# design 1

**Design 1: sequential cells grouped by signal name**

Bar = 50 um. Other sequential cells in the stronger grey, the rest of the logic in the fainter grey.
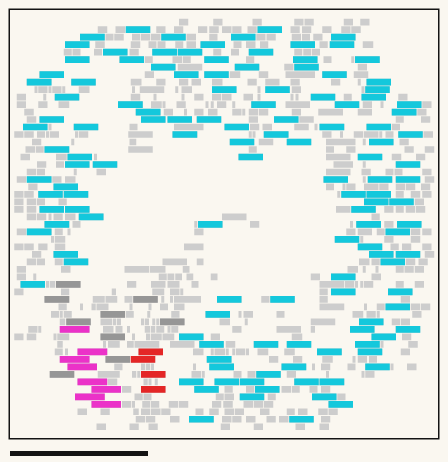

$ cat src/rtl/rdata_chan_mngr_p.sv
// AXI R-channel manager: queues expected read IDs, assembles BURST x DW lines for the head ID.
// Optional RRESP error tracking is compiled in with `define RDAT_RRESP_EN.
module rdata_chan_mngr_p #(
    parameter int DW    = 32,
    parameter int BURST = 4,
    parameter int IDW   = 4,
    parameter int OUTST = 2
) (
    input  logic                clk,
    input  logic                rst_n,
    input  logic                rvalid,
    output logic                rready,
    input  logic [IDW-1:0]      rid,
    input  logic [DW-1:0]       rdata,
    input  logic                rlast,
    input  logic                next_rrq,
    input  logic [IDW-1:0]      next_rid,
    output logic                rq_full,
    output logic [DW*BURST-1:0] rdat_m_data,
    output logic [IDW-1:0]      rdat_m_id,
    output logic                rdat_m_valid,
    input  logic                rdat_m_ready,
    output logic                rdat_m_ovf,
`ifdef RDAT_RRESP_EN
    input  logic [1:0]          rresp,
    output logic                rdat_m_err,
`endif
    output logic                finish_mrd
);

    localparam int CW  = $clog2(BURST);
    localparam int PW  = (OUTST > 1) ? $clog2(OUTST) : 1;
    localparam int QCW = $clog2(OUTST + 1);

    typedef enum logic [1:0] {
        IDLE,
        RECV,
        DRAIN,
        HOLD
    } state_t;

    state_t          state_reg, state_next;
    logic [CW-1:0]   cnt_reg;
    logic [IDW-1:0]  q_mem [OUTST];
    logic [PW-1:0]   wr_ptr_reg, rd_ptr_reg;
    logic [QCW-1:0]  q_count_reg;
    logic [DW-1:0]   line_reg [BURST];
    logic [IDW-1:0]  id_reg;
    logic            ovf_reg;
    logic [IDW-1:0]  head_id;
    logic            beat_acc;
    logic            push;
    logic            pop;
    logic            hand_off;

    function automatic logic [PW-1:0] ptr_inc(input logic [PW-1:0] p);
        return (p == PW'(OUTST - 1)) ? '0 : p + PW'(1);
    endfunction

    // ------------------------------------------------------------------
    // Expected-ID queue
    // ------------------------------------------------------------------
    assign rq_full  = (q_count_reg == QCW'(OUTST));
    assign push     = next_rrq & ~rq_full;
    assign head_id  = q_mem[rd_ptr_reg];
    assign beat_acc = rvalid & rready;
    assign pop      = beat_acc & rlast;
    assign hand_off = (state_reg == HOLD) & rdat_m_ready;

    always_ff @(posedge clk) begin
        if (push) begin
            q_mem[wr_ptr_reg] <= next_rid;
        end
    end

    always_ff @(posedge clk or negedge rst_n) begin
        if (!rst_n) begin
            wr_ptr_reg  <= '0;
            rd_ptr_reg  <= '0;
            q_count_reg <= '0;
        end else begin
            if (push) begin
                wr_ptr_reg <= ptr_inc(wr_ptr_reg);
            end
            if (pop) begin
                rd_ptr_reg <= ptr_inc(rd_ptr_reg);
            end
            case ({push, pop})
                2'b10:   q_count_reg <= q_count_reg + QCW'(1);
                2'b01:   q_count_reg <= q_count_reg - QCW'(1);
                default: q_count_reg <= q_count_reg;
            endcase
        end
    end

    // ------------------------------------------------------------------
    // Line FSM
    // ------------------------------------------------------------------
    always_ff @(posedge clk or negedge rst_n) begin
        if (!rst_n) begin
            state_reg <= IDLE;
        end else begin
            state_reg <= state_next;
        end
    end

    always_comb begin
        state_next = state_reg;
        rready     = 1'b0;
        case (state_reg)
            IDLE: begin
                if (q_count_reg != '0) begin
                    state_next = RECV;
                end
            end
            RECV: begin
                rready = (rid == head_id);
                if (beat_acc) begin
                    if (rlast) begin
                        state_next = HOLD;
                    end else if (cnt_reg == CW'(BURST - 1)) begin
                        state_next = DRAIN;
                    end
                end
            end
            DRAIN: begin
                rready = (rid == head_id);
                if (pop) begin
                    state_next = HOLD;
                end
            end
            HOLD: begin
                if (rdat_m_ready) begin
                    state_next = IDLE;
                end
            end
            default: state_next = IDLE;
        endcase
    end

    // Beat counter only advances on RECV beats; the DRAIN entry wrap is harmless
    // because the counter is cleared when rlast is accepted.
    always_ff @(posedge clk or negedge rst_n) begin
        if (!rst_n) begin
            cnt_reg <= '0;
        end else if (pop) begin
            cnt_reg <= '0;
        end else if (beat_acc && state_reg == RECV) begin
            cnt_reg <= cnt_reg + CW'(1);
        end
    end

    // ------------------------------------------------------------------
    // Line buffer: one register slot per beat
    // ------------------------------------------------------------------
    generate
        for (genvar gi = 0; gi < BURST; gi++) begin : g_slot
            always_ff @(posedge clk or negedge rst_n) begin
                if (!rst_n) begin
                    line_reg[gi] <= '0;
                end else if (beat_acc && state_reg == RECV) begin
                    if (cnt_reg == CW'(gi)) begin
                        line_reg[gi] <= rdata;
                    end else if (rlast && (CW'(gi) > cnt_reg)) begin
                        line_reg[gi] <= '0;
                    end
                end
            end
            assign rdat_m_data[gi*DW +: DW] = line_reg[gi];
        end
    endgenerate

    always_ff @(posedge clk or negedge rst_n) begin
        if (!rst_n) begin
            id_reg  <= '0;
            ovf_reg <= 1'b0;
        end else begin
            if (pop) begin
                id_reg <= head_id;
            end
            if (pop && state_reg == DRAIN) begin
                ovf_reg <= 1'b1;
            end else if (hand_off) begin
                ovf_reg <= 1'b0;
            end
        end
    end

`ifdef RDAT_RRESP_EN
    logic err_reg;

    always_ff @(posedge clk or negedge rst_n) begin
        if (!rst_n) begin
            err_reg <= 1'b0;
        end else if (hand_off) begin
            err_reg <= 1'b0;
        end else if (beat_acc) begin
            err_reg <= err_reg | rresp[1];
        end
    end

    assign rdat_m_err = err_reg;
`endif

    assign rdat_m_id    = id_reg;
    assign rdat_m_ovf   = ovf_reg;
    assign rdat_m_valid = (state_reg == HOLD);
    assign finish_mrd   = rdat_m_valid & rdat_m_ready;

endmodule
$ cat config.mk
export PLATFORM = sky130hd
export DESIGN_NAME = rdata_chan_mngr_p
export DESIGN_NICKNAME = d
export VERILOG_FILES = /design/src/rtl/rdata_chan_mngr_p.sv
export SDC_FILE = /design/constraint.sdc
export NUM_CORES = 1
export LEC_CHECK = 0
export CAP_MARGIN = 25
export CORE_UTILIZATION = 26
export DETAILED_ROUTE_END_ITERATION = 16
export GPL_ROUTABILITY_DRIVEN = 0
export PLACE_DENSITY = 0.53
export SETUP_SLACK_MARGIN = 0.05
export SKIP_LAST_GASP = 1
export SLEW_MARGIN = 20
export SYNTH_ARGS = -nofsm -noshare
export SYNTH_HDL_FRONTEND = slang
export SYNTH_SLANG_ARGS = --single-unit
export TNS_END_PERCENT = 10
$ cat constraint.sdc
create_clock -name clk -period 3.5 [get_ports clk]
set_input_delay 0.7 -clock clk [delete_from_list [all_inputs] [get_ports clk]]
set_output_delay 0.7 -clock clk [all_outputs]
set_load 0.01 [all_outputs]
# design 2

==> config.mk <==
export PLATFORM = sky130hd
export DESIGN_NAME = alu_writeback_stage
export DESIGN_NICKNAME = d
export VERILOG_FILES = /design/src/rtl/alu_writeback_stage.sv
export SDC_FILE = /design/constraint.sdc
export NUM_CORES = 1
export LEC_CHECK = 0
export ABC_AREA = 1
export CAP_MARGIN = 20
export CORE_ASPECT_RATIO = 0.5
export CORE_UTILIZATION = 52
export CTS_BUF_LIST = sky130_fd_sc_hd__clkbuf_4
export DETAILED_ROUTE_END_ITERATION = 10
export PLACE_DENSITY = 0.85
export SLEW_MARGIN = 25
export SYNTH_ARGS = -nofsm -noshare
export SYNTH_HDL_FRONTEND = slang
export SYNTH_SLANG_ARGS = --single-unit
==> constraint.sdc <==
create_clock -name clk -period 1.73 [get_ports clk]
set_input_delay 0.346 -clock clk [delete_from_list [all_inputs] [get_ports clk]]
set_output_delay 0.346 -clock clk [all_outputs]
set_load 0.005 [all_outputs]
==> src/rtl/alu_writeback_stage.sv <==
// alu_writeback_stage
//
// Execute-to-writeback stage that sits directly behind the 16-bit saturating
// adder/subtractor. Each accepted adder result, together with its destination
// register tag, goes into a two-entry skid buffer (main + skid). From there it
// is handed to the register-file writer over a valid/ready handshake. The
// stage also keeps the architectural Z/V/N flag register and counts the
// accepted ALU ops.
//
// Ports:
//   clk, rst           single clock, synchronous active-high reset
//   in_valid/in_ready  upstream handshake; in_ready depends only on state and rst
//   in_sum, in_overflow, in_rd, in_flag_we   adder result and its attributes
//   flush              drops every buffered result and the input of this cycle
//   out_valid/out_ready   downstream handshake toward the register-file writer
//   out_data, out_rd   result and destination tag (the main entry)
//   flags              [2]=Z, [1]=V, [0]=N, updated when a result is accepted
//   op_count           accepted-result counter, wraps around
module alu_writeback_stage #(
  parameter int WIDTH = 16,
  parameter int RD_W  = 4,
  parameter int CNT_W = 16
) (
  input  logic             clk,
  input  logic             rst,
  input  logic             in_valid,
  output logic             in_ready,
  input  logic [WIDTH-1:0] in_sum,
  input  logic             in_overflow,
  input  logic [RD_W-1:0]  in_rd,
  input  logic             in_flag_we,
  input  logic             flush,
  output logic             out_valid,
  input  logic             out_ready,
  output logic [WIDTH-1:0] out_data,
  output logic [RD_W-1:0]  out_rd,
  output logic [2:0]       flags,
  output logic [CNT_W-1:0] op_count
);

  logic             main_valid;
  logic [WIDTH-1:0] main_data;
  logic [RD_W-1:0]  main_rd;
  logic             skid_valid;
  logic [WIDTH-1:0] skid_data;
  logic [RD_W-1:0]  skid_rd;
  logic             accept;
  logic             pop;

  // in_ready is taken from the skid register only, so there is no
  // combinational path from out_ready back to the upstream adder.
  assign in_ready  = !rst && !skid_valid;
  assign accept    = in_valid && in_ready && !flush;
  assign pop       = main_valid && out_ready;

  assign out_valid = main_valid;
  assign out_data  = main_data;
  assign out_rd    = main_rd;

  // Skid buffer. The main entry always holds the oldest result, so FIFO order
  // falls out of the moves below: a pop pulls the skid entry forward, and a
  // new result lands in main only if main is (or is becoming) empty.
  // Flush clears the valid bits and leaves the stale payload in place.
  always_ff @(posedge clk) begin
    if (rst) begin
      main_valid <= 1'b0;
      main_data  <= '0;
      main_rd    <= '0;
      skid_valid <= 1'b0;
      skid_data  <= '0;
      skid_rd    <= '0;
    end else if (flush) begin
      main_valid <= 1'b0;
      skid_valid <= 1'b0;
    end else if (pop) begin
      if (skid_valid) begin
        main_data  <= skid_data;
        main_rd    <= skid_rd;
        skid_valid <= accept;
        if (accept) begin
          skid_data <= in_sum;
          skid_rd   <= in_rd;
        end
      end else if (accept) begin
        main_data <= in_sum;
        main_rd   <= in_rd;
      end else begin
        main_valid <= 1'b0;
      end
    end else if (accept) begin
      if (!main_valid) begin
        main_valid <= 1'b1;
        main_data  <= in_sum;
        main_rd    <= in_rd;
      end else begin
        skid_valid <= 1'b1;
        skid_data  <= in_sum;
        skid_rd    <= in_rd;
      end
    end
  end

  // Flags and the op counter are committed at accept time, in program order,
  // independent of when the result eventually leaves the buffer. A flushed
  // input never reaches accept, so it changes neither of them.
  always_ff @(posedge clk) begin
    if (rst) begin
      flags    <= 3'b000;
      op_count <= '0;
    end else if (accept) begin
      op_count <= op_count + CNT_W'(1);
      if (in_flag_we) begin
        flags <= {(in_sum == '0), in_overflow, in_sum[WIDTH-1]};
      end
    end
  end

endmodule


## Gallery

Zoomed window.
picture 1
Bar = 5 um. Region (44, 28) to (64, 48) um. Cells in grey, sequential cells in the stronger grey; small squares are vias.
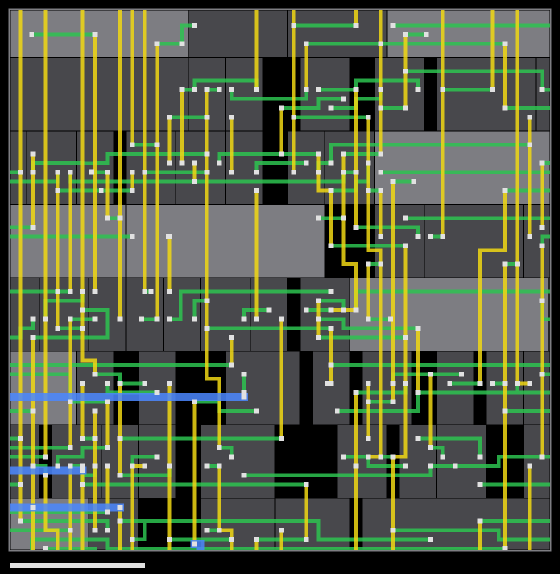
picture 2
Bar = 5 um. Region (68, 99) to (88, 119) um. Cells in grey, sequential cells in the stronger grey; small squares are vias.
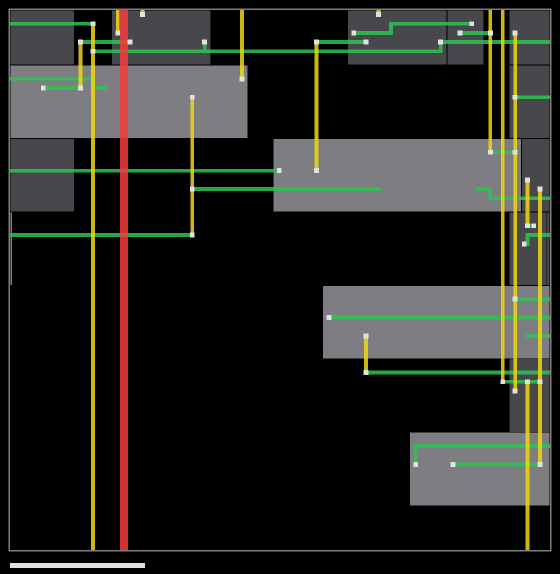
| picture | from |
|---|---|
| picture 2 | design 1 |
| picture 1 | design 2 |

Key to picture 2:
[red] met4
[green] met1
[yellow] met2
cells with their middle in the window: 9
most frequent: dfrtp_1 (4), mux2i_1 (2), inv_1 (2)
sequential cells in the window: 4
netlist names of flops here include: rdat_m_data (4)

**Design 1: routing congestion**

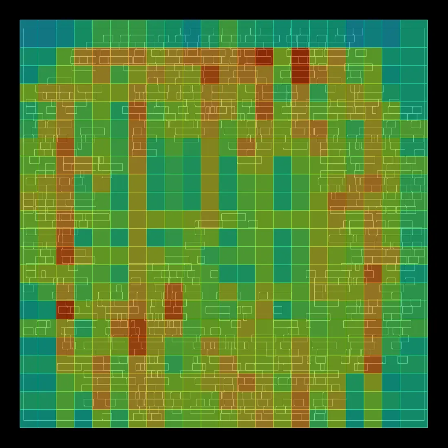
met2 Usage GRT: 23.6%
met3 GRT Util: 3.37%

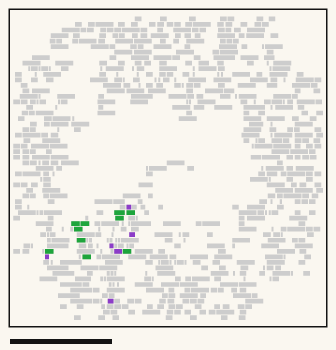
**Above:** design 1 (gate families picked out).
Bar = 50 um.
[purple] AND and OR gates | cells: 6
[green] adder and majority cells | cells: 10 | most used: ha_1

## Picture notes: 'sequential cells grouped by signal name' of design 1
[red] rdat_m_id | sequential cells: 4
[cyan] rdat_m_data | sequential cells: 128 | where: all over the die
[magenta] q_mem | sequential cells: 8 | where: lower left
not coloured: 9
Reg area: 3770 um^2
P_seq: 2.30 mW
fraction of area in registers: 42.9%

==> run_results.csv, design 1 <==
group,metric,value,unit
status,status,"finished clean",
layout,nonClkBufAreaFrac,21.9,%
worst_setup_path,ff2ff_setup_slack,0.89,ns
route,routed.top_layer,"met4",
job,warnings,33,
clock_network,cts_resized,0,
route,drtIter0Drc,176,
global_routing,top_usage_layer,"met2",
route,wl_met1,7.72,mm
logic_synthesis,synth-edff-count,8,
logic_synthesis,netlist.area_leader.share,57.7,%
logic_synthesis,simple_gate_area_share,4.42,%
worst_setup_path,arrival,2.36,ns
layout,diodes,0,
clock_network,cts_tree,"yes",
worst_setup_path,path_max_fanout,5,
floorplan,io_pins,183,
[design 1: cells in the final DEF, fill, tap and decap left out, types with 6 or more instances in the layout]
master	n
a22o_1	66
clkbuf_16	17
clkdlybuf4s50_1	181
dfrtp_1	141
edfxtp_1	8
ha_1	9
inv_1	39
mux2_1	9
mux2_2	14
mux2_4	10
mux2i_1	36
nand2_1	43
nor2_1	7
o21ai_0	6
[design 1: power breakdown]
group	internal [mW]	switching, mW
Combinational	0.855	0.638
Sequential	2.07	0.224
Clock	1.13	0.772
Total	4.06	1.63
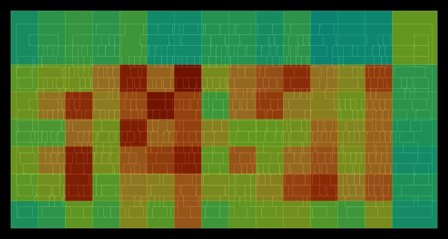
**Above:** design 2 (routing congestion).
met1 GRT Util: 29.1%
drt wl/cell: 12.1 um

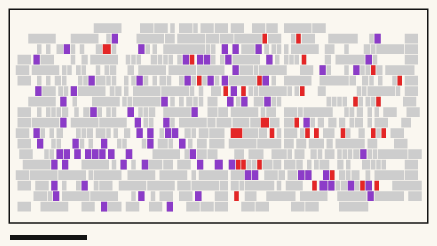
**Above:** design 2 (gate families picked out).
Bar = 20 um.
[purple] inverting AOI/OAI gates | cells: 82
[red] inverters | cells: 31 | most used: inv_1
Finished Layout Cells: 574
multi-input combinational area share: 37.4%
most numerous logic cell after layout: nor2_1

==> run_results.csv, design 2 <==
group,metric,value,unit
status,status,"finished clean",
floorplan,die_w,108,um
pwr,switching_power,0.729,mW
sta,worst_pin_slew,0.307,ns
sta,period_needed,1.66,ns
job,cap_violations,0,
clock_network,cts_sinks,61,
worst_hold_path,min-delay-start,"skid_data[9]",
logic_synthesis,common_cells,"91 x nor2_1, 82 x nand2_1, 61 x dfxtp_1",
clock_network,numCtsBuffers,9,
sta,fin_skew,0.0156,ns
clock_network,root_buffer,"clkbuf_4",
worst_setup_path,setup.worst_path.end,"in_ready",
sta,rsz0062_at_grt,"no",
placed_design,dp_hpwl,4.84,mm
pwr,power,2.78,mW
sta,holdWs,0.458,ns
clock_network,post_cts_buffers,0,
global_routing,use_met3,7.38,%
sta,drv_slew,0,
logic_synthesis,yosys.stat.seqShare,41.8,%
pwr,pwr-share-clk,36.0,%
logic_synthesis,ys_types,27,
worst_setup_path,rr_endpoint,"skid_data[11]",
logic_synthesis,synth_nets,450,
-- design 2: kinds of logic (layout without fill, tap and decap cells) --
logic type	Yosys count	after routing	share of synthesized area [%]
AND-OR/OR-AND	82	82	14.1
adder cells (fa/ha/maj)	2	2	0.856
buffers and inverters	50	133	8.78
flip-flops	61	61	41.8
AND/OR/NAND/NOR	226	226	34.4
-- design 2: power by group through the flow --
stage,clock network [mW],logic (mW),registers (mW)
after floorplan,0,0.147,1.48
after global placement,0,0.319,1.48
after detailed placement,0,0.326,1.48
after CTS,1.02,0.328,1.45
after global routing,1.10,0.362,1.46
final,1.00,0.328,1.45

# design 3

**Design 3: routing congestion**

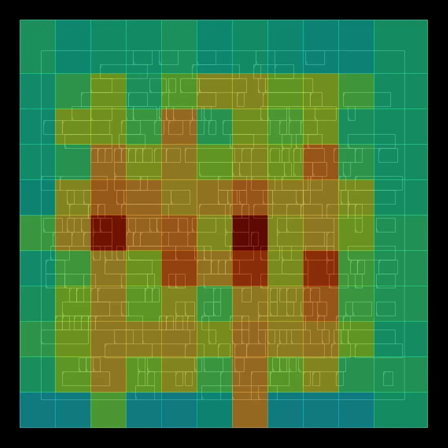

**src/rtl/bcd_seq_comparator_pkg.sv**
```systemverilog
// Shared types and helpers for the serial signed BCD magnitude comparator.
// The CMP_* codes are the magnitude result carried through the scan.
package bcd_seq_comparator_pkg;

  localparam int BCD_W = 4;

  typedef enum logic [1:0] {
    CMP_LT = 2'b01,
    CMP_EQ = 2'b10,
    CMP_GT = 2'b11
  } cmp_t;

  typedef enum logic [1:0] {
    ST_IDLE = 2'b00,
    ST_SCAN = 2'b01,
    ST_DONE = 2'b10
  } state_t;

  function automatic logic is_bcd(input logic [BCD_W-1:0] digit);
    return digit <= 4'd9;
  endfunction

endpackage

```
**src/rtl/bcd_seq_comparator_if.sv**
```systemverilog
// Request/result bundle of the BCD comparator: master drives operands and start,
// slave (the comparator) returns busy/done and the L/E/G/invalid flags.
interface bcd_seq_comparator_if #(
  parameter int NDIGITS = 3
);
  import bcd_seq_comparator_pkg::*;

  logic                       start;
  logic [BCD_W*NDIGITS-1:0]   a_digits;
  logic [BCD_W*NDIGITS-1:0]   b_digits;
  logic                       a_sign;
  logic                       b_sign;
  logic                       busy;
  logic                       done;
  logic                       L;
  logic                       E;
  logic                       G;
  logic                       invalid;

  modport master (
    output start, a_digits, b_digits, a_sign, b_sign,
    input  busy, done, L, E, G, invalid
  );

  modport slave (
    input  start, a_digits, b_digits, a_sign, b_sign,
    output busy, done, L, E, G, invalid
  );

endinterface

```
**src/rtl/bcd_seq_comparator_digit_cmp.sv**
```systemverilog
// Combinational compare of one BCD digit pair, producing a CMP_* code.
module bcd_digit_cmp
  import bcd_seq_comparator_pkg::*;
(
  input  logic [BCD_W-1:0] i_a,
  input  logic [BCD_W-1:0] i_b,
  output cmp_t             o_cmp
);

  always_comb begin
    if (i_a < i_b) begin
      o_cmp = CMP_LT;
    end else if (i_a > i_b) begin
      o_cmp = CMP_GT;
    end else begin
      o_cmp = CMP_EQ;
    end
  end

endmodule

```
**src/rtl/bcd_seq_comparator.sv**
```systemverilog
// Serial N-digit signed BCD comparator, MSD first, with early exit and invalid-digit detection.
// The MSD is compared on the start edge itself, so SCAN covers digits NDIGITS-2 down to 0.
module bcd_seq_comparator
  import bcd_seq_comparator_pkg::*;
#(
  parameter int NDIGITS    = 3,
  parameter bit SIGNED     = 1'b1,
  parameter bit EARLY_EXIT = 1'b1
) (
  input  logic                 clk,
  input  logic                 rst_n,
  bcd_seq_comparator_if.slave  bus
);

  localparam int IDX_W   = (NDIGITS > 1) ? $clog2(NDIGITS) : 1;
  localparam int IDX_TOP = (NDIGITS > 1) ? NDIGITS - 2 : 0;
  localparam int MSD_LO  = (NDIGITS - 1) * BCD_W;

  state_t                    r_state;
  state_t                    w_state_next;
  logic [BCD_W*NDIGITS-1:0]  r_a;
  logic [BCD_W*NDIGITS-1:0]  r_b;
  logic                      r_a_sign;
  logic                      r_b_sign;
  logic                      r_a_zero;
  logic                      r_b_zero;
  logic [IDX_W-1:0]          r_idx;
  logic [IDX_W-1:0]          w_idx_next;
  cmp_t                      r_mag;
  cmp_t                      w_mag_next;
  logic                      r_l;
  logic                      r_e;
  logic                      r_g;
  logic                      r_invalid;

  logic [NDIGITS-1:0]        w_a_ok;
  logic [NDIGITS-1:0]        w_b_ok;
  logic                      w_invalid_in;
  logic [BCD_W-1:0]          w_a_dig [NDIGITS];
  logic [BCD_W-1:0]          w_b_dig [NDIGITS];
  logic [BCD_W-1:0]          w_cmp_a;
  logic [BCD_W-1:0]          w_cmp_b;
  cmp_t                      w_dig_cmp;
  logic                      w_idle;
  logic                      w_start;
  logic                      w_sa;
  logic                      w_sb;
  logic                      w_za;
  logic                      w_zb;
  logic                      w_l;
  logic                      w_e;
  logic                      w_g;

  genvar gi;
  generate
    for (gi = 0; gi < NDIGITS; gi++) begin : g_digit
      assign w_a_ok[gi]  = is_bcd(bus.a_digits[gi*BCD_W +: BCD_W]);
      assign w_b_ok[gi]  = is_bcd(bus.b_digits[gi*BCD_W +: BCD_W]);
      assign w_a_dig[gi] = r_a[gi*BCD_W +: BCD_W];
      assign w_b_dig[gi] = r_b[gi*BCD_W +: BCD_W];
    end
  endgenerate

  assign w_invalid_in = ~(&w_a_ok) | ~(&w_b_ok);
  assign w_idle       = (r_state == ST_IDLE);
  assign w_start      = w_idle & bus.start;

  // In IDLE the single digit comparator sees the live MSD; afterwards the captured digit at idx.
  assign w_cmp_a = w_idle ? bus.a_digits[MSD_LO +: BCD_W] : w_a_dig[r_idx];
  assign w_cmp_b = w_idle ? bus.b_digits[MSD_LO +: BCD_W] : w_b_dig[r_idx];

  bcd_digit_cmp u_digit_cmp (
    .i_a   (w_cmp_a),
    .i_b   (w_cmp_b),
    .o_cmp (w_dig_cmp)
  );

  // State register
  always_ff @(posedge clk or negedge rst_n) begin
    if (!rst_n) begin
      r_state <= ST_IDLE;
    end else begin
      r_state <= w_state_next;
    end
  end

  // Next-state, index and magnitude accumulation
  always_comb begin
    w_state_next = r_state;
    w_idx_next   = r_idx;
    w_mag_next   = r_mag;
    case (r_state)
      ST_IDLE: begin
        if (bus.start) begin
          w_mag_next = w_dig_cmp;
          if (w_invalid_in || (NDIGITS == 1) ||
              (EARLY_EXIT && (w_dig_cmp != CMP_EQ))) begin
            w_state_next = ST_DONE;
          end else begin
            w_state_next = ST_SCAN;
            w_idx_next   = IDX_W'(IDX_TOP);
          end
        end
      end
      ST_SCAN: begin
        // Only the first differing digit decides; later digits cannot override it.
        if (r_mag == CMP_EQ) begin
          w_mag_next = w_dig_cmp;
        end
        if ((EARLY_EXIT && (w_mag_next != CMP_EQ)) || (r_idx == '0)) begin
          w_state_next = ST_DONE;
        end else begin
          w_idx_next = r_idx - 1'b1;
        end
      end
      ST_DONE: begin
        w_state_next = ST_IDLE;
      end
      default: begin
        w_state_next = ST_IDLE;
      end
    endcase
  end

  // Sign resolution; signs/zero flags come straight from the bus when deciding out of IDLE.
  assign w_sa = w_idle ? bus.a_sign : r_a_sign;
  assign w_sb = w_idle ? bus.b_sign : r_b_sign;
  assign w_za = w_idle ? ~(|bus.a_digits) : r_a_zero;
  assign w_zb = w_idle ? ~(|bus.b_digits) : r_b_zero;

  always_comb begin
    w_l = 1'b0;
    w_e = 1'b0;
    w_g = 1'b0;
    if (!SIGNED || (w_sa == w_sb && !w_sa)) begin
      w_l = (w_mag_next == CMP_LT);
      w_e = (w_mag_next == CMP_EQ);
      w_g = (w_mag_next == CMP_GT);
    end else if (w_sa == w_sb) begin
      w_l = (w_mag_next == CMP_GT);
      w_e = (w_mag_next == CMP_EQ);
      w_g = (w_mag_next == CMP_LT);
    end else if (w_za && w_zb) begin
      w_e = 1'b1;
    end else begin
      w_g = ~w_sa;
      w_l = w_sa;
    end
  end

  // Datapath: operand capture, scan index, magnitude and held result flags
  always_ff @(posedge clk or negedge rst_n) begin
    if (!rst_n) begin
      r_a       <= '0;
      r_b       <= '0;
      r_a_sign  <= 1'b0;
      r_b_sign  <= 1'b0;
      r_a_zero  <= 1'b0;
      r_b_zero  <= 1'b0;
      r_idx     <= '0;
      r_mag     <= CMP_EQ;
      r_l       <= 1'b0;
      r_e       <= 1'b0;
      r_g       <= 1'b0;
      r_invalid <= 1'b0;
    end else begin
      if (w_start) begin
        r_a      <= bus.a_digits;
        r_b      <= bus.b_digits;
        r_a_sign <= bus.a_sign;
        r_b_sign <= bus.b_sign;
        r_a_zero <= ~(|bus.a_digits);
        r_b_zero <= ~(|bus.b_digits);
      end
      r_idx <= w_idx_next;
      r_mag <= w_mag_next;
      if (w_state_next == ST_DONE) begin
        if (w_idle && w_invalid_in) begin
          r_l       <= 1'b0;
          r_e       <= 1'b0;
          r_g       <= 1'b0;
          r_invalid <= 1'b1;
        end else begin
          r_l       <= w_l;
          r_e       <= w_e;
          r_g       <= w_g;
          r_invalid <= 1'b0;
        end
      end
    end
  end

  // Moore outputs
  always_comb begin
    bus.busy    = (r_state == ST_SCAN);
    bus.done    = (r_state == ST_DONE);
    bus.L       = r_l;
    bus.E       = r_e;
    bus.G       = r_g;
    bus.invalid = r_invalid;
  end

endmodule

```
**src/flat_wrapper.sv**
```systemverilog
// flat-port wrapper written by rule: the top's interface ports become plain ports
module bcd_seq_comparator_flat import bcd_seq_comparator_pkg::*;
#(
  parameter int NDIGITS    = 3,
  parameter bit SIGNED     = 1'b1,
  parameter bit EARLY_EXIT = 1'b1
)
  (clk, rst_n, bus_start, bus_a_digits, bus_b_digits, bus_a_sign, bus_b_sign, bus_busy, bus_done, bus_L, bus_E, bus_G, bus_invalid);
  bcd_seq_comparator_if #(.NDIGITS(NDIGITS)) bus_i ();
  input  logic clk;
  input  logic rst_n;
  input wire logic [$bits(bus_i.start)-1:0] bus_start;
  input wire logic [$bits(bus_i.a_digits)-1:0] bus_a_digits;
  input wire logic [$bits(bus_i.b_digits)-1:0] bus_b_digits;
  input wire logic [$bits(bus_i.a_sign)-1:0] bus_a_sign;
  input wire logic [$bits(bus_i.b_sign)-1:0] bus_b_sign;
  output wire logic [$bits(bus_i.busy)-1:0] bus_busy;
  output wire logic [$bits(bus_i.done)-1:0] bus_done;
  output wire logic [$bits(bus_i.L)-1:0] bus_L;
  output wire logic [$bits(bus_i.E)-1:0] bus_E;
  output wire logic [$bits(bus_i.G)-1:0] bus_G;
  output wire logic [$bits(bus_i.invalid)-1:0] bus_invalid;
  assign bus_i.start = bus_start;
  assign bus_i.a_digits = bus_a_digits;
  assign bus_i.b_digits = bus_b_digits;
  assign bus_i.a_sign = bus_a_sign;
  assign bus_i.b_sign = bus_b_sign;
  assign bus_busy = bus_i.busy;
  assign bus_done = bus_i.done;
  assign bus_L = bus_i.L;
  assign bus_E = bus_i.E;
  assign bus_G = bus_i.G;
  assign bus_invalid = bus_i.invalid;
  bcd_seq_comparator #(.NDIGITS(NDIGITS), .SIGNED(SIGNED), .EARLY_EXIT(EARLY_EXIT)) u_core (.clk(clk), .rst_n(rst_n), .bus(bus_i));
endmodule
```
**config.mk**
```make
export PLATFORM = sky130hd
export DESIGN_NAME = bcd_seq_comparator_flat
export DESIGN_NICKNAME = d
export VERILOG_FILES = /design/src/rtl/bcd_seq_comparator_pkg.sv /design/src/rtl/bcd_seq_comparator_if.sv /design/src/rtl/bcd_seq_comparator_digit_cmp.sv /design/src/rtl/bcd_seq_comparator.sv /design/src/flat_wrapper.sv
export SDC_FILE = /design/constraint.sdc
export NUM_CORES = 1
export LEC_CHECK = 0
export CAP_MARGIN = 20
export CORE_MARGIN = 4
export CORE_UTILIZATION = 41
export DETAILED_ROUTE_END_ITERATION = 8
export GPL_TIMING_DRIVEN = 1
export PLACE_DENSITY = 0.61
export SLEW_MARGIN = 20
export SYNTH_ARGS = -nofsm -noshare
export SYNTH_HDL_FRONTEND = slang
export SYNTH_SLANG_ARGS = --single-unit
```
**constraint.sdc**
```tcl
create_clock -name clk -period 3.4 [get_ports clk]
set_input_delay 0.68 -clock clk [delete_from_list [all_inputs] [get_ports clk]]
set_output_delay 0.68 -clock clk [all_outputs]
set_load 0.02 [all_outputs]
```
# design 4

`config.mk`:
```
export PLATFORM = sky130hd
export DESIGN_NAME = fifo_flat
export DESIGN_NICKNAME = d
export VERILOG_FILES = /design/src/rtl/fifo_if.sv /design/src/rtl/fifo.sv /design/src/flat_wrapper.sv
export SDC_FILE = /design/constraint.sdc
export NUM_CORES = 1
export LEC_CHECK = 0
export CAP_MARGIN = 10
export CORE_UTILIZATION = 60
export CTS_BUF_LIST = sky130_fd_sc_hd__clkbuf_8
export CTS_CLUSTER_SIZE = 20
export DETAILED_ROUTE_END_ITERATION = 10
export GPL_TIMING_DRIVEN = 0
export PLACE_DENSITY = 0.81
export SKIP_CTS_REPAIR_TIMING = 1
export SLEW_MARGIN = 10
export SYNTH_ARGS = -nofsm -noshare
export SYNTH_HDL_FRONTEND = slang
export SYNTH_SLANG_ARGS = --single-unit
```
`constraint.sdc`:
```
create_clock -name clk -period 8.9 [get_ports clk]
set_clock_uncertainty 0.1 [all_clocks]
set_input_delay 1.335 -clock clk [delete_from_list [all_inputs] [get_ports clk]]
set_output_delay 1.335 -clock clk [all_outputs]
set_load 0.005 [all_outputs]
```
`src/rtl/fifo_if.sv`:
```
// Push/pop handshake bundle for the synchronous FIFO.
// The slave modport is the FIFO side and the master modport is the producer/consumer side.
interface fifo_if #(
    parameter int DATA_W = 16
);
    logic              push_i;
    logic [DATA_W-1:0] push_data_i;
    logic              pop_i;
    logic [DATA_W-1:0] pop_data_o;
    logic              full_o;
    logic              empty_o;

    modport slave (
        input  push_i,
        input  push_data_i,
        input  pop_i,
        output pop_data_o,
        output full_o,
        output empty_o
    );

    modport master (
        output push_i,
        output push_data_i,
        output pop_i,
        input  pop_data_o,
        input  full_o,
        input  empty_o
    );
endinterface

```
`src/rtl/fifo.sv`:
```
// Synchronous first-word-fall-through FIFO. The pointers carry one extra wrap bit
// so that the full and empty states can be told apart.
module fifo #(
    parameter int DATA_W = 16,
    parameter int DEPTH  = 8
) (
    input  logic   clk,
    input  logic   reset,
    fifo_if.slave  bus
);
    localparam int AW = (DEPTH > 1) ? $clog2(DEPTH) : 1;
    localparam int PW = AW + 1;
    localparam logic [PW-1:0] PTR_ONE = {{AW{1'b0}}, 1'b1};

    logic [DATA_W-1:0] mem_q [DEPTH];
    logic [DATA_W-1:0] mem_d [DEPTH];
    logic [PW-1:0]     wr_ptr_q;
    logic [PW-1:0]     wr_ptr_d;
    logic [PW-1:0]     rd_ptr_q;
    logic [PW-1:0]     rd_ptr_d;
    logic              full_s;
    logic              empty_s;
    logic              push_acc_s;
    logic              pop_acc_s;

    // Status flags and handshake acceptance, derived from the registered pointers.
    always_comb begin
        empty_s    = (wr_ptr_q == rd_ptr_q);
        full_s     = (wr_ptr_q[AW] != rd_ptr_q[AW]) &&
                     (wr_ptr_q[AW-1:0] == rd_ptr_q[AW-1:0]);
        pop_acc_s  = bus.pop_i && !empty_s;
        // When full, a push is accepted only if a pop frees the head slot in the same cycle.
        push_acc_s = bus.push_i && (!full_s || pop_acc_s);
    end

    // Next-state pointers and storage write.
    always_comb begin
        wr_ptr_d = wr_ptr_q;
        rd_ptr_d = rd_ptr_q;
        mem_d    = mem_q;
        if (push_acc_s) begin
            wr_ptr_d                  = wr_ptr_q + PTR_ONE;
            mem_d[wr_ptr_q[AW-1:0]]   = bus.push_data_i;
        end else begin
            wr_ptr_d = wr_ptr_q;
        end
        if (pop_acc_s) begin
            rd_ptr_d = rd_ptr_q + PTR_ONE;
        end else begin
            rd_ptr_d = rd_ptr_q;
        end
    end

    // Outputs: head word falls through combinationally and reads as zero when empty.
    always_comb begin
        bus.full_o  = full_s;
        bus.empty_o = empty_s;
        if (empty_s) begin
            bus.pop_data_o = {DATA_W{1'b0}};
        end else begin
            bus.pop_data_o = mem_q[rd_ptr_q[AW-1:0]];
        end
    end

    // Pointer registers with synchronous reset.
    always_ff @(posedge clk) begin
        if (reset) begin
            wr_ptr_q <= {PW{1'b0}};
            rd_ptr_q <= {PW{1'b0}};
        end else begin
            wr_ptr_q <= wr_ptr_d;
            rd_ptr_q <= rd_ptr_d;
        end
    end

    // Storage array; its contents are deliberately left unreset.
    always_ff @(posedge clk) begin
        mem_q <= mem_d;
    end
endmodule

```
`src/flat_wrapper.sv`:
```
// flat-port wrapper written by rule: the top's interface ports become plain ports
module fifo_flat 
#(
    parameter int DATA_W = 16,
    parameter int DEPTH  = 8
)
  (clk, reset, bus_push_i, bus_push_data_i, bus_pop_i, bus_pop_data_o, bus_full_o, bus_empty_o);
  fifo_if #(.DATA_W(DATA_W)) bus_i ();
  input  logic clk;
  input  logic reset;
  input wire logic [$bits(bus_i.push_i)-1:0] bus_push_i;
  input wire logic [$bits(bus_i.push_data_i)-1:0] bus_push_data_i;
  input wire logic [$bits(bus_i.pop_i)-1:0] bus_pop_i;
  output wire logic [$bits(bus_i.pop_data_o)-1:0] bus_pop_data_o;
  output wire logic [$bits(bus_i.full_o)-1:0] bus_full_o;
  output wire logic [$bits(bus_i.empty_o)-1:0] bus_empty_o;
  assign bus_i.push_i = bus_push_i;
  assign bus_i.push_data_i = bus_push_data_i;
  assign bus_i.pop_i = bus_pop_i;
  assign bus_pop_data_o = bus_i.pop_data_o;
  assign bus_full_o = bus_i.full_o;
  assign bus_empty_o = bus_i.empty_o;
  fifo #(.DATA_W(DATA_W), .DEPTH(DEPTH)) u_core (.clk(clk), .reset(reset), .bus(bus_i));
endmodule
```
**Design 4: gate families picked out**

Bar = 20 um.
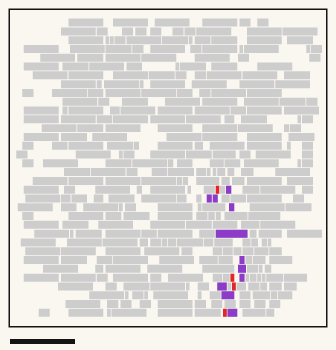
[red] inverters | cells: 4 | most used: inv_1
[purple] inverting AOI/OAI gates | cells: 11 | most used: o21ai_0

==> run_results.csv, design 4 <==
group,metric,value,unit
worst_setup_path,startpoint,"u_core.rd_ptr_q[1]",
route,dr_total_vias,2791,
logic_synthesis,top_logic_kind,"multiplexers",
placed_design,port_buffers,37,
layout,layout.nets,361,
status,status,"complete, but fails checks",
global_routing,track_usage,23.6,%
route,post-route-drc-count,2,
logic_synthesis,ys_area,5500,um^2
logic_synthesis,syn-cell-area,5500,um^2
sta,rsz0062_at_grt,"no",
global_routing,top_usage_layer,"met2",
global_routing,grt_pass1_vias,2857,
placed_design,place_ws,5.17,ns
job,cap_violations,0,
clock_network,clock_latency,0.42,ns
layout,n_fill_cell,496,
floorplan,core,8810,um^2
global_routing,grt_pass1_wl,15.7,mm
status,violations,"design-rule violations",
pwr,cellPowerDensity,221,nW/um^2
design 4: layer usage:
| layer | up-vias | share of wire, % |
|---|---|---|
| li1 | 1229 | - |
| met2 | 112 | 51 |
| met1 | 1432 | 41 |
| met3 | 18 | 5.9 |
| met4 | 0 | 2.0 |
| met5 | - | 0 |
design 4: worst max-delay path: cells and delay by family, from the launching register on:
family	cells	cell delay, ns
DFF	1	0.34
muxes	2	0.62
buffers and inverters	3	1.25
and+or+nand+nor	1	0.07
design 4: sequential cells by signal, summed over array words and instances, names as in the netlist:
name	flops
u_core.wr_ptr_q	4
u_core.rd_ptr_q	4
u_core.mem_q	128
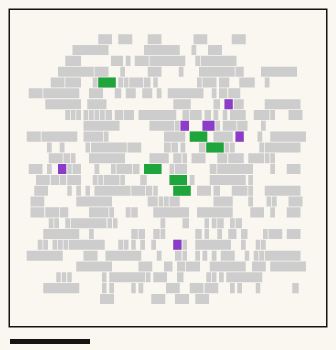
**Above:** design 3 (gate families picked out).
Bar = 20 um.
[green] adder and majority cells | cells: 6 | most used: ha_1 | where: centre
[purple] AND and OR gates | cells: 6

## Picture notes: 'routing congestion' of design 3
gr usage total: 17.9%
met1 GRT Util: 25.4%
GRT Max-Usage Layer: met2
met2 Usage GRT: 26.0%
met3 GRT Util: 4.40%

==> run_results.csv, design 3 <==
group,metric,value,unit
logic_synthesis,area_leaders,"dfrtp_1 44%, nand2_1 16%, mux2_2 4.3%",
clock_network,clock_latency,0.29,ns
worst_setup_path,crit_type,"reg -> reg",
logic_synthesis,syn-cell-area,2090,um^2
pwr,swShare,30.3,%
pwr,cellPowerDensity,444,nW/um^2
logic_synthesis,ff_type,"dfrtp_1",
worst_setup_path,path_cells,"mux2_2 -> a221o_1 -> o21ai_0 -> ha_1 -> nand4_1 -> or2_2 -> a22oi_2 -> nor2_1 -> a221o_1 -> a32o_1",
sta,rsz0062_at_grt,"no",
pwr,maxPowerGroup,"sequential cells",
worst_setup_path,rr_endpoint,"u_core.bus.L",
worst_setup_path,reg2reg_depth,10,
status,status,"finished clean",
floorplan,dieArea,6310,um^2
logic_synthesis,most_common_cell,"nand2_1",
design 3: placed cells by master, fill, tap and decap left out, drive strengths merged, types with 2 or more instances in the layout:
master         count
a21oi             12
a221o              5
a22oi              2
a32o               2
and3               2
buf                5
clkbuf             7
clkdlybuf4s50     33
dfrtp             37
ha                 6
inv                9
mux2               8
mux2i              7
nand2             89
nand2b             2
nor2              17
nor4               6
o21ai             13
or2                2
design 3: routing by layer:
layer,vias to the layer above,GRT usage (%),share of wire (%)
li1,903,-,-
met1,871,25.4,49
met2,42,26.0,43
met3,10,4.40,6.0
met4,0,7.22,2.2
met5,-,0,0

==> notes/layouts.md <==
Pictures saved along the way, in no particular order.

Zoomed window.
panel A
Bar = 5 um. Region (30, 46) to (50, 66) um. Cells in grey, sequential cells in the stronger grey; small squares are vias.
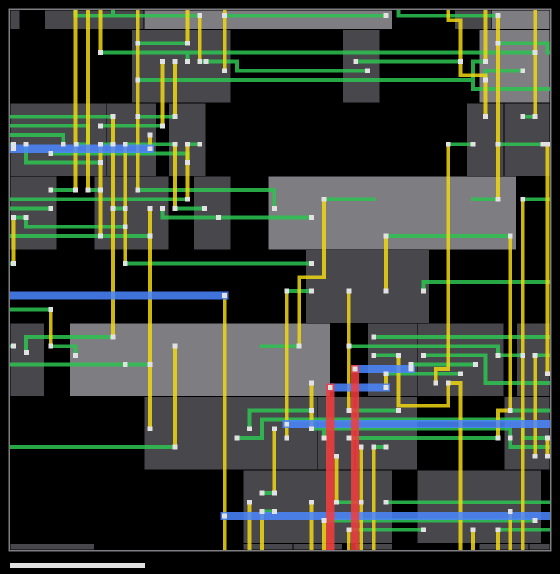
panel B
Bar = 5 um. Region (39, 58) to (59, 78) um. Cells in grey, sequential cells in the stronger grey; small squares are vias.
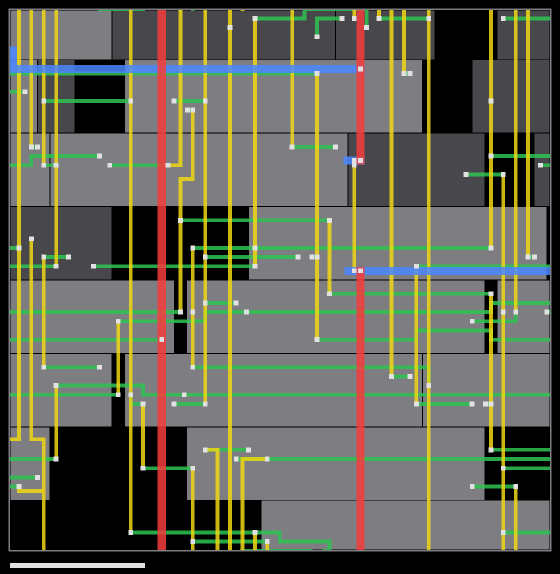
panel A -> design 3
panel B -> design 4

Key to panel A:
[green] met1
[yellow] met2
[blue] met3
[red] met4
cells with their middle in the window: 21
sequential cells in the window: 2
netlist names of flops here include: u_core.r_mag (2)
most frequent: nand2_1 (2), inv_1 (2), o21ai_0 (2)


# design 5

**Design 5: sequential cells grouped by signal name**

Bar = 20 um. Other sequential cells in the stronger grey, the rest of the logic in the fainter grey.
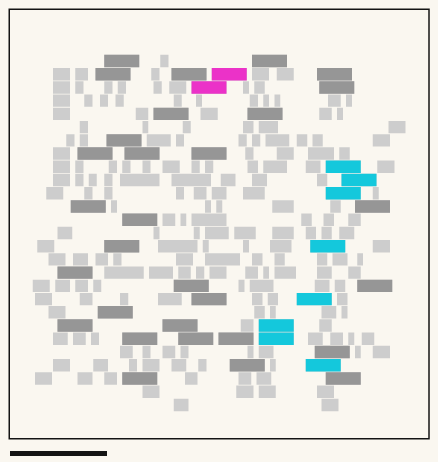

File: src/rtl/addsub_pkg.sv
// Shared types and helpers for the serial add/subtract unit.
package addsub_pkg;

  typedef enum logic [1:0] {IDLE, RUN, DONE} state_e;

  localparam logic MODE_ADD = 1'b0;
  localparam logic MODE_SUB = 1'b1;

  // Saturation limit for a given width: most negative when neg, else most positive.
  function automatic logic [63:0] sat_limit(input int width, input logic neg);
    logic [63:0] msb;
    msb = 64'd1 << (width - 1);
    return neg ? msb : (msb - 64'd1);
  endfunction

endpackage

File: src/rtl/addsub_slice.sv
// STEP-bit combinational ripple adder slice; also exposes the carry into its top bit.
module addsub_slice #(
  parameter int STEP = 2
) (
  input  logic [STEP-1:0] a,
  input  logic [STEP-1:0] b,
  input  logic            cin,
  output logic [STEP-1:0] sum,
  output logic            cout,
  output logic            c_msb_in
);

  logic [STEP:0] c;

  always_comb begin
    c    = '0;
    sum  = '0;
    c[0] = cin;
    for (int i = 0; i < STEP; i++) begin
      sum[i]   = a[i] ^ b[i] ^ c[i];
      c[i+1]   = (a[i] & b[i]) | (c[i] & (a[i] ^ b[i]));
    end
  end

  assign cout     = c[STEP];
  assign c_msb_in = c[STEP-1];

endmodule

File: src/rtl/addsub_serial.sv
// Multi-cycle signed add/subtract, STEP bits per cycle, start/done handshake.
// Define ADDSUB_SATURATE_EN to saturate on overflow instead of forcing zero.
module addsub_serial
  import addsub_pkg::*;
#(
  parameter int WIDTH = 8,
  parameter int STEP  = 2
) (
  input  logic             clk,
  input  logic             rst,
  input  logic             start,
  input  logic             mode,
  input  logic [WIDTH-1:0] in1,
  input  logic [WIDTH-1:0] in2,
  output logic             busy,
  output logic             done,
  output logic [WIDTH-1:0] result,
  output logic             ovf,
  output logic             cb
);

  localparam int N     = WIDTH / STEP;
  localparam int CNT_W = (N > 1) ? $clog2(N) : 1;
  localparam int IDX_W = (WIDTH > 2) ? $clog2(WIDTH) : 1;

  generate
    if ((WIDTH < 2) || (WIDTH > 64) || (STEP < 1) || (WIDTH % STEP != 0)) begin : g_bad_cfg
      $fatal(1, "addsub_serial: WIDTH must be 2..64 and divisible by STEP");
    end
  endgenerate

  state_e             state_q, state_d;
  logic [CNT_W-1:0]   cnt_q;
  logic [WIDTH-1:0]   a_q, b_q, acc_q, acc_d;
  logic               mode_q, carry_q;
  logic [WIDTH-1:0]   result_q, fin_d;
  logic               ovf_q, cb_q;

  logic               accept, last;
  logic [IDX_W-1:0]   lsb;
  logic [STEP-1:0]    sl_sum;
  logic               sl_cout, sl_cmsb, ovf_now;

  assign accept = start && (state_q != RUN);
  assign last   = (cnt_q == CNT_W'(N - 1));
  assign lsb    = IDX_W'(int'(cnt_q) * STEP);

  // One slice, time-multiplexed across the operand by cnt.
  addsub_slice #(.STEP(STEP)) u_slice (
    .a        (a_q[lsb +: STEP]),
    .b        (b_q[lsb +: STEP]),
    .cin      (carry_q),
    .sum      (sl_sum),
    .cout     (sl_cout),
    .c_msb_in (sl_cmsb)
  );

  assign ovf_now = sl_cmsb ^ sl_cout;

  always_comb begin
    acc_d              = acc_q;
    acc_d[lsb +: STEP] = sl_sum;
`ifdef ADDSUB_SATURATE_EN
    // Overflow means in1 and the effective operand share a sign, so in1's sign picks the rail.
    fin_d = ovf_now ? WIDTH'(sat_limit(WIDTH, a_q[WIDTH-1])) : acc_d;
`else
    fin_d = ovf_now ? '0 : acc_d;
`endif
  end

  always_ff @(posedge clk) begin
    if (rst) state_q <= IDLE;
    else     state_q <= state_d;
  end

  always_comb begin
    state_d = state_q;
    unique case (state_q)
      IDLE:    if (start) state_d = RUN;
      RUN:     if (last)  state_d = DONE;
      DONE:    state_d = start ? RUN : IDLE;
      default: state_d = IDLE;
    endcase
  end

  always_comb begin
    busy = (state_q == RUN);
    done = (state_q == DONE);
  end

  always_ff @(posedge clk) begin
    if (rst) begin
      cnt_q    <= '0;
      a_q      <= '0;
      b_q      <= '0;
      acc_q    <= '0;
      mode_q   <= MODE_ADD;
      carry_q  <= 1'b0;
      result_q <= '0;
      ovf_q    <= 1'b0;
      cb_q     <= 1'b0;
    end else if (accept) begin
      a_q     <= in1;
      b_q     <= (mode == MODE_SUB) ? ~in2 : in2;
      mode_q  <= mode;
      carry_q <= mode;
      cnt_q   <= '0;
    end else if (state_q == RUN) begin
      acc_q   <= acc_d;
      carry_q <= sl_cout;
      cnt_q   <= last ? '0 : cnt_q + CNT_W'(1);
      if (last) begin
        result_q <= fin_d;
        ovf_q    <= ovf_now;
        cb_q     <= (mode_q == MODE_SUB) ? ~sl_cout : sl_cout;
      end
    end
  end

  assign result = result_q;
  assign ovf    = ovf_q;
  assign cb     = cb_q;

endmodule

File: config.mk
export PLATFORM = sky130hd
export DESIGN_NAME = addsub_serial
export DESIGN_NICKNAME = d
export VERILOG_FILES = /design/src/rtl/addsub_pkg.sv /design/src/rtl/addsub_slice.sv /design/src/rtl/addsub_serial.sv
export SDC_FILE = /design/constraint.sdc
export NUM_CORES = 1
export LEC_CHECK = 0
export ABC_CLOCK_PERIOD_IN_PS = 3700
export CELL_PAD_IN_SITES_DETAIL_PLACEMENT = 1
export CELL_PAD_IN_SITES_GLOBAL_PLACEMENT = 2
export CORE_AREA = 4 4 82 84
export CTS_CLUSTER_SIZE = 30
export DETAILED_ROUTE_END_ITERATION = 10
export DIE_AREA = 0 0 86 88
export PLACE_DENSITY_LB_ADDON = 0.1
export REMOVE_ABC_BUFFERS = 1
export SYNTH_ARGS = -nofsm -noshare
export SYNTH_HDL_FRONTEND = slang
export SYNTH_SLANG_ARGS = --single-unit
File: constraint.sdc
create_clock -name clk -period 3.7 [get_ports clk]
set_input_delay 0.74 -clock clk [delete_from_list [all_inputs] [get_ports clk]]
set_output_delay 0.74 -clock clk [all_outputs]
set_load 0.01 [all_outputs]
# design 6

$ cat config.mk
export PLATFORM = sky130hd
export DESIGN_NAME = thread_switch_trigger
export DESIGN_NICKNAME = d
export VERILOG_FILES = /design/src/rtl/thread_switch_trigger_pkg.sv /design/src/rtl/thread_switch_trigger_resume_table.sv /design/src/rtl/thread_switch_trigger.sv
export SDC_FILE = /design/constraint.sdc
export NUM_CORES = 1
export LEC_CHECK = 0
export ABC_CLOCK_PERIOD_IN_PS = 2400
export CORE_UTILIZATION = 31
export CTS_CLUSTER_SIZE = 20
export DETAILED_ROUTE_END_ITERATION = 6
export PLACE_DENSITY_LB_ADDON = 0.1
export SYNTH_ARGS = -nofsm -noshare
export SYNTH_HDL_FRONTEND = slang
export SYNTH_HIERARCHICAL = 1
export SYNTH_SLANG_ARGS = --single-unit
$ cat constraint.sdc
create_clock -name clk -period 2.4 [get_ports clk]
set_input_delay 0.36 -clock clk [delete_from_list [all_inputs] [get_ports clk]]
set_output_delay 0.36 -clock clk [all_outputs]
set_load 0.05 [all_outputs]
$ cat src/rtl/thread_switch_trigger_pkg.sv
// Shared definitions for the thread-switch trigger and the thread controller.
package thread_switch_trigger_pkg;

  typedef enum logic [1:0] {
    ST_RUN    = 2'd0,
    ST_DRAIN  = 2'd1,
    ST_SWITCH = 2'd2,
    ST_HALT   = 2'd3
  } tst_state_t;

  // Resume PCs loaded into the table at reset; the thread controller boots from these too.
  localparam logic [31:0] THREAD0_RESET_PC = 32'h0000_0000;
  localparam logic [31:0] THREAD1_RESET_PC = 32'h8000_0000;

endpackage

$ cat src/rtl/thread_switch_trigger_resume_table.sv
// Two-entry per-thread table: resume PC, terminated flag and miss-pending flag.
// One write port driven by the trigger logic, one read port indexed by the switch target.
module thread_resume_table
  import thread_switch_trigger_pkg::*;
#(
  parameter int ADDR_WIDTH = 32
) (
  input  logic                  clk,
  input  logic                  rst_n,
  input  logic                  i_wr_en,        // miss switch: save PC, mark pending
  input  logic                  i_wr_idx,       // thread being switched out
  input  logic [ADDR_WIDTH-1:0] i_wr_pc,
  input  logic                  i_set_done,     // thread i_wr_idx has terminated
  input  logic                  i_clr_pending,  // parked thread's miss has returned
  input  logic                  i_clr_idx,
  input  logic                  i_rd_idx,
  output logic [ADDR_WIDTH-1:0] o_rd_pc,
  output logic [1:0]            o_done,
  output logic [1:0]            o_pending
);

  logic [ADDR_WIDTH-1:0] r_pc [2];
  logic [1:0]            r_done;
  logic [1:0]            r_pending;

  // Resume PC storage; a miss switch replays the missing load, so its PC is saved.
  // NOTE: this storage is reset (unlike a RAM) because both entries must hold boot PCs.
  always_ff @(posedge clk or negedge rst_n) begin
    if (!rst_n) begin
      // NOTE: sequential state always uses non-blocking assignment to avoid update races.
      r_pc[0] <= ADDR_WIDTH'(THREAD0_RESET_PC);
      r_pc[1] <= ADDR_WIDTH'(THREAD1_RESET_PC);
    end else if (i_wr_en) begin
      r_pc[i_wr_idx] <= i_wr_pc;
    end
  end

  // Done and pending flags; a set on the current thread coexists with a clear on the other.
  always_ff @(posedge clk or negedge rst_n) begin
    if (!rst_n) begin
      r_done    <= '0;
      r_pending <= '0;
    end else begin
      if (i_set_done)    r_done[i_wr_idx]     <= 1'b1;
      if (i_clr_pending) r_pending[i_clr_idx] <= 1'b0;
      if (i_wr_en)       r_pending[i_wr_idx]  <= 1'b1;
    end
  end

  assign o_rd_pc   = r_pc[i_rd_idx];
  assign o_done    = r_done;
  assign o_pending = r_pending;

endmodule

$ cat src/rtl/thread_switch_trigger.sv
// Watches MEM for load misses and thread termination, drains IF..EX, then
// issues a one-cycle switch request with the target thread and its resume PC.
module thread_switch_trigger
  import thread_switch_trigger_pkg::*;
#(
  parameter int ADDR_WIDTH     = 32,
  parameter int MIN_RUN_CYCLES = 16,
  parameter int DRAIN_CYCLES   = 3
) (
  input  logic                  clk,
  input  logic                  rst_n,
  input  logic                  mem_valid,
  input  logic                  mem_is_load,
  input  logic                  mem_miss,
  input  logic [ADDR_WIDTH-1:0] mem_pc,
  input  logic                  thread_done,
  input  logic                  miss_done,
  output logic                  flush,
  output logic                  stall,
  output logic                  switch_valid,
  output logic                  switch_thread,
  output logic [ADDR_WIDTH-1:0] switch_pc,
  output logic                  cur_thread,
  output logic                  all_done
);

  localparam int RUN_CNT_W   = $clog2(MIN_RUN_CYCLES + 1);
  localparam int DRAIN_CNT_W = (DRAIN_CYCLES > 1) ? $clog2(DRAIN_CYCLES) : 1;
  localparam logic [RUN_CNT_W-1:0]   RUN_SAT    = RUN_CNT_W'(MIN_RUN_CYCLES);
  localparam logic [DRAIN_CNT_W-1:0] DRAIN_LOAD = DRAIN_CNT_W'(DRAIN_CYCLES - 1);

  tst_state_t             r_state;
  logic                   r_cur;
  logic                   r_target;
  logic [RUN_CNT_W-1:0]   r_run_cnt;
  logic [DRAIN_CNT_W-1:0] r_drain_cnt;
  logic                   r_flush;
  logic                   r_stall;
  logic                   r_switch_valid;
  logic                   r_switch_thread;
  logic [ADDR_WIDTH-1:0]  r_switch_pc;
  logic                   r_all_done;

  logic                   w_other;
  logic                   w_other_live;
  logic                   w_done_trig;
  logic                   w_miss_trig;
  logic [1:0]             w_done;
  logic [1:0]             w_pending;
  logic [ADDR_WIDTH-1:0]  w_target_pc;

  assign w_other      = ~r_cur;
  assign w_other_live = !w_done[w_other] && !w_pending[w_other];
  // Termination outranks a miss in the same cycle, so that miss never marks pending.
  assign w_done_trig  = (r_state == ST_RUN) && mem_valid && thread_done;
  assign w_miss_trig  = (r_state == ST_RUN) && !w_done_trig && mem_valid && mem_is_load &&
                        mem_miss && (r_run_cnt == RUN_SAT) && w_other_live;

  thread_resume_table #(.ADDR_WIDTH(ADDR_WIDTH)) u_table (
    .clk          (clk),
    .rst_n        (rst_n),
    .i_wr_en      (w_miss_trig),
    .i_wr_idx     (r_cur),
    .i_wr_pc      (mem_pc),
    .i_set_done   (w_done_trig),
    .i_clr_pending(miss_done),
    .i_clr_idx    (w_other),
    .i_rd_idx     (r_target),
    .o_rd_pc      (w_target_pc),
    .o_done       (w_done),
    .o_pending    (w_pending)
  );

  // Switch sequencer: RUN -> DRAIN -> SWITCH -> RUN, or RUN -> HALT once both threads end.
  always_ff @(posedge clk or negedge rst_n) begin
    if (!rst_n) begin
      r_state         <= ST_RUN;
      r_cur           <= 1'b0;
      r_target        <= 1'b0;
      r_run_cnt       <= '0;
      r_drain_cnt     <= '0;
      r_flush         <= 1'b0;
      r_stall         <= 1'b0;
      r_switch_valid  <= 1'b0;
      r_switch_thread <= 1'b0;
      r_switch_pc     <= '0;
      r_all_done      <= 1'b0;
    end else begin
      r_switch_valid  <= 1'b0;
      r_switch_thread <= 1'b0;
      r_switch_pc     <= '0;
      unique case (r_state)
        ST_RUN: begin
          if (r_run_cnt != RUN_SAT) r_run_cnt <= r_run_cnt + 1'b1;
          if (w_done_trig && w_done[w_other]) begin
            r_state    <= ST_HALT;
            r_all_done <= 1'b1;
            r_stall    <= 1'b1;
          end else if (w_done_trig || w_miss_trig) begin
            r_state     <= ST_DRAIN;
            r_target    <= w_other;
            r_drain_cnt <= DRAIN_LOAD;
            r_flush     <= 1'b1;
            r_stall     <= 1'b1;
          end
        end
        ST_DRAIN: begin
          if (r_drain_cnt == '0) begin
            r_state         <= ST_SWITCH;
            r_flush         <= 1'b0;
            r_switch_valid  <= 1'b1;
            r_switch_thread <= r_target;
            r_switch_pc     <= w_target_pc;
          end else begin
            r_drain_cnt <= r_drain_cnt - 1'b1;
          end
        end
        ST_SWITCH: begin
          r_state   <= ST_RUN;
          r_cur     <= r_target;
          r_run_cnt <= '0;
          r_stall   <= 1'b0;
        end
        ST_HALT: begin
          r_state <= ST_HALT;
        end
        default: begin
          r_state <= ST_RUN;
        end
      endcase
    end
  end

  assign flush         = r_flush;
  assign stall         = r_stall;
  assign switch_valid  = r_switch_valid;
  assign switch_thread = r_switch_thread;
  assign switch_pc     = r_switch_pc;
  assign cur_thread    = r_cur;
  assign all_done      = r_all_done;

endmodule
# design 7

`src/rtl/y86_writeback.sv`:
```
// Y86-64 write-back stage: architectural register file, status machine and
// retired-instruction counter for the sequential core.
module y86_writeback #(
    parameter logic [63:0] RESET_RSP = 64'd0
) (
    input  logic        clk,
    input  logic        rst,
    input  logic        wb_valid,
    input  logic [3:0]  icode,
    input  logic [3:0]  rA,
    input  logic [3:0]  rB,
    input  logic        cnd,
    input  logic        mem_err,
    input  logic [63:0] valE,
    input  logic [63:0] valM,
    output logic [63:0] reg_mem0,
    output logic [63:0] reg_mem1,
    output logic [63:0] reg_mem2,
    output logic [63:0] reg_mem3,
    output logic [63:0] reg_mem4,
    output logic [63:0] reg_mem5,
    output logic [63:0] reg_mem6,
    output logic [63:0] reg_mem7,
    output logic [63:0] reg_mem8,
    output logic [63:0] reg_mem9,
    output logic [63:0] reg_mem10,
    output logic [63:0] reg_mem11,
    output logic [63:0] reg_mem12,
    output logic [63:0] reg_mem13,
    output logic [63:0] reg_mem14,
    output logic [63:0] reg_mem15,
    output logic [2:0]  stat,
    output logic [63:0] retired,
    output logic        wb_done
);

    typedef enum logic [2:0] {
        S_AOK = 3'd1,
        S_HLT = 3'd2,
        S_ADR = 3'd3,
        S_INS = 3'd4
    } stat_t;

    localparam logic [3:0] R_NONE = 4'hF;
    localparam logic [3:0] R_RSP  = 4'h4;

    logic [63:0] r_regs [0:14];
    stat_t       r_stat;
    logic [63:0] r_retired;
    logic        r_wb_done;

    logic [3:0]  w_dstE;
    logic [3:0]  w_dstM;
    logic        w_accept;

    always_comb begin
        w_dstE = R_NONE;
        case (icode)
            4'h2:                      w_dstE = cnd ? rB : R_NONE;
            4'h3, 4'h6:                w_dstE = rB;
            4'h8, 4'h9, 4'hA, 4'hB:    w_dstE = R_RSP;
            default:                   w_dstE = R_NONE;
        endcase
    end

    always_comb begin
        w_dstM = R_NONE;
        if (icode == 4'h5 || icode == 4'hB)
            w_dstM = rA;
    end

    assign w_accept = wb_valid && (r_stat == S_AOK);

    always_ff @(posedge clk) begin
        if (rst) begin
            for (int unsigned i = 0; i < 15; i++)
                r_regs[i] <= (i == 4) ? RESET_RSP : '0;
            r_stat    <= S_AOK;
            r_retired <= '0;
            r_wb_done <= 1'b0;
        end else begin
            r_wb_done <= w_accept;
            if (w_accept) begin
                if (mem_err) begin
                    r_stat <= S_ADR;
                end else if (icode > 4'hB) begin
                    r_stat <= S_INS;
                end else if (icode == 4'h0) begin
                    r_stat    <= S_HLT;
                    r_retired <= r_retired + 64'd1;
                end else begin
                    // M port wins when both ports target the same register (popq %rsp).
                    for (int unsigned i = 0; i < 15; i++) begin
                        if (w_dstM == 4'(i))
                            r_regs[i] <= valM;
                        else if (w_dstE == 4'(i))
                            r_regs[i] <= valE;
                    end
                    r_retired <= r_retired + 64'd1;
                end
            end
        end
    end

    assign reg_mem0  = r_regs[0];
    assign reg_mem1  = r_regs[1];
    assign reg_mem2  = r_regs[2];
    assign reg_mem3  = r_regs[3];
    assign reg_mem4  = r_regs[4];
    assign reg_mem5  = r_regs[5];
    assign reg_mem6  = r_regs[6];
    assign reg_mem7  = r_regs[7];
    assign reg_mem8  = r_regs[8];
    assign reg_mem9  = r_regs[9];
    assign reg_mem10 = r_regs[10];
    assign reg_mem11 = r_regs[11];
    assign reg_mem12 = r_regs[12];
    assign reg_mem13 = r_regs[13];
    assign reg_mem14 = r_regs[14];
    assign reg_mem15 = '0;

    assign stat    = r_stat;
    assign retired = r_retired;
    assign wb_done = r_wb_done;

endmodule

```
`config.mk`:
```
export PLATFORM = sky130hd
export DESIGN_NAME = y86_writeback
export DESIGN_NICKNAME = d
export VERILOG_FILES = /design/src/rtl/y86_writeback.sv
export SDC_FILE = /design/constraint.sdc
export NUM_CORES = 2
export LEC_CHECK = 0
export CAP_MARGIN = 20
export CORE_AREA = 2 2 487 489
export DETAILED_ROUTE_END_ITERATION = 8
export DIE_AREA = 0 0 489 491
export SLEW_MARGIN = 15
export SYNTH_ARGS = -nofsm -noshare
export SYNTH_HDL_FRONTEND = slang
export SYNTH_SLANG_ARGS = --single-unit
```
`constraint.sdc`:
```
create_clock -name clk -period 33.1 [get_ports clk]
set_clock_uncertainty 0.15 [all_clocks]
set_input_delay 6.62 -clock clk [delete_from_list [all_inputs] [get_ports clk]]
set_output_delay 6.62 -clock clk [all_outputs]
set_load 0.005 [all_outputs]
```
# design 8

### src/rtl/snn_rate_coded_io.sv
// snn_rate_coded_io
//   Rate-coded input encoder and first-spike readout that sits around a
//   network of spiking_neuron_2in instances. It shares the neurons'
//   addr/cmd/cmd_arg bus, and owns the address window starting at IO_ADDR_BASE.
//
// Ports
//   clk, rst            clock (rising edge), asynchronous active-low reset
//   addr, cmd, cmd_arg  shared command bus
//   in                  logical input vector, gated onto spike_to_net by the encoder
//   spike_to_net        registered input spikes to the first neuron layer
//   spike_from_net      readout neuron spikes
//   done/valid          decision made / made by spike (1) or by timeout (0)
//   winner/latency      lowest-index spiking readout neuron / step of decision
//
// Readout states
//   state    | meaning
//   S_ACTIVE | waiting for a readout spike or the timeout
//   S_DONE   | decision latched, readout frozen until CLEAR or reset
module snn_rate_coded_io #(
   parameter int N_IN         = 4,
   parameter int N_OUT        = 2,
   parameter int INT_WIDTH    = 4,
   parameter int FLOAT_WIDTH  = 2*INT_WIDTH,
   parameter int ADDR_WIDTH   = 4,
   parameter int CMD_WIDTH    = 3,
   parameter int IO_ADDR_BASE = 8,
   parameter int MAX_TIME     = 35,
   parameter int TIME_WIDTH   = 8,
   localparam int WIN_WIDTH   = (N_OUT > 1) ? $clog2(N_OUT) : 1
) (
   input  logic                   clk,
   input  logic                   rst,
   input  logic [ADDR_WIDTH-1:0]  addr,
   input  logic [CMD_WIDTH-1:0]   cmd,
   input  logic [FLOAT_WIDTH-1:0] cmd_arg,
   input  logic [N_IN-1:0]        in,
   output logic [N_IN-1:0]        spike_to_net,
   input  logic [N_OUT-1:0]       spike_from_net,
   output logic                   done,
   output logic                   valid,
   output logic [WIN_WIDTH-1:0]   winner,
   output logic [TIME_WIDTH-1:0]  latency
);

   localparam logic [CMD_WIDTH-1:0] CMD_RUN         = '0;
   localparam logic [CMD_WIDTH-1:0] CMD_CLEAR       = CMD_WIDTH'((1 << CMD_WIDTH) - 3);
   localparam logic [CMD_WIDTH-1:0] CMD_SET_LEN     = CMD_WIDTH'((1 << CMD_WIDTH) - 4);
   localparam logic [CMD_WIDTH-1:0] CMD_SET_FREQ    = CMD_WIDTH'((1 << CMD_WIDTH) - 5);
   localparam logic [CMD_WIDTH-1:0] CMD_SET_TIMEOUT = CMD_WIDTH'((1 << CMD_WIDTH) - 6);

   localparam logic [ADDR_WIDTH-1:0]  BASE = ADDR_WIDTH'(IO_ADDR_BASE);
   localparam logic [FLOAT_WIDTH:0]   ONE  = (FLOAT_WIDTH+1)'(1 << INT_WIDTH);
   localparam logic [TIME_WIDTH-1:0]  TIMEOUT_RST = TIME_WIDTH'(MAX_TIME);

   typedef enum logic {S_ACTIVE, S_DONE} state_t;

   state_t                  state_q, state_d;
   logic                    valid_d;
   logic [WIN_WIDTH-1:0]    winner_d, first_idx;
   logic [TIME_WIDTH-1:0]   latency_d, t_q, t_d;

   logic [FLOAT_WIDTH-1:0]  freq [N_IN];
   logic [FLOAT_WIDTH:0]    acc  [N_IN];
   logic [INT_WIDTH-1:0]    len, remaining;
   logic [TIME_WIDTH-1:0]   timeout;

   logic                    in_window, ch_zero, ch_in_range;
   logic [ADDR_WIDTH-1:0]   ch;

   assign in_window   = (addr >= BASE);
   assign ch          = addr - BASE;
   assign ch_zero     = in_window && (ch == '0);
   assign ch_in_range = in_window && (32'(ch) < 32'(N_IN));
   assign done        = (state_q == S_DONE);

   // Configuration registers and encoder
   always_ff @(posedge clk or negedge rst) begin
      if (!rst) begin
         freq         <= '{default: '0};
         acc          <= '{default: ONE};
         len          <= INT_WIDTH'(1);
         remaining    <= INT_WIDTH'(1);
         timeout      <= TIMEOUT_RST;
         spike_to_net <= '0;
      end else begin
         case (cmd)
            CMD_RUN: begin
               if (!done && remaining != '0) begin
                  remaining <= remaining - INT_WIDTH'(1);
                  for (int i = 0; i < N_IN; i++) begin
                     if (acc[i] >= ONE) begin
                        // keep only the fractional part, then add this step's rate
                        spike_to_net[i] <= in[i];
                        acc[i] <= (FLOAT_WIDTH+1)'(acc[i][INT_WIDTH-1:0])
                                + (FLOAT_WIDTH+1)'(freq[i]);
                     end else begin
                        spike_to_net[i] <= 1'b0;
                        acc[i] <= acc[i] + (FLOAT_WIDTH+1)'(freq[i]);
                     end
                  end
               end else begin
                  spike_to_net <= '0;
               end
            end
            CMD_CLEAR: begin
               acc          <= '{default: ONE};
               remaining    <= len;
               spike_to_net <= '0;
            end
            CMD_SET_LEN: if (ch_zero) len <= cmd_arg[INT_WIDTH-1:0];
            CMD_SET_FREQ: begin
               for (int i = 0; i < N_IN; i++)
                  if (ch_in_range && 32'(ch) == 32'(i)) freq[i] <= cmd_arg;
            end
            CMD_SET_TIMEOUT: if (ch_zero) timeout <= TIME_WIDTH'(cmd_arg);
            default: ;
         endcase
      end
   end

   always_comb begin
      first_idx = '0;
      for (int i = N_OUT-1; i >= 0; i--)
         if (spike_from_net[i]) first_idx = WIN_WIDTH'(i);
   end

   // Readout state register
   always_ff @(posedge clk or negedge rst) begin
      if (!rst) begin
         state_q <= S_ACTIVE;
         valid   <= 1'b0;
         winner  <= '0;
         latency <= '0;
         t_q     <= '0;
      end else begin
         state_q <= state_d;
         valid   <= valid_d;
         winner  <= winner_d;
         latency <= latency_d;
         t_q     <= t_d;
      end
   end

   // Readout next state; a spike takes priority over the timeout on the same step
   always_comb begin
      state_d   = state_q;
      valid_d   = valid;
      winner_d  = winner;
      latency_d = latency;
      t_d       = t_q;
      if (cmd == CMD_CLEAR) begin
         state_d   = S_ACTIVE;
         valid_d   = 1'b0;
         winner_d  = '0;
         latency_d = '0;
         t_d       = '0;
      end else if (cmd == CMD_RUN && state_q == S_ACTIVE) begin
         if (|spike_from_net) begin
            state_d   = S_DONE;
            valid_d   = 1'b1;
            winner_d  = first_idx;
            latency_d = t_q;
         end else if (t_q >= timeout) begin
            state_d   = S_DONE;
            valid_d   = 1'b0;
            winner_d  = '0;
            latency_d = t_q;
         end else if (t_q != '1) begin
            t_d = t_q + TIME_WIDTH'(1);
         end
      end
   end

endmodule

### config.mk
export PLATFORM = sky130hd
export DESIGN_NAME = snn_rate_coded_io
export DESIGN_NICKNAME = d
export VERILOG_FILES = /design/src/rtl/snn_rate_coded_io.sv
export SDC_FILE = /design/constraint.sdc
export NUM_CORES = 1
export LEC_CHECK = 0
export ABC_CLOCK_PERIOD_IN_PS = 2400
export CAP_MARGIN = 20
export CORE_MARGIN = 3
export CORE_UTILIZATION = 57
export DETAILED_ROUTE_END_ITERATION = 16
export GPL_TIMING_DRIVEN = 0
export PLACE_DENSITY = 0.77
export SLEW_MARGIN = 10
export SYNTH_ARGS = -nofsm -noshare
export SYNTH_HDL_FRONTEND = slang
export SYNTH_SLANG_ARGS = --single-unit
### constraint.sdc
create_clock -name clk -period 2.4 [get_ports clk]
set_input_delay 0.24 -clock clk [delete_from_list [all_inputs] [get_ports clk]]
set_output_delay 0.24 -clock clk [all_outputs]
set_load 0.05 [all_outputs]
**Design 5: wiring by layer**

Bar = 20 um.
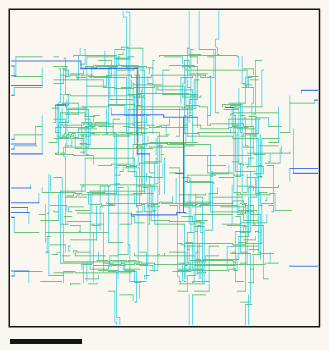
[green] met1 | wire length: 2170 um
[red] met4 | wire length: 50.3 um
[blue] met3 | wire length: 172 um
[cyan] met2 | wire length: 2420 um
Routed WL: 4.82 mm
drt wl/cell: 16.2 um
gr usage total: 13.8%
DR vias: 1551

About 'sequential cells grouped by signal name' of design 5:
[magenta] state_q | sequential cells: 2
[cyan] result | sequential cells: 8
not coloured: 30
Reg area: 801 um^2
P_seq: 0.472 mW

==> run_results.csv, design 5 <==
group,metric,value,unit
status,status,"finished clean",
layout,utilization,39.3,%
logic_synthesis,yosys.area.top_type,"dfxtp_1",
layout,inv_count,9,
floorplan,rows,28,
layout,ff_count,40,
worst_hold_path,hp-class,"reg -> reg",
global_routing,use_met1,16.1,%
global_routing,grt_max_degree,33,
layout,n_fill_cell,669,
layout,stdcell_count,298,
pwr,power,0.936,mW
layout,logic_gates,133,
worst_setup_path,startpoint,"cnt_q[0]",
placed_design,placed_cell_area,2230,um^2
worst_setup_path,path_cells,"mux4_2 -> inv_1 -> fa_1 -> inv_1 -> fa_1 -> xnor2_1 -> or3_1 -> o2bb2ai_1",
logic_synthesis,ys_sh_adder,6.11,%
worst_setup_path,crit_type,"reg -> reg",
logic_synthesis,yosys.area_share.aoi,22.6,%
floorplan,io_pins,32,
global_routing,use_met2,25.0,%
layout,lay_top_cells,"40 x dfxtp_1, 31 x clkdlybuf4s50_1, 19 x a21oi_1, 18 x a211oi_1, 13 x nor2_1",
worst_setup_path,startpoint_type,"flip-flop",
design 5: critical path: cells and delay by family (launching register included):
| family | cells | cell delay [ns] |
|---|---|---|
| mux | 1 | 0.57 |
| fa+ha+maj | 2 | 0.70 |
| flops | 1 | 0.72 |
| xor+xnor | 1 | 0.18 |
| buf+inv | 2 | 0.15 |
| compound gates | 1 | 0.20 |
| simple gates | 1 | 0.48 |
design 5: registers in the layout (all words and copies together) (netlist names):
name / flops
cnt_q: 2
mode_q: 1
result: 8
b_q: 8
acc_q: 8
cb: 1
ovf: 1
carry_q: 1
state_q: 2
a_q: 8
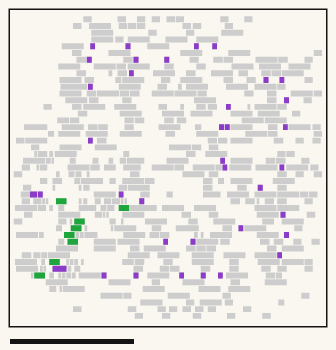
**Above:** design 6 (gate families picked out).
Bar = 50 um.
[green] adder and majority cells | cells: 8 | most used: ha_1
[purple] AND and OR gates | cells: 37 | most used: and3_1 | where: all over the die

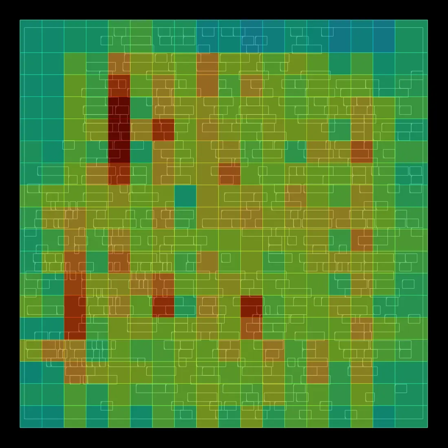
**Above:** design 6 (routing congestion).
met1 GRT Util: 17.2%
final core utilization: 42.8%
gr usage total: 13.9%
drt wl/cell: 15.5 um
GRT Max-Usage Layer: met2

==> run_results.csv, design 6 <==
group,metric,value,unit
global_routing,grt_pass1_vias,3289,
logic_synthesis,synth-edff-count,0,
sta,rsz0062_at_grt,"no",
logic_synthesis,yosys.area_share.aoi,3.77,%
worst_setup_path,path_cells,"clkdlybuf4s50_1",
logic_synthesis,ys_types,37,
worst_hold_path,hp-class,"reg -> reg",
layout,stdcell_count,659,
logic_synthesis,simple_gate_area_share,7.77,%
layout,inv_count,10,
layout,layout_top_cell,"dfrtp_1",
global_routing,use_met3,4.61,%
worst_setup_path,rr_startpoint,"r_state[0]",
global_routing,use_met2,22.6,%
logic_synthesis,most_common_cell,"dfrtp_1",
route,dr_wl_met2,5.04,mm
worst_setup_path,startpoint_type,"flip-flop",
sta,setup-tns-final,0,ns
clock_network,cts_tree,"yes",
route,final_antenna_net_count,0,
worst_setup_path,crit_buf_inv,1,
layout,nonClkBufAreaFrac,14.1,%
logic_synthesis,mux_share,23.3,%
status,status,"finished clean",
layout,mi_logic_area,1820,um^2
route,drtIter0Drc,82,
layout,logic_gates,198,
clock_network,post_cts_buffers,0,
layout,nClkBuffers,23,
==> design 6: flip-flops by register name (all words and copies together), names as in the netlist <==
signal and cells:
u_table/o_done 2, r_drain_cnt 2, flush 1, all_done 1, switch_pc 32, cur_thread 1
r_state 2, u_table/r_pc 64, r_target 1, switch_thread 1, stall 1, r_run_cnt 5
switch_valid 1, u_table/o_pending 2
==> design 6: report_power, final <==
part	switching [mW]	leakage, nW	total [mW]	internal (mW)
Clock	0.848	0.279	2.45	1.60
Combinational	0.777	1.43	1.31	0.529
Sequential	0.100	1.58	2.18	2.08
Total	1.73	3.29	5.93	4.21
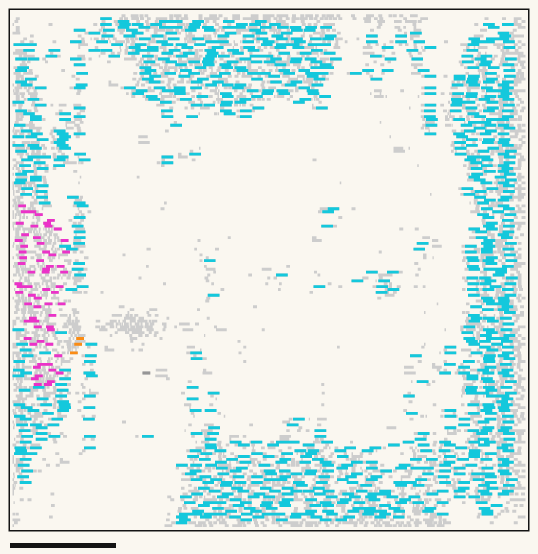
**Above:** design 7 (sequential cells grouped by signal name).
Bar = 100 um. Other sequential cells in the stronger grey, the rest of the logic in the fainter grey.
[orange] stat | sequential cells: 3
[cyan] r_regs | sequential cells: 960 | where: all over the die
[magenta] retired | sequential cells: 64 | where: middle left
P_seq: 1.50 mW
final core utilization: 26.9%
Reg area: 30200 um^2

==> run_results.csv, design 7 <==
group,metric,value,unit
status,status,"finished clean",
worst_hold_path,worstHoldEndpoint,"retired[63]",
floorplan,core,235000,um^2
floorplan,die_w,489,um
job,warnings,29,
worst_setup_path,cp_num_cells,8,
route,post-route-drc-count,0,
logic_synthesis,most_common_cell,"edfxtp_1",
worst_setup_path,worst_setup_path_end_kind,"flip-flop",
layout,final_cell_area,63200,um^2
logic_synthesis,syn-cell-area,44000,um^2
worst_setup_path,path_cells,"clkdlybuf4s50_1 -> and2_0 -> nor4_2 -> nand2_4 -> nor4_2 -> buf_4 -> or3_4 -> buf_4",
worst_setup_path,critPathSlowestCell,"buf_4",
logic_synthesis,simple_gate_area_share,5.23,%
floorplan,dieArea,240000,um^2
clock_network,clock_latency,0.78,ns
worst_setup_path,crit_buf_inv,3,
worst_hold_path,hp-class,"reg -> reg",
logic_synthesis,top_logic_kind,"AND-OR/OR-AND gates",
route,wl_met1,96.0,mm
pwr,power,3.16,mW
route,routedWlPerCell,35.1,um
logic_synthesis,syn_avg_cell_area,14.6,um^2
sta,max_slew_margin,18.5,%
design 7: cell type report:
type | count | area (um^2)
antenna | 19 | 47.5
clock inverter | 80 | 800
sequential | 1028 | 30200
multi-input combinational | 1623 | 12400
inverter | 9 | 41.3
clock buffer | 145 | 3120
tap | 3150 | 3940
timing repair buffer | 1291 | 12700
fill | 23900 | 171000
design 7: sequential cells by signal, summed over array words and instances (netlist names):
signal,flops
wb_done,1
retired,64
stat,3
r_regs,960
design 7: where the power goes:
group / internal, mW / switching (mW) / total (mW)
clock: 0.740 / 0.605 / 1.35
sequential: 1.48 / 0.0245 / 1.50
combinational: 0.122 / 0.190 / 0.313
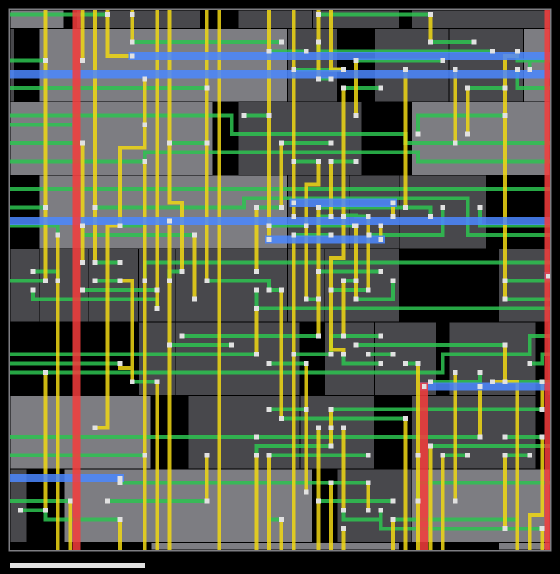
**Above:** design 8 (zoomed window).
Bar = 5 um. Region (44, 65) to (64, 85) um. Cells in grey, sequential cells in the stronger grey; small squares are vias.
[red] met4
[yellow] met2
[blue] met3
[green] met1
sequential cells in the window: 7
cells with their middle in the window: 30
netlist names of flops here include: acc (4), freq (2)
most frequent: dfrtp_1 (6), o21ai_0 (3), ha_1 (3)

==> run_results.csv, design 8 <==
group,metric,value,unit
route,dr_total_vias,4634,
worst_setup_path,path_max_fanout,10,
layout,layout.nets,691,
sta,fin_crit_sh,96.1,%
global_routing,antenna_found_initial,0,
layout,reg_top3,"acc x36, freq x32",
logic_synthesis,netlist.area_leader.share,41.8,%
route,drtIter0Drc,307,
worst_setup_path,critPathSlowestCell,"dfstp_2",
worst_setup_path,crit_family,"AND-OR/OR-AND gates",
sta,fin_skew,0.0113,ns
logic_synthesis,top_logic_kind,"AND-OR/OR-AND gates",
layout,largest_class,"multi-input combinational cells",
layout,areaGrowthSynthToFinish,14.9,%
logic_synthesis,yosysWarnings,0,
status,status,"finished clean",
worst_setup_path,crit_required,2.67,ns
worst_setup_path,rr_startpoint,"timeout[5]",
[design 8: where the power goes]
group	total, mW	internal (mW)	switching (mW)	leakage [nW]
Sequential	2.45	2.22	0.236	1.40
Combinational	1.43	0.623	0.802	1.63
Clock	1.21	0.583	0.631	0.101
[design 8: how the worst min path moves through the flow]
stage                     slack [ns]  startpoint  depth (start not counted)            to
after CTS                       0.26         rst                          2    latency[0]
after global placement          0.46      len[3]                          1  remaining[3]
after detailed placement        0.11         rst                          1    latency[0]
after floorplan                -0.06         rst                          0        acc[0]
final                           0.26         rst                          2    latency[0]
after global routing            0.26         rst                          2    latency[0]

# design 9

**Design 9: gate families picked out**

Bar = 50 um.
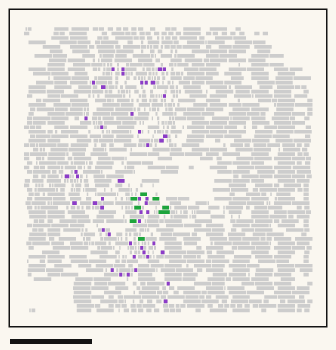

**src/rtl/fetch_queue.sv**
```systemverilog
// Instruction fetch stage: PC register, imem addressing and a small {instr, pc} FIFO toward decode.
// Optional FETCH_HALT_EN macro stops fetching after the halt word (CBZ XZR,#0) is enqueued.
module fetch_queue #(
  parameter int N     = 64,
  parameter int IW    = 32,
  parameter int AW    = 6,
  parameter int DEPTH = 4
) (
  input  logic             clk,
  input  logic             reset,
  output logic [AW-1:0]    imem_addr,
  input  logic [IW-1:0]    imem_q,
  input  logic             redirect_valid,
  input  logic [N-1:0]     redirect_pc,
  output logic             instr_valid,
  output logic [IW-1:0]    instr,
  output logic [N-1:0]     instr_pc,
  input  logic             instr_ready,
  output logic [$clog2(DEPTH):0] count,
  output logic             halted
);

  localparam int PW = $clog2(DEPTH);
  localparam int CW = PW + 1;

  logic [N-1:0]  pc_reg, pc_next;
  logic [PW-1:0] head_reg, head_next;
  logic [PW-1:0] tail_reg, tail_next;
  logic [CW-1:0] count_reg, count_next;
  logic          pop, push;

  logic [IW-1:0] mem_instr [DEPTH];
  logic [N-1:0]  mem_pc    [DEPTH];

  // Low two bits of a redirect target are discarded (word-aligned fetch).
  logic unused_redirect_bits;
  assign unused_redirect_bits = ^redirect_pc[1:0];

`ifdef FETCH_HALT_EN
  localparam logic [IW-1:0] HALT_WORD = IW'(32'hB400001F);
  logic halted_reg;
  assign halted = halted_reg;
`else
  assign halted = 1'b0;
`endif

  assign imem_addr   = pc_reg[AW+1:2];
  assign instr_valid = (count_reg != '0);
  assign instr       = mem_instr[head_reg];
  assign instr_pc    = mem_pc[head_reg];
  assign count       = count_reg;

  always_comb begin
    pop  = instr_valid & instr_ready;
    push = !redirect_valid && !halted && ((count_reg < CW'(DEPTH)) || pop);

    pc_next    = pc_reg;
    head_next  = head_reg;
    tail_next  = tail_reg;
    count_next = count_reg;

    if (redirect_valid) begin
      // A same-cycle pop still counts as accepted; the whole queue is dropped.
      pc_next    = {redirect_pc[N-1:2], 2'b00};
      head_next  = '0;
      tail_next  = '0;
      count_next = '0;
    end else begin
      if (push) begin
        pc_next   = pc_reg + N'(4);
        tail_next = tail_reg + PW'(1);
      end
      if (pop) begin
        head_next = head_reg + PW'(1);
      end
      count_next = count_reg + CW'(push) - CW'(pop);
    end
  end

  always_ff @(posedge clk) begin
    if (!reset) begin
      pc_reg    <= '0;
      head_reg  <= '0;
      tail_reg  <= '0;
      count_reg <= '0;
    end else begin
      pc_reg    <= pc_next;
      head_reg  <= head_next;
      tail_reg  <= tail_next;
      count_reg <= count_next;
    end
  end

  // Storage has no reset: contents are only observable through count.
  always_ff @(posedge clk) begin
    if (push) begin
      mem_instr[tail_reg] <= imem_q;
      mem_pc[tail_reg]    <= pc_reg;
    end
  end

`ifdef FETCH_HALT_EN
  always_ff @(posedge clk) begin
    if (!reset) begin
      halted_reg <= 1'b0;
    end else if (redirect_valid) begin
      halted_reg <= 1'b0;
    end else if (push && (imem_q == HALT_WORD)) begin
      halted_reg <= 1'b1;
    end
  end
`endif

endmodule

```
**config.mk**
```make
export PLATFORM = sky130hd
export DESIGN_NAME = fetch_queue
export DESIGN_NICKNAME = d
export VERILOG_FILES = /design/src/rtl/fetch_queue.sv
export SDC_FILE = /design/constraint.sdc
export NUM_CORES = 1
export LEC_CHECK = 0
export CORE_MARGIN = 8
export CORE_UTILIZATION = 56
export CTS_BUF_LIST = sky130_fd_sc_hd__clkbuf_16
export DETAILED_ROUTE_END_ITERATION = 6
export GPL_TIMING_DRIVEN = 0
export PLACE_DENSITY = 0.78
export RECOVER_POWER = 100
export SLEW_MARGIN = 40
export SYNTH_ARGS = -nofsm -noshare
export SYNTH_HDL_FRONTEND = slang
export SYNTH_SLANG_ARGS = --single-unit
```
**constraint.sdc**
```tcl
create_clock -name clk -period 4.9 [get_ports clk]
set_input_delay 0.49 -clock clk [delete_from_list [all_inputs] [get_ports clk]]
set_output_delay 0.49 -clock clk [all_outputs]
set_load 0.02 [all_outputs]
```
# design 10

$ cat config.mk
export PLATFORM = sky130hd
export DESIGN_NAME = bf2i_bundle_packer
export DESIGN_NICKNAME = d
export VERILOG_FILES = /design/src/rtl/bf2i_pkg.sv /design/src/rtl/bf2i_bundle_bank.sv /design/src/rtl/bf2i_bundle_packer.sv
export SDC_FILE = /design/constraint.sdc
export NUM_CORES = 1
export LEC_CHECK = 0
export ABC_AREA = 1
export CORE_MARGIN = 2
export CORE_UTILIZATION = 30
export CTS_CLUSTER_SIZE = 10
export DETAILED_ROUTE_END_ITERATION = 8
export SYNTH_ARGS = -nofsm -noshare
export SYNTH_HDL_FRONTEND = slang
export SYNTH_HIERARCHICAL = 1
export SYNTH_SLANG_ARGS = --single-unit
$ cat constraint.sdc
create_clock -name clk -period 5.85 [get_ports clk]
set_input_delay 1.17 -clock clk [delete_from_list [all_inputs] [get_ports clk]]
set_output_delay 1.17 -clock clk [all_outputs]
set_load 0.01 [all_outputs]
$ cat src/rtl/bf2i_pkg.sv
// bf2i_pkg - shared defaults and types for the BF2I bundle packer.
//   BF2I_WIDTH : default bit width of one signed R/Q sample
//   BF2I_DEPTH : default lanes per bundle (power of 2, >= 2)
//   LANE_W     : lane index width for the default depth
//   sample_t   : one signed sample
//   bundle_t   : DEPTH samples forming one bundle
package bf2i_pkg;

  localparam int BF2I_WIDTH = 9;
  localparam int BF2I_DEPTH = 16;
  localparam int LANE_W     = $clog2(BF2I_DEPTH);

  typedef logic signed [BF2I_WIDTH-1:0] sample_t;
  typedef sample_t [BF2I_DEPTH-1:0]     bundle_t;

endpackage

$ cat src/rtl/bf2i_bundle_bank.sv
// bf2i_bundle_bank - one DEPTH-lane register bank of R/Q samples.
//   clk    : clock, rising edge
//   clr_i  : synchronous clear of every lane (dominates write)
//   we_i   : write enable
//   addr_i : lane to write
//   wr_r_i : real part to store
//   wr_q_i : imaginary part to store
//   rd_r_o : all real lanes, straight from registers
//   rd_q_o : all imaginary lanes, straight from registers
module bf2i_bundle_bank
  import bf2i_pkg::*;
#(
  parameter int WIDTH  = BF2I_WIDTH,
  parameter int DEPTH  = BF2I_DEPTH,
  parameter int ADDR_W = $clog2(DEPTH)
) (
  input  logic                    clk,
  input  logic                    clr_i,
  input  logic                    we_i,
  input  logic [ADDR_W-1:0]       addr_i,
  input  logic signed [WIDTH-1:0] wr_r_i,
  input  logic signed [WIDTH-1:0] wr_q_i,
  output logic signed [WIDTH-1:0] rd_r_o [DEPTH],
  output logic signed [WIDTH-1:0] rd_q_o [DEPTH]
);

  logic signed [WIDTH-1:0] lane_r_q [DEPTH];
  logic signed [WIDTH-1:0] lane_q_q [DEPTH];

  genvar gi;
  generate
    for (gi = 0; gi < DEPTH; gi++) begin : g_lane
      always_ff @(posedge clk) begin
        if (clr_i) begin
          lane_r_q[gi] <= '0;
          lane_q_q[gi] <= '0;
        end else if (we_i && (addr_i == ADDR_W'(gi))) begin
          lane_r_q[gi] <= wr_r_i;
          lane_q_q[gi] <= wr_q_i;
        end
      end

      assign rd_r_o[gi] = lane_r_q[gi];
      assign rd_q_o[gi] = lane_q_q[gi];
    end
  endgenerate

endmodule

$ cat src/rtl/bf2i_bundle_packer.sv
// bf2i_bundle_packer - packs serial complex samples into DEPTH-lane bundles
// for the BF2I butterfly, using two banks in ping-pong.
//   clk, rst            : clock and synchronous active-high reset
//   in_valid/in_ready   : sample handshake
//   in_sof              : start of frame, forces the sample into lane 0
//   in_R, in_Q          : signed sample
//   out_valid/out_ready : bundle handshake (out_valid feeds butterfly en)
//   dout_R, dout_Q      : bundle lanes of the presented bank
//   abort_flag          : sticky, set when in_sof truncates a partial bundle
module bf2i_bundle_packer
  import bf2i_pkg::*;
#(
  parameter int WIDTH = BF2I_WIDTH,
  parameter int DEPTH = BF2I_DEPTH
) (
  input  logic                    clk,
  input  logic                    rst,
  input  logic                    in_valid,
  output logic                    in_ready,
  input  logic                    in_sof,
  input  logic signed [WIDTH-1:0] in_R,
  input  logic signed [WIDTH-1:0] in_Q,
  output logic                    out_valid,
  input  logic                    out_ready,
  output logic signed [WIDTH-1:0] dout_R [DEPTH],
  output logic signed [WIDTH-1:0] dout_Q [DEPTH],
  output logic                    abort_flag
);

  localparam int LW = $clog2(DEPTH);

  logic [1:0]    full_q, full_d;
  logic          fill_sel_q, fill_sel_d;
  logic          out_sel_q, out_sel_d;
  logic [LW-1:0] wr_idx_q, wr_idx_d;
  logic          abort_q, abort_d;

  logic          acc;
  logic          rel;
  logic          last_lane;
  logic [LW-1:0] lane;

  logic signed [WIDTH-1:0] b0_r [DEPTH];
  logic signed [WIDTH-1:0] b0_q [DEPTH];
  logic signed [WIDTH-1:0] b1_r [DEPTH];
  logic signed [WIDTH-1:0] b1_q [DEPTH];

  // Ready depends only on registered state, so it never loops back on in_valid.
  assign in_ready  = !full_q[fill_sel_q];
  assign acc       = in_valid && in_ready;
  assign out_valid = full_q[out_sel_q];
  assign rel       = out_valid && out_ready;
  assign lane      = in_sof ? '0 : wr_idx_q;
  assign last_lane = acc && (lane == LW'(DEPTH - 1));

  always_comb begin
    full_d     = full_q;
    fill_sel_d = fill_sel_q;
    out_sel_d  = out_sel_q;
    wr_idx_d   = wr_idx_q;
    abort_d    = abort_q;

    if (acc) begin
      // Power-of-2 depth: lane+1 wraps to 0 after the last lane by itself.
      wr_idx_d = lane + 1'b1;
      if (in_sof && (wr_idx_q != '0)) begin
        abort_d = 1'b1;
      end
    end

    // Completion and release always target different banks (the fill bank
    // is never full while accepting), so both updates can apply together.
    if (last_lane) begin
      full_d[fill_sel_q] = 1'b1;
      fill_sel_d         = !fill_sel_q;
    end
    if (rel) begin
      full_d[out_sel_q] = 1'b0;
      out_sel_d         = !out_sel_q;
    end
  end

  always_ff @(posedge clk) begin
    if (rst) begin
      full_q     <= '0;
      fill_sel_q <= 1'b0;
      out_sel_q  <= 1'b0;
      wr_idx_q   <= '0;
      abort_q    <= 1'b0;
    end else begin
      full_q     <= full_d;
      fill_sel_q <= fill_sel_d;
      out_sel_q  <= out_sel_d;
      wr_idx_q   <= wr_idx_d;
      abort_q    <= abort_d;
    end
  end

  assign abort_flag = abort_q;

  bf2i_bundle_bank #(
    .WIDTH  (WIDTH),
    .DEPTH  (DEPTH),
    .ADDR_W (LW)
  ) u_bank0 (
    .clk    (clk),
    .clr_i  (rst),
    .we_i   (acc && !fill_sel_q),
    .addr_i (lane),
    .wr_r_i (in_R),
    .wr_q_i (in_Q),
    .rd_r_o (b0_r),
    .rd_q_o (b0_q)
  );

  bf2i_bundle_bank #(
    .WIDTH  (WIDTH),
    .DEPTH  (DEPTH),
    .ADDR_W (LW)
  ) u_bank1 (
    .clk    (clk),
    .clr_i  (rst),
    .we_i   (acc && fill_sel_q),
    .addr_i (lane),
    .wr_r_i (in_R),
    .wr_q_i (in_Q),
    .rd_r_o (b1_r),
    .rd_q_o (b1_q)
  );

  genvar gi;
  generate
    for (gi = 0; gi < DEPTH; gi++) begin : g_out
      assign dout_R[gi] = out_sel_q ? b1_r[gi] : b0_r[gi];
      assign dout_Q[gi] = out_sel_q ? b1_q[gi] : b0_q[gi];
    end
  endgenerate

endmodule

# design 11

<file path="src/rtl/pci_rr_arbiter.sv">
// PCI central arbiter: round-robin over active-low REQ#, registered GNT#,
// one dead clock between grantees, grant timeout, optional parking.
// Ports: i_clk, i_rst_n (async, active-low), i_frame_n, i_irdy_n,
//   i_req_n[NREQ], o_gnt_n[NREQ], o_owner[IDW], o_owner_valid.
// Macro: PCI_ARB_PARK_EN enables bus parking on PARK_ID.
module pci_rr_arbiter #(
  parameter int NREQ        = 4,
  parameter int PARK_ID     = 0,
  parameter int GNT_TIMEOUT = 16,
  localparam int IDW        = $clog2(NREQ)
) (
  input  logic            i_clk,
  input  logic            i_rst_n,
  input  logic            i_frame_n,
  input  logic            i_irdy_n,
  input  logic [NREQ-1:0] i_req_n,
  output logic [NREQ-1:0] o_gnt_n,
  output logic [IDW-1:0]  o_owner,
  output logic            o_owner_valid
);

  if (NREQ < 2 || NREQ > 16) begin : g_bad_nreq
    $error("NREQ must be 2..16");
  end
  if (PARK_ID < 0 || PARK_ID >= NREQ) begin : g_bad_park
    $error("PARK_ID must be < NREQ");
  end
  if (GNT_TIMEOUT < 2 || GNT_TIMEOUT > 255) begin : g_bad_tmo
    $error("GNT_TIMEOUT must be 2..255");
  end

  typedef enum logic [2:0] {
    S_IDLE,
    S_GRANT,
    S_BUSY,
    S_DEAD,
    S_PARK
  } state_t;

  localparam logic [7:0] TMO_LAST = 8'(GNT_TIMEOUT - 1);
`ifdef PCI_ARB_PARK_EN
  localparam logic [IDW-1:0] PARK_IDX = IDW'(PARK_ID);
`endif

  state_t            r_state;
  logic [NREQ-1:0]   r_gnt_n;
  logic [IDW-1:0]    r_owner;
  logic [IDW-1:0]    r_last;
  logic [7:0]        r_tmo;

  state_t            w_nstate;
  logic [NREQ-1:0]   w_ngnt;
  logic [IDW-1:0]    w_nowner;
  logic [IDW-1:0]    w_nlast;
  logic [7:0]        w_ntmo;

  logic [NREQ-1:0]   w_req;
  logic [NREQ-1:0]   w_own_mask;
  logic              w_any;
  logic              w_own_req;
  logic              w_others;
  logic              w_bus_idle;
  logic              w_found;
  logic [IDW-1:0]    w_sel;

  assign w_req      = ~i_req_n;
  assign w_own_mask = NREQ'(1) << r_owner;
  assign w_any      = |w_req;
  assign w_own_req  = |(w_req & w_own_mask);
  assign w_others   = |(w_req & ~w_own_mask);
  assign w_bus_idle = i_frame_n & i_irdy_n;

  // First requester after the last grantee, wrapping.
  always_comb begin
    logic [IDW-1:0] v_idx;
    v_idx   = '0;
    w_sel   = '0;
    w_found = 1'b0;
    for (int k = 1; k <= NREQ; k++) begin
      v_idx = IDW'((int'(r_last) + k) % NREQ);
      if (!w_found && w_req[v_idx]) begin
        w_found = 1'b1;
        w_sel   = v_idx;
      end
    end
  end

  always_comb begin
    w_nstate = r_state;
    w_ngnt   = r_gnt_n;
    w_nowner = r_owner;
    w_nlast  = r_last;
    w_ntmo   = '0;
    unique case (r_state)
      S_IDLE, S_DEAD: begin
        if (w_found) begin
          w_nstate = S_GRANT;
          w_ngnt   = ~(NREQ'(1) << w_sel);
          w_nowner = w_sel;
          w_nlast  = w_sel;
        end else if (r_state == S_DEAD) begin
          w_nstate = S_IDLE;
          w_ngnt   = '1;
        end else begin
`ifdef PCI_ARB_PARK_EN
          w_nstate = S_PARK;
          w_ngnt   = ~(NREQ'(1) << PARK_IDX);
          w_nowner = PARK_IDX;
`endif
        end
      end
      S_GRANT: begin
        if (!i_frame_n) begin
          w_nstate = S_BUSY;
        end else if (w_bus_idle &&
                     (!w_own_req || r_tmo == TMO_LAST)) begin
          w_nstate = S_DEAD;
          w_ngnt   = '1;
        end else if (w_bus_idle) begin
          w_ntmo = (r_tmo == 8'hFF) ? r_tmo : r_tmo + 8'd1;
        end
      end
      S_BUSY: begin
        if (w_others) begin
          w_nstate = S_DEAD;
          w_ngnt   = '1;
        end else if (w_bus_idle) begin
          w_nstate = S_GRANT;
        end
      end
`ifdef PCI_ARB_PARK_EN
      S_PARK: begin
        if (!i_frame_n) begin
          w_nstate = S_BUSY;
          w_nlast  = PARK_IDX;
        end else if (w_own_req) begin
          w_nstate = S_GRANT;
          w_nlast  = PARK_IDX;
        end else if (w_any) begin
          w_nstate = S_DEAD;
          w_ngnt   = '1;
        end
      end
`endif
      default: begin
        w_nstate = S_IDLE;
        w_ngnt   = '1;
      end
    endcase
  end

  always_ff @(posedge i_clk or negedge i_rst_n) begin
    if (!i_rst_n) begin
      r_state <= S_IDLE;
      r_gnt_n <= '1;
      r_owner <= '0;
      r_last  <= IDW'(NREQ - 1);
      r_tmo   <= '0;
    end else begin
      r_state <= w_nstate;
      r_gnt_n <= w_ngnt;
      r_owner <= w_nowner;
      r_last  <= w_nlast;
      r_tmo   <= w_ntmo;
    end
  end

  assign o_gnt_n       = r_gnt_n;
  assign o_owner       = r_owner;
  assign o_owner_valid = ~&r_gnt_n;

endmodule

</file>
<file path="config.mk">
export PLATFORM = sky130hd
export DESIGN_NAME = pci_rr_arbiter
export DESIGN_NICKNAME = d
export VERILOG_FILES = /design/src/rtl/pci_rr_arbiter.sv
export SDC_FILE = /design/constraint.sdc
export NUM_CORES = 1
export LEC_CHECK = 0
export CAP_MARGIN = 10
export CORE_ASPECT_RATIO = 1.2
export CORE_MARGIN = 5
export CORE_UTILIZATION = 53
export CTS_BUF_LIST = sky130_fd_sc_hd__clkbuf_16
export DETAILED_ROUTE_END_ITERATION = 7
export HOLD_SLACK_MARGIN = 0.08
export PLACE_DENSITY_LB_ADDON = 0.2
export SLEW_MARGIN = 20
export SYNTH_ARGS = -nofsm -noshare
export SYNTH_HDL_FRONTEND = slang
export SYNTH_SLANG_ARGS = --single-unit
</file>
<file path="constraint.sdc">
create_clock -name i_clk -period 2.4 [get_ports i_clk]
set_clock_uncertainty 0.2 [all_clocks]
set_input_delay 0.24 -clock i_clk [delete_from_list [all_inputs] [get_ports i_clk]]
set_output_delay 0.24 -clock i_clk [all_outputs]
set_load 0.05 [all_outputs]
</file>
# design 12

### src/rtl/pid_mul_sched.sv
// PID duty sequencer: time-shares one external saturating Q2.12 multiplier
// across the P, I and D terms and sums the products with saturation.
module pid_mul_sched #(
  parameter int W = 14
) (
  input  logic         clk,
  input  logic         rst_n,
  input  logic         accel_vld,
  input  logic [W-1:0] xmeas,
  input  logic [W-1:0] cfg_data,
  input  logic         wrtp,
  input  logic         wrti,
  input  logic         wrtd,
  input  logic         chngxset,
  output logic         mul_start,
  output logic [W-1:0] mul_a,
  output logic [W-1:0] mul_b,
  input  logic         mul_done,
  input  logic [W-1:0] mul_prod,
  output logic [W-1:0] duty,
  output logic         duty_vld,
  output logic         busy,
  output logic         overrun
);

  localparam logic [W-1:0] SAT_MAX = {1'b0, {(W-1){1'b1}}};
  localparam logic [W-1:0] SAT_MIN = {1'b1, {(W-1){1'b0}}};

  typedef enum logic [3:0] {
    IDLE, ERR, MP, WAIT_P, MI, WAIT_I, MD, WAIT_D, SUM
  } state_t;

  function automatic logic [W-1:0] add_sat(input logic [W-1:0] a, input logic [W-1:0] b);
    logic [W:0] s;
    s = {a[W-1], a} + {b[W-1], b};
    if (s[W] != s[W-1]) return s[W] ? SAT_MIN : SAT_MAX;
    return s[W-1:0];
  endfunction

  function automatic logic [W-1:0] sub_sat(input logic [W-1:0] a, input logic [W-1:0] b);
    logic [W:0] s;
    s = {a[W-1], a} - {b[W-1], b};
    if (s[W] != s[W-1]) return s[W] ? SAT_MIN : SAT_MAX;
    return s[W-1:0];
  endfunction

  state_t       state_q;
  logic [W-1:0] p_q, i_q, d_q, xset_q;
  logic [W-1:0] isnap_q, dsnap_q;
  logic [W-1:0] xm_q, pbuf_q;
  logic         pend_q, clr_q, ovr_q;
  logic [W-1:0] sumerr_q, preverr_q, err_q, derr_q;
  logic [W-1:0] pm_q, im_q, dm_q;
  logic [W-1:0] duty_q, ma_q, mb_q;
  logic         dvld_q, mstart_q;

  logic [W-1:0] err_d, sumerr_d, derr_d, duty_d;

  // Error terms are evaluated combinationally and only committed in ERR.
  always_comb begin
    err_d    = sub_sat(xm_q, xset_q);
    sumerr_d = add_sat(sumerr_q, err_d);
    derr_d   = sub_sat(err_d, preverr_q);
    duty_d   = add_sat(add_sat(pm_q, im_q), dm_q);
  end

  always_ff @(posedge clk or negedge rst_n) begin
    if (!rst_n) begin
      state_q   <= IDLE;
      p_q       <= '0;
      i_q       <= '0;
      d_q       <= '0;
      xset_q    <= '0;
      isnap_q   <= '0;
      dsnap_q   <= '0;
      xm_q      <= '0;
      pbuf_q    <= '0;
      pend_q    <= 1'b0;
      clr_q     <= 1'b0;
      ovr_q     <= 1'b0;
      sumerr_q  <= '0;
      preverr_q <= '0;
      err_q     <= '0;
      derr_q    <= '0;
      pm_q      <= '0;
      im_q      <= '0;
      dm_q      <= '0;
      duty_q    <= '0;
      ma_q      <= '0;
      mb_q      <= '0;
      dvld_q    <= 1'b0;
      mstart_q  <= 1'b0;
    end else begin
      dvld_q   <= 1'b0;
      mstart_q <= 1'b0;

      if (wrtp) p_q <= cfg_data;
      if (wrti) i_q <= cfg_data;
      if (wrtd) d_q <= cfg_data;
      if (chngxset) begin
        xset_q <= cfg_data;
        if (state_q == IDLE) begin
          sumerr_q  <= '0;
          preverr_q <= '0;
        end else begin
          clr_q <= 1'b1;
        end
      end

      case (state_q)
        IDLE: begin
          if (pend_q) begin
            xm_q    <= pbuf_q;
            pend_q  <= 1'b0;
            state_q <= ERR;
          end else if (accel_vld) begin
            xm_q    <= xmeas;
            state_q <= ERR;
          end
        end
        ERR: begin
          err_q    <= err_d;
          derr_q   <= derr_d;
          sumerr_q <= sumerr_d;
          isnap_q  <= i_q;
          dsnap_q  <= d_q;
          ma_q     <= err_d;
          mb_q     <= p_q;
          mstart_q <= 1'b1;
          state_q  <= MP;
        end
        MP: state_q <= WAIT_P;
        WAIT_P: begin
          if (mul_done) begin
            pm_q     <= mul_prod;
            ma_q     <= sumerr_q;
            mb_q     <= isnap_q;
            mstart_q <= 1'b1;
            state_q  <= MI;
          end
        end
        MI: state_q <= WAIT_I;
        WAIT_I: begin
          if (mul_done) begin
            im_q     <= mul_prod;
            ma_q     <= derr_q;
            mb_q     <= dsnap_q;
            mstart_q <= 1'b1;
            state_q  <= MD;
          end
        end
        MD: state_q <= WAIT_D;
        WAIT_D: begin
          if (mul_done) begin
            dm_q    <= mul_prod;
            state_q <= SUM;
          end
        end
        SUM: begin
          duty_q <= duty_d;
          dvld_q <= 1'b1;
          // A clear requested during this computation wins over the history update.
          if (clr_q || chngxset) begin
            sumerr_q  <= '0;
            preverr_q <= '0;
            clr_q     <= 1'b0;
          end else begin
            preverr_q <= err_q;
          end
          state_q <= IDLE;
        end
        default: state_q <= IDLE;
      endcase

      // Sample arriving while the FSM is occupied; IDLE consuming pend frees the slot.
      if (accel_vld) begin
        if (state_q == IDLE) begin
          if (pend_q) begin
            pbuf_q <= xmeas;
            pend_q <= 1'b1;
          end
        end else if (!pend_q) begin
          pbuf_q <= xmeas;
          pend_q <= 1'b1;
        end else begin
          ovr_q <= 1'b1;
        end
      end
    end
  end

  assign mul_start = mstart_q;
  assign mul_a     = ma_q;
  assign mul_b     = mb_q;
  assign duty      = duty_q;
  assign duty_vld  = dvld_q;
  assign busy      = (state_q != IDLE);
  assign overrun   = ovr_q;

endmodule

### config.mk
export PLATFORM = sky130hd
export DESIGN_NAME = pid_mul_sched
export DESIGN_NICKNAME = d
export VERILOG_FILES = /design/src/rtl/pid_mul_sched.sv
export SDC_FILE = /design/constraint.sdc
export NUM_CORES = 1
export LEC_CHECK = 0
export ABC_AREA = 0
export CELL_PAD_IN_SITES_DETAIL_PLACEMENT = 0
export CELL_PAD_IN_SITES_GLOBAL_PLACEMENT = 1
export CORE_ASPECT_RATIO = 1.2
export CORE_MARGIN = 5
export CORE_UTILIZATION = 45
export CTS_BUF_LIST = sky130_fd_sc_hd__clkbuf_4
export CTS_CLUSTER_DIAMETER = 200
export DETAILED_ROUTE_END_ITERATION = 8
export GPL_TIMING_DRIVEN = 0
export PLACE_DENSITY = 0.88
export SLEW_MARGIN = 10
export SYNTH_ARGS = -nofsm -noshare
export SYNTH_HDL_FRONTEND = slang
export SYNTH_SLANG_ARGS = --single-unit
### constraint.sdc
create_clock -name clk -period 9.8 [get_ports clk]
set_input_delay 1.96 -clock clk [delete_from_list [all_inputs] [get_ports clk]]
set_output_delay 1.96 -clock clk [all_outputs]
set_load 0.1 [all_outputs]
**Design 11: gate families picked out**

Bar = 20 um.
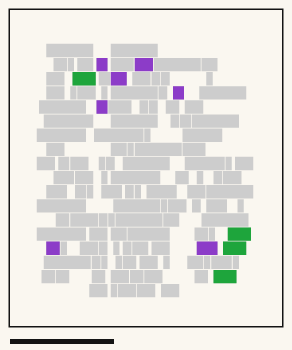
[green] adder and majority cells | cells: 4 | most used: ha_1
[purple] AND and OR gates | cells: 7 | most used: and3_1

==> run_results.csv, design 11 <==
group,metric,value,unit
status,status,"finished clean",
route,routedWlPerCell,14.8,um
logic_synthesis,yosysWarnings,0,
layout,stdcell_count,158,
sta,rsz0062_at_grt,"no",
logic_synthesis,ff_type,"dfrtp_1",
logic_synthesis,yosys.area.top_type,"dfrtp_1",
clock_network,cts_resized,0,
layout,nNonClkBuffers,20,
placed_design,port_buffers,14,
logic_synthesis,netlist.area_leader.share,26.3,%
worst_setup_path,startpoint,"i_req_n[3]",
sta,worst_pin_slew,0.512,ns
route,dr_total_vias,897,
sta,fin_crit_sh,87.7,%
global_routing,track_usage,18.1,%
floorplan,dieArea,3180,um^2
route,drtIter0Drc,29,
clock_network,htreeDepth,1,
layout,layout_top_cell,"clkdlybuf4s50_1",
sta,max_slew_margin,65.8,%
clock_network,clock_latency,0.25,ns
-- design 11: state kept, by name, summed over array words and instances, names as in the netlist --
register  flops
r_state       2
r_last        2
r_tmo         8
o_owner       2
o_gnt_n       4
-- design 11: through the flow --
step                hold slack, ns  cell area, um^2
global placement             0.283             1350
finish                       0.117             1430
CTS                          0.129             1430
global route                 0.145             1430
floorplan                   -0.256             1140
detailed placement           0.293             1350
-- design 11: worst max-delay path, stage by stage --
cell             delay (ns)
clkdlybuf4s50_1        0.59
nand2_1                0.16
o32ai_1                0.44
nand3_1                0.15
nand3_2                0.12
mux2_1                 0.33
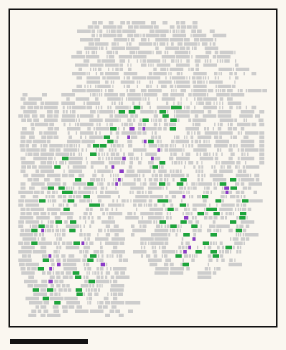
**Above:** design 12 (gate families picked out).
Bar = 50 um.
[purple] AND and OR gates | cells: 25
[green] adder and majority cells | cells: 82 | most used: ha_1

==> run_results.csv, design 12 <==
group,metric,value,unit
worst_setup_path,rr_startpoint,"xm_q[0]",
sta,fmax,170,MHz
status,status,"finished clean",
layout,lay_top_cells,"261 x dfrtp_1, 171 x nand2_1, 124 x nor2_1, 103 x clkbuf_4, 100 x mux2_2",
sta,setup-tns-final,0,ns
floorplan,io_pins,96,
worst_hold_path,hold_depth,2,
global_routing,overflow,0,
layout,largest_class,"multi-input combinational cells",
floorplan,n_tap_cell,396,
floorplan,rows,70,
route,dr_wl_met2,16.4,mm
worst_hold_path,min-delay-start,"d_q[9]",
worst_setup_path,max_stage_delay,0.45,ns
global_routing,use_met3,4.03,%
worst_hold_path,hp-class,"reg -> reg",
layout,utilization,53.4,%
route,dr_wl_met3,1.80,mm
logic_synthesis,synth_cells,1354,
route,drtIter0Drc,632,
global_routing,use_met2,32.5,%
placed_design,place_congestion,0.927,
global_routing,track_usage,20.1,%
sta,rsz0062_at_grt,"no",
logic_synthesis,mux_share,9.39,%
floorplan,core,30500,um^2
logic_synthesis,synth-edff-count,0,
worst_hold_path,worstHoldEndpoint,"dsnap_q[9]",
## design 12: through the flow
| stage | worst slack, ns | area, um^2 |
|---|---|---|
| global route | 3.50 | 16300 |
| floorplan | 4.87 | 13900 |
| finish | 3.92 | 16300 |
| CTS | 3.95 | 16300 |
| detailed placement | 4.01 | 15400 |
| global placement | -4.31 | 15400 |
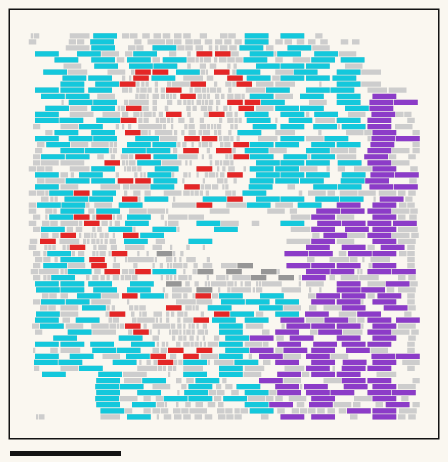
**Above:** design 9 (sequential cells grouped by signal name).
Bar = 50 um. Other sequential cells in the stronger grey, the rest of the logic in the fainter grey.
[red] pc_reg | sequential cells: 62
[cyan] mem_pc | sequential cells: 248 | where: all over the die
[purple] mem_instr | sequential cells: 128
not coloured: 9
final core utilization: 70.1%
fraction of area in registers: 59.1%

## Picture notes: 'gate families picked out' of design 9
[purple] AND and OR gates | cells: 47 | most used: and3_1 | where: a vertical strip down the middle
[green] adder and majority cells | cells: 8 | most used: ha_1

==> run_results.csv, design 9 <==
group,metric,value,unit
status,status,"complete, but fails checks",
status,violations,"max-capacitance violations, max-slew violations",
worst_setup_path,crit_family,"simple AND/OR/NAND/NOR gates",
sta,rsz0062_at_grt,"no",
worst_setup_path,max_stage_delay,1.29,ns
route,post-route-drc-count,0,
sta,drv_slew,131,
layout,nNonClkBuffers,264,
clock_network,cts_buffer_depth,3,
global_routing,use_met1,28.9,%
logic_synthesis,area_leaders,"edfxtp_1 65%, mux4_2 12%, dfxtp_1 8.1%",
floorplan,dieArea,37000,um^2
job,cap_violations,5,
global_routing,top_usage_layer,"met2",
layout,largest_reg_flops,248,
route,dr_wl_met3,3.17,mm
worst_hold_path,hp-class,"in -> reg",
logic_synthesis,most_common_cell,"edfxtp_1",
logic_synthesis,yosys.stat.seqShare,72.9,%
route,via_per_inst,5.93,
## design 9: through the flow
step           instance area, um^2  util (%)
5_1_grt                      21500      70.1
3_3_place_gp                 19900      65.0
6_report                     21500      70.1
4_1_cts                      21600      70.5
3_5_place_dp                 20100      65.6
2_1_floorplan                17400         -
## design 9: final timing paths
kind | slack [ns] | from | endpoint
hold reg to reg | 0.52 | tail_reg[1] | tail_reg[1]
setup / recovery | 0.87 | instr_ready | pc_reg[57]
setup reg to reg | 0.99 | count[2] | pc_reg[57]
hold / removal | 0.32 | reset | pc_reg[57]
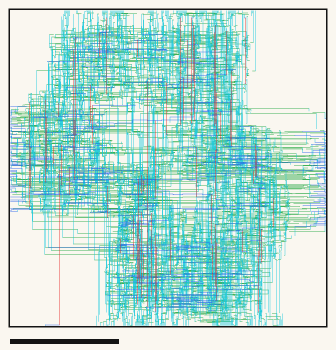
**Above:** design 10 (wiring by layer).
Bar = 100 um.
[green] met1 | wire length: 37.4 mm
[red] met4 | wire length: 3280 um
[cyan] met2 | wire length: 43.1 mm
[blue] met3 | wire length: 6810 um
gr usage total: 21.0%
Routed WL: 90.7 mm
drt wl/cell: 24.0 um
DR vias: 18300

==> run_results.csv, design 10 <==
group,metric,value,unit
worst_setup_path,rr_startpoint,"fill_sel_q",
sta,finalSetupViolations,0,
layout,seqCellArea,17500,um^2
worst_setup_path,critPathSlowestCell,"inv_8",
worst_setup_path,reg2reg_depth,8,
placed_design,port_buffers,313,
worst_setup_path,crit_required,4.68,ns
status,status,"finished clean",
worst_setup_path,crit_type,"reg -> out",
sta,fmax,220,MHz
logic_synthesis,yosys.area_share.aoi,0.610,%
layout,layout_top_cell,"nand2_1",
sta,setup-tns-final,0,ns
logic_synthesis,synth_cells,2391,
worst_hold_path,worstHoldEndpoint,"abort_flag",
global_routing,overflow,0,
clock_network,cts_resized,0,
route,wl_met1,37.4,mm
sta,drv_slew,0,
worst_setup_path,ff2ff_setup_slack,2.60,ns
worst_setup_path,startpoint_type,"flip-flop",
design 10: cell type report:
type                            instances  area share, %
Timing Repair Buffer                  368           11.6
Clock inverter                         10          0.441
Tap cell                             1070           4.33
Inverter                               65          0.814
Multi-Input combinational cell       1601           20.3
Clock buffer                           84           5.98
Sequential cell                       585           56.6
design 10: per-stage QoR:
step	util, %	hold slack (ns)	worst slack, ns
detailed placement	35.4	0.453	1.53
finish	37.8	0.457	1.31
global route	37.8	0.492	1.11
floorplan	-	0.454	2.00
global placement	35.4	0.445	1.48
CTS	37.8	0.463	1.24

# design 13

**Design 13: gate families picked out**

Bar = 20 um.
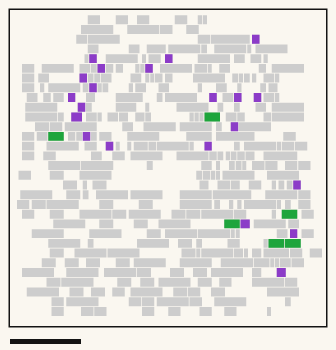

--- config.mk ---
export PLATFORM = sky130hd
export DESIGN_NAME = spi_adc_sampler_flat
export DESIGN_NICKNAME = d
export VERILOG_FILES = /design/src/rtl/spi_daq_pkg.sv /design/src/rtl/spi_adc_sampler_if.sv /design/src/rtl/spi_sclk_gen.sv /design/src/rtl/spi_adc_sampler.sv /design/src/flat_wrapper.sv
export SDC_FILE = /design/constraint.sdc
export NUM_CORES = 1
export LEC_CHECK = 0
export CORE_UTILIZATION = 45
export CTS_BUF_LIST = sky130_fd_sc_hd__clkbuf_2
export CTS_CLUSTER_SIZE = 28
export DETAILED_ROUTE_END_ITERATION = 7
export PLACE_DENSITY_LB_ADDON = 0.25
export SKIP_LAST_GASP = 1
export SYNTH_ARGS = -nofsm -noshare
export SYNTH_HDL_FRONTEND = slang
export SYNTH_HIERARCHICAL = 1
export SYNTH_SLANG_ARGS = --single-unit
--- constraint.sdc ---
create_clock -name clk -period 5 [get_ports clk]
set_input_delay 1 -clock clk [delete_from_list [all_inputs] [get_ports clk]]
set_output_delay 1 -clock clk [all_outputs]
set_load 0.005 [all_outputs]
--- src/rtl/spi_daq_pkg.sv ---
// Shared types and constants for the SPI DAQ datapath: sampler FSM states,
// the sample width used by the FIFO, and the sampler debug view.
package spi_daq_pkg;

  localparam int SAMPLE_W = 16;

  typedef enum logic [2:0] {
    IDLE,
    SETUP,
    SHIFT,
    HOLD,
    PUSH
  } sampler_state_e;

  typedef struct packed {
    sampler_state_e state;
    logic           sclk_rise;
    logic           sclk_fall;
    logic [7:0]     edge_cnt;
  } sampler_dbg_t;

  function automatic logic [15:0] sat_inc16(input logic [15:0] v);
    return (v == 16'hFFFF) ? v : v + 16'd1;
  endfunction

endpackage

--- src/rtl/spi_adc_sampler_if.sv ---
// Sampler-to-ADC serial pins and sampler-to-FIFO push port.
// write_en is a one-cycle push strobe with no back-pressure; fifo_full only
// decides whether a finished sample is pushed or dropped, never stalls.
interface spi_adc_sampler_if #(
  parameter int WIDTH = 16
);
  logic             sclk;
  logic             cs_n;
  logic             miso;
  logic             write_en;
  logic [WIDTH-1:0] data_out;
  logic             fifo_full;

  modport master (
    output sclk, cs_n, write_en, data_out,
    input  miso, fifo_full
  );

  modport slave (
    input  sclk, cs_n, write_en, data_out,
    output miso, fifo_full
  );
endinterface

--- src/rtl/spi_sclk_gen.sv ---
// SPI mode-0 clock generator: one burst of WIDTH sclk periods per start pulse,
// each half-period CLK_DIV clk cycles, ending with sclk low for a final half.
module spi_sclk_gen #(
  parameter int WIDTH   = 16,
  parameter int CLK_DIV = 4,
  localparam int EDGE_W = $clog2(2 * WIDTH)
) (
  input  logic              clk,
  input  logic              rst_n,
  input  logic              start,
  output logic              sclk,
  output logic              rise_pulse,
  output logic              fall_pulse,
  output logic              done,
  output logic [EDGE_W-1:0] edge_cnt
);

  localparam int DIV_W = (CLK_DIV > 1) ? $clog2(CLK_DIV) : 1;

  logic             running;
  logic [DIV_W-1:0] div_cnt;
  logic             half_end;
  logic             last_half;

  // edge_cnt indexes half-periods; even halves are sclk high, odd halves low
  assign half_end   = running && (div_cnt == DIV_W'(CLK_DIV - 1));
  assign last_half  = (edge_cnt == EDGE_W'(2 * WIDTH - 1));
  assign rise_pulse = start || (half_end && !sclk && !last_half);
  assign fall_pulse = half_end && sclk;
  assign done       = half_end && last_half;

  always_ff @(posedge clk or negedge rst_n) begin
    if (!rst_n) begin
      running  <= 1'b0;
      div_cnt  <= '0;
      edge_cnt <= '0;
      sclk     <= 1'b0;
    end else if (start) begin
      running  <= 1'b1;
      div_cnt  <= '0;
      edge_cnt <= '0;
      sclk     <= 1'b1;
    end else if (running) begin
      if (half_end) begin
        div_cnt <= '0;
        if (last_half) begin
          running <= 1'b0;
          sclk    <= 1'b0;
        end else begin
          edge_cnt <= edge_cnt + EDGE_W'(1);
          sclk     <= ~sclk;
        end
      end else begin
        div_cnt <= div_cnt + DIV_W'(1);
      end
    end
  end

endmodule

--- src/rtl/spi_adc_sampler.sv ---
// Periodic SPI-master ADC sampler: every SAMPLE_PERIOD clocks it reads one
// WIDTH-bit sample MSB-first and pushes it to a FIFO, dropping it when full.
module spi_adc_sampler
  import spi_daq_pkg::*;
#(
  parameter int WIDTH         = SAMPLE_W,
  parameter int CLK_DIV       = 4,
  parameter int CS_SETUP      = 2,
  parameter int SAMPLE_PERIOD = 1000
) (
  input  logic                     clk,
  input  logic                     rst_n,
  input  logic                     enable,
  spi_adc_sampler_if.master        bus,
  output logic                     busy,
  output logic [15:0]              overrun_cnt,
  output sampler_dbg_t             dbg
);

  localparam int PER_W  = $clog2(SAMPLE_PERIOD);
  localparam int SET_W  = (CS_SETUP > 1) ? $clog2(CS_SETUP) : 1;
  localparam int EDGE_W = $clog2(2 * WIDTH);

  if (SAMPLE_PERIOD <= CS_SETUP + 2 * WIDTH * CLK_DIV + 2 || CLK_DIV < 1 ||
      CS_SETUP < 1 || WIDTH < 2) begin : g_bad_params
    $error("spi_adc_sampler: SAMPLE_PERIOD must exceed one full conversion");
  end

  sampler_state_e    state;
  logic [PER_W-1:0]  period_cnt;
  logic [SET_W-1:0]  setup_cnt;
  logic [WIDTH-1:0]  shift_reg;
  logic [15:0]       overrun_q;
  logic              tick;
  logic              sclk_start;
  logic              rise_pulse;
  logic              fall_pulse;
  logic              shift_done;
  logic [EDGE_W-1:0] edge_cnt;

  assign tick       = enable && (period_cnt == PER_W'(SAMPLE_PERIOD - 1));
  assign sclk_start = (state == SETUP) && (setup_cnt == SET_W'(CS_SETUP - 1));

  always_ff @(posedge clk or negedge rst_n) begin
    if (!rst_n) begin
      period_cnt <= '0;
    end else if (!enable || tick) begin
      period_cnt <= '0;
    end else begin
      period_cnt <= period_cnt + PER_W'(1);
    end
  end

  spi_sclk_gen #(
    .WIDTH   (WIDTH),
    .CLK_DIV (CLK_DIV)
  ) u_sclk_gen (
    .clk        (clk),
    .rst_n      (rst_n),
    .start      (sclk_start),
    .sclk       (bus.sclk),
    .rise_pulse (rise_pulse),
    .fall_pulse (fall_pulse),
    .done       (shift_done),
    .edge_cnt   (edge_cnt)
  );

  // The push decision is taken on the edge entering PUSH so that write_en and
  // data_out are registered and valid for exactly the PUSH cycle.
  always_ff @(posedge clk or negedge rst_n) begin
    if (!rst_n) begin
      state        <= IDLE;
      setup_cnt    <= '0;
      shift_reg    <= '0;
      overrun_q    <= '0;
      busy         <= 1'b0;
      bus.cs_n     <= 1'b1;
      bus.write_en <= 1'b0;
      bus.data_out <= '0;
    end else begin
      case (state)
        IDLE: begin
          if (tick) begin
            state     <= SETUP;
            setup_cnt <= '0;
            busy      <= 1'b1;
            bus.cs_n  <= 1'b0;
          end
        end
        SETUP: begin
          if (sclk_start) begin
            state <= SHIFT;
          end else begin
            setup_cnt <= setup_cnt + SET_W'(1);
          end
        end
        SHIFT: begin
          if (shift_done) begin
            state    <= HOLD;
            bus.cs_n <= 1'b1;
          end
        end
        HOLD: begin
          state <= PUSH;
          if (!bus.fifo_full) begin
            bus.write_en <= 1'b1;
            bus.data_out <= shift_reg;
          end else begin
            overrun_q <= sat_inc16(overrun_q);
          end
        end
        PUSH: begin
          state        <= IDLE;
          busy         <= 1'b0;
          bus.write_en <= 1'b0;
        end
        default: begin
          state        <= IDLE;
          busy         <= 1'b0;
          bus.cs_n     <= 1'b1;
          bus.write_en <= 1'b0;
        end
      endcase

      if (rise_pulse) begin
        shift_reg <= {shift_reg[WIDTH-2:0], bus.miso};
      end
    end
  end

  assign overrun_cnt   = overrun_q;
  assign dbg.state     = state;
  assign dbg.sclk_rise = rise_pulse;
  assign dbg.sclk_fall = fall_pulse;
  assign dbg.edge_cnt  = 8'(edge_cnt);

endmodule

--- src/flat_wrapper.sv ---
// flat-port wrapper written by rule: the top's interface ports become plain ports
module spi_adc_sampler_flat import spi_daq_pkg::*;
#(
  parameter int WIDTH         = SAMPLE_W,
  parameter int CLK_DIV       = 4,
  parameter int CS_SETUP      = 2,
  parameter int SAMPLE_PERIOD = 1000
)
  (clk, rst_n, enable, busy, overrun_cnt, dbg, bus_sclk, bus_cs_n, bus_write_en, bus_data_out, bus_miso, bus_fifo_full);
  spi_adc_sampler_if #(.WIDTH(WIDTH)) bus_i ();
  input  logic clk;
  input  logic rst_n;
  input  logic enable;
  output logic busy;
  output logic [15:0] overrun_cnt;
  output sampler_dbg_t dbg;
  output wire logic [$bits(bus_i.sclk)-1:0] bus_sclk;
  output wire logic [$bits(bus_i.cs_n)-1:0] bus_cs_n;
  output wire logic [$bits(bus_i.write_en)-1:0] bus_write_en;
  output wire logic [$bits(bus_i.data_out)-1:0] bus_data_out;
  input wire logic [$bits(bus_i.miso)-1:0] bus_miso;
  input wire logic [$bits(bus_i.fifo_full)-1:0] bus_fifo_full;
  assign bus_sclk = bus_i.sclk;
  assign bus_cs_n = bus_i.cs_n;
  assign bus_write_en = bus_i.write_en;
  assign bus_data_out = bus_i.data_out;
  assign bus_i.miso = bus_miso;
  assign bus_i.fifo_full = bus_fifo_full;
  spi_adc_sampler #(.WIDTH(WIDTH), .CLK_DIV(CLK_DIV), .CS_SETUP(CS_SETUP), .SAMPLE_PERIOD(SAMPLE_PERIOD)) u_core (.clk(clk), .rst_n(rst_n), .enable(enable), .bus(bus_i), .busy(busy), .overrun_cnt(overrun_cnt), .dbg(dbg));
endmodule
# design 14

`src/rtl/decoder_pkg.sv`:
```
// Shared mode constants and FSM state encoding for the one-hot scan decoder.
package decoder_pkg;

    localparam logic MODE_DIRECT = 1'b0;
    localparam logic MODE_SCAN   = 1'b1;

    typedef enum logic [1:0] {
        IDLE   = 2'd0,
        DIRECT = 2'd1,
        SCAN   = 2'd2,
        BLANK  = 2'd3
    } dec_state_t;

endpackage

```
`src/rtl/decoder_dwell_cnt.sv`:
```
// Per-slot dwell counter: counts up from 0 and flags when it reaches the captured terminal value.
module decoder_dwell_cnt #(
    parameter int unsigned DWELL_W = 8
) (
    input  logic               clk,
    input  logic               rst,
    input  logic               clear,
    input  logic               load,
    input  logic               en,
    input  logic [DWELL_W-1:0] terminal,
    output logic               tc_c
);

    logic [DWELL_W-1:0] cnt;
    logic [DWELL_W-1:0] term;

    // clear beats load beats count; load restarts the slot with a fresh length
    always_ff @(posedge clk or posedge rst) begin
        if (rst) begin
            cnt  <= '0;
            term <= '0;
        end else if (clear) begin
            cnt <= '0;
        end else if (load) begin
            cnt  <= '0;
            term <= terminal;
        end else if (en) begin
            cnt <= cnt + DWELL_W'(1);
        end
    end

    assign tc_c = (cnt == term);

endmodule

```
`src/rtl/decoder_scan_n.sv`:
```
// Registered SEL_W-to-2^SEL_W one-hot decoder with direct and scan modes.
// Optional anti-ghosting blank cycle between scan slots: define DECODER_SCAN_BLANK_EN.
module decoder_scan_n
    import decoder_pkg::*;
#(
    parameter int unsigned SEL_W   = 3,
    parameter int unsigned DWELL_W = 8
) (
    input  logic                   clk,
    input  logic                   rst,
    input  logic                   en,
    input  logic                   mode,
    input  logic [SEL_W-1:0]       a,
    input  logic [DWELL_W-1:0]     dwell,
    input  logic [SEL_W-1:0]       last,
    output logic [(1<<SEL_W)-1:0]  y,
    output logic [SEL_W-1:0]       idx,
    output logic                   wrap
);

    localparam int unsigned OUT_W = 1 << SEL_W;

    dec_state_t       state;
    logic             tc_c;
    logic             scan_run_c;
    logic             enter_scan_c;
    logic             advance_c;
    logic             cnt_clear_c;
    logic             cnt_load_c;
    logic             cnt_en_c;
    logic [SEL_W-1:0] idx_nxt_c;

    // Counter control; a dropped enable or a switch to direct mode always zeroes the count
    always_comb begin
        scan_run_c   = en && (mode == MODE_SCAN);
        enter_scan_c = scan_run_c && ((state == IDLE) || (state == DIRECT));
        advance_c    = scan_run_c && (state == SCAN) && tc_c;
        cnt_clear_c  = !scan_run_c;
        cnt_load_c   = enter_scan_c || advance_c;
        cnt_en_c     = scan_run_c && (state == SCAN);
        idx_nxt_c    = (idx >= last) ? '0 : idx + SEL_W'(1);
    end

    decoder_dwell_cnt #(
        .DWELL_W (DWELL_W)
    ) u_dwell_cnt (
        .clk      (clk),
        .rst      (rst),
        .clear    (cnt_clear_c),
        .load     (cnt_load_c),
        .en       (cnt_en_c),
        .terminal (dwell),
        .tc_c     (tc_c)
    );

    // FSM with registered strobe, index and wrap pulse; wrap defaults low every cycle
    always_ff @(posedge clk or posedge rst) begin
        if (rst) begin
            state <= IDLE;
            y     <= '0;
            idx   <= '0;
            wrap  <= 1'b0;
        end else begin
            wrap <= 1'b0;
            if (!en) begin
                state <= IDLE;
                y     <= '0;
                idx   <= '0;
            end else if (mode == MODE_DIRECT) begin
                state <= DIRECT;
                y     <= OUT_W'(1) << a;
                idx   <= a;
            end else begin
                case (state)
                    IDLE, DIRECT: begin
                        state <= SCAN;
                        y     <= OUT_W'(1);
                        idx   <= '0;
                    end
                    SCAN: begin
                        if (advance_c) begin
                            idx  <= idx_nxt_c;
                            wrap <= (idx >= last);
`ifdef DECODER_SCAN_BLANK_EN
                            state <= BLANK;
                            y     <= '0;
`else
                            y     <= OUT_W'(1) << idx_nxt_c;
`endif
                        end
                    end
`ifdef DECODER_SCAN_BLANK_EN
                    BLANK: begin
                        state <= SCAN;
                        y     <= OUT_W'(1) << idx;
                    end
`endif
                    default: begin
                        state <= IDLE;
                        y     <= '0;
                        idx   <= '0;
                    end
                endcase
            end
        end
    end

endmodule
```
`config.mk`:
```
export PLATFORM = sky130hd
export DESIGN_NAME = decoder_scan_n
export DESIGN_NICKNAME = d
export VERILOG_FILES = /design/src/rtl/decoder_pkg.sv /design/src/rtl/decoder_dwell_cnt.sv /design/src/rtl/decoder_scan_n.sv
export SDC_FILE = /design/constraint.sdc
export NUM_CORES = 1
export LEC_CHECK = 0
export ABC_AREA = 1
export CAP_MARGIN = 20
export CORE_UTILIZATION = 45
export CTS_CLUSTER_SIZE = 24
export DETAILED_ROUTE_END_ITERATION = 7
export PLACE_DENSITY_LB_ADDON = 0.12
export SETUP_SLACK_MARGIN = 0.15
export SYNTH_ARGS = -nofsm -noshare
export SYNTH_HDL_FRONTEND = slang
export SYNTH_SLANG_ARGS = --single-unit
```
`constraint.sdc`:
```
create_clock -name clk -period 1.74 [get_ports clk]
set_clock_uncertainty 0.15 [all_clocks]
set_input_delay 0.435 -clock clk [delete_from_list [all_inputs] [get_ports clk]]
set_output_delay 0.435 -clock clk [all_outputs]
set_load 0.02 [all_outputs]
```

==> notes/layouts.md <==
Pictures saved along the way, in no particular order.

Wiring by layer.
Bar = 20 um.
(a)
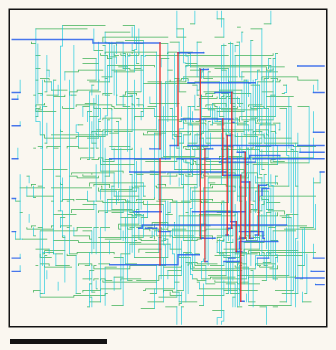
(b)
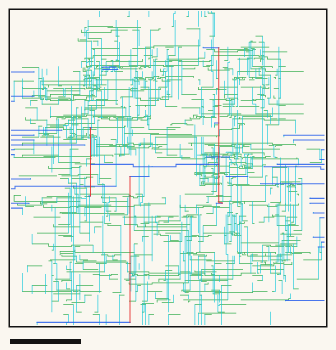
- design 13 = (b)
- design 14 = (a)
- largest die: (b)

**Design 14: sequential cells grouped by signal name**

Bar = 20 um. Other sequential cells in the stronger grey, the rest of the logic in the fainter grey.
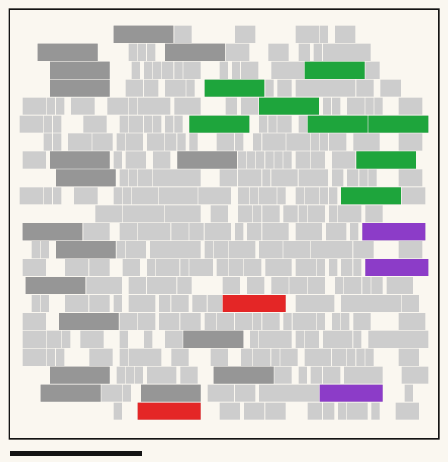
[red] state | sequential cells: 2
[green] y | sequential cells: 8
[purple] idx | sequential cells: 3
not coloured: 17

==> run_results.csv, design 14 <==
group,metric,value,unit
clock_network,holdBufCountCts,0,
logic_synthesis,syn-cell-area,1780,um^2
worst_setup_path,crit_type,"reg -> reg",
layout,stdcell_count,364,
status,violations,"negative setup slack",
logic_synthesis,yosys.stat.seqShare,42.2,%
logic_synthesis,ys_area,1780,um^2
logic_synthesis,syn_avg_cell_area,7.51,um^2
sta,worst_pin_slew,0.280,ns
sta,finalSetupViolations,2,
layout,ff_count,30,
route,wl_met1,1.95,mm
layout,layout.nets,338,
layout,clock_area_share,3.14,%
worst_setup_path,crit_family,"simple AND/OR/NAND/NOR gates",
placed_design,place_congestion,0.917,
sta,setup_ws,-0.0156,ns
worst_hold_path,hp-class,"in -> async",
status,status,"complete, but fails checks",
==> design 14: synth_stat cells <==
master     n
nor3_4     1
nand3_1   24
dfrtp_1   30
nand4_2    1
nand3b_1   6
a21oi_1    3
nor2_1    18
nand2_2    5
o211ai_1   1
clkinv_1   1
o21ai_1    6
buf_4      1
nand4_1    4
nand3_2    2
o31ai_1    1
inv_1     29
ha_1       5
xor2_1     4
inv_2      3
buf_2      2
buf_6      1
nor2_2     3
nand2_1   76
xnor2_1    5
nor2_4     1
o22ai_1    1
nor3_1     2
or2_1      1
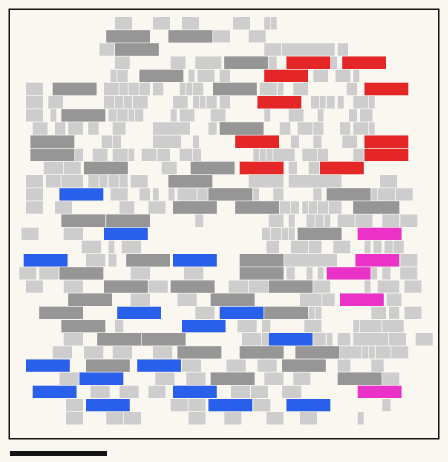
**Above:** design 13 (sequential cells grouped by signal name).
Bar = 20 um. Other sequential cells in the stronger grey, the rest of the logic in the fainter grey.
[magenta] u_core/u_sclk_gen/edge_cnt | sequential cells: 5
[red] u_core/period_cnt | sequential cells: 10
[blue] u_core/bus.data_out | sequential cells: 16

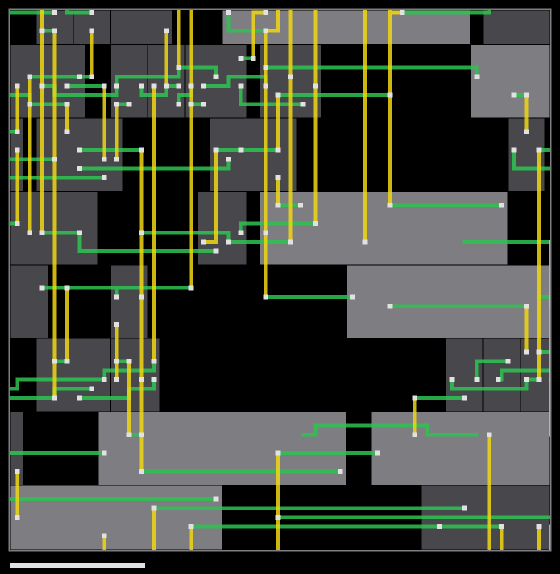
**Above:** design 13 (zoomed window).
Bar = 5 um. Region (34, 52) to (54, 72) um. Cells in grey, sequential cells in the stronger grey; small squares are vias.
[green] met1
[yellow] met2
sequential cells in the window: 5
cells with their middle in the window: 21
most frequent: dfrtp_1 (5), nor2_1 (4)
netlist names of flops here include: u_core/overrun_cnt (3), u_core/period_cnt (2)

## Picture notes: 'gate families picked out' of design 13
[green] adder and majority cells | cells: 6 | most used: ha_1
[purple] AND and OR gates | cells: 21 | most used: and3_1

==> run_results.csv, design 13 <==
group,metric,value,unit
job,warnings,27,
global_routing,grt_pass1_vias,2083,
logic_synthesis,yosys.area.top_type,"dfrtp_1",
route,routed.top_layer,"met4",
sta,max_slew_margin,30.4,%
sta,fmax,276,MHz
floorplan,die_w,88.4,um
clock_network,cts_tree,"yes",
sta,setup-tns-final,0,ns
logic_synthesis,top_logic_kind,"simple AND/OR/NAND/NOR gates",
status,status,"finished clean",
pwr,maxPowerGroup,"sequential cells",
layout,utilization,56.3,%
worst_hold_path,min-delay-start,"u_core/period_cnt[0]",
clock_network,post_cts_buffers,0,
logic_synthesis,ys_types,49,
layout,areaGrowthSynthToFinish,21.5,%
worst_setup_path,crit_type,"reg -> out",
## design 13: critical path, delay by kind of cell, from the launching register on
kind	cells	cell delay, ns
adders and majority gates	2	0.43
buffers and inverters	2	0.84
AOI/OAI and AO/OA	1	0.21
and+or+nand+nor	1	0.20
DFF	1	0.45
## design 13: area by class of cell
class | instances | area, um^2 | share of cell area, %
multi-input cells | 184 | 1410 | 34.4
clock inverters | 7 | 115 | 2.82
flip-flops and latches | 74 | 1850 | 45.4
inverters | 6 | 22.5 | 0.552
well taps | 99 | 124 | 3.03
repair buffers | 53 | 518 | 12.7
clock buffers | 9 | 45.0 | 1.10

# design 15

===== config.mk =====
export PLATFORM = sky130hd
export DESIGN_NAME = pipe_mux
export DESIGN_NICKNAME = d
export VERILOG_FILES = /design/src/rtl/pipe_mux.sv
export SDC_FILE = /design/constraint.sdc
export NUM_CORES = 1
export LEC_CHECK = 0
export ABC_AREA = 1
export CAP_MARGIN = 20
export CELL_PAD_IN_SITES_DETAIL_PLACEMENT = 1
export CELL_PAD_IN_SITES_GLOBAL_PLACEMENT = 2
export CORE_MARGIN = 1.5
export CORE_UTILIZATION = 23
export CTS_CLUSTER_DIAMETER = 40
export DETAILED_ROUTE_END_ITERATION = 8
export PLACE_DENSITY_LB_ADDON = 0.1
export SLEW_MARGIN = 30
export SYNTH_ARGS = -nofsm -noshare
export SYNTH_HDL_FRONTEND = slang
export SYNTH_SLANG_ARGS = --single-unit

===== constraint.sdc =====
create_clock -name clk -period 1.6 [get_ports clk]
set_input_delay 0.24 -clock clk [delete_from_list [all_inputs] [get_ports clk]]
set_output_delay 0.24 -clock clk [all_outputs]
set_load 0.02 [all_outputs]

===== src/rtl/pipe_mux.sv =====
// pipe_mux: selects one of N data channels and delivers the selected word
// through a two-entry (main + skid) ready/valid buffer. Out-of-range selects
// yield zero data, raise a one-cycle sel_err pulse and bump a saturating
// error counter.
module pipe_mux #(
    parameter int WIDTH = 32,
    parameter int N     = 3,
    parameter int SELW  = 2
) (
    input  logic                 clk,
    input  logic                 rst,
    input  logic [N*WIDTH-1:0]   in_data,
    input  logic [SELW-1:0]      select,
    input  logic                 in_valid,
    output logic                 in_ready,
    input  logic                 flush,
    output logic [WIDTH-1:0]     out_data,
    output logic                 out_valid,
    input  logic                 out_ready,
    output logic                 sel_err,
    output logic [7:0]           err_cnt
);

    typedef enum logic [1:0] {
        EMPTY = 2'd0,
        ONE   = 2'd1,
        FULL  = 2'd2
    } state_t;

    state_t           state;
    state_t           state_nxt;
    logic [WIDTH-1:0] main_data;
    logic [WIDTH-1:0] skid_data;
    logic [WIDTH-1:0] sel_value;
    logic             in_xfer;
    logic             out_xfer;
    logic             sel_bad;
    logic             err_hit;
    logic             load_main;
    logic             load_skid;
    logic             skid_to_main;

    // Channel picked by s; an index past the last channel gives all-zero.
    function automatic logic [WIDTH-1:0] pick_channel(
        input logic [N*WIDTH-1:0] d,
        input logic [SELW-1:0]    s
    );
        logic [WIDTH-1:0] r;
        r = '0;
        for (int k = 0; k < N; k++) begin
            if (int'(s) == k) begin
                r = d[k*WIDTH +: WIDTH];
            end
        end
        return r;
    endfunction

    // True when the select value does not name an existing channel.
    function automatic logic select_out_of_range(input logic [SELW-1:0] s);
        return (int'(s) >= N);
    endfunction

    // Increment that sticks at the top of the 8-bit range.
    function automatic logic [7:0] sat_inc(input logic [7:0] c);
        return (c == 8'hFF) ? c : c + 8'd1;
    endfunction

    assign sel_value = pick_channel(in_data, select);
    assign sel_bad   = select_out_of_range(select);
    assign in_ready  = (state != FULL) && !rst;
    assign out_valid = (state != EMPTY);
    assign out_data  = main_data;
    assign in_xfer   = in_valid && in_ready;
    assign out_xfer  = out_valid && out_ready;
    assign err_hit   = in_xfer && !flush && sel_bad;

    // State register; reset and flush both land in EMPTY.
    always_ff @(posedge clk) begin
        if (rst) begin
            state <= EMPTY;
        end else begin
            state <= state_nxt;
        end
    end

    // Next-state and load decisions for the main/skid pair; flush discards
    // any same-cycle transfer.
    always_comb begin
        state_nxt    = state;
        load_main    = 1'b0;
        load_skid    = 1'b0;
        skid_to_main = 1'b0;
        if (flush) begin
            state_nxt = EMPTY;
        end else begin
            case (state)
                EMPTY: begin
                    if (in_xfer) begin
                        state_nxt = ONE;
                        load_main = 1'b1;
                    end
                end
                ONE: begin
                    if (in_xfer && out_xfer) begin
                        load_main = 1'b1;
                    end else if (in_xfer) begin
                        state_nxt = FULL;
                        load_skid = 1'b1;
                    end else if (out_xfer) begin
                        state_nxt = EMPTY;
                    end
                end
                FULL: begin
                    if (out_xfer) begin
                        state_nxt    = ONE;
                        skid_to_main = 1'b1;
                    end
                end
                default: begin
                    state_nxt = EMPTY;
                end
            endcase
        end
    end

    // Storage entries; main keeps its contents when the buffer drains so
    // out_data only changes on a load.
    always_ff @(posedge clk) begin
        if (rst) begin
            main_data <= '0;
            skid_data <= '0;
        end else begin
            if (load_main) begin
                main_data <= sel_value;
            end else if (skid_to_main) begin
                main_data <= skid_data;
            end
            if (load_skid) begin
                skid_data <= sel_value;
            end
        end
    end

    // Out-of-range select reporting: one-cycle pulse plus saturating count.
    always_ff @(posedge clk) begin
        if (rst) begin
            sel_err <= 1'b0;
            err_cnt <= 8'd0;
        end else begin
            sel_err <= err_hit;
            if (err_hit) begin
                err_cnt <= sat_inc(err_cnt);
            end
        end
    end

endmodule


# design 16

===== config.mk =====
export PLATFORM = sky130hd
export DESIGN_NAME = div
export DESIGN_NICKNAME = d
export VERILOG_FILES = /design/src/rtl/div.sv
export SDC_FILE = /design/constraint.sdc
export NUM_CORES = 1
export LEC_CHECK = 0
export CAP_MARGIN = 20
export CELL_PAD_IN_SITES_DETAIL_PLACEMENT = 0
export CELL_PAD_IN_SITES_GLOBAL_PLACEMENT = 1
export CORE_MARGIN = 2
export CORE_UTILIZATION = 44
export CTS_BUF_LIST = sky130_fd_sc_hd__clkbuf_4
export CTS_CLUSTER_DIAMETER = 60
export CTS_CLUSTER_SIZE = 20
export DETAILED_ROUTE_END_ITERATION = 8
export MAX_ROUTING_LAYER = met4
export PLACE_DENSITY = 0.91
export SLEW_MARGIN = 10
export SYNTH_ARGS = -nofsm -noshare
export SYNTH_HDL_FRONTEND = slang
export SYNTH_SLANG_ARGS = --single-unit

===== constraint.sdc =====
create_clock -name clk_i -period 5.4 [get_ports clk_i]
set_input_delay 0.54 -clock clk_i [delete_from_list [all_inputs] [get_ports clk_i]]
set_output_delay 0.54 -clock clk_i [all_outputs]
set_load 0.02 [all_outputs]

===== src/rtl/div.sv =====
// rtl/div.sv - sequential unsigned restoring divider, one quotient bit per clock
module div #(
    parameter int WIDTH = 8
) (
    input  logic             clk_i,
    input  logic             rst_i,
    input  logic [WIDTH-1:0] a_bi,
    input  logic [WIDTH-1:0] b_bi,
    input  logic             start_i,
    output logic             busy_o,
    output logic [WIDTH-1:0] y_bo,
    output logic [WIDTH-1:0] r_bo,
    output logic             dz_o
);

    localparam int CW = (WIDTH > 1) ? $clog2(WIDTH) : 1;
    localparam logic [CW-1:0] LAST_STEP = CW'(WIDTH - 1);

    typedef enum logic {
        IDLE = 1'b0,
        WORK = 1'b1
    } state_t;

    state_t           state;
    logic [WIDTH-1:0] dq;
    logic [WIDTH-1:0] dvs;
    logic [WIDTH:0]   rem;
    logic [CW-1:0]    cnt;
    logic             dz_q;

    logic [WIDTH:0]   rem_sh;
    logic             q_bit;
    logic [WIDTH:0]   rem_nx;
    logic [WIDTH-1:0] dq_nx;

    // The partial remainder stays below the divisor, so the shifted value fits
    // in WIDTH+1 bits and a plain compare replaces the sign test of the trial.
    always_comb begin
        rem_sh = {rem[WIDTH-1:0], dq[WIDTH-1]};
        q_bit  = (rem_sh >= {1'b0, dvs});
        rem_nx = q_bit ? (rem_sh - {1'b0, dvs}) : rem_sh;
        dq_nx  = {dq[WIDTH-2:0], q_bit};
    end

    always_ff @(posedge clk_i) begin
        if (rst_i) begin
            state  <= IDLE;
            dq     <= '0;
            dvs    <= '0;
            rem    <= '0;
            cnt    <= '0;
            dz_q   <= 1'b0;
            busy_o <= 1'b0;
            y_bo   <= '0;
            r_bo   <= '0;
            dz_o   <= 1'b0;
        end else begin
            case (state)
                IDLE: begin
                    if (start_i) begin
                        dq     <= a_bi;
                        dvs    <= b_bi;
                        rem    <= '0;
                        cnt    <= '0;
                        dz_q   <= (b_bi == '0);
                        busy_o <= 1'b1;
                        state  <= WORK;
                    end
                end
                WORK: begin
                    dq  <= dq_nx;
                    rem <= rem_nx;
                    if (cnt == LAST_STEP) begin
                        cnt    <= '0;
                        y_bo   <= dq_nx;
                        r_bo   <= rem_nx[WIDTH-1:0];
                        dz_o   <= dz_q;
                        busy_o <= 1'b0;
                        state  <= IDLE;
                    end else begin
                        cnt <= cnt + 1'b1;
                    end
                end
                default: state <= IDLE;
            endcase
        end
    end

endmodule


**Design 16: port wiring**

Bar = 20 um.
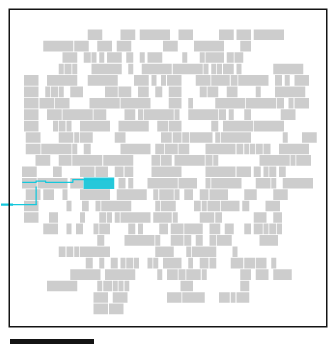
[cyan] dz_o | bits: 1 | direction: output | edge: left | end cells: 1 | buffers: 1 | wire: 33.0 um
IO buf count: 36
Top Ports: 37

==> run_results.csv, design 16 <==
group,metric,value,unit
logic_synthesis,yosysCellCount,255,
logic_synthesis,most_common_cell,"dfxtp_1",
pwr,power_frac_seq,46.8,%
pwr,switching_power,0.283,mW
layout,nClkBuffers,5,
status,status,"finished clean",
route,dr_wl_met3,202,um
layout,stdcell_count,354,
worst_setup_path,ff2ff_setup_slack,3.22,ns
pwr,powerClk,0.169,mW
worst_setup_path,path_cells,"clkdlybuf4s50_1 -> nor3_1 -> a32oi_1 -> o31ai_1",
clock_network,root_buffer,"clkbuf_4",
pwr,p_leak,1.03,nW
layout,sh_comb_area,44.0,%
layout,layout.nets,316,
sta,drv_slew,0,
route,final_antenna_net_count,0,
pwr,maxPowerGroup,"sequential cells",
layout,largest_class,"multi-input combinational cells",
worst_setup_path,crit_buf_inv,1,
layout,logic_gates,181,
==> design 16: cells by family after synthesis <==
group	share of synthesized area [%]
adders and majority gates	6.50
DFF	42.1
xor gates and xnor gates	1.18
muxes	6.05
and+or+nand+nor	18.0
AOI/OAI and AO/OA	21.0
buffers and inverters	5.10
==> design 16: final timing paths <==
kind                            startpoint      end  cells after the start
worst max-delay path                 rst_i   rem[5]                      4
worst max register to register      dvs[4]   rem[4]                      7
worst min register to register     r_bo[4]  r_bo[4]                      2
worst min-delay path               r_bo[4]  r_bo[4]                      2
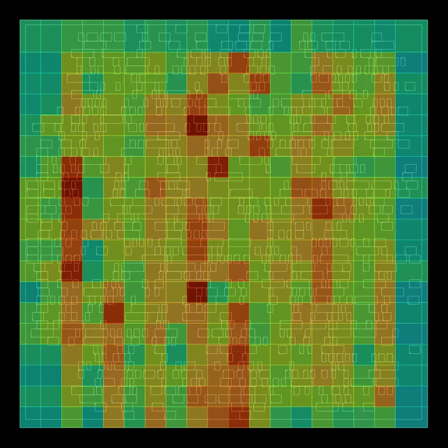
**Above:** design 15 (routing congestion).
GRT Max-Usage Layer: met2
drt wl/cell: 16.0 um
met1 GRT Util: 22.4%

==> run_results.csv, design 15 <==
group,metric,value,unit
logic_synthesis,synth_nets,729,
logic_synthesis,yosys.area_share.aoi,9.61,%
pwr,cellPowerDensity,732,nW/um^2
floorplan,core,17100,um^2
logic_synthesis,synth-edff-count,0,
placed_design,dp_hpwl,11.9,mm
global_routing,overflow,0,
status,status,"finished clean",
worst_hold_path,hp-class,"in -> reg",
clock_network,post_cts_buffers,0,
layout,stdcell_count,1022,
worst_setup_path,crit_family,"buffers and inverters",
sta,holdWs,0.261,ns
logic_synthesis,ys_async_sr_fraction,0,%
logic_synthesis,synth_cells,625,
layout,seqCellArea,1500,um^2
[design 15: report_power, final]
| part | internal [mW] | total, mW | switching (mW) |
|---|---|---|---|
| Clock | 1.13 | 1.92 | 0.786 |
| Combinational | 0.444 | 0.822 | 0.378 |
| Sequential | 1.90 | 1.91 | 0.0150 |
[design 15: layer usage]
| metal | track usage, % | part of all wire, % | up-vias |
|---|---|---|---|
| li1 | - | - | 2378 |
| met1 | 22.4 | 43 | 2286 |
| met2 | 33.5 | 50 | 101 |
| met3 | 4.02 | 5.3 | 13 |
| met4 | 5.79 | 1.2 | 0 |
| met5 | 0 | 0 | - |

==> notes/layouts.md <==
Pictures saved along the way, in no particular order.

Gate families picked out.
shot_01.png
Bar = 20 um.
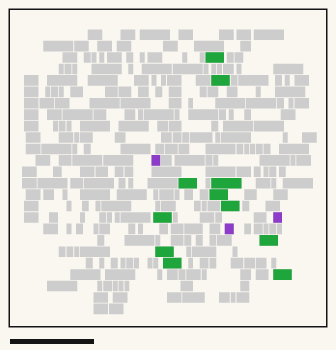
shot_02.png
Bar = 50 um.
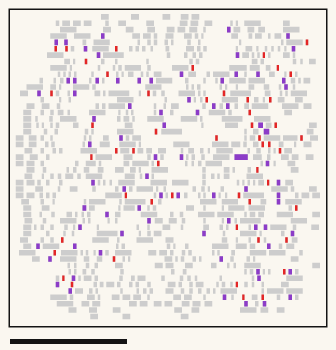
- design 15 = shot_02.png
- design 16 = shot_01.png

Key to shot_01.png:
[purple] AND and OR gates | cells: 3 | most used: and2_1
[green] adder and majority cells | cells: 11 | most used: ha_1


# design 17

**Design 17: routing congestion**

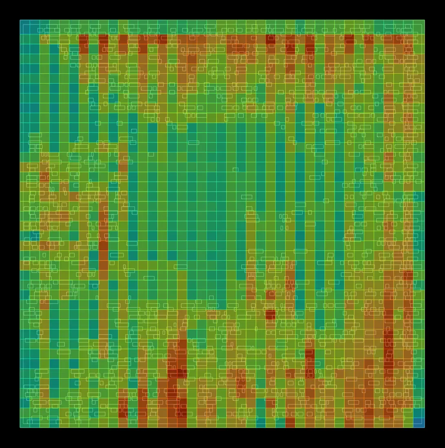

[config.mk]
export PLATFORM = sky130hd
export DESIGN_NAME = mem_bus_arbiter_n_flat
export DESIGN_NICKNAME = d
export VERILOG_FILES = /design/src/rtl/mem_bus_arbiter_n_if.sv /design/src/rtl/mem_bus_arbiter_n.sv /design/src/flat_wrapper.sv
export SDC_FILE = /design/constraint.sdc
export NUM_CORES = 1
export LEC_CHECK = 0
export CELL_PAD_IN_SITES_DETAIL_PLACEMENT = 1
export CELL_PAD_IN_SITES_GLOBAL_PLACEMENT = 1
export CORE_AREA = 2 2 282 284
export DETAILED_ROUTE_END_ITERATION = 8
export DIE_AREA = 0 0 284 286
export PLACE_DENSITY_LB_ADDON = 0.1
export SYNTH_ARGS = -nofsm -noshare
export SYNTH_HDL_FRONTEND = slang
export SYNTH_SLANG_ARGS = --single-unit
[constraint.sdc]
create_clock -name clk -period 2.4 [get_ports clk]
set_input_delay 0.36 -clock clk [delete_from_list [all_inputs] [get_ports clk]]
set_output_delay 0.36 -clock clk [all_outputs]
set_load 0.05 [all_outputs]
[src/rtl/mem_bus_arbiter_n_if.sv]
// ----------------------------------------------------------------------------
// mem_bus_arbiter_n_if
//   Bundle of every handshake/bus signal around the main-memory arbiter:
//   the NUM_RD read-master request/ready lanes, the write-buffer drain
//   channel and the single main-memory port.
//
//   modport master : the arbiter side (drives ready/pop and the memory port).
//   modport slave  : the environment side (read masters, write buffer, memory).
//
//   Signal groups
//     rd_req_in     [NUM_RD]           per-master level request
//     rd_addr_in    [NUM_RD*ADDR_W]    master i at [i*ADDR_W +: ADDR_W]
//     rd_ready_out  [NUM_RD]           one-cycle line-valid pulse
//     rd_data_out   [LINE_W]           shared read line
//     wb_empty_in / wb_data_in {addr, data[31:0], be[3:0]} / wb_pop_en_out
//     mem_req_out, mem_we_out, mem_addr_out, mem_wdata_out, mem_be_out,
//     mem_rdata_in, mem_wait_in
// ----------------------------------------------------------------------------
interface mem_bus_arbiter_n_if #(
    parameter int NUM_RD = 2,
    parameter int ADDR_W = 32,
    parameter int LINE_W = 256
);
    // read masters
    logic [NUM_RD-1:0]        rd_req_in;
    logic [NUM_RD*ADDR_W-1:0] rd_addr_in;
    logic [NUM_RD-1:0]        rd_ready_out;
    logic [LINE_W-1:0]        rd_data_out;

    // write-buffer drain channel
    logic                     wb_empty_in;
    logic [ADDR_W+35:0]       wb_data_in;
    logic                     wb_pop_en_out;

    // main-memory port
    logic                     mem_req_out;
    logic                     mem_we_out;
    logic [ADDR_W-1:0]        mem_addr_out;
    logic [31:0]              mem_wdata_out;
    logic [3:0]               mem_be_out;
    logic [LINE_W-1:0]        mem_rdata_in;
    logic                     mem_wait_in;

    modport master (
        input  rd_req_in, rd_addr_in, wb_empty_in, wb_data_in,
               mem_rdata_in, mem_wait_in,
        output rd_ready_out, rd_data_out, wb_pop_en_out,
               mem_req_out, mem_we_out, mem_addr_out, mem_wdata_out, mem_be_out
    );

    modport slave (
        output rd_req_in, rd_addr_in, wb_empty_in, wb_data_in,
               mem_rdata_in, mem_wait_in,
        input  rd_ready_out, rd_data_out, wb_pop_en_out,
               mem_req_out, mem_we_out, mem_addr_out, mem_wdata_out, mem_be_out
    );
endinterface

[src/rtl/mem_bus_arbiter_n.sv]
// ----------------------------------------------------------------------------
// mem_bus_arbiter_n
//   Arbitrates NUM_RD cache-line read masters plus one posted write-buffer
//   drain channel onto a single main-memory port. Read policy is fixed
//   priority (index 0 highest) or round-robin. The winning request is latched
//   at grant time so later input changes cannot disturb a transfer in flight.
//   A starvation guard forces a write-buffer drain after WB_STARVE_MAX read
//   grants taken while the buffer was non-empty.
//
//   Ports
//     clk, rst_n    clock, asynchronous active-low reset
//     bus           mem_bus_arbiter_n_if.master (read lanes, wb drain, memory)
//     busy_out      high whenever a transfer is in progress (state != IDLE)
//     grant_id_out  latched grant; MSB=1 is the write channel, else read index
//
//   Timing: a request seen in IDLE at cycle T puts mem_req_out up at T+1;
//   ready/pop fire in the first cycle with mem_wait_in low. IDLE always sits
//   between two transfers, so grants are at least two cycles apart.
// ----------------------------------------------------------------------------
module mem_bus_arbiter_n #(
    parameter int NUM_RD        = 2,
    parameter int ADDR_W        = 32,
    parameter int LINE_W        = 256,
    parameter int ARB_MODE      = 0,
    parameter int WB_STARVE_MAX = 8
) (
    input  logic                    clk,
    input  logic                    rst_n,
    mem_bus_arbiter_n_if.master     bus,
    output logic                    busy_out,
    output logic [$clog2(NUM_RD):0] grant_id_out
);

    localparam int IDX_W = (NUM_RD > 1) ? $clog2(NUM_RD) : 1;
    localparam int GID_W = $clog2(NUM_RD) + 1;
    localparam int CNT_W = $clog2(WB_STARVE_MAX + 1);

    typedef enum logic [1:0] {
        IDLE  = 2'd0,
        READ  = 2'd1,
        WRITE = 2'd2
    } state_e;

    typedef struct packed {
        logic [ADDR_W-1:0] addr;
        logic [31:0]       data;
        logic [3:0]        be;
    } wb_ent_t;

    state_e                   state_q, state_d;
    logic [IDX_W-1:0]         idx_q, idx_d;
    logic [IDX_W-1:0]         rr_ptr_q, rr_ptr_d;
    logic [ADDR_W-1:0]        addr_q, addr_d;
    wb_ent_t                  wb_q, wb_d;
    logic [CNT_W-1:0]         cnt_q, cnt_d;

    // Per-master view of the flat address bus; element i is
    // rd_addr_in[i*ADDR_W +: ADDR_W].
    logic [NUM_RD-1:0][ADDR_W-1:0] rd_addr;
    assign rd_addr = bus.rd_addr_in;

    // ------------------------------------------------------------------
    // Winner selection
    // ------------------------------------------------------------------
    logic             any_rd;
    logic [IDX_W-1:0] fix_win;
    logic [IDX_W-1:0] rr_win;
    logic             rr_found;
    logic [IDX_W-1:0] win;

    assign any_rd = |bus.rd_req_in;

    // Descending scan so the lowest set index is the last one written.
    always_comb begin
        fix_win = '0;
        for (int i = NUM_RD - 1; i >= 0; i--) begin
            if (bus.rd_req_in[i]) fix_win = IDX_W'(i);
        end
    end

    // Search rr_ptr+1, rr_ptr+2, ... with wrap; the pointer itself is
    // checked last so the previous winner has the lowest priority.
    always_comb begin
        rr_found = 1'b0;
        rr_win   = '0;
        for (int k = 1; k <= NUM_RD; k++) begin
            if (!rr_found && bus.rd_req_in[(int'(rr_ptr_q) + k) % NUM_RD]) begin
                rr_found = 1'b1;
                rr_win   = IDX_W'((int'(rr_ptr_q) + k) % NUM_RD);
            end
        end
    end

    assign win = (ARB_MODE == 1) ? rr_win : fix_win;

    // ------------------------------------------------------------------
    // IDLE decision and next state
    // ------------------------------------------------------------------
    logic force_wr;
    logic grant_wr;

    assign force_wr = !bus.wb_empty_in && (cnt_q == CNT_W'(WB_STARVE_MAX));
    // With no read traffic a non-empty buffer drains opportunistically.
    assign grant_wr = force_wr || (!any_rd && !bus.wb_empty_in);

    always_comb begin
        state_d  = state_q;
        idx_d    = idx_q;
        rr_ptr_d = rr_ptr_q;
        addr_d   = addr_q;
        wb_d     = wb_q;
        cnt_d    = cnt_q;
        case (state_q)
            IDLE: begin
                if (grant_wr) begin
                    state_d = WRITE;
                    wb_d    = bus.wb_data_in;
                    cnt_d   = '0;
                end else if (any_rd) begin
                    state_d = READ;
                    idx_d   = win;
                    addr_d  = rd_addr[win];
                    if (ARB_MODE == 1) rr_ptr_d = win;
                    // Only reads that bypass a waiting write count toward
                    // starvation; the count saturates at the limit.
                    if (bus.wb_empty_in)
                        cnt_d = '0;
                    else if (cnt_q != CNT_W'(WB_STARVE_MAX))
                        cnt_d = cnt_q + 1'b1;
                end
            end
            READ, WRITE: begin
                // Transfers are never cancelled; they end only on !mem_wait.
                if (!bus.mem_wait_in) state_d = IDLE;
            end
            default: state_d = IDLE;
        endcase
    end

    always_ff @(posedge clk or negedge rst_n) begin
        if (!rst_n) begin
            state_q  <= IDLE;
            idx_q    <= '0;
            rr_ptr_q <= IDX_W'(NUM_RD - 1);
            addr_q   <= '0;
            wb_q     <= '0;
            cnt_q    <= '0;
        end else begin
            state_q  <= state_d;
            idx_q    <= idx_d;
            rr_ptr_q <= rr_ptr_d;
            addr_q   <= addr_d;
            wb_q     <= wb_d;
            cnt_q    <= cnt_d;
        end
    end

    // ------------------------------------------------------------------
    // Outputs: decoded from state and latches only, so everything reads
    // zero in IDLE and a reset clears the port in the same instant.
    // ------------------------------------------------------------------
    logic in_rd, in_wr, done;

    assign in_rd = (state_q == READ);
    assign in_wr = (state_q == WRITE);
    assign done  = !bus.mem_wait_in;

    assign bus.mem_req_out   = in_rd || in_wr;
    assign bus.mem_we_out    = in_wr;
    assign bus.mem_addr_out  = in_wr ? wb_q.addr : (in_rd ? addr_q : '0);
    assign bus.mem_wdata_out = in_wr ? wb_q.data : '0;
    assign bus.mem_be_out    = in_wr ? wb_q.be   : '0;

    assign bus.rd_ready_out  = (in_rd && done) ? (NUM_RD'(1) << idx_q) : '0;
    assign bus.rd_data_out   = in_rd ? bus.mem_rdata_in : '0;
    assign bus.wb_pop_en_out = in_wr && done;

    assign busy_out     = in_rd || in_wr;
    assign grant_id_out = in_wr ? (GID_W'(1) << (GID_W - 1)) :
                          (in_rd ? GID_W'(idx_q) : '0);

endmodule

[src/flat_wrapper.sv]
// flat-port wrapper written by rule: the top's interface ports become plain ports
module mem_bus_arbiter_n_flat 
#(
    parameter int NUM_RD        = 2,
    parameter int ADDR_W        = 32,
    parameter int LINE_W        = 256,
    parameter int ARB_MODE      = 0,
    parameter int WB_STARVE_MAX = 8
)
  (clk, rst_n, busy_out, grant_id_out, bus_rd_req_in, bus_rd_addr_in, bus_wb_empty_in, bus_wb_data_in, bus_mem_rdata_in, bus_mem_wait_in, bus_rd_ready_out, bus_rd_data_out, bus_wb_pop_en_out, bus_mem_req_out, bus_mem_we_out, bus_mem_addr_out, bus_mem_wdata_out, bus_mem_be_out);
  mem_bus_arbiter_n_if #(.NUM_RD(NUM_RD), .ADDR_W(ADDR_W), .LINE_W(LINE_W)) bus_i ();
  input  logic clk;
  input  logic rst_n;
  output logic busy_out;
  output logic [$clog2(NUM_RD):0] grant_id_out;
  input wire logic [$bits(bus_i.rd_req_in)-1:0] bus_rd_req_in;
  input wire logic [$bits(bus_i.rd_addr_in)-1:0] bus_rd_addr_in;
  input wire logic [$bits(bus_i.wb_empty_in)-1:0] bus_wb_empty_in;
  input wire logic [$bits(bus_i.wb_data_in)-1:0] bus_wb_data_in;
  input wire logic [$bits(bus_i.mem_rdata_in)-1:0] bus_mem_rdata_in;
  input wire logic [$bits(bus_i.mem_wait_in)-1:0] bus_mem_wait_in;
  output wire logic [$bits(bus_i.rd_ready_out)-1:0] bus_rd_ready_out;
  output wire logic [$bits(bus_i.rd_data_out)-1:0] bus_rd_data_out;
  output wire logic [$bits(bus_i.wb_pop_en_out)-1:0] bus_wb_pop_en_out;
  output wire logic [$bits(bus_i.mem_req_out)-1:0] bus_mem_req_out;
  output wire logic [$bits(bus_i.mem_we_out)-1:0] bus_mem_we_out;
  output wire logic [$bits(bus_i.mem_addr_out)-1:0] bus_mem_addr_out;
  output wire logic [$bits(bus_i.mem_wdata_out)-1:0] bus_mem_wdata_out;
  output wire logic [$bits(bus_i.mem_be_out)-1:0] bus_mem_be_out;
  assign bus_i.rd_req_in = bus_rd_req_in;
  assign bus_i.rd_addr_in = bus_rd_addr_in;
  assign bus_i.wb_empty_in = bus_wb_empty_in;
  assign bus_i.wb_data_in = bus_wb_data_in;
  assign bus_i.mem_rdata_in = bus_mem_rdata_in;
  assign bus_i.mem_wait_in = bus_mem_wait_in;
  assign bus_rd_ready_out = bus_i.rd_ready_out;
  assign bus_rd_data_out = bus_i.rd_data_out;
  assign bus_wb_pop_en_out = bus_i.wb_pop_en_out;
  assign bus_mem_req_out = bus_i.mem_req_out;
  assign bus_mem_we_out = bus_i.mem_we_out;
  assign bus_mem_addr_out = bus_i.mem_addr_out;
  assign bus_mem_wdata_out = bus_i.mem_wdata_out;
  assign bus_mem_be_out = bus_i.mem_be_out;
  mem_bus_arbiter_n #(.NUM_RD(NUM_RD), .ADDR_W(ADDR_W), .LINE_W(LINE_W), .ARB_MODE(ARB_MODE), .WB_STARVE_MAX(WB_STARVE_MAX)) u_core (.clk(clk), .rst_n(rst_n), .bus(bus_i), .busy_out(busy_out), .grant_id_out(grant_id_out));
endmodule
# design 18

`src/rtl/cpu_types_pkg.sv`:
```
// rtl/cpu_types_pkg.sv - shared CPU word, NOP and fetch/IF-ID types
package cpu_types_pkg;

  typedef logic [31:0] word_t;

  localparam word_t NOP = 32'h0000_0000;

  typedef enum logic {
    RUN    = 1'b0,
    HALTED = 1'b1
  } fetch_state_t;

  typedef struct packed {
    logic  valid;
    word_t instr;
    word_t npc;
  } ifid_t;

  localparam ifid_t IFID_BUBBLE = '{valid: 1'b0, instr: NOP, npc: 32'h0000_0000};

endpackage

```
`src/rtl/fetch_stage_ifid_reg.sv`:
```
// rtl/fetch_stage_ifid_reg.sv - IF/ID pipeline latch with load, hold and flush
module ifid_reg
  import cpu_types_pkg::*;
(
  input  logic        clk,
  input  logic        rst,
  input  logic        load,
  input  logic        flush,
  input  logic [31:0] next_instr,
  input  logic [31:0] next_npc,
  output logic        valid,
  output logic [31:0] instr,
  output logic [31:0] npc
);

  ifid_t entry;

  // Flush outranks load so a squashed slot can never carry a wrong-path word.
  always_ff @(posedge clk) begin
    if (rst || flush) begin
      entry <= IFID_BUBBLE;
    end else if (load) begin
      entry <= '{valid: 1'b1, instr: next_instr, npc: next_npc};
    end
  end

  assign valid = entry.valid;
  assign instr = entry.instr;
  assign npc   = entry.npc;

endmodule

```
`src/rtl/fetch_stage.sv`:
```
// rtl/fetch_stage.sv - instruction fetch: PC, icache request, IF/ID latch, sticky halt
module fetch_stage
  import cpu_types_pkg::*;
#(
  parameter logic [31:0] PC_INIT = 32'h0000_0000
) (
  input  logic        CLK,
  input  logic        RST,
  input  logic        ihit,
  input  logic [31:0] imemload,
  output logic        imemREN,
  output logic [31:0] imemaddr,
  input  logic        stall,
  input  logic        redirect,
  input  logic [31:0] redirect_pc,
  input  logic        id_halt,
  output logic        ifid_valid,
  output logic [31:0] ifid_instr,
  output logic [31:0] ifid_npc,
  output logic        halted,
  output logic [31:0] fetch_count
);

  fetch_state_t state, state_next;
  word_t        pc, pc_plus4, count;
  logic         take_redirect, take_halt, take_hit, take_miss, ifid_flush;

  assign pc_plus4 = pc + 32'd4;

  // Priority decode: redirect, halt, stall, hit, miss. Nothing acts while halted.
  always_comb begin
    take_redirect = 1'b0;
    take_halt     = 1'b0;
    take_hit      = 1'b0;
    take_miss     = 1'b0;
    if (state == RUN) begin
      if (redirect) begin
        take_redirect = 1'b1;
      end else if (id_halt && !stall) begin
        take_halt = 1'b1;
      end else if (!stall) begin
        take_hit  = ihit;
        take_miss = !ihit;
      end
    end
  end

  assign ifid_flush = take_redirect | take_halt | take_miss;

  always_ff @(posedge CLK) begin
    if (RST) begin
      state <= RUN;
    end else begin
      state <= state_next;
    end
  end

  always_comb begin
    state_next = state;
    if (state == RUN && take_halt) begin
      state_next = HALTED;
    end
  end

  always_comb begin
    imemREN = (state == RUN);
    halted  = (state == HALTED);
  end

  always_ff @(posedge CLK) begin
    if (RST) begin
      pc <= PC_INIT;
    end else if (take_redirect) begin
      pc <= redirect_pc;
    end else if (take_hit) begin
      pc <= pc_plus4;
    end
  end

  always_ff @(posedge CLK) begin
    if (RST) begin
      count <= 32'd0;
    end else if (take_hit) begin
      count <= count + 32'd1;
    end
  end

  ifid_reg u_ifid_reg (
    .clk        (CLK),
    .rst        (RST),
    .load       (take_hit),
    .flush      (ifid_flush),
    .next_instr (imemload),
    .next_npc   (pc_plus4),
    .valid      (ifid_valid),
    .instr      (ifid_instr),
    .npc        (ifid_npc)
  );

  assign imemaddr    = pc;
  assign fetch_count = count;

endmodule
```
`config.mk`:
```
export PLATFORM = sky130hd
export DESIGN_NAME = fetch_stage
export DESIGN_NICKNAME = d
export VERILOG_FILES = /design/src/rtl/cpu_types_pkg.sv /design/src/rtl/fetch_stage_ifid_reg.sv /design/src/rtl/fetch_stage.sv
export SDC_FILE = /design/constraint.sdc
export NUM_CORES = 1
export LEC_CHECK = 0
export CAP_MARGIN = 25
export CORE_MARGIN = 2
export CORE_UTILIZATION = 49
export DETAILED_ROUTE_END_ITERATION = 12
export PLACE_DENSITY = 0.85
export RECOVER_POWER = 100
export SLEW_MARGIN = 15
export SYNTH_ARGS = -nofsm -noshare
export SYNTH_HDL_FRONTEND = slang
export SYNTH_SLANG_ARGS = --single-unit
```
`constraint.sdc`:
```
create_clock -name CLK -period 3.69 [get_ports CLK]
set_input_delay 0.738 -clock CLK [delete_from_list [all_inputs] [get_ports CLK]]
set_output_delay 0.738 -clock CLK [all_outputs]
set_load 0.05 [all_outputs]
```
# design 19

[src/rtl/spi_pkg.sv]
// rtl/spi_pkg.sv - shared SPI state encoding and mode constants
package spi_pkg;

    typedef enum logic [2:0] {
        ST_IDLE,
        ST_SETUP,
        ST_LEAD,
        ST_TRAIL,
        ST_HOLD
    } state_e;

    localparam logic [1:0] MODE0 = 2'd0;
    localparam logic [1:0] MODE1 = 2'd1;
    localparam logic [1:0] MODE2 = 2'd2;
    localparam logic [1:0] MODE3 = 2'd3;

    localparam int CPOL_BIT = 1;
    localparam int CPHA_BIT = 0;

endpackage

[src/rtl/spi_half_timer.sv]
// rtl/spi_half_timer.sv - sclk half-period timer with terminal-count pulse
module spi_half_timer #(
    parameter int HALF_PERIOD = 4
) (
    input  logic clk_i,
    input  logic reset_i,
    input  logic restart_i,
    output logic tc_o
);

    localparam int CW = (HALF_PERIOD > 2) ? $clog2(HALF_PERIOD) : 1;
    localparam logic [CW-1:0] LAST = CW'(HALF_PERIOD - 1);

    logic [CW-1:0] cnt_q;

    always_ff @(posedge clk_i) begin
        if (reset_i || restart_i || cnt_q == LAST) begin
            cnt_q <= '0;
        end else begin
            cnt_q <= cnt_q + CW'(1);
        end
    end

    assign tc_o = (cnt_q == LAST);

endmodule

[src/rtl/spi_master.sv]
// rtl/spi_master.sv - SPI master engine, one DATA_W-bit word per start, modes 0..3
module spi_master
    import spi_pkg::*;
#(
    parameter int DATA_W      = 8,
    parameter int HALF_PERIOD = 4
) (
    input  logic              clk_i,
    input  logic              reset_i,
    input  logic              start_i,
    input  logic [1:0]        mode_i,
    input  logic [DATA_W-1:0] tx_data_i,
    input  logic              miso_i,
    output logic              cs_o,
    output logic              sclk_o,
    output logic              mosi_o,
    output logic [DATA_W-1:0] rx_data_o,
    output logic              busy_o,
    output logic              done_o
);

    localparam int EW = $clog2(2 * DATA_W + 1);
    localparam logic [EW-1:0] LAST_EDGE   = EW'(2 * DATA_W);
    localparam logic [EW-1:0] PENULT_EDGE = EW'(2 * DATA_W - 1);

    state_e            state_q, state_d;
    logic              cpol_q, cpol_d, cpha_q, cpha_d;
    logic [DATA_W-1:0] tx_q, tx_d, rx_q, rx_d, rx_data_q, rx_data_d;
    logic [EW-1:0]     edge_q, edge_d;
    logic              cs_q, cs_d, sclk_q, sclk_d, mosi_q, mosi_d;
    logic              busy_q, busy_d, done_q, done_d;
    logic              accept, tc, lead_edge, trail_edge;

    assign accept = (state_q == ST_IDLE) && start_i;

    spi_half_timer #(.HALF_PERIOD(HALF_PERIOD)) u_timer (
        .clk_i    (clk_i),
        .reset_i  (reset_i),
        .restart_i(accept),
        .tc_o     (tc)
    );

    always_comb begin
        state_d    = state_q;
        cpol_d     = cpol_q;
        cpha_d     = cpha_q;
        tx_d       = tx_q;
        rx_d       = rx_q;
        edge_d     = edge_q;
        rx_data_d  = rx_data_q;
        done_d     = 1'b0;
        lead_edge  = 1'b0;
        trail_edge = 1'b0;

        case (state_q)
            ST_IDLE: begin
                if (start_i) begin
                    state_d = ST_SETUP;
                    cpol_d  = mode_i[CPOL_BIT];
                    cpha_d  = mode_i[CPHA_BIT];
                    tx_d    = tx_data_i;
                    rx_d    = '0;
                    edge_d  = '0;
                end
            end
            ST_SETUP: if (tc) begin state_d = ST_LEAD;  lead_edge  = 1'b1; end
            ST_LEAD:  if (tc) begin state_d = ST_TRAIL; trail_edge = 1'b1; end
            ST_TRAIL: begin
                if (tc) begin
                    if (edge_q < LAST_EDGE) begin
                        state_d   = ST_LEAD;
                        lead_edge = 1'b1;
                    end else begin
                        state_d = ST_HOLD;
                    end
                end
            end
            ST_HOLD: begin
                if (tc) begin
                    state_d   = ST_IDLE;
                    done_d    = 1'b1;
                    rx_data_d = rx_q;
                end
            end
            default: state_d = ST_IDLE;
        endcase

        // Edge k is counted as it is produced, so edge_q holds k-1 when acting on edge k.
        if (lead_edge || trail_edge) edge_d = edge_q + EW'(1);
        if (lead_edge) begin
            if (!cpha_q)             rx_d = {rx_q[DATA_W-2:0], miso_i};
            else if (edge_q != '0)   tx_d = {tx_q[DATA_W-2:0], 1'b0};
        end
        if (trail_edge) begin
            if (cpha_q)                   rx_d = {rx_q[DATA_W-2:0], miso_i};
            else if (edge_q != PENULT_EDGE) tx_d = {tx_q[DATA_W-2:0], 1'b0};
        end

        busy_d = (state_d != ST_IDLE);
        cs_d   = ~busy_d;
        sclk_d = (state_d == ST_LEAD) ? ~cpol_d : cpol_d;
        mosi_d = busy_d & tx_d[DATA_W-1];
    end

    always_ff @(posedge clk_i) begin
        if (reset_i) begin
            state_q          <= ST_IDLE;
            {cpol_q, cpha_q} <= MODE0;
            tx_q             <= '0;
            rx_q             <= '0;
            edge_q           <= '0;
            rx_data_q        <= '0;
            cs_q             <= 1'b1;
            sclk_q           <= 1'b0;
            mosi_q           <= 1'b0;
            busy_q           <= 1'b0;
            done_q           <= 1'b0;
        end else begin
            state_q   <= state_d;
            cpol_q    <= cpol_d;
            cpha_q    <= cpha_d;
            tx_q      <= tx_d;
            rx_q      <= rx_d;
            edge_q    <= edge_d;
            rx_data_q <= rx_data_d;
            cs_q      <= cs_d;
            sclk_q    <= sclk_d;
            mosi_q    <= mosi_d;
            busy_q    <= busy_d;
            done_q    <= done_d;
        end
    end

    assign cs_o      = cs_q;
    assign sclk_o    = sclk_q;
    assign mosi_o    = mosi_q;
    assign rx_data_o = rx_data_q;
    assign busy_o    = busy_q;
    assign done_o    = done_q;

endmodule

[config.mk]
export PLATFORM = sky130hd
export DESIGN_NAME = spi_master
export DESIGN_NICKNAME = d
export VERILOG_FILES = /design/src/rtl/spi_pkg.sv /design/src/rtl/spi_half_timer.sv /design/src/rtl/spi_master.sv
export SDC_FILE = /design/constraint.sdc
export NUM_CORES = 1
export LEC_CHECK = 0
export ABC_AREA = 1
export CAP_MARGIN = 20
export CORE_UTILIZATION = 54
export DETAILED_ROUTE_END_ITERATION = 12
export GPL_ROUTABILITY_DRIVEN = 0
export HOLD_SLACK_MARGIN = 0.05
export PLACE_DENSITY = 0.79
export SYNTH_ARGS = -nofsm -noshare
export SYNTH_HDL_FRONTEND = slang
export SYNTH_SLANG_ARGS = --single-unit
[constraint.sdc]
create_clock -name clk_i -period 1.75 [get_ports clk_i]
set_input_delay 0.2625 -clock clk_i [delete_from_list [all_inputs] [get_ports clk_i]]
set_output_delay 0.2625 -clock clk_i [all_outputs]
set_load 0.01 [all_outputs]
**Design 17: port wiring**

Bar = 100 um.
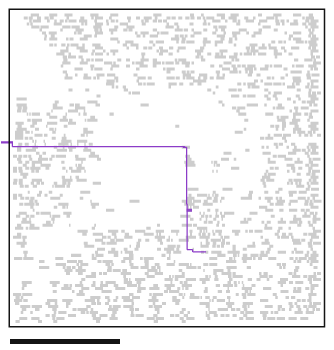
[purple] busy_out | bits: 1 | direction: output | edge: left | end cells: 1 | buffers: 1 | wire: 277 um
Top Ports: 726
IO buf count: 725

Notes on 'routing congestion' of design 17 above:
met3 GRT Util: 4.04%
met1 GRT Util: 16.6%

==> run_results.csv, design 17 <==
group,metric,value,unit
pwr,switching_power,11.2,mW
worst_setup_path,rr_startpoint,"u_core.cnt_q[0]",
layout,clock_area_share,1.57,%
route,routedWlPerCell,24.7,um
global_routing,use_met2,28.3,%
status,status,"finished clean",
layout,nonClkBufAreaFrac,57.2,%
floorplan,core,78400,um^2
global_routing,antenna_found_initial,16,
worst_setup_path,arrival,1.99,ns
layout,stdcell_count,2518,
logic_synthesis,mux_share,11.2,%
worst_hold_path,worstHoldEndpoint,"u_core.wb_q[44]",
pwr,ir_drop,0.533,mV
sta,drv_slew,0,
route,dr_total_vias,8366,
floorplan,rows,103,
pwr,powerClk,1.67,mW
logic_synthesis,synth-xor-area-share,0,%
logic_synthesis,syn_avg_cell_area,9.17,um^2
pwr,swShare,48.5,%
logic_synthesis,syn-cell-area,6850,um^2
-- design 17: registers in the layout, indices dropped and copies added, names as in the netlist --
| name | flops |
|---|---|
| u_core.wb_q | 68 |
| u_core.addr_q | 32 |
| u_core.cnt_q | 4 |
| u_core.state_q | 2 |
| u_core.idx_q | 1 |
-- design 17: worst max-delay path: stages, from the launching register on --
cell     delay (ns)
dfrtp_1        0.43
inv_1          0.13
ha_4           0.19
buf_16         0.19
buf_16         0.22
and2_1         0.22
buf_12         0.15
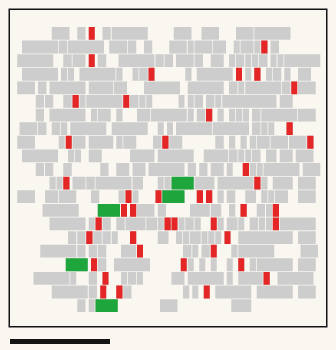
**Above:** design 19 (gate families picked out).
Bar = 20 um.
[red] inverters | cells: 43 | most used: inv_1
[green] adder and majority cells | cells: 5 | most used: ha_1
Finished Layout Cells: 356
most numerous logic cell after layout: nand2_1
multi-input combinational area share: 39.1%

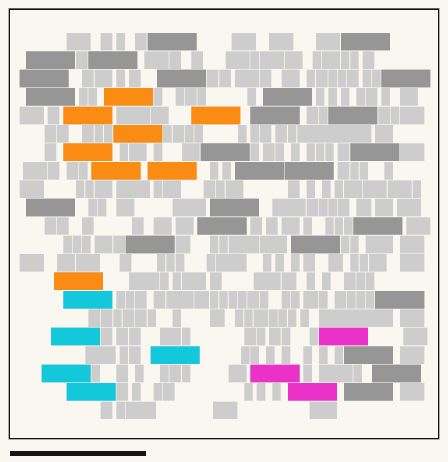
**Above:** design 19 (sequential cells grouped by signal name).
Bar = 20 um. Other sequential cells in the stronger grey, the rest of the logic in the fainter grey.
[magenta] state_q | sequential cells: 3
[cyan] edge_q | sequential cells: 5 | where: lower left
[orange] rx_q | sequential cells: 8

==> run_results.csv, design 19 <==
group,metric,value,unit
floorplan,die-height,63.2,um
placed_design,dp_hpwl,2.73,mm
worst_hold_path,hold_depth,1,
sta,period_needed,1.62,ns
clock_network,numCtsBuffers,5,
logic_synthesis,synth_cells,281,
logic_synthesis,ys_async_sr_fraction,0,%
layout,utilization,70.0,%
pwr,cellPowerDensity,904,nW/um^2
route,dr_wl_met2,1.88,mm
global_routing,grt_pass1_wl,7.00,mm
clock_network,root_buffer,"clkbuf_8",
sta,holdWs,0.464,ns
worst_hold_path,hp-class,"reg -> reg",
worst_setup_path,crit_required,1.93,ns
job,warnings,28,
layout,layout-drive-gt1-share,10.3,%
worst_setup_path,rr_startpoint,"edge_q[0]",
placed_design,dp.cells,348,
logic_synthesis,yosysCellCount,281,
sta,finalSetupViolations,0,
floorplan,io_pins,27,
layout,diodes,0,
worst_setup_path,startpoint,"edge_q[0]",
worst_setup_path,rr_endpoint,"mosi_o",
layout,n_fill_cell,287,
worst_setup_path,worst_setup_path_end_kind,"flip-flop",
logic_synthesis,netlist.area_leader.share,40.6,%
route,dr_total_vias,1805,
status,status,"finished clean",
==> design 19: report_power, final <==
group	internal, mW	leakage, nW	switching (mW)
Clock	0.567	0.0681	0.328
Combinational	0.127	0.772	0.161
Sequential	0.984	0.335	0.0281
==> design 19: area by class of cell <==
type	count	area share [%]
inverter	43	6.65
sequential	41	33.8
clock inverter	3	2.68
tap	46	2.37
clock buffer	5	2.83
multi-input combinational	186	39.1
timing repair buffer	32	12.6
==> design 19: routing by layer <==
metal / up-vias / GRT usage [%]
li1: 942 / -
met1: 823 / 27.4
met2: 36 / 37.0
met3: 4 / 3.99
met4: 0 / 9.01
met5: - / 0
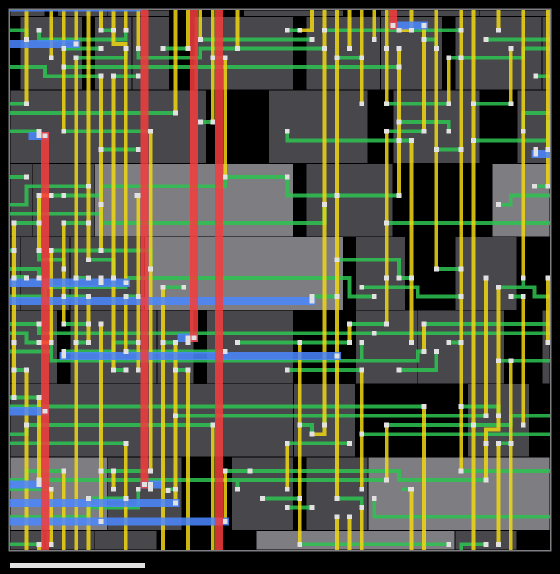
**Above:** design 18 (zoomed window).
Bar = 5 um. Region (47, 70) to (67, 90) um. Cells in grey, sequential cells in the stronger grey; small squares are vias.
[yellow] met2
[red] met4
[green] met1
[blue] met3
sequential cells in the window: 3
most frequent: nand4_1 (3), xor2_1 (3), dfxtp_1 (3)
netlist names of flops here include: imemaddr (3)
cells with their middle in the window: 32

==> run_results.csv, design 18 <==
group,metric,value,unit
status,status,"complete, but fails checks",
status,violations,"max-capacitance violations, max-slew violations",
worst_hold_path,worstHoldEndpoint,"u_ifid_reg.instr[10]",
sta,hold_viol,0,
logic_synthesis,ys_sh_adder,0.421,%
route,dr_wl_met2,8.11,mm
clock_network,cts_tree,"yes",
route,post-route-drc-count,0,
worst_setup_path,crit_family,"buffers and inverters",
logic_synthesis,mux_share,0.884,%
sta,drv_slew,52,
global_routing,overflow,0,
worst_setup_path,crit_buf_inv,3,
logic_synthesis,synth_cells,723,
job,cap_violations,1,
floorplan,dieArea,13000,um^2
logic_synthesis,common_cells,"130 x dfxtp_1, 110 x nand2_1, 95 x nor2_1",
logic_synthesis,synth_nets,795,
worst_hold_path,hold_depth,2,
design 18: where the power goes:
part	switching (mW)	leakage, nW	internal [mW]	total (mW)
Combinational	0.245	1.94	0.159	0.404
Sequential	0.0530	1.05	1.44	1.49
Clock	0.595	0.275	1.04	1.64
design 18: worst max-delay path by stage:
stage,start,to,slack (ns),cells after the start
6_report,redirect,imemaddr[2],0.59,7
5_1_grt,redirect,imemaddr[2],0.46,7
4_1_cts,redirect,fetch_count[29],1.01,6
3_5_place_dp,redirect,fetch_count[29],0.58,6
3_3_place_gp,redirect,fetch_count[28],0.65,6
2_1_floorplan,imemaddr[2],imemaddr[26],1.36,6

## Gallery

Wiring by layer.
image #1
Bar = 20 um.
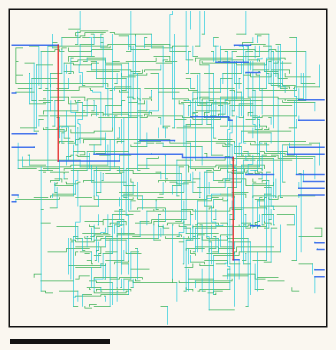
image #2
Bar = 100 um.
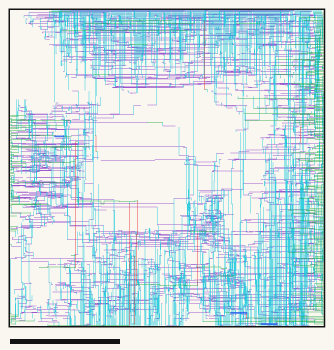
image #3
Bar = 20 um.
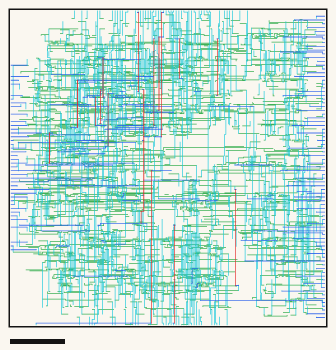
- design 18 = image #3
- design 19 = image #1
- design 17 = image #2
- smallest die: image #1


# design 20

**Design 20: wiring by layer**

Bar = 10 um.
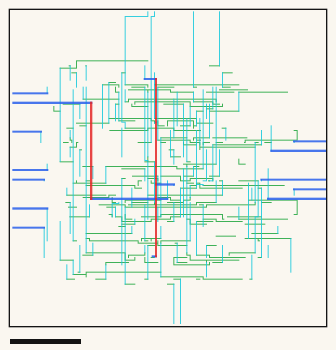

<file path="src/rtl/piso_pkg.sv">
// Shared constants for the PISO serializer: FSM state encoding and bit-order selectors.
package piso_pkg;

    // FSM state encoding (single bit, legacy-compatible)
    localparam logic ST_IDLE  = 1'b0;
    localparam logic ST_SHIFT = 1'b1;

    // Bit-order selectors for the MSB_FIRST parameter
    localparam logic ORDER_LSB = 1'b0;
    localparam logic ORDER_MSB = 1'b1;

endpackage : piso_pkg

</file>
<file path="src/rtl/piso_bit_cnt.sv">
// Modulo-WIDTH bit counter with synchronous clear, enable and terminal-count flag.
// Counts 0..WIDTH-1 and wraps to 0 on an enabled edge at terminal count, so it
// never holds a value beyond WIDTH-1.
module piso_bit_cnt #(
    parameter int WIDTH = 8
) (
    input  logic                                       clk,
    input  logic                                       rst,
    input  logic                                       clr,
    input  logic                                       en,
    output logic [((WIDTH > 1) ? $clog2(WIDTH) : 1)-1:0] cnt,
    output logic                                       tc
);

    localparam int CNT_W = (WIDTH > 1) ? $clog2(WIDTH) : 1;
    localparam logic [CNT_W-1:0] TC_VAL  = CNT_W'(WIDTH - 1);
    localparam logic [CNT_W-1:0] CNT_ONE = CNT_W'(1);
    localparam logic [CNT_W-1:0] CNT_ZERO = CNT_W'(0);

    logic [CNT_W-1:0] cnt_r;

    // Counter register: reset and clear take priority, then wrap or increment on enable
    always_ff @(posedge clk) begin
        if (rst) begin
            cnt_r <= CNT_ZERO;
        end else if (clr) begin
            cnt_r <= CNT_ZERO;
        end else if (en) begin
            if (cnt_r == TC_VAL) begin
                cnt_r <= CNT_ZERO;
            end else begin
                cnt_r <= cnt_r + CNT_ONE;
            end
        end else begin
            cnt_r <= cnt_r;
        end
    end

    // Expose count and terminal-count flag
    always_comb begin
        cnt = cnt_r;
        tc  = (cnt_r == TC_VAL);
    end

endmodule : piso_bit_cnt

</file>
<file path="src/rtl/piso_serializer.sv">
// Parallel-in/serial-out serializer with valid/ready load, frame bit counter,
// selectable bit order and busy/last/done status. o_ready deliberately depends
// combinationally on in_en so a new word can be taken on the final-bit edge,
// giving a gap-free stream between back-to-back frames.
module piso_serializer
    import piso_pkg::*;
#(
    parameter int WIDTH      = 8,
    parameter bit MSB_FIRST  = 1'b1,
    parameter bit IDLE_LEVEL = 1'b0
) (
    input  logic             in_clk,
    input  logic             in_rst,
    input  logic [WIDTH-1:0] in_l,
    input  logic             in_valid,
    output logic             o_ready,
    input  logic             in_en,
    input  logic             in_si,
    output logic             o_q,
    output logic             o_busy,
    output logic             o_last,
    output logic             o_done
);

    localparam int CNT_W = (WIDTH > 1) ? $clog2(WIDTH) : 1;

    logic             state_r;
    logic [WIDTH-1:0] shift_r;
    logic             done_r;

    logic [CNT_W-1:0] cnt_s;
    logic             tc_s;
    logic             last_s;
    logic             end_s;
    logic             load_s;
    logic             adv_s;
    logic [WIDTH-1:0] shift_nxt_s;
    logic             out_bit_s;

    // Frame bit counter; cleared on every accepted load, advanced on enabled shift edges
    piso_bit_cnt #(
        .WIDTH (WIDTH)
    ) u_bit_cnt (
        .clk (in_clk),
        .rst (in_rst),
        .clr (load_s),
        .en  (adv_s),
        .cnt (cnt_s),
        .tc  (tc_s)
    );

    // Handshake, frame-end and next-shift-value decode
    always_comb begin
        last_s  = (state_r == ST_SHIFT) && tc_s;
        end_s   = last_s && in_en;
        o_ready = !in_rst && ((state_r == ST_IDLE) || end_s);
        load_s  = in_valid && o_ready;
        adv_s   = (state_r == ST_SHIFT) && in_en;
        if (MSB_FIRST == ORDER_MSB) begin
            shift_nxt_s = {shift_r[WIDTH-2:0], in_si};
            out_bit_s   = shift_r[WIDTH-1];
        end else begin
            shift_nxt_s = {in_si, shift_r[WIDTH-1:1]};
            out_bit_s   = shift_r[0];
        end
    end

    // FSM: load moves to SHIFT, an unreloaded frame end returns to IDLE
    always_ff @(posedge in_clk) begin
        if (in_rst) begin
            state_r <= ST_IDLE;
        end else begin
            case (state_r)
                ST_IDLE: begin
                    if (load_s) begin
                        state_r <= ST_SHIFT;
                    end else begin
                        state_r <= ST_IDLE;
                    end
                end
                ST_SHIFT: begin
                    if (load_s) begin
                        state_r <= ST_SHIFT;
                    end else if (end_s) begin
                        state_r <= ST_IDLE;
                    end else begin
                        state_r <= ST_SHIFT;
                    end
                end
                default: state_r <= ST_IDLE;
            endcase
        end
    end

    // Shift register: load wins over shift; holds while in_en is low
    always_ff @(posedge in_clk) begin
        if (in_rst) begin
            shift_r <= {WIDTH{1'b0}};
        end else if (load_s) begin
            shift_r <= in_l;
        end else if (adv_s) begin
            shift_r <= shift_nxt_s;
        end else begin
            shift_r <= shift_r;
        end
    end

    // Done pulse: high for the cycle after the final bit's enabled edge
    always_ff @(posedge in_clk) begin
        if (in_rst) begin
            done_r <= 1'b0;
        end else begin
            done_r <= end_s;
        end
    end

    // Output mux: idle level outside a frame, otherwise the output-end register bit
    always_comb begin
        if (state_r == ST_SHIFT) begin
            o_q = out_bit_s;
        end else begin
            o_q = IDLE_LEVEL;
        end
        o_busy = (state_r == ST_SHIFT);
        o_last = last_s;
        o_done = done_r;
    end

endmodule : piso_serializer

</file>
<file path="config.mk">
export PLATFORM = sky130hd
export DESIGN_NAME = piso_serializer
export DESIGN_NICKNAME = d
export VERILOG_FILES = /design/src/rtl/piso_pkg.sv /design/src/rtl/piso_bit_cnt.sv /design/src/rtl/piso_serializer.sv
export SDC_FILE = /design/constraint.sdc
export NUM_CORES = 1
export LEC_CHECK = 0
export CAP_MARGIN = 20
export CORE_MARGIN = 4
export CORE_UTILIZATION = 49
export DETAILED_ROUTE_END_ITERATION = 8
export PLACE_DENSITY = 0.81
export SLEW_MARGIN = 5
export SYNTH_ARGS = -nofsm -noshare
export SYNTH_HDL_FRONTEND = slang
export SYNTH_HIERARCHICAL = 1
export SYNTH_SLANG_ARGS = --single-unit
</file>
<file path="constraint.sdc">
create_clock -name in_clk -period 3.8 [get_ports in_clk]
set_clock_uncertainty 0.15 [all_clocks]
set_input_delay 0.76 -clock in_clk [delete_from_list [all_inputs] [get_ports in_clk]]
set_output_delay 0.76 -clock in_clk [all_outputs]
set_load 0.02 [all_outputs]
</file>
# design 21

## src/rtl/alu_cmd_sequencer.sv

```systemverilog
// Issue stage in front of the ALU + register-file Processor: queues commands,
// runs each as write-pulse then read-back, and hands the result downstream.
module alu_cmd_sequencer #(
  parameter int DEPTH = 4,
  parameter int CNT_W = 3
) (
  input  logic             clk,
  input  logic             rst,
  input  logic             in_valid,
  output logic             in_ready,
  input  logic [1:0]       in_opcode,
  input  logic [7:0]       in_a,
  input  logic [7:0]       in_b,
  input  logic [2:0]       in_rd,
  output logic [1:0]       p_opcode,
  output logic [7:0]       p_a,
  output logic [7:0]       p_b,
  output logic [2:0]       p_write_reg,
  output logic             p_write_enable,
  output logic [2:0]       p_read_reg,
  input  logic [7:0]       p_read_data,
  output logic             res_valid,
  input  logic             res_ready,
  output logic [7:0]       res_data,
  output logic [2:0]       res_reg,
  output logic             busy,
  output logic [CNT_W-1:0] fill_count
);

  localparam int PTR_W = $clog2(DEPTH);
  localparam int ENT_W = 21;

  typedef enum logic [1:0] {
    IDLE  = 2'd0,
    ISSUE = 2'd1,
    READ  = 2'd2,
    HOLD  = 2'd3
  } state_t;

  state_t state, next_state;

  logic [ENT_W-1:0] mem [DEPTH];
  logic [PTR_W-1:0] wr_ptr, rd_ptr;
  logic [CNT_W-1:0] count;
  logic             push, pop, capture, release_res;

  logic [1:0] cmd_op;
  logic [7:0] cmd_a, cmd_b;
  logic [2:0] cmd_rd;

  // Both interfaces: a transfer happens on a rising edge where valid and ready
  // are both high; valid holds its payload until then, ready never waits on valid.
  assign in_ready = (count < CNT_W'(DEPTH));
  assign push     = in_valid && in_ready;

  always_comb begin
    next_state     = state;
    pop            = 1'b0;
    p_write_enable = 1'b0;
    capture        = 1'b0;
    release_res    = 1'b0;
    case (state)
      IDLE: begin
        if (count != '0) begin
          pop        = 1'b1;
          next_state = ISSUE;
        end
      end
      ISSUE: begin
        p_write_enable = 1'b1;
        next_state     = READ;
      end
      READ: begin
        capture    = 1'b1;
        next_state = HOLD;
      end
      HOLD: begin
        if (res_ready) begin
          release_res = 1'b1;
          next_state  = IDLE;
        end
      end
      default: next_state = IDLE;
    endcase
  end

  always_ff @(posedge clk) begin
    if (rst) state <= IDLE;
    else     state <= next_state;
  end

  // Storage is not reset: occupancy is tracked by count alone.
  always_ff @(posedge clk) begin
    if (push) mem[wr_ptr] <= {in_opcode, in_a, in_b, in_rd};
  end

  always_ff @(posedge clk) begin
    if (rst) begin
      wr_ptr <= '0;
      rd_ptr <= '0;
      count  <= '0;
    end else begin
      if (push) wr_ptr <= wr_ptr + PTR_W'(1);
      if (pop)  rd_ptr <= rd_ptr + PTR_W'(1);
      case ({push, pop})
        2'b10:   count <= count + CNT_W'(1);
        2'b01:   count <= count - CNT_W'(1);
        default: count <= count;
      endcase
    end
  end

  always_ff @(posedge clk) begin
    if (rst) begin
      cmd_op <= '0;
      cmd_a  <= '0;
      cmd_b  <= '0;
      cmd_rd <= '0;
    end else if (pop) begin
      {cmd_op, cmd_a, cmd_b, cmd_rd} <= mem[rd_ptr];
    end
  end

  // Result is captured one cycle after the write so it reflects the new value.
  always_ff @(posedge clk) begin
    if (rst) begin
      res_valid <= 1'b0;
      res_data  <= '0;
      res_reg   <= '0;
    end else if (capture) begin
      res_valid <= 1'b1;
      res_data  <= p_read_data;
      res_reg   <= cmd_rd;
    end else if (release_res) begin
      res_valid <= 1'b0;
    end
  end

  assign p_opcode    = cmd_op;
  assign p_a         = cmd_a;
  assign p_b         = cmd_b;
  assign p_write_reg = cmd_rd;
  assign p_read_reg  = cmd_rd;
  assign busy        = (state != IDLE);
  assign fill_count  = count;

endmodule

```

## config.mk

```make
export PLATFORM = sky130hd
export DESIGN_NAME = alu_cmd_sequencer
export DESIGN_NICKNAME = d
export VERILOG_FILES = /design/src/rtl/alu_cmd_sequencer.sv
export SDC_FILE = /design/constraint.sdc
export NUM_CORES = 1
export LEC_CHECK = 0
export CAP_MARGIN = 5
export CORE_ASPECT_RATIO = 1.25
export CORE_MARGIN = 2
export CORE_UTILIZATION = 57
export CTS_CLUSTER_DIAMETER = 80
export DETAILED_ROUTE_END_ITERATION = 10
export PLACE_DENSITY = 0.94
export SYNTH_ARGS = -nofsm -noshare
export SYNTH_HDL_FRONTEND = slang
export SYNTH_SLANG_ARGS = --single-unit
```

## constraint.sdc

```tcl
create_clock -name clk -period 4.95 [get_ports clk]
set_clock_uncertainty 0.15 [all_clocks]
set_input_delay 0.99 -clock clk [delete_from_list [all_inputs] [get_ports clk]]
set_output_delay 0.99 -clock clk [all_outputs]
set_load 0.05 [all_outputs]
```

# design 22

File: src/rtl/nco_sweep_ctrl.sv
// nco_sweep_ctrl
// Stepped-frequency sweep sequencer for a 32-bit phase-accumulator NCO.
// Owns the NCO phase increment, reset_n and clken. For each sweep it resets
// the NCO, waits for output validity, then dwells on each tone before
// stepping the phase increment. The NCO phase stays continuous between tones.
//
// Build option: define SWEEP_PINGPONG_EN to enable up/down round-trip sweeps.
// This adds the cfg_repeat port. Without the macro the sweep runs upward once.
module nco_sweep_ctrl #(
  parameter int PHI_W      = 32,
  parameter int DWELL_W    = 16,
  parameter int RST_CYCLES = 14,
  parameter int SETTLE_MAX = 64
) (
  input  logic               clk,
  input  logic               rst,
  input  logic               start,
  input  logic               abort,
  input  logic [PHI_W-1:0]   cfg_start_inc,
  input  logic [PHI_W-1:0]   cfg_step_inc,
  input  logic [PHI_W-1:0]   cfg_stop_inc,
  input  logic [DWELL_W-1:0] cfg_dwell,
`ifdef SWEEP_PINGPONG_EN
  input  logic [7:0]         cfg_repeat,
`endif
  input  logic               nco_valid,
  output logic [PHI_W-1:0]   nco_phi_inc,
  output logic               nco_reset_n,
  output logic               nco_clken,
  output logic               tone_valid,
  output logic [15:0]        tone_idx,
  output logic               busy,
  output logic               done,
  output logic               err_timeout
);

  // Counter widths sized to hold RST_CYCLES-1 and SETTLE_MAX-1.
  localparam int RC_W = (RST_CYCLES > 1) ? $clog2(RST_CYCLES) : 1;
  localparam int SC_W = (SETTLE_MAX > 1) ? $clog2(SETTLE_MAX) : 1;

  typedef enum logic [2:0] {
    ST_IDLE   = 3'd0,
    ST_NCORST = 3'd1,
    ST_SETTLE = 3'd2,
    ST_DWELL  = 3'd3,
    ST_FIN    = 3'd4
  } state_t;

  // Saturating tone index increment: the index sticks at all-ones.
  function automatic logic [15:0] idx_sat_inc(input logic [15:0] v);
    logic [15:0] r;
    if (v == 16'hFFFF) begin
      r = v;
    end else begin
      r = v + 16'd1;
    end
    return r;
  endfunction

  // Registered state
  state_t              state_r;
  logic [PHI_W-1:0]    start_inc_r;
  logic [PHI_W-1:0]    step_r;
  logic [PHI_W-1:0]    stop_r;
  logic [DWELL_W-1:0]  dwell_r;
  logic [RC_W-1:0]     rst_cnt_r;
  logic [SC_W-1:0]     settle_cnt_r;
  logic [DWELL_W-1:0]  dwell_cnt_r;
  logic [PHI_W-1:0]    phi_r;
  logic [15:0]         idx_r;
  logic                busy_r;
  logic                done_r;
  logic                tone_valid_r;
  logic                nco_reset_n_r;
  logic                nco_clken_r;
  logic                err_r;
`ifdef SWEEP_PINGPONG_EN
  logic                dir_r;   // 0 = stepping up, 1 = stepping down
  logic [7:0]          rep_r;   // round trips remaining, including current
`endif

  // Next-state values
  state_t              state_nxt_s;
  logic [PHI_W-1:0]    start_inc_nxt_s;
  logic [PHI_W-1:0]    step_nxt_s;
  logic [PHI_W-1:0]    stop_nxt_s;
  logic [DWELL_W-1:0]  dwell_nxt_s;
  logic [RC_W-1:0]     rst_cnt_nxt_s;
  logic [SC_W-1:0]     settle_cnt_nxt_s;
  logic [DWELL_W-1:0]  dwell_cnt_nxt_s;
  logic [PHI_W-1:0]    phi_nxt_s;
  logic [15:0]         idx_nxt_s;
  logic                busy_nxt_s;
  logic                done_nxt_s;
  logic                tone_valid_nxt_s;
  logic                nco_reset_n_nxt_s;
  logic                nco_clken_nxt_s;
  logic                err_nxt_s;
  logic                timeout_s;
  logic [PHI_W:0]      up_sum_s;
  logic                up_ok_s;
`ifdef SWEEP_PINGPONG_EN
  logic                dir_nxt_s;
  logic [7:0]          rep_nxt_s;
  logic [PHI_W:0]      dn_diff_s;
  logic                dn_ok_s;
`endif

  // Next-state, datapath and output decode; everything holds by default.
  always_comb begin
    state_nxt_s      = state_r;
    start_inc_nxt_s  = start_inc_r;
    step_nxt_s       = step_r;
    stop_nxt_s       = stop_r;
    dwell_nxt_s      = dwell_r;
    rst_cnt_nxt_s    = rst_cnt_r;
    settle_cnt_nxt_s = settle_cnt_r;
    dwell_cnt_nxt_s  = dwell_cnt_r;
    phi_nxt_s        = phi_r;
    idx_nxt_s        = idx_r;
    err_nxt_s        = err_r;
    timeout_s        = 1'b0;
`ifdef SWEEP_PINGPONG_EN
    dir_nxt_s        = dir_r;
    rep_nxt_s        = rep_r;
`endif

    // Candidate next tone with the carry kept so wrap-around ends the sweep.
    up_sum_s = {1'b0, phi_r} + {1'b0, step_r};
    up_ok_s  = (up_sum_s[PHI_W] == 1'b0) &&
               (up_sum_s[PHI_W-1:0] <= stop_r) &&
               (step_r != {PHI_W{1'b0}});
`ifdef SWEEP_PINGPONG_EN
    dn_diff_s = {1'b0, phi_r} - {1'b0, step_r};
    dn_ok_s   = (dn_diff_s[PHI_W] == 1'b0) &&
                (dn_diff_s[PHI_W-1:0] >= start_inc_r) &&
                (step_r != {PHI_W{1'b0}});
`endif

    case (state_r)
      ST_IDLE: begin
        // start wins over abort here; abort has no meaning while idle.
        if (start) begin
          start_inc_nxt_s = cfg_start_inc;
          step_nxt_s      = cfg_step_inc;
          stop_nxt_s      = cfg_stop_inc;
          if (cfg_dwell == {DWELL_W{1'b0}}) begin
            dwell_nxt_s = DWELL_W'(1'b1);
          end else begin
            dwell_nxt_s = cfg_dwell;
          end
          phi_nxt_s     = cfg_start_inc;
          idx_nxt_s     = 16'd0;
          err_nxt_s     = 1'b0;
          rst_cnt_nxt_s = RC_W'(RST_CYCLES - 1);
`ifdef SWEEP_PINGPONG_EN
          dir_nxt_s = 1'b0;
          if (cfg_repeat == 8'd0) begin
            rep_nxt_s = 8'd1;
          end else begin
            rep_nxt_s = cfg_repeat;
          end
`endif
          state_nxt_s = ST_NCORST;
        end else begin
          state_nxt_s = ST_IDLE;
        end
      end

      ST_NCORST: begin
        if (abort) begin
          state_nxt_s = ST_FIN;
        end else if (rst_cnt_r == {RC_W{1'b0}}) begin
          settle_cnt_nxt_s = {SC_W{1'b0}};
          state_nxt_s      = ST_SETTLE;
        end else begin
          rst_cnt_nxt_s = rst_cnt_r - RC_W'(1'b1);
        end
      end

      ST_SETTLE: begin
        if (abort) begin
          state_nxt_s = ST_FIN;
        end else if (nco_valid) begin
          dwell_cnt_nxt_s = dwell_r;
          state_nxt_s     = ST_DWELL;
        end else if (settle_cnt_r == SC_W'(SETTLE_MAX - 1)) begin
          // Settle timeout: flag it, pulse done and skip FIN.
          err_nxt_s   = 1'b1;
          timeout_s   = 1'b1;
          state_nxt_s = ST_IDLE;
        end else begin
          settle_cnt_nxt_s = settle_cnt_r + SC_W'(1'b1);
        end
      end

      ST_DWELL: begin
        if (abort) begin
          state_nxt_s = ST_FIN;
        end else if (dwell_cnt_r == DWELL_W'(1'b1)) begin
`ifdef SWEEP_PINGPONG_EN
          if (!dir_r) begin
            if (up_ok_s) begin
              phi_nxt_s = up_sum_s[PHI_W-1:0];
              idx_nxt_s = idx_sat_inc(idx_r);
              dwell_cnt_nxt_s = dwell_r;
            end else if (dn_ok_s) begin
              // Turnaround: the top tone is not repeated.
              dir_nxt_s = 1'b1;
              phi_nxt_s = dn_diff_s[PHI_W-1:0];
              idx_nxt_s = idx_sat_inc(idx_r);
              dwell_cnt_nxt_s = dwell_r;
            end else begin
              state_nxt_s = ST_FIN;
            end
          end else begin
            if (dn_ok_s) begin
              phi_nxt_s = dn_diff_s[PHI_W-1:0];
              idx_nxt_s = idx_sat_inc(idx_r);
              dwell_cnt_nxt_s = dwell_r;
            end else if ((rep_r > 8'd1) && up_ok_s) begin
              rep_nxt_s = rep_r - 8'd1;
              dir_nxt_s = 1'b0;
              phi_nxt_s = up_sum_s[PHI_W-1:0];
              idx_nxt_s = idx_sat_inc(idx_r);
              dwell_cnt_nxt_s = dwell_r;
            end else begin
              state_nxt_s = ST_FIN;
            end
          end
`else
          if (up_ok_s) begin
            phi_nxt_s       = up_sum_s[PHI_W-1:0];
            idx_nxt_s       = idx_sat_inc(idx_r);
            dwell_cnt_nxt_s = dwell_r;
          end else begin
            state_nxt_s = ST_FIN;
          end
`endif
        end else begin
          dwell_cnt_nxt_s = dwell_cnt_r - DWELL_W'(1'b1);
        end
      end

      ST_FIN: begin
        state_nxt_s = ST_IDLE;
      end

      default: begin
        state_nxt_s = ST_IDLE;
      end
    endcase

    // Outputs are decoded from the next state so they leave flops aligned
    // with the state they describe.
    busy_nxt_s        = (state_nxt_s != ST_IDLE);
    done_nxt_s        = (state_nxt_s == ST_FIN) || timeout_s;
    tone_valid_nxt_s  = (state_nxt_s == ST_DWELL);
    nco_reset_n_nxt_s = (state_nxt_s == ST_SETTLE) || (state_nxt_s == ST_DWELL);
    nco_clken_nxt_s   = (state_nxt_s != ST_IDLE);
  end

  // State, datapath and output registers with asynchronous reset.
  always_ff @(posedge clk or posedge rst) begin
    if (rst) begin
      state_r       <= ST_IDLE;
      start_inc_r   <= {PHI_W{1'b0}};
      step_r        <= {PHI_W{1'b0}};
      stop_r        <= {PHI_W{1'b0}};
      dwell_r       <= {DWELL_W{1'b0}};
      rst_cnt_r     <= {RC_W{1'b0}};
      settle_cnt_r  <= {SC_W{1'b0}};
      dwell_cnt_r   <= {DWELL_W{1'b0}};
      phi_r         <= {PHI_W{1'b0}};
      idx_r         <= 16'd0;
      busy_r        <= 1'b0;
      done_r        <= 1'b0;
      tone_valid_r  <= 1'b0;
      nco_reset_n_r <= 1'b0;
      nco_clken_r   <= 1'b0;
      err_r         <= 1'b0;
`ifdef SWEEP_PINGPONG_EN
      dir_r         <= 1'b0;
      rep_r         <= 8'd0;
`endif
    end else begin
      state_r       <= state_nxt_s;
      start_inc_r   <= start_inc_nxt_s;
      step_r        <= step_nxt_s;
      stop_r        <= stop_nxt_s;
      dwell_r       <= dwell_nxt_s;
      rst_cnt_r     <= rst_cnt_nxt_s;
      settle_cnt_r  <= settle_cnt_nxt_s;
      dwell_cnt_r   <= dwell_cnt_nxt_s;
      phi_r         <= phi_nxt_s;
      idx_r         <= idx_nxt_s;
      busy_r        <= busy_nxt_s;
      done_r        <= done_nxt_s;
      tone_valid_r  <= tone_valid_nxt_s;
      nco_reset_n_r <= nco_reset_n_nxt_s;
      nco_clken_r   <= nco_clken_nxt_s;
      err_r         <= err_nxt_s;
`ifdef SWEEP_PINGPONG_EN
      dir_r         <= dir_nxt_s;
      rep_r         <= rep_nxt_s;
`endif
    end
  end

  assign nco_phi_inc = phi_r;
  assign nco_reset_n = nco_reset_n_r;
  assign nco_clken   = nco_clken_r;
  assign tone_valid  = tone_valid_r;
  assign tone_idx    = idx_r;
  assign busy        = busy_r;
  assign done        = done_r;
  assign err_timeout = err_r;

endmodule

File: config.mk
export PLATFORM = sky130hd
export DESIGN_NAME = nco_sweep_ctrl
export DESIGN_NICKNAME = d
export VERILOG_FILES = /design/src/rtl/nco_sweep_ctrl.sv
export SDC_FILE = /design/constraint.sdc
export NUM_CORES = 1
export LEC_CHECK = 0
export ABC_AREA = 1
export CAP_MARGIN = 5
export CORE_UTILIZATION = 50
export CTS_CLUSTER_DIAMETER = 120
export CTS_CLUSTER_SIZE = 28
export DETAILED_ROUTE_END_ITERATION = 8
export PLACE_DENSITY = 0.8
export SLEW_MARGIN = 20
export SYNTH_ARGS = -nofsm -noshare
export SYNTH_HDL_FRONTEND = slang
export SYNTH_SLANG_ARGS = --single-unit
File: constraint.sdc
create_clock -name clk -period 5.6 [get_ports clk]
set_clock_uncertainty 0.1 [all_clocks]
set_input_delay 1.12 -clock clk [delete_from_list [all_inputs] [get_ports clk]]
set_output_delay 1.12 -clock clk [all_outputs]
set_load 0.1 [all_outputs]
# design 23

--- src/rtl/vga_fb_arbiter_pkg.sv ---
// Constants and state encoding shared by the VGA frame-buffer arbiter,
// its bus interface and the pixel shifter.
package vga_pkg;
    localparam int DEF_H_ACTIVE = 640;
    localparam int DEF_V_ACTIVE = 480;
    localparam int DEF_H_TOTAL  = 800;
    localparam int DEF_V_TOTAL  = 525;

    localparam int PIX_BITS     = 3;
    localparam int PIX_PER_WORD = 8;

    localparam int DEF_ADDR_W   = 16;
    localparam int DEF_DATA_W   = PIX_BITS * PIX_PER_WORD;

    typedef enum logic [1:0] {
        IDLE = 2'd0,
        DRD  = 2'd1,
        DCAP = 2'd2
    } fb_state_e;

    function automatic int words_per_line(input int h_active);
        return h_active / PIX_PER_WORD;
    endfunction
endpackage

--- src/rtl/vga_fb_arbiter_if.sv ---
// Frame-buffer RAM port plus pixel-writer handshake, as seen by the arbiter
// (master) and by the RAM/writer side (slave).
interface vga_fb_arbiter_if
    import vga_pkg::*;
#(
    parameter int ADDR_W = DEF_ADDR_W,
    parameter int DATA_W = DEF_DATA_W
);
    logic [ADDR_W-1:0] mem_addr;
    logic              mem_rd;
    logic              mem_we;
    logic [DATA_W-1:0] mem_wdata;
    logic [DATA_W-1:0] mem_rdata;

    logic              wr_req;
    logic [ADDR_W-1:0] wr_addr;
    logic [DATA_W-1:0] wr_data;
    logic              wr_ack;

    modport master (
        output mem_addr, mem_rd, mem_we, mem_wdata, wr_ack,
        input  mem_rdata, wr_req, wr_addr, wr_data
    );

    modport slave (
        input  mem_addr, mem_rd, mem_we, mem_wdata, wr_ack,
        output mem_rdata, wr_req, wr_addr, wr_data
    );
endinterface

--- src/rtl/vga_pix_shifter.sv ---
// Word buffer and 3-bit-per-pixel shift register feeding the registered
// r/g/b outputs, blanked outside the visible area.
module vga_pix_shifter
    import vga_pkg::*;
#(
    parameter int H_ACTIVE = DEF_H_ACTIVE,
    parameter int V_ACTIVE = DEF_V_ACTIVE,
    parameter int DATA_W   = DEF_DATA_W
) (
    input  logic              clk,
    input  logic              RST,
    input  logic [10:0]       hcnt,
    input  logic [10:0]       vcnt,
    input  logic              cap,
    input  logic [DATA_W-1:0] rdata,
    output logic              r,
    output logic              g,
    output logic              b
);
    logic [DATA_W-1:0] word_buf;
    logic [DATA_W-1:0] shift;
    logic [DATA_W-1:0] shift_nx;
    logic              active;
    logic              load;

    assign active   = (hcnt < 11'(H_ACTIVE)) && (vcnt < 11'(V_ACTIVE));
    assign load     = active && (hcnt[2:0] == 3'd0);
    assign shift_nx = load ? word_buf : (shift >> PIX_BITS);

    // Colour samples the shifter's next value, so pixel h leaves while hcnt == h+1.
    always_ff @(posedge clk or posedge RST) begin
        if (RST) begin
            word_buf  <= '0;
            shift     <= '0;
            {b, g, r} <= 3'b000;
        end else begin
            if (cap) begin
                word_buf <= rdata;
            end
            shift <= shift_nx;
            if (active) begin
                {b, g, r} <= shift_nx[PIX_BITS-1:0];
            end else begin
                {b, g, r} <= 3'b000;
            end
        end
    end
endmodule

--- src/rtl/vga_fb_arbiter.sv ---
// Shares a single-port frame-buffer RAM between VGA scan-out (always wins)
// and a pixel writer that takes every remaining cycle.
//
// state | meaning
// IDLE  | RAM free for the writer, waiting for a display fetch slot
// DRD   | display read on the RAM, writer held off for this cycle
// DCAP  | read data captured into the word buffer, RAM free for the writer
module vga_fb_arbiter
    import vga_pkg::*;
#(
    parameter int H_ACTIVE = DEF_H_ACTIVE,
    parameter int V_ACTIVE = DEF_V_ACTIVE,
    parameter int H_TOTAL  = DEF_H_TOTAL,
    parameter int V_TOTAL  = DEF_V_TOTAL,
    parameter int ADDR_W   = DEF_ADDR_W,
    parameter int DATA_W   = DEF_DATA_W
) (
    input  logic             clk,
    input  logic             RST,
    input  logic [10:0]      hcnt,
    input  logic [10:0]      vcnt,
    vga_fb_arbiter_if.master bus,
    output logic             r,
    output logic             g,
    output logic             b,
    output logic             line_fetch
);
    localparam int                WORDS     = words_per_line(H_ACTIVE);
    localparam logic [ADDR_W-1:0] LINE_STEP = ADDR_W'(WORDS);

    fb_state_e         state;
    fb_state_e         state_nx;
    logic [ADDR_W-1:0] line_base;
    logic [ADDR_W-1:0] fetch_addr;
    logic [ADDR_W-1:0] base_nx;
    logic [ADDR_W-1:0] k_off;
    logic [10:0]       hn;
    logic              synced;
    logic              slot_word0;
    logic              slot_wordk;
    logic              fetch_go;
    logic              write_ok;

    // Slots are decoded one pixel early so DRD lands exactly on hcnt == slot.
    assign hn = hcnt + 11'd1;

    // Mid-line words are held off after reset until a word-0 fetch has
    // re-established the line, so a restarted frame shows black, not garbage.
    always_comb begin
        slot_word0 = (hn == 11'(H_TOTAL - 4)) &&
                     ((vcnt == 11'(V_TOTAL - 1)) || (vcnt < 11'(V_ACTIVE - 1)));
        slot_wordk = synced && (hn[2:0] == 3'd4) &&
                     (hn < 11'(H_ACTIVE - 8)) && (vcnt < 11'(V_ACTIVE));
        k_off      = ADDR_W'((hn + 11'd4) >> 3);
        base_nx    = line_base;
        if (slot_word0) begin
            base_nx = (vcnt == 11'(V_TOTAL - 1)) ? '0 : line_base + LINE_STEP;
        end
        fetch_go   = (state == IDLE) && (slot_word0 || slot_wordk);
    end

    always_ff @(posedge clk or posedge RST) begin
        if (RST) begin
            state <= IDLE;
        end else begin
            state <= state_nx;
        end
    end

    always_comb begin
        state_nx      = state;
        bus.mem_rd    = 1'b0;
        bus.mem_we    = 1'b0;
        bus.mem_addr  = '0;
        bus.mem_wdata = '0;
        bus.wr_ack    = 1'b0;
        line_fetch    = 1'b0;
        write_ok      = bus.wr_req && (state != DRD) && !RST;

        case (state)
            IDLE:    if (fetch_go) state_nx = DRD;
            DRD:     state_nx = DCAP;
            DCAP:    state_nx = IDLE;
            default: state_nx = IDLE;
        endcase

        if (state == DRD) begin
            bus.mem_rd   = 1'b1;
            bus.mem_addr = fetch_addr;
            line_fetch   = 1'b1;
        end else if (write_ok) begin
            bus.mem_we    = 1'b1;
            bus.mem_addr  = bus.wr_addr;
            bus.mem_wdata = bus.wr_data;
            bus.wr_ack    = 1'b1;
        end
    end

    always_ff @(posedge clk or posedge RST) begin
        if (RST) begin
            line_base  <= '0;
            fetch_addr <= '0;
            synced     <= 1'b0;
        end else if (fetch_go) begin
            line_base  <= base_nx;
            fetch_addr <= slot_word0 ? base_nx : line_base + k_off;
            if (slot_word0) begin
                synced <= 1'b1;
            end
        end
    end

    vga_pix_shifter #(
        .H_ACTIVE (H_ACTIVE),
        .V_ACTIVE (V_ACTIVE),
        .DATA_W   (DATA_W)
    ) u_shifter (
        .clk   (clk),
        .RST   (RST),
        .hcnt  (hcnt),
        .vcnt  (vcnt),
        .cap   (state == DCAP),
        .rdata (bus.mem_rdata),
        .r     (r),
        .g     (g),
        .b     (b)
    );
endmodule

--- src/flat_wrapper.sv ---
// flat-port wrapper written by rule: the top's interface ports become plain ports
module vga_fb_arbiter_flat import vga_pkg::*;
#(
    parameter int H_ACTIVE = DEF_H_ACTIVE,
    parameter int V_ACTIVE = DEF_V_ACTIVE,
    parameter int H_TOTAL  = DEF_H_TOTAL,
    parameter int V_TOTAL  = DEF_V_TOTAL,
    parameter int ADDR_W   = DEF_ADDR_W,
    parameter int DATA_W   = DEF_DATA_W
)
  (clk, RST, hcnt, vcnt, r, g, b, line_fetch, bus_mem_addr, bus_mem_rd, bus_mem_we, bus_mem_wdata, bus_wr_ack, bus_mem_rdata, bus_wr_req, bus_wr_addr, bus_wr_data);
  vga_fb_arbiter_if #(.ADDR_W(ADDR_W), .DATA_W(DATA_W)) bus_i ();
  input  logic clk;
  input  logic RST;
  input  logic [10:0] hcnt;
  input  logic [10:0] vcnt;
  output logic r;
  output logic g;
  output logic b;
  output logic line_fetch;
  output wire logic [$bits(bus_i.mem_addr)-1:0] bus_mem_addr;
  output wire logic [$bits(bus_i.mem_rd)-1:0] bus_mem_rd;
  output wire logic [$bits(bus_i.mem_we)-1:0] bus_mem_we;
  output wire logic [$bits(bus_i.mem_wdata)-1:0] bus_mem_wdata;
  output wire logic [$bits(bus_i.wr_ack)-1:0] bus_wr_ack;
  input wire logic [$bits(bus_i.mem_rdata)-1:0] bus_mem_rdata;
  input wire logic [$bits(bus_i.wr_req)-1:0] bus_wr_req;
  input wire logic [$bits(bus_i.wr_addr)-1:0] bus_wr_addr;
  input wire logic [$bits(bus_i.wr_data)-1:0] bus_wr_data;
  assign bus_mem_addr = bus_i.mem_addr;
  assign bus_mem_rd = bus_i.mem_rd;
  assign bus_mem_we = bus_i.mem_we;
  assign bus_mem_wdata = bus_i.mem_wdata;
  assign bus_wr_ack = bus_i.wr_ack;
  assign bus_i.mem_rdata = bus_mem_rdata;
  assign bus_i.wr_req = bus_wr_req;
  assign bus_i.wr_addr = bus_wr_addr;
  assign bus_i.wr_data = bus_wr_data;
  vga_fb_arbiter #(.H_ACTIVE(H_ACTIVE), .V_ACTIVE(V_ACTIVE), .H_TOTAL(H_TOTAL), .V_TOTAL(V_TOTAL), .ADDR_W(ADDR_W), .DATA_W(DATA_W)) u_core (.clk(clk), .RST(RST), .hcnt(hcnt), .vcnt(vcnt), .bus(bus_i), .r(r), .g(g), .b(b), .line_fetch(line_fetch));
endmodule
--- config.mk ---
export PLATFORM = sky130hd
export DESIGN_NAME = vga_fb_arbiter_flat
export DESIGN_NICKNAME = d
export VERILOG_FILES = /design/src/rtl/vga_fb_arbiter_pkg.sv /design/src/rtl/vga_fb_arbiter_if.sv /design/src/rtl/vga_pix_shifter.sv /design/src/rtl/vga_fb_arbiter.sv /design/src/flat_wrapper.sv
export SDC_FILE = /design/constraint.sdc
export NUM_CORES = 1
export LEC_CHECK = 0
export ABC_AREA = 1
export ABC_CLOCK_PERIOD_IN_PS = 3700
export CAP_MARGIN = 20
export CORE_AREA = 8 8 145 147
export CTS_CLUSTER_DIAMETER = 80
export DETAILED_ROUTE_END_ITERATION = 8
export DIE_AREA = 0 0 153 155
export GPL_TIMING_DRIVEN = 0
export PLACE_DENSITY = 0.59
export SETUP_SLACK_MARGIN = 0.1
export SLEW_MARGIN = 20
export SYNTH_ARGS = -nofsm -noshare
export SYNTH_HDL_FRONTEND = slang
export SYNTH_HIERARCHICAL = 1
export SYNTH_SLANG_ARGS = --single-unit
--- constraint.sdc ---
create_clock -name clk -period 3.7 [get_ports clk]
set_input_delay 0.74 -clock clk [delete_from_list [all_inputs] [get_ports clk]]
set_output_delay 0.74 -clock clk [all_outputs]
set_load 0.01 [all_outputs]

==> gallery <==
Gate families picked out.
Plate I
Bar = 50 um.
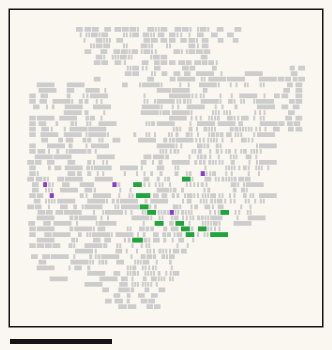
Plate II
Bar = 20 um.
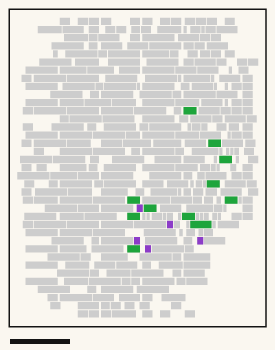
Plate III
Bar = 10 um.
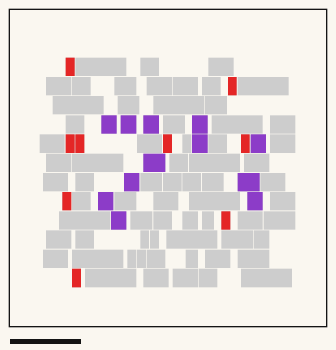
Plate IV
Bar = 50 um.
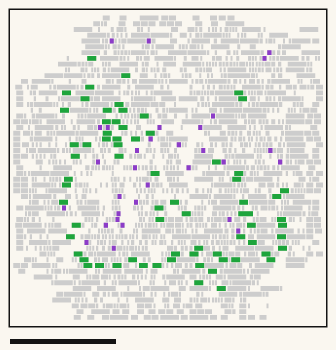
Of these, fewest cells: Plate III
Of these, smallest die: Plate III
| from | picture |
|---|---|
| design 21 | Plate II |
| design 20 | Plate III |
| design 23 | Plate I |
| design 22 | Plate IV |

**Design 23: sequential cells grouped by signal name**

Bar = 50 um. Other sequential cells in the stronger grey, the rest of the logic in the fainter grey.
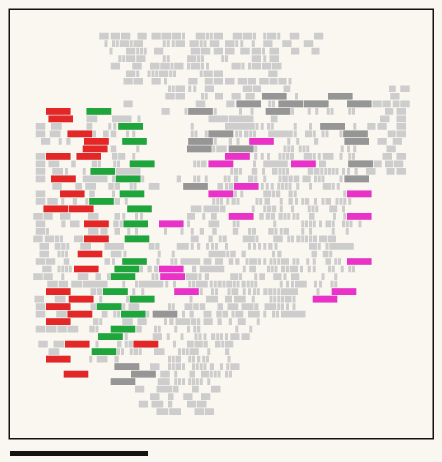
[red] u_core/u_shifter/word_buf | sequential cells: 24
[magenta] u_core/line_base | sequential cells: 16
[green] u_core/u_shifter/shift | sequential cells: 21
not coloured: 22
Reg area: 2080 um^2
P_seq: 0.995 mW
fraction of area in registers: 27.5%

==> run_results.csv, design 23 <==
group,metric,value,unit
sta,setup-tns-final,0,ns
worst_setup_path,startpoint,"RST",
logic_synthesis,syn-cell-area,5480,um^2
placed_design,placed_cell_area,7160,um^2
status,status,"finished clean",
floorplan,io_pins,136,
route,via_per_inst,4.46,
floorplan,core,19000,um^2
floorplan,dieArea,23700,um^2
pwr,powerClk,0.895,mW
pwr,cellPowerDensity,299,nW/um^2
pwr,power.internal,1.69,mW
layout,largest_reg_flops,24,
job,cap_violations,0,
route,post-route-drc-count,0,
layout,utilization,39.9,%
job,warnings,27,
worst_setup_path,cp_num_cells,7,
floorplan,die-height,155,um
global_routing,track_usage,13.1,%
global_routing,antenna_found_initial,0,
layout,largest_register,"u_core/u_shifter/word_buf",
pwr,pwr-share-clk,39.6,%
pwr,power_frac_seq,44.0,%
layout,nClkBuffers,10,
global_routing,grt_pass1_wl,25.4,mm
-- design 23: logic make-up (layout without fill, tap and decap cells) --
| kind of cell | count (synthesis) | count (layout) | share of synthesized area, % |
|---|---|---|---|
| xor gates and xnor gates | 20 | 20 | 3.20 |
| adders and majority gates | 13 | 13 | 3.11 |
| and+or+nand+nor | 454 | 454 | 35.7 |
| muxes | 21 | 21 | 4.32 |
| AOI/OAI and AO/OA | 39 | 39 | 5.14 |
| DFF | 83 | 83 | 37.9 |
| buffers and inverters | 124 | 279 | 10.6 |
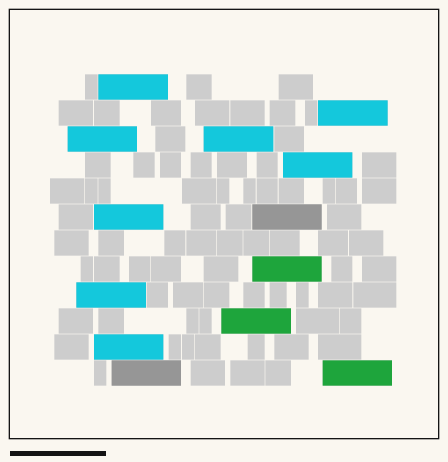
**Above:** design 20 (sequential cells grouped by signal name).
Bar = 10 um. Other sequential cells in the stronger grey, the rest of the logic in the fainter grey.
[cyan] shift_r | sequential cells: 8
[green] u_bit_cnt/cnt | sequential cells: 3
not coloured: 2
final core utilization: 71.3%
fraction of area in registers: 30.8%

## Picture notes: 'wiring by layer' of design 20
[red] met4 | wire length: 38.8 um
[blue] met3 | wire length: 86.7 um
[cyan] met2 | wire length: 550 um
[green] met1 | wire length: 596 um
drt wl/cell: 12.5 um
DR vias: 576
Routed WL: 1.27 mm
gr usage total: 14.3%

==> run_results.csv, design 20 <==
group,metric,value,unit
status,status,"finished clean",
layout,clock_area_share,3.11,%
layout,n_fill_cell,97,
worst_hold_path,hold_depth,2,
logic_synthesis,yosysCellCount,72,
layout,sh_comb_area,39.1,%
logic_synthesis,ff_type,"dfxtp_1",
route,dr_wl_met2,550,um
logic_synthesis,ys_async_sr_fraction,0,%
route,drtIter0Drc,8,
logic_synthesis,yosysWarnings,6,
worst_setup_path,rr_startpoint,"u_bit_cnt/cnt[0]",
worst_setup_path,path_cells,"clkdlybuf4s50_1 -> a21boi_0 -> nor2_1 -> clkdlybuf4s50_1",
global_routing,grt_pass1_wl,2.04,mm
route,dr_wl_met3,86,um
clock_network,cts.clk_slew.worst_paths,0.07,ns
logic_synthesis,synth-xor-area-share,0,%
[design 20: per-stage QoR]
step                      hold slack [ns]  area [um^2]  setup slack [ns]  power (mW)  cells
after global routing                0.405          846             0.461       0.305    102
after floorplan                     0.326          663              1.50       0.187     72
after detailed placement            0.365          820             0.603       0.207     98
final                               0.364          846             0.594       0.289    102
after global placement              0.349          820             0.623       0.205     98
after CTS                           0.376          846             0.593       0.292    102
[design 20: state kept, by name, summed over array words and instances (netlist names)]
register,count
o_busy,1
u_bit_cnt/cnt,3
shift_r,8
o_done,1
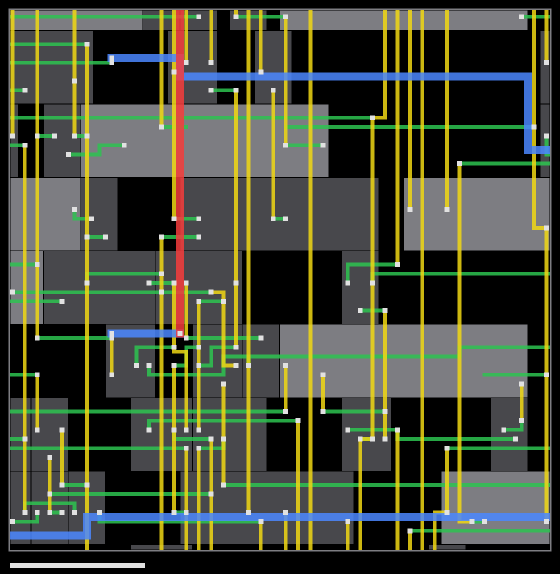
**Above:** design 22 (zoomed window).
Bar = 5 um. Region (65, 95) to (85, 115) um. Cells in grey, sequential cells in the stronger grey; small squares are vias.
[blue] met3
[red] met4
[yellow] met2
[green] met1
sequential cells in the window: 3
cells with their middle in the window: 23
most frequent: nand2_1 (5), inv_1 (3), dfrtp_1 (3)

==> run_results.csv, design 22 <==
group,metric,value,unit
floorplan,dieArea,22300,um^2
status,status,"finished clean",
global_routing,top_usage_layer,"met2",
worst_setup_path,crit_buf_inv,2,
clock_network,numCtsBuffers,17,
worst_setup_path,startpoint_type,"flip-flop",
sta,setup-tns-final,0,ns
logic_synthesis,yosys.area.top_type,"dfrtp_1",
worst_setup_path,critPathSlowestCell,"nand2_4",
logic_synthesis,top_logic_kind,"simple AND/OR/NAND/NOR gates",
pwr,power_frac_seq,21.4,%
clock_network,root_buffer,"clkbuf_16",
worst_setup_path,arrival,4.76,ns
route,routed.top_layer,"met4",
pwr,pwr-share-clk,12.9,%
pwr,swShare,54.1,%
route,totalWireLength,30.6,mm
global_routing,overflow,0,
pwr,power.internal,4.28,mW
worst_setup_path,max_stage_delay,0.52,ns
layout,layout.nets,1850,
logic_synthesis,ys_async_sr_fraction,100,%
logic_synthesis,ys_area,10900,um^2
route,routedWlPerCell,15.7,um
## design 22: state kept, by name, summed over array words and instances, names as in the netlist, 3 cells and up
name	cells
step_r	32
dwell_r	16
nco_phi_inc	32
settle_cnt_r	6
tone_idx	16
rst_cnt_r	4
stop_r	32
state_r	3
dwell_cnt_r	16
## design 22: layout make-up
class / instances / area, um^2
clock inverters: 15 / 176
flip-flops and latches: 162 / 4050
repair buffers: 175 / 1750
multi-input cells: 1156 / 5990
fillers: 1879 / 7840
inverters: 151 / 572
well taps: 275 / 344
clock buffers: 17 / 425
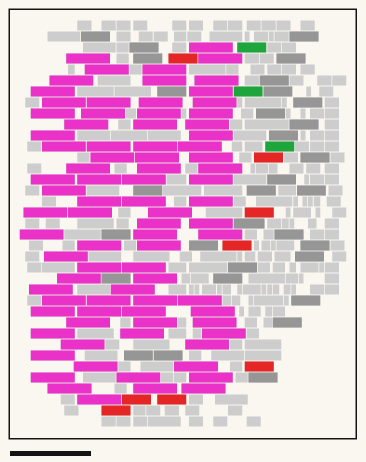
**Above:** design 21 (sequential cells grouped by signal name).
Bar = 20 um. Other sequential cells in the stronger grey, the rest of the logic in the fainter grey.
[magenta] mem | sequential cells: 84
[red] p_a | sequential cells: 8
[green] res_reg | sequential cells: 3
not coloured: 31

==> run_results.csv, design 21 <==
group,metric,value,unit
status,status,"finished clean",
clock_network,post_cts_buffers,0,
logic_synthesis,ys_types,30,
sta,fin_crit_sh,67.2,%
worst_setup_path,crit_family,"buffers and inverters",
worst_setup_path,path_cells,"inv_1 -> ha_1 -> inv_1 -> clkdlybuf4s50_1",
worst_setup_path,path_common_cell,"inv_1",
worst_setup_path,path_max_fanout,5,
sta,holdWs,0.326,ns
pwr,seq_cell_power,1.50,mW
logic_synthesis,most_common_cell,"edfxtp_1",
pwr,maxPowerGroup,"sequential cells",
logic_synthesis,synth-edff-count,84,
clock_network,cts_resized,0,
floorplan,core,8150,um^2
==> design 21: cell families (layout without fill, tap and decap cells) <==
group	after synthesis	after routing	synth area share, %
xor+xnor	5	5	0.926
buf+inv	28	117	3.55
flops	126	126	71.1
compound gates	30	30	5.19
mux	34	34	13.0
fa+ha+maj	11	11	3.07
simple gates	33	33	3.15
==> design 21: area by class of cell <==
class	instances	share of cell area (%)
multi-input combinational	113	20.0
sequential	126	55.8
timing repair buffer	75	12.4
tap	97	2.01
clock inverter	14	2.26
clock buffer	18	6.93
inverter	10	0.622

# design 24

**Design 24: sequential cells grouped by signal name**

Bar = 20 um. Other sequential cells in the stronger grey, the rest of the logic in the fainter grey.
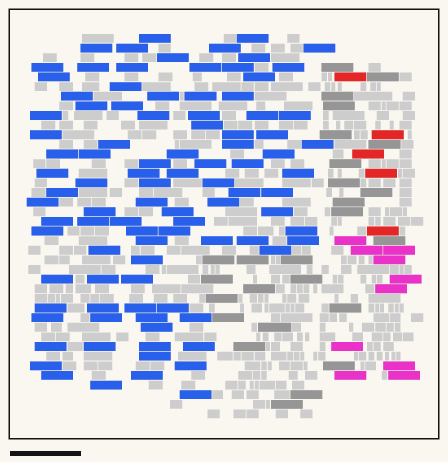

==> config.mk <==
export PLATFORM = sky130hd
export DESIGN_NAME = sound_sequencer
export DESIGN_NICKNAME = d
export VERILOG_FILES = /design/src/rtl/sound_sequencer.sv
export SDC_FILE = /design/constraint.sdc
export NUM_CORES = 1
export LEC_CHECK = 0
export CAP_MARGIN = 20
export CORE_MARGIN = 4
export CORE_UTILIZATION = 50
export CTS_CLUSTER_DIAMETER = 150
export DETAILED_ROUTE_END_ITERATION = 8
export PLACE_DENSITY = 0.69
export SLEW_MARGIN = 25
export SYNTH_ARGS = -nofsm -noshare
export SYNTH_HDL_FRONTEND = slang
export SYNTH_SLANG_ARGS = --single-unit
==> constraint.sdc <==
create_clock -name i_clk -period 4.6 [get_ports i_clk]
set_clock_uncertainty 0.05 [all_clocks]
set_input_delay 0.46 -clock i_clk [delete_from_list [all_inputs] [get_ports i_clk]]
set_output_delay 0.46 -clock i_clk [all_outputs]
set_load 0.01 [all_outputs]
==> src/rtl/sound_sequencer.sv <==
// rtl/sound_sequencer.sv - autonomous register-write sequencer with host-priority bus arbitration
//
// Purpose: plays up to 8 programmed {delay, address, data} steps onto the
//          signal_generator write bus, spaced by tick-based delays. Direct
//          host writes share the same bus and always take priority.
// Ports:
//    i_clk, i_rst          clock, asynchronous active-high reset
//    i_prog_we/addr/data   program-memory write port {delay, address, data}
//    i_start, i_stop       playback control pulses (stop dominates)
//    i_loop, i_length      wrap enable and active entry count (clamped to 8)
//    i_host_*              direct host write request
//    o_write_strobe/address/data   registered write bus to signal_generator
//    o_busy, o_step_idx, o_done    playback status
module sound_sequencer #(
   parameter int TICK_DIV = 1000,
   parameter int DELAY_W  = 4
) (
   input  logic                 i_clk,
   input  logic                 i_rst,
   input  logic                 i_prog_we,
   input  logic [2:0]           i_prog_addr,
   input  logic [8+DELAY_W-1:0] i_prog_data,
   input  logic                 i_start,
   input  logic                 i_stop,
   input  logic                 i_loop,
   input  logic [3:0]           i_length,
   input  logic                 i_host_strobe,
   input  logic [2:0]           i_host_address,
   input  logic [4:0]           i_host_data,
   output logic                 o_write_strobe,
   output logic [2:0]           o_address,
   output logic [4:0]           o_data,
   output logic                 o_busy,
   output logic [2:0]           o_step_idx,
   output logic                 o_done
);

   localparam int ENT_W = 8 + DELAY_W;
   localparam int PW    = (TICK_DIV > 1) ? $clog2(TICK_DIV) : 1;
   localparam logic [PW-1:0] PRESC_MAX = PW'(TICK_DIV - 1);

   typedef enum logic [1:0] {S_IDLE, S_FETCH, S_ISSUE, S_WAIT} state_t;

   state_t               r_state, w_state_nxt;
   logic [2:0]           r_step_idx, w_step_nxt;
   logic [PW-1:0]        r_presc, w_presc_nxt;
   logic [DELAY_W-1:0]   r_dly, w_dly_nxt;
   logic [ENT_W-1:0]     r_mem [8];
   logic [DELAY_W-1:0]   r_ent_dly;
   logic [2:0]           r_ent_addr;
   logic [4:0]           r_ent_data;
   logic                 r_ws;
   logic [2:0]           r_addr;
   logic [4:0]           r_data;
   logic                 r_done;

   logic [ENT_W-1:0]     w_fetch;
   logic [3:0]           w_len;
   logic                 w_last;
   logic                 w_latch;
   logic                 w_seq_issue;
   logic                 w_advance;
   logic                 w_done_nxt;

   assign w_fetch = r_mem[r_step_idx];
   assign w_len   = (i_length > 4'd8) ? 4'd8 : i_length;
   // ">=" rather than "==" so a length shrunk below the current step still ends playback
   assign w_last  = (({1'b0, r_step_idx} + 4'd1) >= w_len);

   always_comb begin
      w_state_nxt = r_state;
      w_step_nxt  = r_step_idx;
      w_presc_nxt = r_presc;
      w_dly_nxt   = r_dly;
      w_latch     = 1'b0;
      w_seq_issue = 1'b0;
      w_advance   = 1'b0;
      w_done_nxt  = 1'b0;

      case (r_state)
         S_IDLE: ;
         S_FETCH: begin
            w_latch     = 1'b1;
            w_state_nxt = S_ISSUE;
         end
         S_ISSUE: begin
            // a host write owns the bus this cycle; retry next cycle
            if (!i_host_strobe) begin
               w_seq_issue = 1'b1;
               w_dly_nxt   = r_ent_dly;
               w_presc_nxt = '0;
               if (r_ent_dly == '0) w_advance = 1'b1;
               else                 w_state_nxt = S_WAIT;
            end
         end
         S_WAIT: begin
            if (r_presc == PRESC_MAX) begin
               w_presc_nxt = '0;
               w_dly_nxt   = r_dly - 1'b1;
               if (r_dly <= 1) w_advance = 1'b1;
            end else begin
               w_presc_nxt = r_presc + 1'b1;
            end
         end
         default: w_state_nxt = S_IDLE;
      endcase

      if (w_advance) begin
         if (w_last) begin
            w_step_nxt = 3'd0;
            if (i_loop) begin
               w_state_nxt = S_FETCH;
            end else begin
               w_state_nxt = S_IDLE;
               w_done_nxt  = 1'b1;
            end
         end else begin
            w_step_nxt  = r_step_idx + 3'd1;
            w_state_nxt = S_FETCH;
         end
      end

      if (i_start && (w_len != 4'd0)) begin
         w_state_nxt = S_FETCH;
         w_step_nxt  = 3'd0;
         w_presc_nxt = '0;
         w_dly_nxt   = '0;
         w_seq_issue = 1'b0;
         w_done_nxt  = 1'b0;
      end

      if (i_stop) begin
         w_state_nxt = S_IDLE;
         w_step_nxt  = 3'd0;
         w_presc_nxt = '0;
         w_dly_nxt   = '0;
         w_seq_issue = 1'b0;
         w_done_nxt  = 1'b0;
      end
   end

   always_ff @(posedge i_clk or posedge i_rst) begin
      if (i_rst) begin
         r_state    <= S_IDLE;
         r_step_idx <= 3'd0;
         r_presc    <= '0;
         r_dly      <= '0;
         r_ent_dly  <= '0;
         r_ent_addr <= 3'd0;
         r_ent_data <= 5'd0;
         r_ws       <= 1'b0;
         r_addr     <= 3'd0;
         r_data     <= 5'd0;
         r_done     <= 1'b0;
         for (int i = 0; i < 8; i++) r_mem[i] <= '0;
      end else begin
         r_state    <= w_state_nxt;
         r_step_idx <= w_step_nxt;
         r_presc    <= w_presc_nxt;
         r_dly      <= w_dly_nxt;
         r_done     <= w_done_nxt;
         if (i_prog_we) r_mem[i_prog_addr] <= i_prog_data;
         if (w_latch) begin
            r_ent_dly  <= w_fetch[ENT_W-1:8];
            r_ent_addr <= w_fetch[7:5];
            r_ent_data <= w_fetch[4:0];
         end
         if (i_host_strobe) begin
            r_ws   <= 1'b1;
            r_addr <= i_host_address;
            r_data <= i_host_data;
         end else if (w_seq_issue) begin
            r_ws   <= 1'b1;
            r_addr <= r_ent_addr;
            r_data <= r_ent_data;
         end else begin
            r_ws   <= 1'b0;
         end
      end
   end

   assign o_write_strobe = r_ws;
   assign o_address      = r_addr;
   assign o_data         = r_data;
   assign o_busy         = (r_state != S_IDLE);
   assign o_step_idx     = r_step_idx;
   assign o_done         = r_done;

endmodule

# design 25

**src/rtl/lsu_pkg.sv**
```systemverilog
// Shared types, funct3 encodings and lane helpers for the RV32I load/store unit.
package lsu_pkg;

    localparam int unsigned DATA_W = 32;
    localparam int unsigned ADDR_W = 32;

    localparam logic [2:0] F3_B  = 3'b000;
    localparam logic [2:0] F3_H  = 3'b001;
    localparam logic [2:0] F3_W  = 3'b010;
    localparam logic [2:0] F3_BU = 3'b100;
    localparam logic [2:0] F3_HU = 3'b101;

    typedef enum logic [1:0] {
        IDLE = 2'd0,
        BUSY = 2'd1,
        DONE = 2'd2
    } lsu_state_e;

    // Store byte enables for a given access size and byte offset.
    function automatic logic [3:0] gen_be(input logic [2:0] f3, input logic [1:0] off);
        case (f3[1:0])
            2'b00:   gen_be = 4'b0001 << off;
            2'b01:   gen_be = 4'b0011 << off;
            default: gen_be = 4'b1111;
        endcase
    endfunction

    // Replicate store data across every lane the access could land on.
    function automatic logic [DATA_W-1:0] lane_data(input logic [2:0] f3, input logic [DATA_W-1:0] d);
        case (f3[1:0])
            2'b00:   lane_data = {4{d[7:0]}};
            2'b01:   lane_data = {2{d[15:0]}};
            default: lane_data = d;
        endcase
    endfunction

endpackage

```
**src/rtl/load_formatter.sv**
```systemverilog
// Selects the addressed byte/half of a read word and sign- or zero-extends it.
module load_formatter
    import lsu_pkg::*;
(
    input  logic [DATA_W-1:0] dmem_rdata,
    input  logic [1:0]        offset,
    input  logic [2:0]        funct3,
    output logic [DATA_W-1:0] load_data
);

    logic [7:0]  byte_sel;
    logic [15:0] half_sel;

    always_comb begin
        case (offset)
            2'd0:    byte_sel = dmem_rdata[7:0];
            2'd1:    byte_sel = dmem_rdata[15:8];
            2'd2:    byte_sel = dmem_rdata[23:16];
            default: byte_sel = dmem_rdata[31:24];
        endcase
        half_sel = offset[1] ? dmem_rdata[31:16] : dmem_rdata[15:0];

        case (funct3)
            F3_B:    load_data = {{24{byte_sel[7]}}, byte_sel};
            F3_BU:   load_data = {24'd0, byte_sel};
            F3_H:    load_data = {{16{half_sel[15]}}, half_sel};
            F3_HU:   load_data = {16'd0, half_sel};
            default: load_data = dmem_rdata;
        endcase
    end

endmodule

```
**src/rtl/load_store_unit.sv**
```systemverilog
// Memory-stage load/store unit: validates the access, runs one req/ack
// transaction on the data-memory port and formats the load result.
module load_store_unit
    import lsu_pkg::*;
#(
    parameter int unsigned DataWidth = DATA_W,
    parameter int unsigned AddrWidth = ADDR_W
) (
    input  logic                 clk,
    input  logic                 rst,
    input  logic                 mem_read,
    input  logic                 mem_write,
    input  logic [2:0]           funct3,
    input  logic [AddrWidth-1:0] alu_out,
    input  logic [DataWidth-1:0] rs2_data,
    output logic                 stall,
    output logic [DataWidth-1:0] data_mem_out,
    output logic                 lsu_done,
    output logic                 lsu_err,
    output logic                 dmem_req,
    output logic                 dmem_we,
    output logic [AddrWidth-1:0] dmem_addr,
    output logic [DataWidth-1:0] dmem_wdata,
    output logic [3:0]           dmem_be,
    input  logic [DataWidth-1:0] dmem_rdata,
    input  logic                 dmem_ack
);

    lsu_state_e state, state_nxt;

    logic              f3_legal;
    logic              aligned;
    logic              access_ok;
    logic              access_bad;
    logic [2:0]        f3_q;
    logic [1:0]        off_q;
    logic [DATA_W-1:0] fmt_data;

    // Access decode: exactly one of read/write, legal size for the direction, aligned.
    always_comb begin
        f3_legal = 1'b0;
        aligned  = 1'b0;
        case (funct3)
            F3_B, F3_H, F3_W: f3_legal = 1'b1;
            F3_BU, F3_HU:     f3_legal = mem_read;
            default:          f3_legal = 1'b0;
        endcase
        case (funct3[1:0])
            2'b00:   aligned = 1'b1;
            2'b01:   aligned = ~alu_out[0];
            2'b10:   aligned = (alu_out[1:0] == 2'b00);
            default: aligned = 1'b0;
        endcase
        access_ok  = (mem_read ^ mem_write) & f3_legal & aligned;
        access_bad = (mem_read | mem_write) & ~access_ok;
    end

    always_ff @(posedge clk) begin
        if (rst) begin
            state <= IDLE;
        end else begin
            state <= state_nxt;
        end
    end

    // Stall covers the accepting cycle combinationally, then every BUSY cycle.
    always_comb begin
        state_nxt = state;
        stall     = 1'b0;
        case (state)
            IDLE: begin
                if (access_ok) begin
                    state_nxt = BUSY;
                    stall     = 1'b1;
                end
            end
            BUSY: begin
                stall = 1'b1;
                if (dmem_req && dmem_ack) begin
                    state_nxt = DONE;
                end
            end
            DONE:    state_nxt = IDLE;
            default: state_nxt = IDLE;
        endcase
    end

    load_formatter u_fmt (
        .dmem_rdata (dmem_rdata),
        .offset     (off_q),
        .funct3     (f3_q),
        .load_data  (fmt_data)
    );

    always_ff @(posedge clk) begin
        if (rst) begin
            lsu_done     <= 1'b0;
            lsu_err      <= 1'b0;
            dmem_req     <= 1'b0;
            dmem_we      <= 1'b0;
            dmem_addr    <= '0;
            dmem_wdata   <= '0;
            dmem_be      <= 4'b0000;
            data_mem_out <= '0;
            f3_q         <= 3'd0;
            off_q        <= 2'd0;
        end else begin
            lsu_done <= 1'b0;
            lsu_err  <= 1'b0;
            case (state)
                IDLE: begin
                    if (access_ok) begin
                        dmem_req  <= 1'b1;
                        dmem_we   <= mem_write;
                        dmem_addr <= {alu_out[AddrWidth-1:2], 2'b00};
                        dmem_be   <= mem_write ? gen_be(funct3, alu_out[1:0]) : 4'b1111;
                        f3_q      <= funct3;
                        off_q     <= alu_out[1:0];
                        if (mem_write) begin
                            dmem_wdata <= lane_data(funct3, rs2_data);
                        end
                    end else if (access_bad) begin
                        lsu_err <= 1'b1;
                    end
                end
                BUSY: begin
                    if (dmem_req && dmem_ack) begin
                        dmem_req <= 1'b0;
                        lsu_done <= 1'b1;
                        if (!dmem_we) begin
                            data_mem_out <= fmt_data;
                        end
                    end
                end
                default: ;
            endcase
        end
    end

endmodule

```
**config.mk**
```make
export PLATFORM = sky130hd
export DESIGN_NAME = load_store_unit
export DESIGN_NICKNAME = d
export VERILOG_FILES = /design/src/rtl/lsu_pkg.sv /design/src/rtl/load_formatter.sv /design/src/rtl/load_store_unit.sv
export SDC_FILE = /design/constraint.sdc
export NUM_CORES = 1
export LEC_CHECK = 0
export CORE_UTILIZATION = 40
export DETAILED_ROUTE_END_ITERATION = 7
export PLACE_DENSITY = 0.77
export REMOVE_ABC_BUFFERS = 1
export SYNTH_ARGS = -nofsm -noshare
export SYNTH_HDL_FRONTEND = slang
export SYNTH_HIERARCHICAL = 1
export SYNTH_SLANG_ARGS = --single-unit
```
**constraint.sdc**
```tcl
create_clock -name clk -period 2.7 [get_ports clk]
set_input_delay 0.81 -clock clk [delete_from_list [all_inputs] [get_ports clk]]
set_output_delay 0.81 -clock clk [all_outputs]
set_load 0.02 [all_outputs]
```
# design 26

===== src/rtl/serial_add_ctrl.sv =====
`default_nettype none
// ============================================================================
// Module      : serial_add_ctrl
// Description : Bit-serial add/subtract unit. One full-adder cell is reused
//               LSB first, one bit per RUN cycle, behind an IDLE/RUN/DONE FSM.
// Revision    : 1.0 - initial release
// ============================================================================
module serial_add_ctrl #(
    parameter int WIDTH = 8
) (
    input  logic             clk,
    input  logic             rst,
    input  logic             start,
    input  logic             op_sub,
    input  logic [WIDTH-1:0] a,
    input  logic [WIDTH-1:0] b,
    input  logic             cin,
    output logic             ready,
    output logic             busy,
    output logic             done,
    output logic [WIDTH-1:0] sum,
    output logic             cout,
    output logic             ovf
);

    localparam int                 c_CNT_W = (WIDTH > 1) ? $clog2(WIDTH) : 1;
    localparam logic [c_CNT_W-1:0] c_LAST  = c_CNT_W'(WIDTH - 1);

    localparam logic [1:0] c_IDLE = 2'd0;
    localparam logic [1:0] c_RUN  = 2'd1;
    localparam logic [1:0] c_DONE = 2'd2;

    logic [1:0]         r_state;
    logic [1:0]         w_state_next;
    logic [WIDTH-1:0]   r_a;
    logic [WIDTH-1:0]   r_b;
    logic [WIDTH-1:0]   r_acc;
    logic [WIDTH-1:0]   r_sum;
    logic               r_carry;
    logic               r_cout;
    logic               r_ovf;
    logic [c_CNT_W-1:0] r_cnt;
    logic               w_accept;
    logic               w_last;
    logic               w_s;
    logic               w_c;
    logic [WIDTH-1:0]   w_acc_next;

    assign w_accept = start && (r_state == c_IDLE);
    assign w_last   = (r_cnt == c_LAST);

    // Single full-adder cell operating on the current LSBs of the shift registers
    assign w_s = r_a[0] ^ r_b[0] ^ r_carry;
    assign w_c = (r_a[0] & r_b[0]) | (r_carry & (r_a[0] ^ r_b[0]));

    always_comb begin
        w_acc_next        = r_acc;
        w_acc_next[r_cnt] = w_s;
    end

    always_ff @(posedge clk) begin
        if (rst) begin
            r_state <= c_IDLE;
        end else begin
            r_state <= w_state_next;
        end
    end

    always_comb begin
        w_state_next = r_state;
        ready        = 1'b0;
        busy         = 1'b0;
        done         = 1'b0;
        case (r_state)
            c_IDLE: begin
                ready = 1'b1;
                if (w_accept) begin
                    w_state_next = c_RUN;
                end
            end
            c_RUN: begin
                busy = 1'b1;
                if (w_last) begin
                    w_state_next = c_DONE;
                end
            end
            c_DONE: begin
                done         = 1'b1;
                w_state_next = c_IDLE;
            end
            default: begin
                w_state_next = c_IDLE;
            end
        endcase
    end

    // Partial bits collect in r_acc; the visible result only moves on the final bit
    always_ff @(posedge clk) begin
        if (rst) begin
            r_a     <= '0;
            r_b     <= '0;
            r_acc   <= '0;
            r_sum   <= '0;
            r_carry <= 1'b0;
            r_cout  <= 1'b0;
            r_ovf   <= 1'b0;
            r_cnt   <= '0;
        end else if (w_accept) begin
            r_a     <= a;
            r_b     <= op_sub ? ~b : b;
            r_carry <= op_sub ? 1'b1 : cin;
            r_acc   <= '0;
            r_cnt   <= '0;
        end else if (r_state == c_RUN) begin
            r_a     <= r_a >> 1;
            r_b     <= r_b >> 1;
            r_carry <= w_c;
            r_acc   <= w_acc_next;
            r_cnt   <= r_cnt + c_CNT_W'(1);
            if (w_last) begin
                r_sum  <= w_acc_next;
                r_cout <= w_c;
                r_ovf  <= r_carry ^ w_c;
            end
        end
    end

    assign sum  = r_sum;
    assign cout = r_cout;
    assign ovf  = r_ovf;

endmodule
`default_nettype wire


===== config.mk =====
export PLATFORM = sky130hd
export DESIGN_NAME = serial_add_ctrl
export DESIGN_NICKNAME = d
export VERILOG_FILES = /design/src/rtl/serial_add_ctrl.sv
export SDC_FILE = /design/constraint.sdc
export NUM_CORES = 1
export LEC_CHECK = 0
export ABC_AREA = 1
export CAP_MARGIN = 20
export CORE_ASPECT_RATIO = 0.9
export CORE_UTILIZATION = 53
export CTS_CLUSTER_DIAMETER = 40
export DETAILED_ROUTE_END_ITERATION = 10
export PLACE_DENSITY_LB_ADDON = 0.08
export SETUP_SLACK_MARGIN = 0.02
export SYNTH_ARGS = -nofsm -noshare
export SYNTH_HDL_FRONTEND = slang
export SYNTH_SLANG_ARGS = --single-unit

===== constraint.sdc =====
create_clock -name clk -period 2 [get_ports clk]
set_input_delay 0.2 -clock clk [delete_from_list [all_inputs] [get_ports clk]]
set_output_delay 0.2 -clock clk [all_outputs]
set_load 0.005 [all_outputs]

**Design 24: zoomed window**

Bar = 5 um. Region (50, 75) to (70, 95) um. Cells in grey, sequential cells in the stronger grey; small squares are vias.
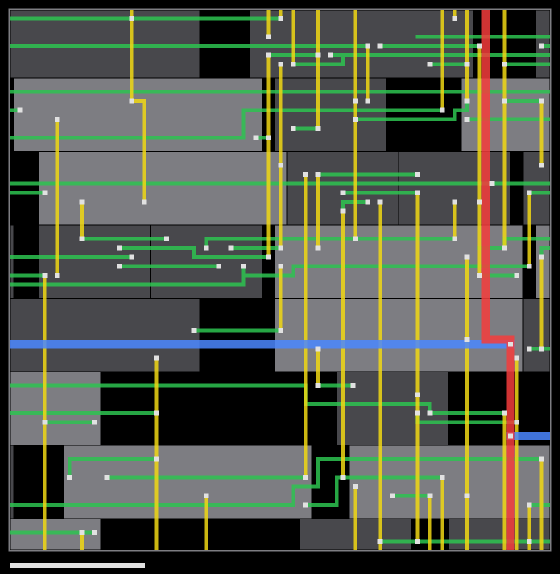
[green] met1
[blue] met3
[red] met4
[yellow] met2
netlist names of flops here include: r_mem (6)
cells with their middle in the window: 15
sequential cells in the window: 6
most frequent: mux2_2 (6), dfrtp_1 (6), clkbuf_16 (2)

Notes on 'sequential cells grouped by signal name' of design 24 above:
[blue] r_mem | sequential cells: 96
[magenta] r_presc | sequential cells: 10
[red] o_data | sequential cells: 5
not coloured: 26
final core utilization: 61.9%
fraction of area in registers: 45.2%
P_seq: 1.55 mW
Reg area: 3430 um^2

==> run_results.csv, design 24 <==
group,metric,value,unit
status,status,"finished clean",
logic_synthesis,synth-xor-area-share,0.962,%
layout,n_fill_cell,974,
layout,layout_top_cell,"dfrtp_1",
sta,fin_crit_sh,61.3,%
sta,holdWs,0.429,ns
floorplan,die-height,121,um
global_routing,overflow,0,
logic_synthesis,area_leaders,"dfrtp_1 54%, mux2_2 17%, mux4_2 8.5%",
clock_network,root_buffer,"clkbuf_16",
layout,final_cell_area,7590,um^2
clock_network,clock_latency,0.42,ns
worst_setup_path,max_stage_delay,0.99,ns
clock_network,cts_sinks,137,
clock_network,cts.clk_slew.worst_paths,0.06,ns
clock_network,htreeDepth,4,
[design 24: power groups by stage]
stage	sequential, mW	clock, mW	combinational [mW]
2_1_floorplan	1.53	0	0.331
5_1_grt	1.57	1.36	0.493
3_5_place_dp	1.57	0	0.447
6_report	1.55	1.27	0.443
3_3_place_gp	1.55	0	0.430
4_1_cts	1.55	1.29	0.450
[design 24: final cells by class]
class	count	area [um^2]	area share [%]
Timing Repair Buffer	55	531	6.99
Clock inverter	10	95.1	1.25
Tap cell	168	210	2.77
Clock buffer	22	464	6.12
Sequential cell	137	3430	45.2
Inverter	6	27.5	0.363
Multi-Input combinational cell	305	2830	37.3
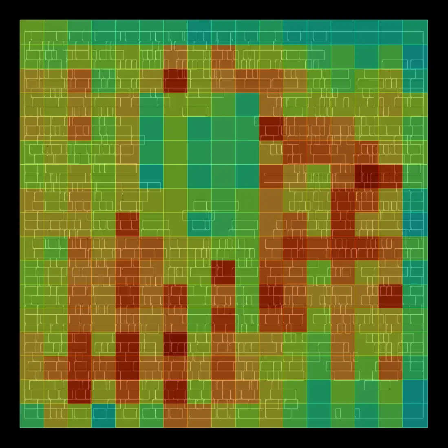
**Above:** design 25 (routing congestion).
drt wl/cell: 16.4 um
met3 GRT Util: 9.79%
met1 GRT Util: 28.0%
met2 Usage GRT: 41.2%

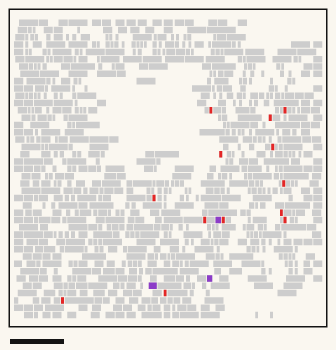
**Above:** design 25 (gate families picked out).
Bar = 20 um.
[purple] AND and OR gates | cells: 3
[red] inverters | cells: 13 | most used: inv_1

==> run_results.csv, design 25 <==
group,metric,value,unit
layout,utilization,62.3,%
worst_hold_path,worstHoldEndpoint,"dmem_addr[8]",
status,status,"finished clean",
layout,nClkBuffers,10,
pwr,power.internal,3.03,mW
sta,hold_viol,0,
worst_setup_path,ff2ff_setup_slack,0.59,ns
layout,logic_gates,472,
pwr,swShare,26.3,%
logic_synthesis,synth-edff-count,0,
route,wl_met1,6.59,mm
clock_network,clock_latency,0.35,ns
logic_synthesis,syn-cell-area,5340,um^2
worst_setup_path,worst_setup_path_end_kind,"output pin",
logic_synthesis,top_logic_kind,"AND-OR/OR-AND gates",
route,dr_total_vias,5555,
pwr,power_frac_seq,41.6,%
layout,areaGrowthSynthToFinish,49.5,%
sta,fin_skew,0.00538,ns
logic_synthesis,yosysWarnings,6,
layout,mi_logic_area,2810,um^2
worst_setup_path,path_max_fanout,2,
sta,drv_slew,0,
layout,ff_count,109,
floorplan,fp_util,41.7,%
worst_hold_path,hp-class,"reg -> reg",
layout,layout_top_cell,"clkdlybuf4s50_1",
logic_synthesis,mux_share,8.87,%
worst_hold_path,min-delay-start,"dmem_addr[8]",
[design 25: timing repair]
action                                  CTS  global route
endpoints found under the setup margin    1             1
pin swaps                                 3             3
gates resized                            19             4
setup buffers                             2             1
[design 25: worst reg2reg max path: stages (launching register included)]
cell and delay [ns]:
dfxtp_1 0.63, clkinv_1 0.52, buf_4 0.35, o21ai_0 0.23, o22ai_1 0.12, nand2_1 0.07
a21oi_1 0.06
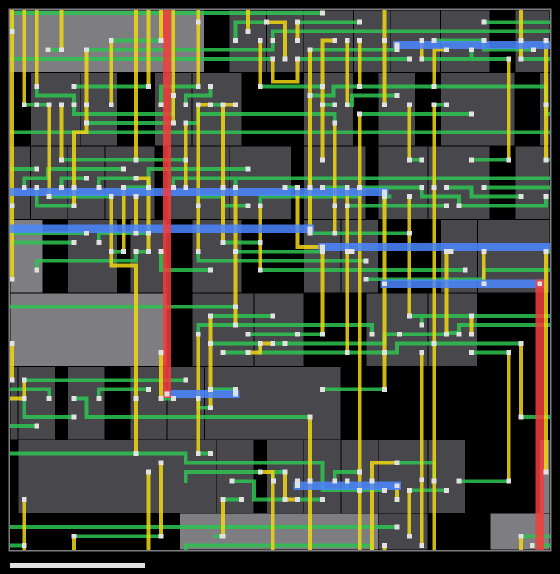
**Above:** design 26 (zoomed window).
Bar = 5 um. Region (25, 34) to (45, 54) um. Cells in grey, sequential cells in the stronger grey; small squares are vias.
[yellow] met2
[blue] met3
[red] met4
[green] met1
netlist names of flops here include: r_acc (3)
sequential cells in the window: 3
most frequent: nand3_1 (15), nand2_1 (10), nor2_1 (9)
cells with their middle in the window: 51

==> run_results.csv, design 26 <==
group,metric,value,unit
worst_setup_path,arrival,1.67,ns
logic_synthesis,yosys.stat.seqShare,37.4,%
worst_hold_path,worstHoldEndpoint,"r_a[7]",
sta,setup-tns-final,0,ns
sta,fin_crit_sh,93.7,%
logic_synthesis,netlist.area_leader.share,37.4,%
pwr,powerClk,0.541,mW
sta,holdWs,0.462,ns
layout,diodes,0,
placed_design,dp_hpwl,3.27,mm
placed_design,dp.cells,397,
floorplan,fp_util,56.6,%
sta,fin_skew,0.0121,ns
floorplan,n_tap_cell,46,
worst_setup_path,reg2reg_depth,6,
status,status,"finished clean",
route,via_per_inst,4.93,
route,wl_met1,2.41,mm
logic_synthesis,synth_cells,326,
route,totalWireLength,4.63,mm
layout,layout.nets,382,
layout,clock_area_share,3.32,%
sta,period_needed,1.87,ns
## design 26: worst max-delay path, stage by stage, from the launching register on
cell             delay, ns
dfxtp_1               0.60
inv_2                 0.10
nor2_4                0.15
clkdlybuf4s50_1       0.52
## design 26: cell usage after synthesis (all sizes together) (2+ instances only)
| cell type | instances |
|---|---|
| a21oi | 16 |
| buf | 15 |
| dfxtp | 40 |
| ha | 2 |
| inv | 38 |
| nand2 | 137 |
| nand3 | 34 |
| nand3b | 6 |
| nand4 | 8 |
| nor2 | 21 |
| o21ai | 3 |


==> notes/layouts.md <==
Pictures saved along the way, in no particular order.

Gate families picked out.
Bar = 20 um.
shot_01.png
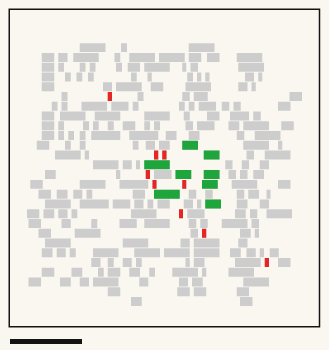
shot_02.png
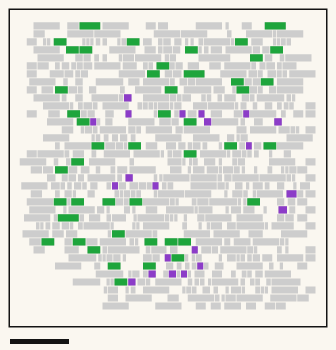
shot_03.png
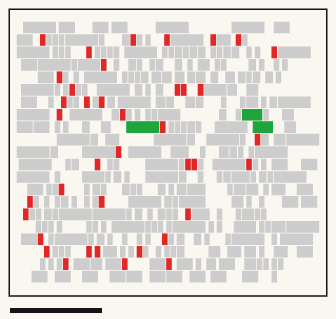
shot_04.png
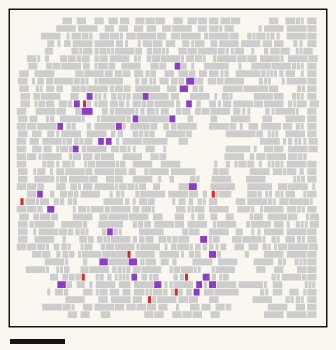
shot_05.png
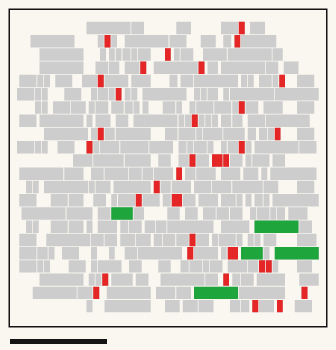
shot_06.png
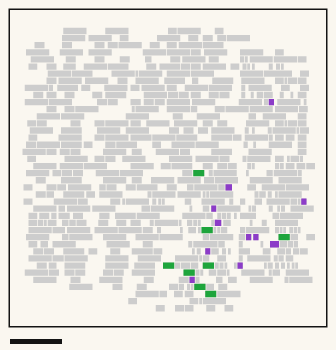
The one with the fewest cells is shot_01.png.
- shot_01.png = design 5
- shot_04.png = design 18
- shot_03.png = design 26
- shot_05.png = design 14
- shot_06.png = design 24
- shot_02.png = design 8

Key to shot_05.png:
[red] inverters | cells: 33 | most used: inv_1
[green] adder and majority cells | cells: 5 | most used: ha_4


==> layout pictures side by side <==
Routing congestion.
(a)
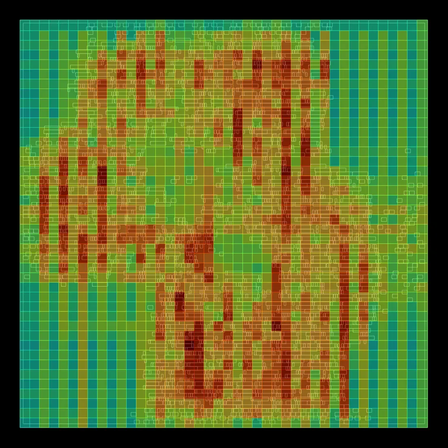
(b)
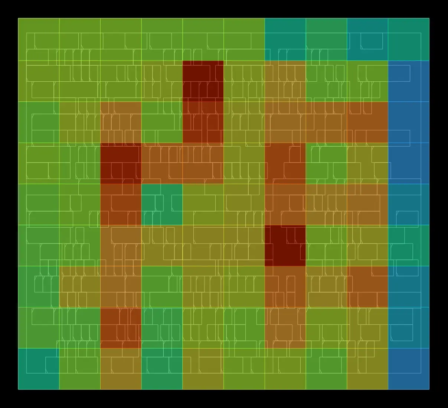
(c)
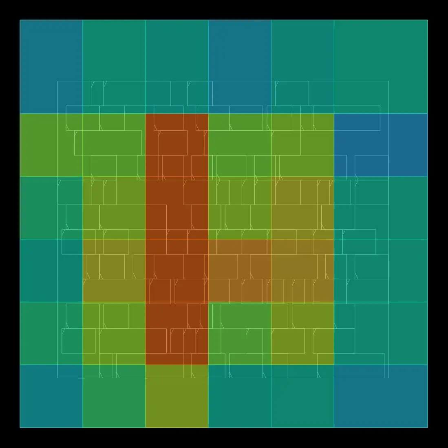
(d)
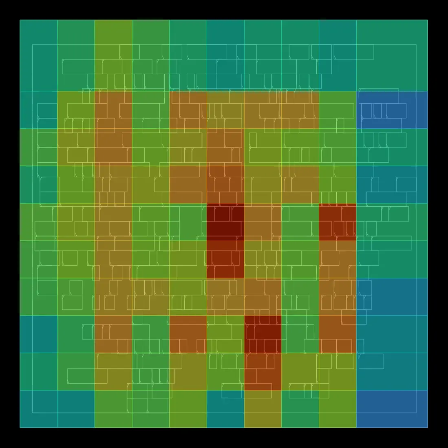
(e)
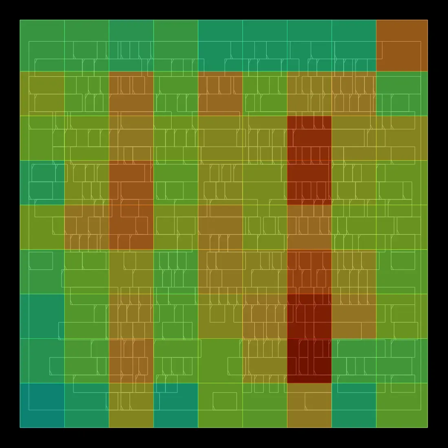
(f)
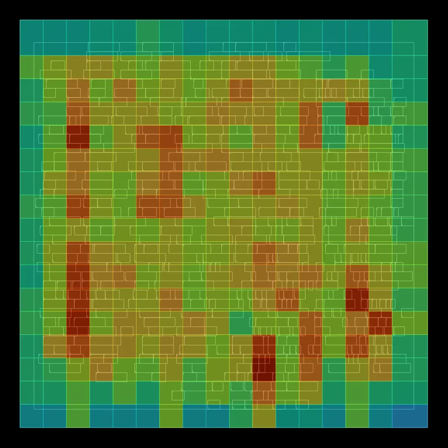
- lowest utilization: (a)
- lowest track usage: (c)
- design 10 = (a)
- design 26 = (b)
- design 24 = (f)
- design 20 = (c)
- design 16 = (d)
- design 19 = (e)

Power is estimated from default activity; no workload was simulated.
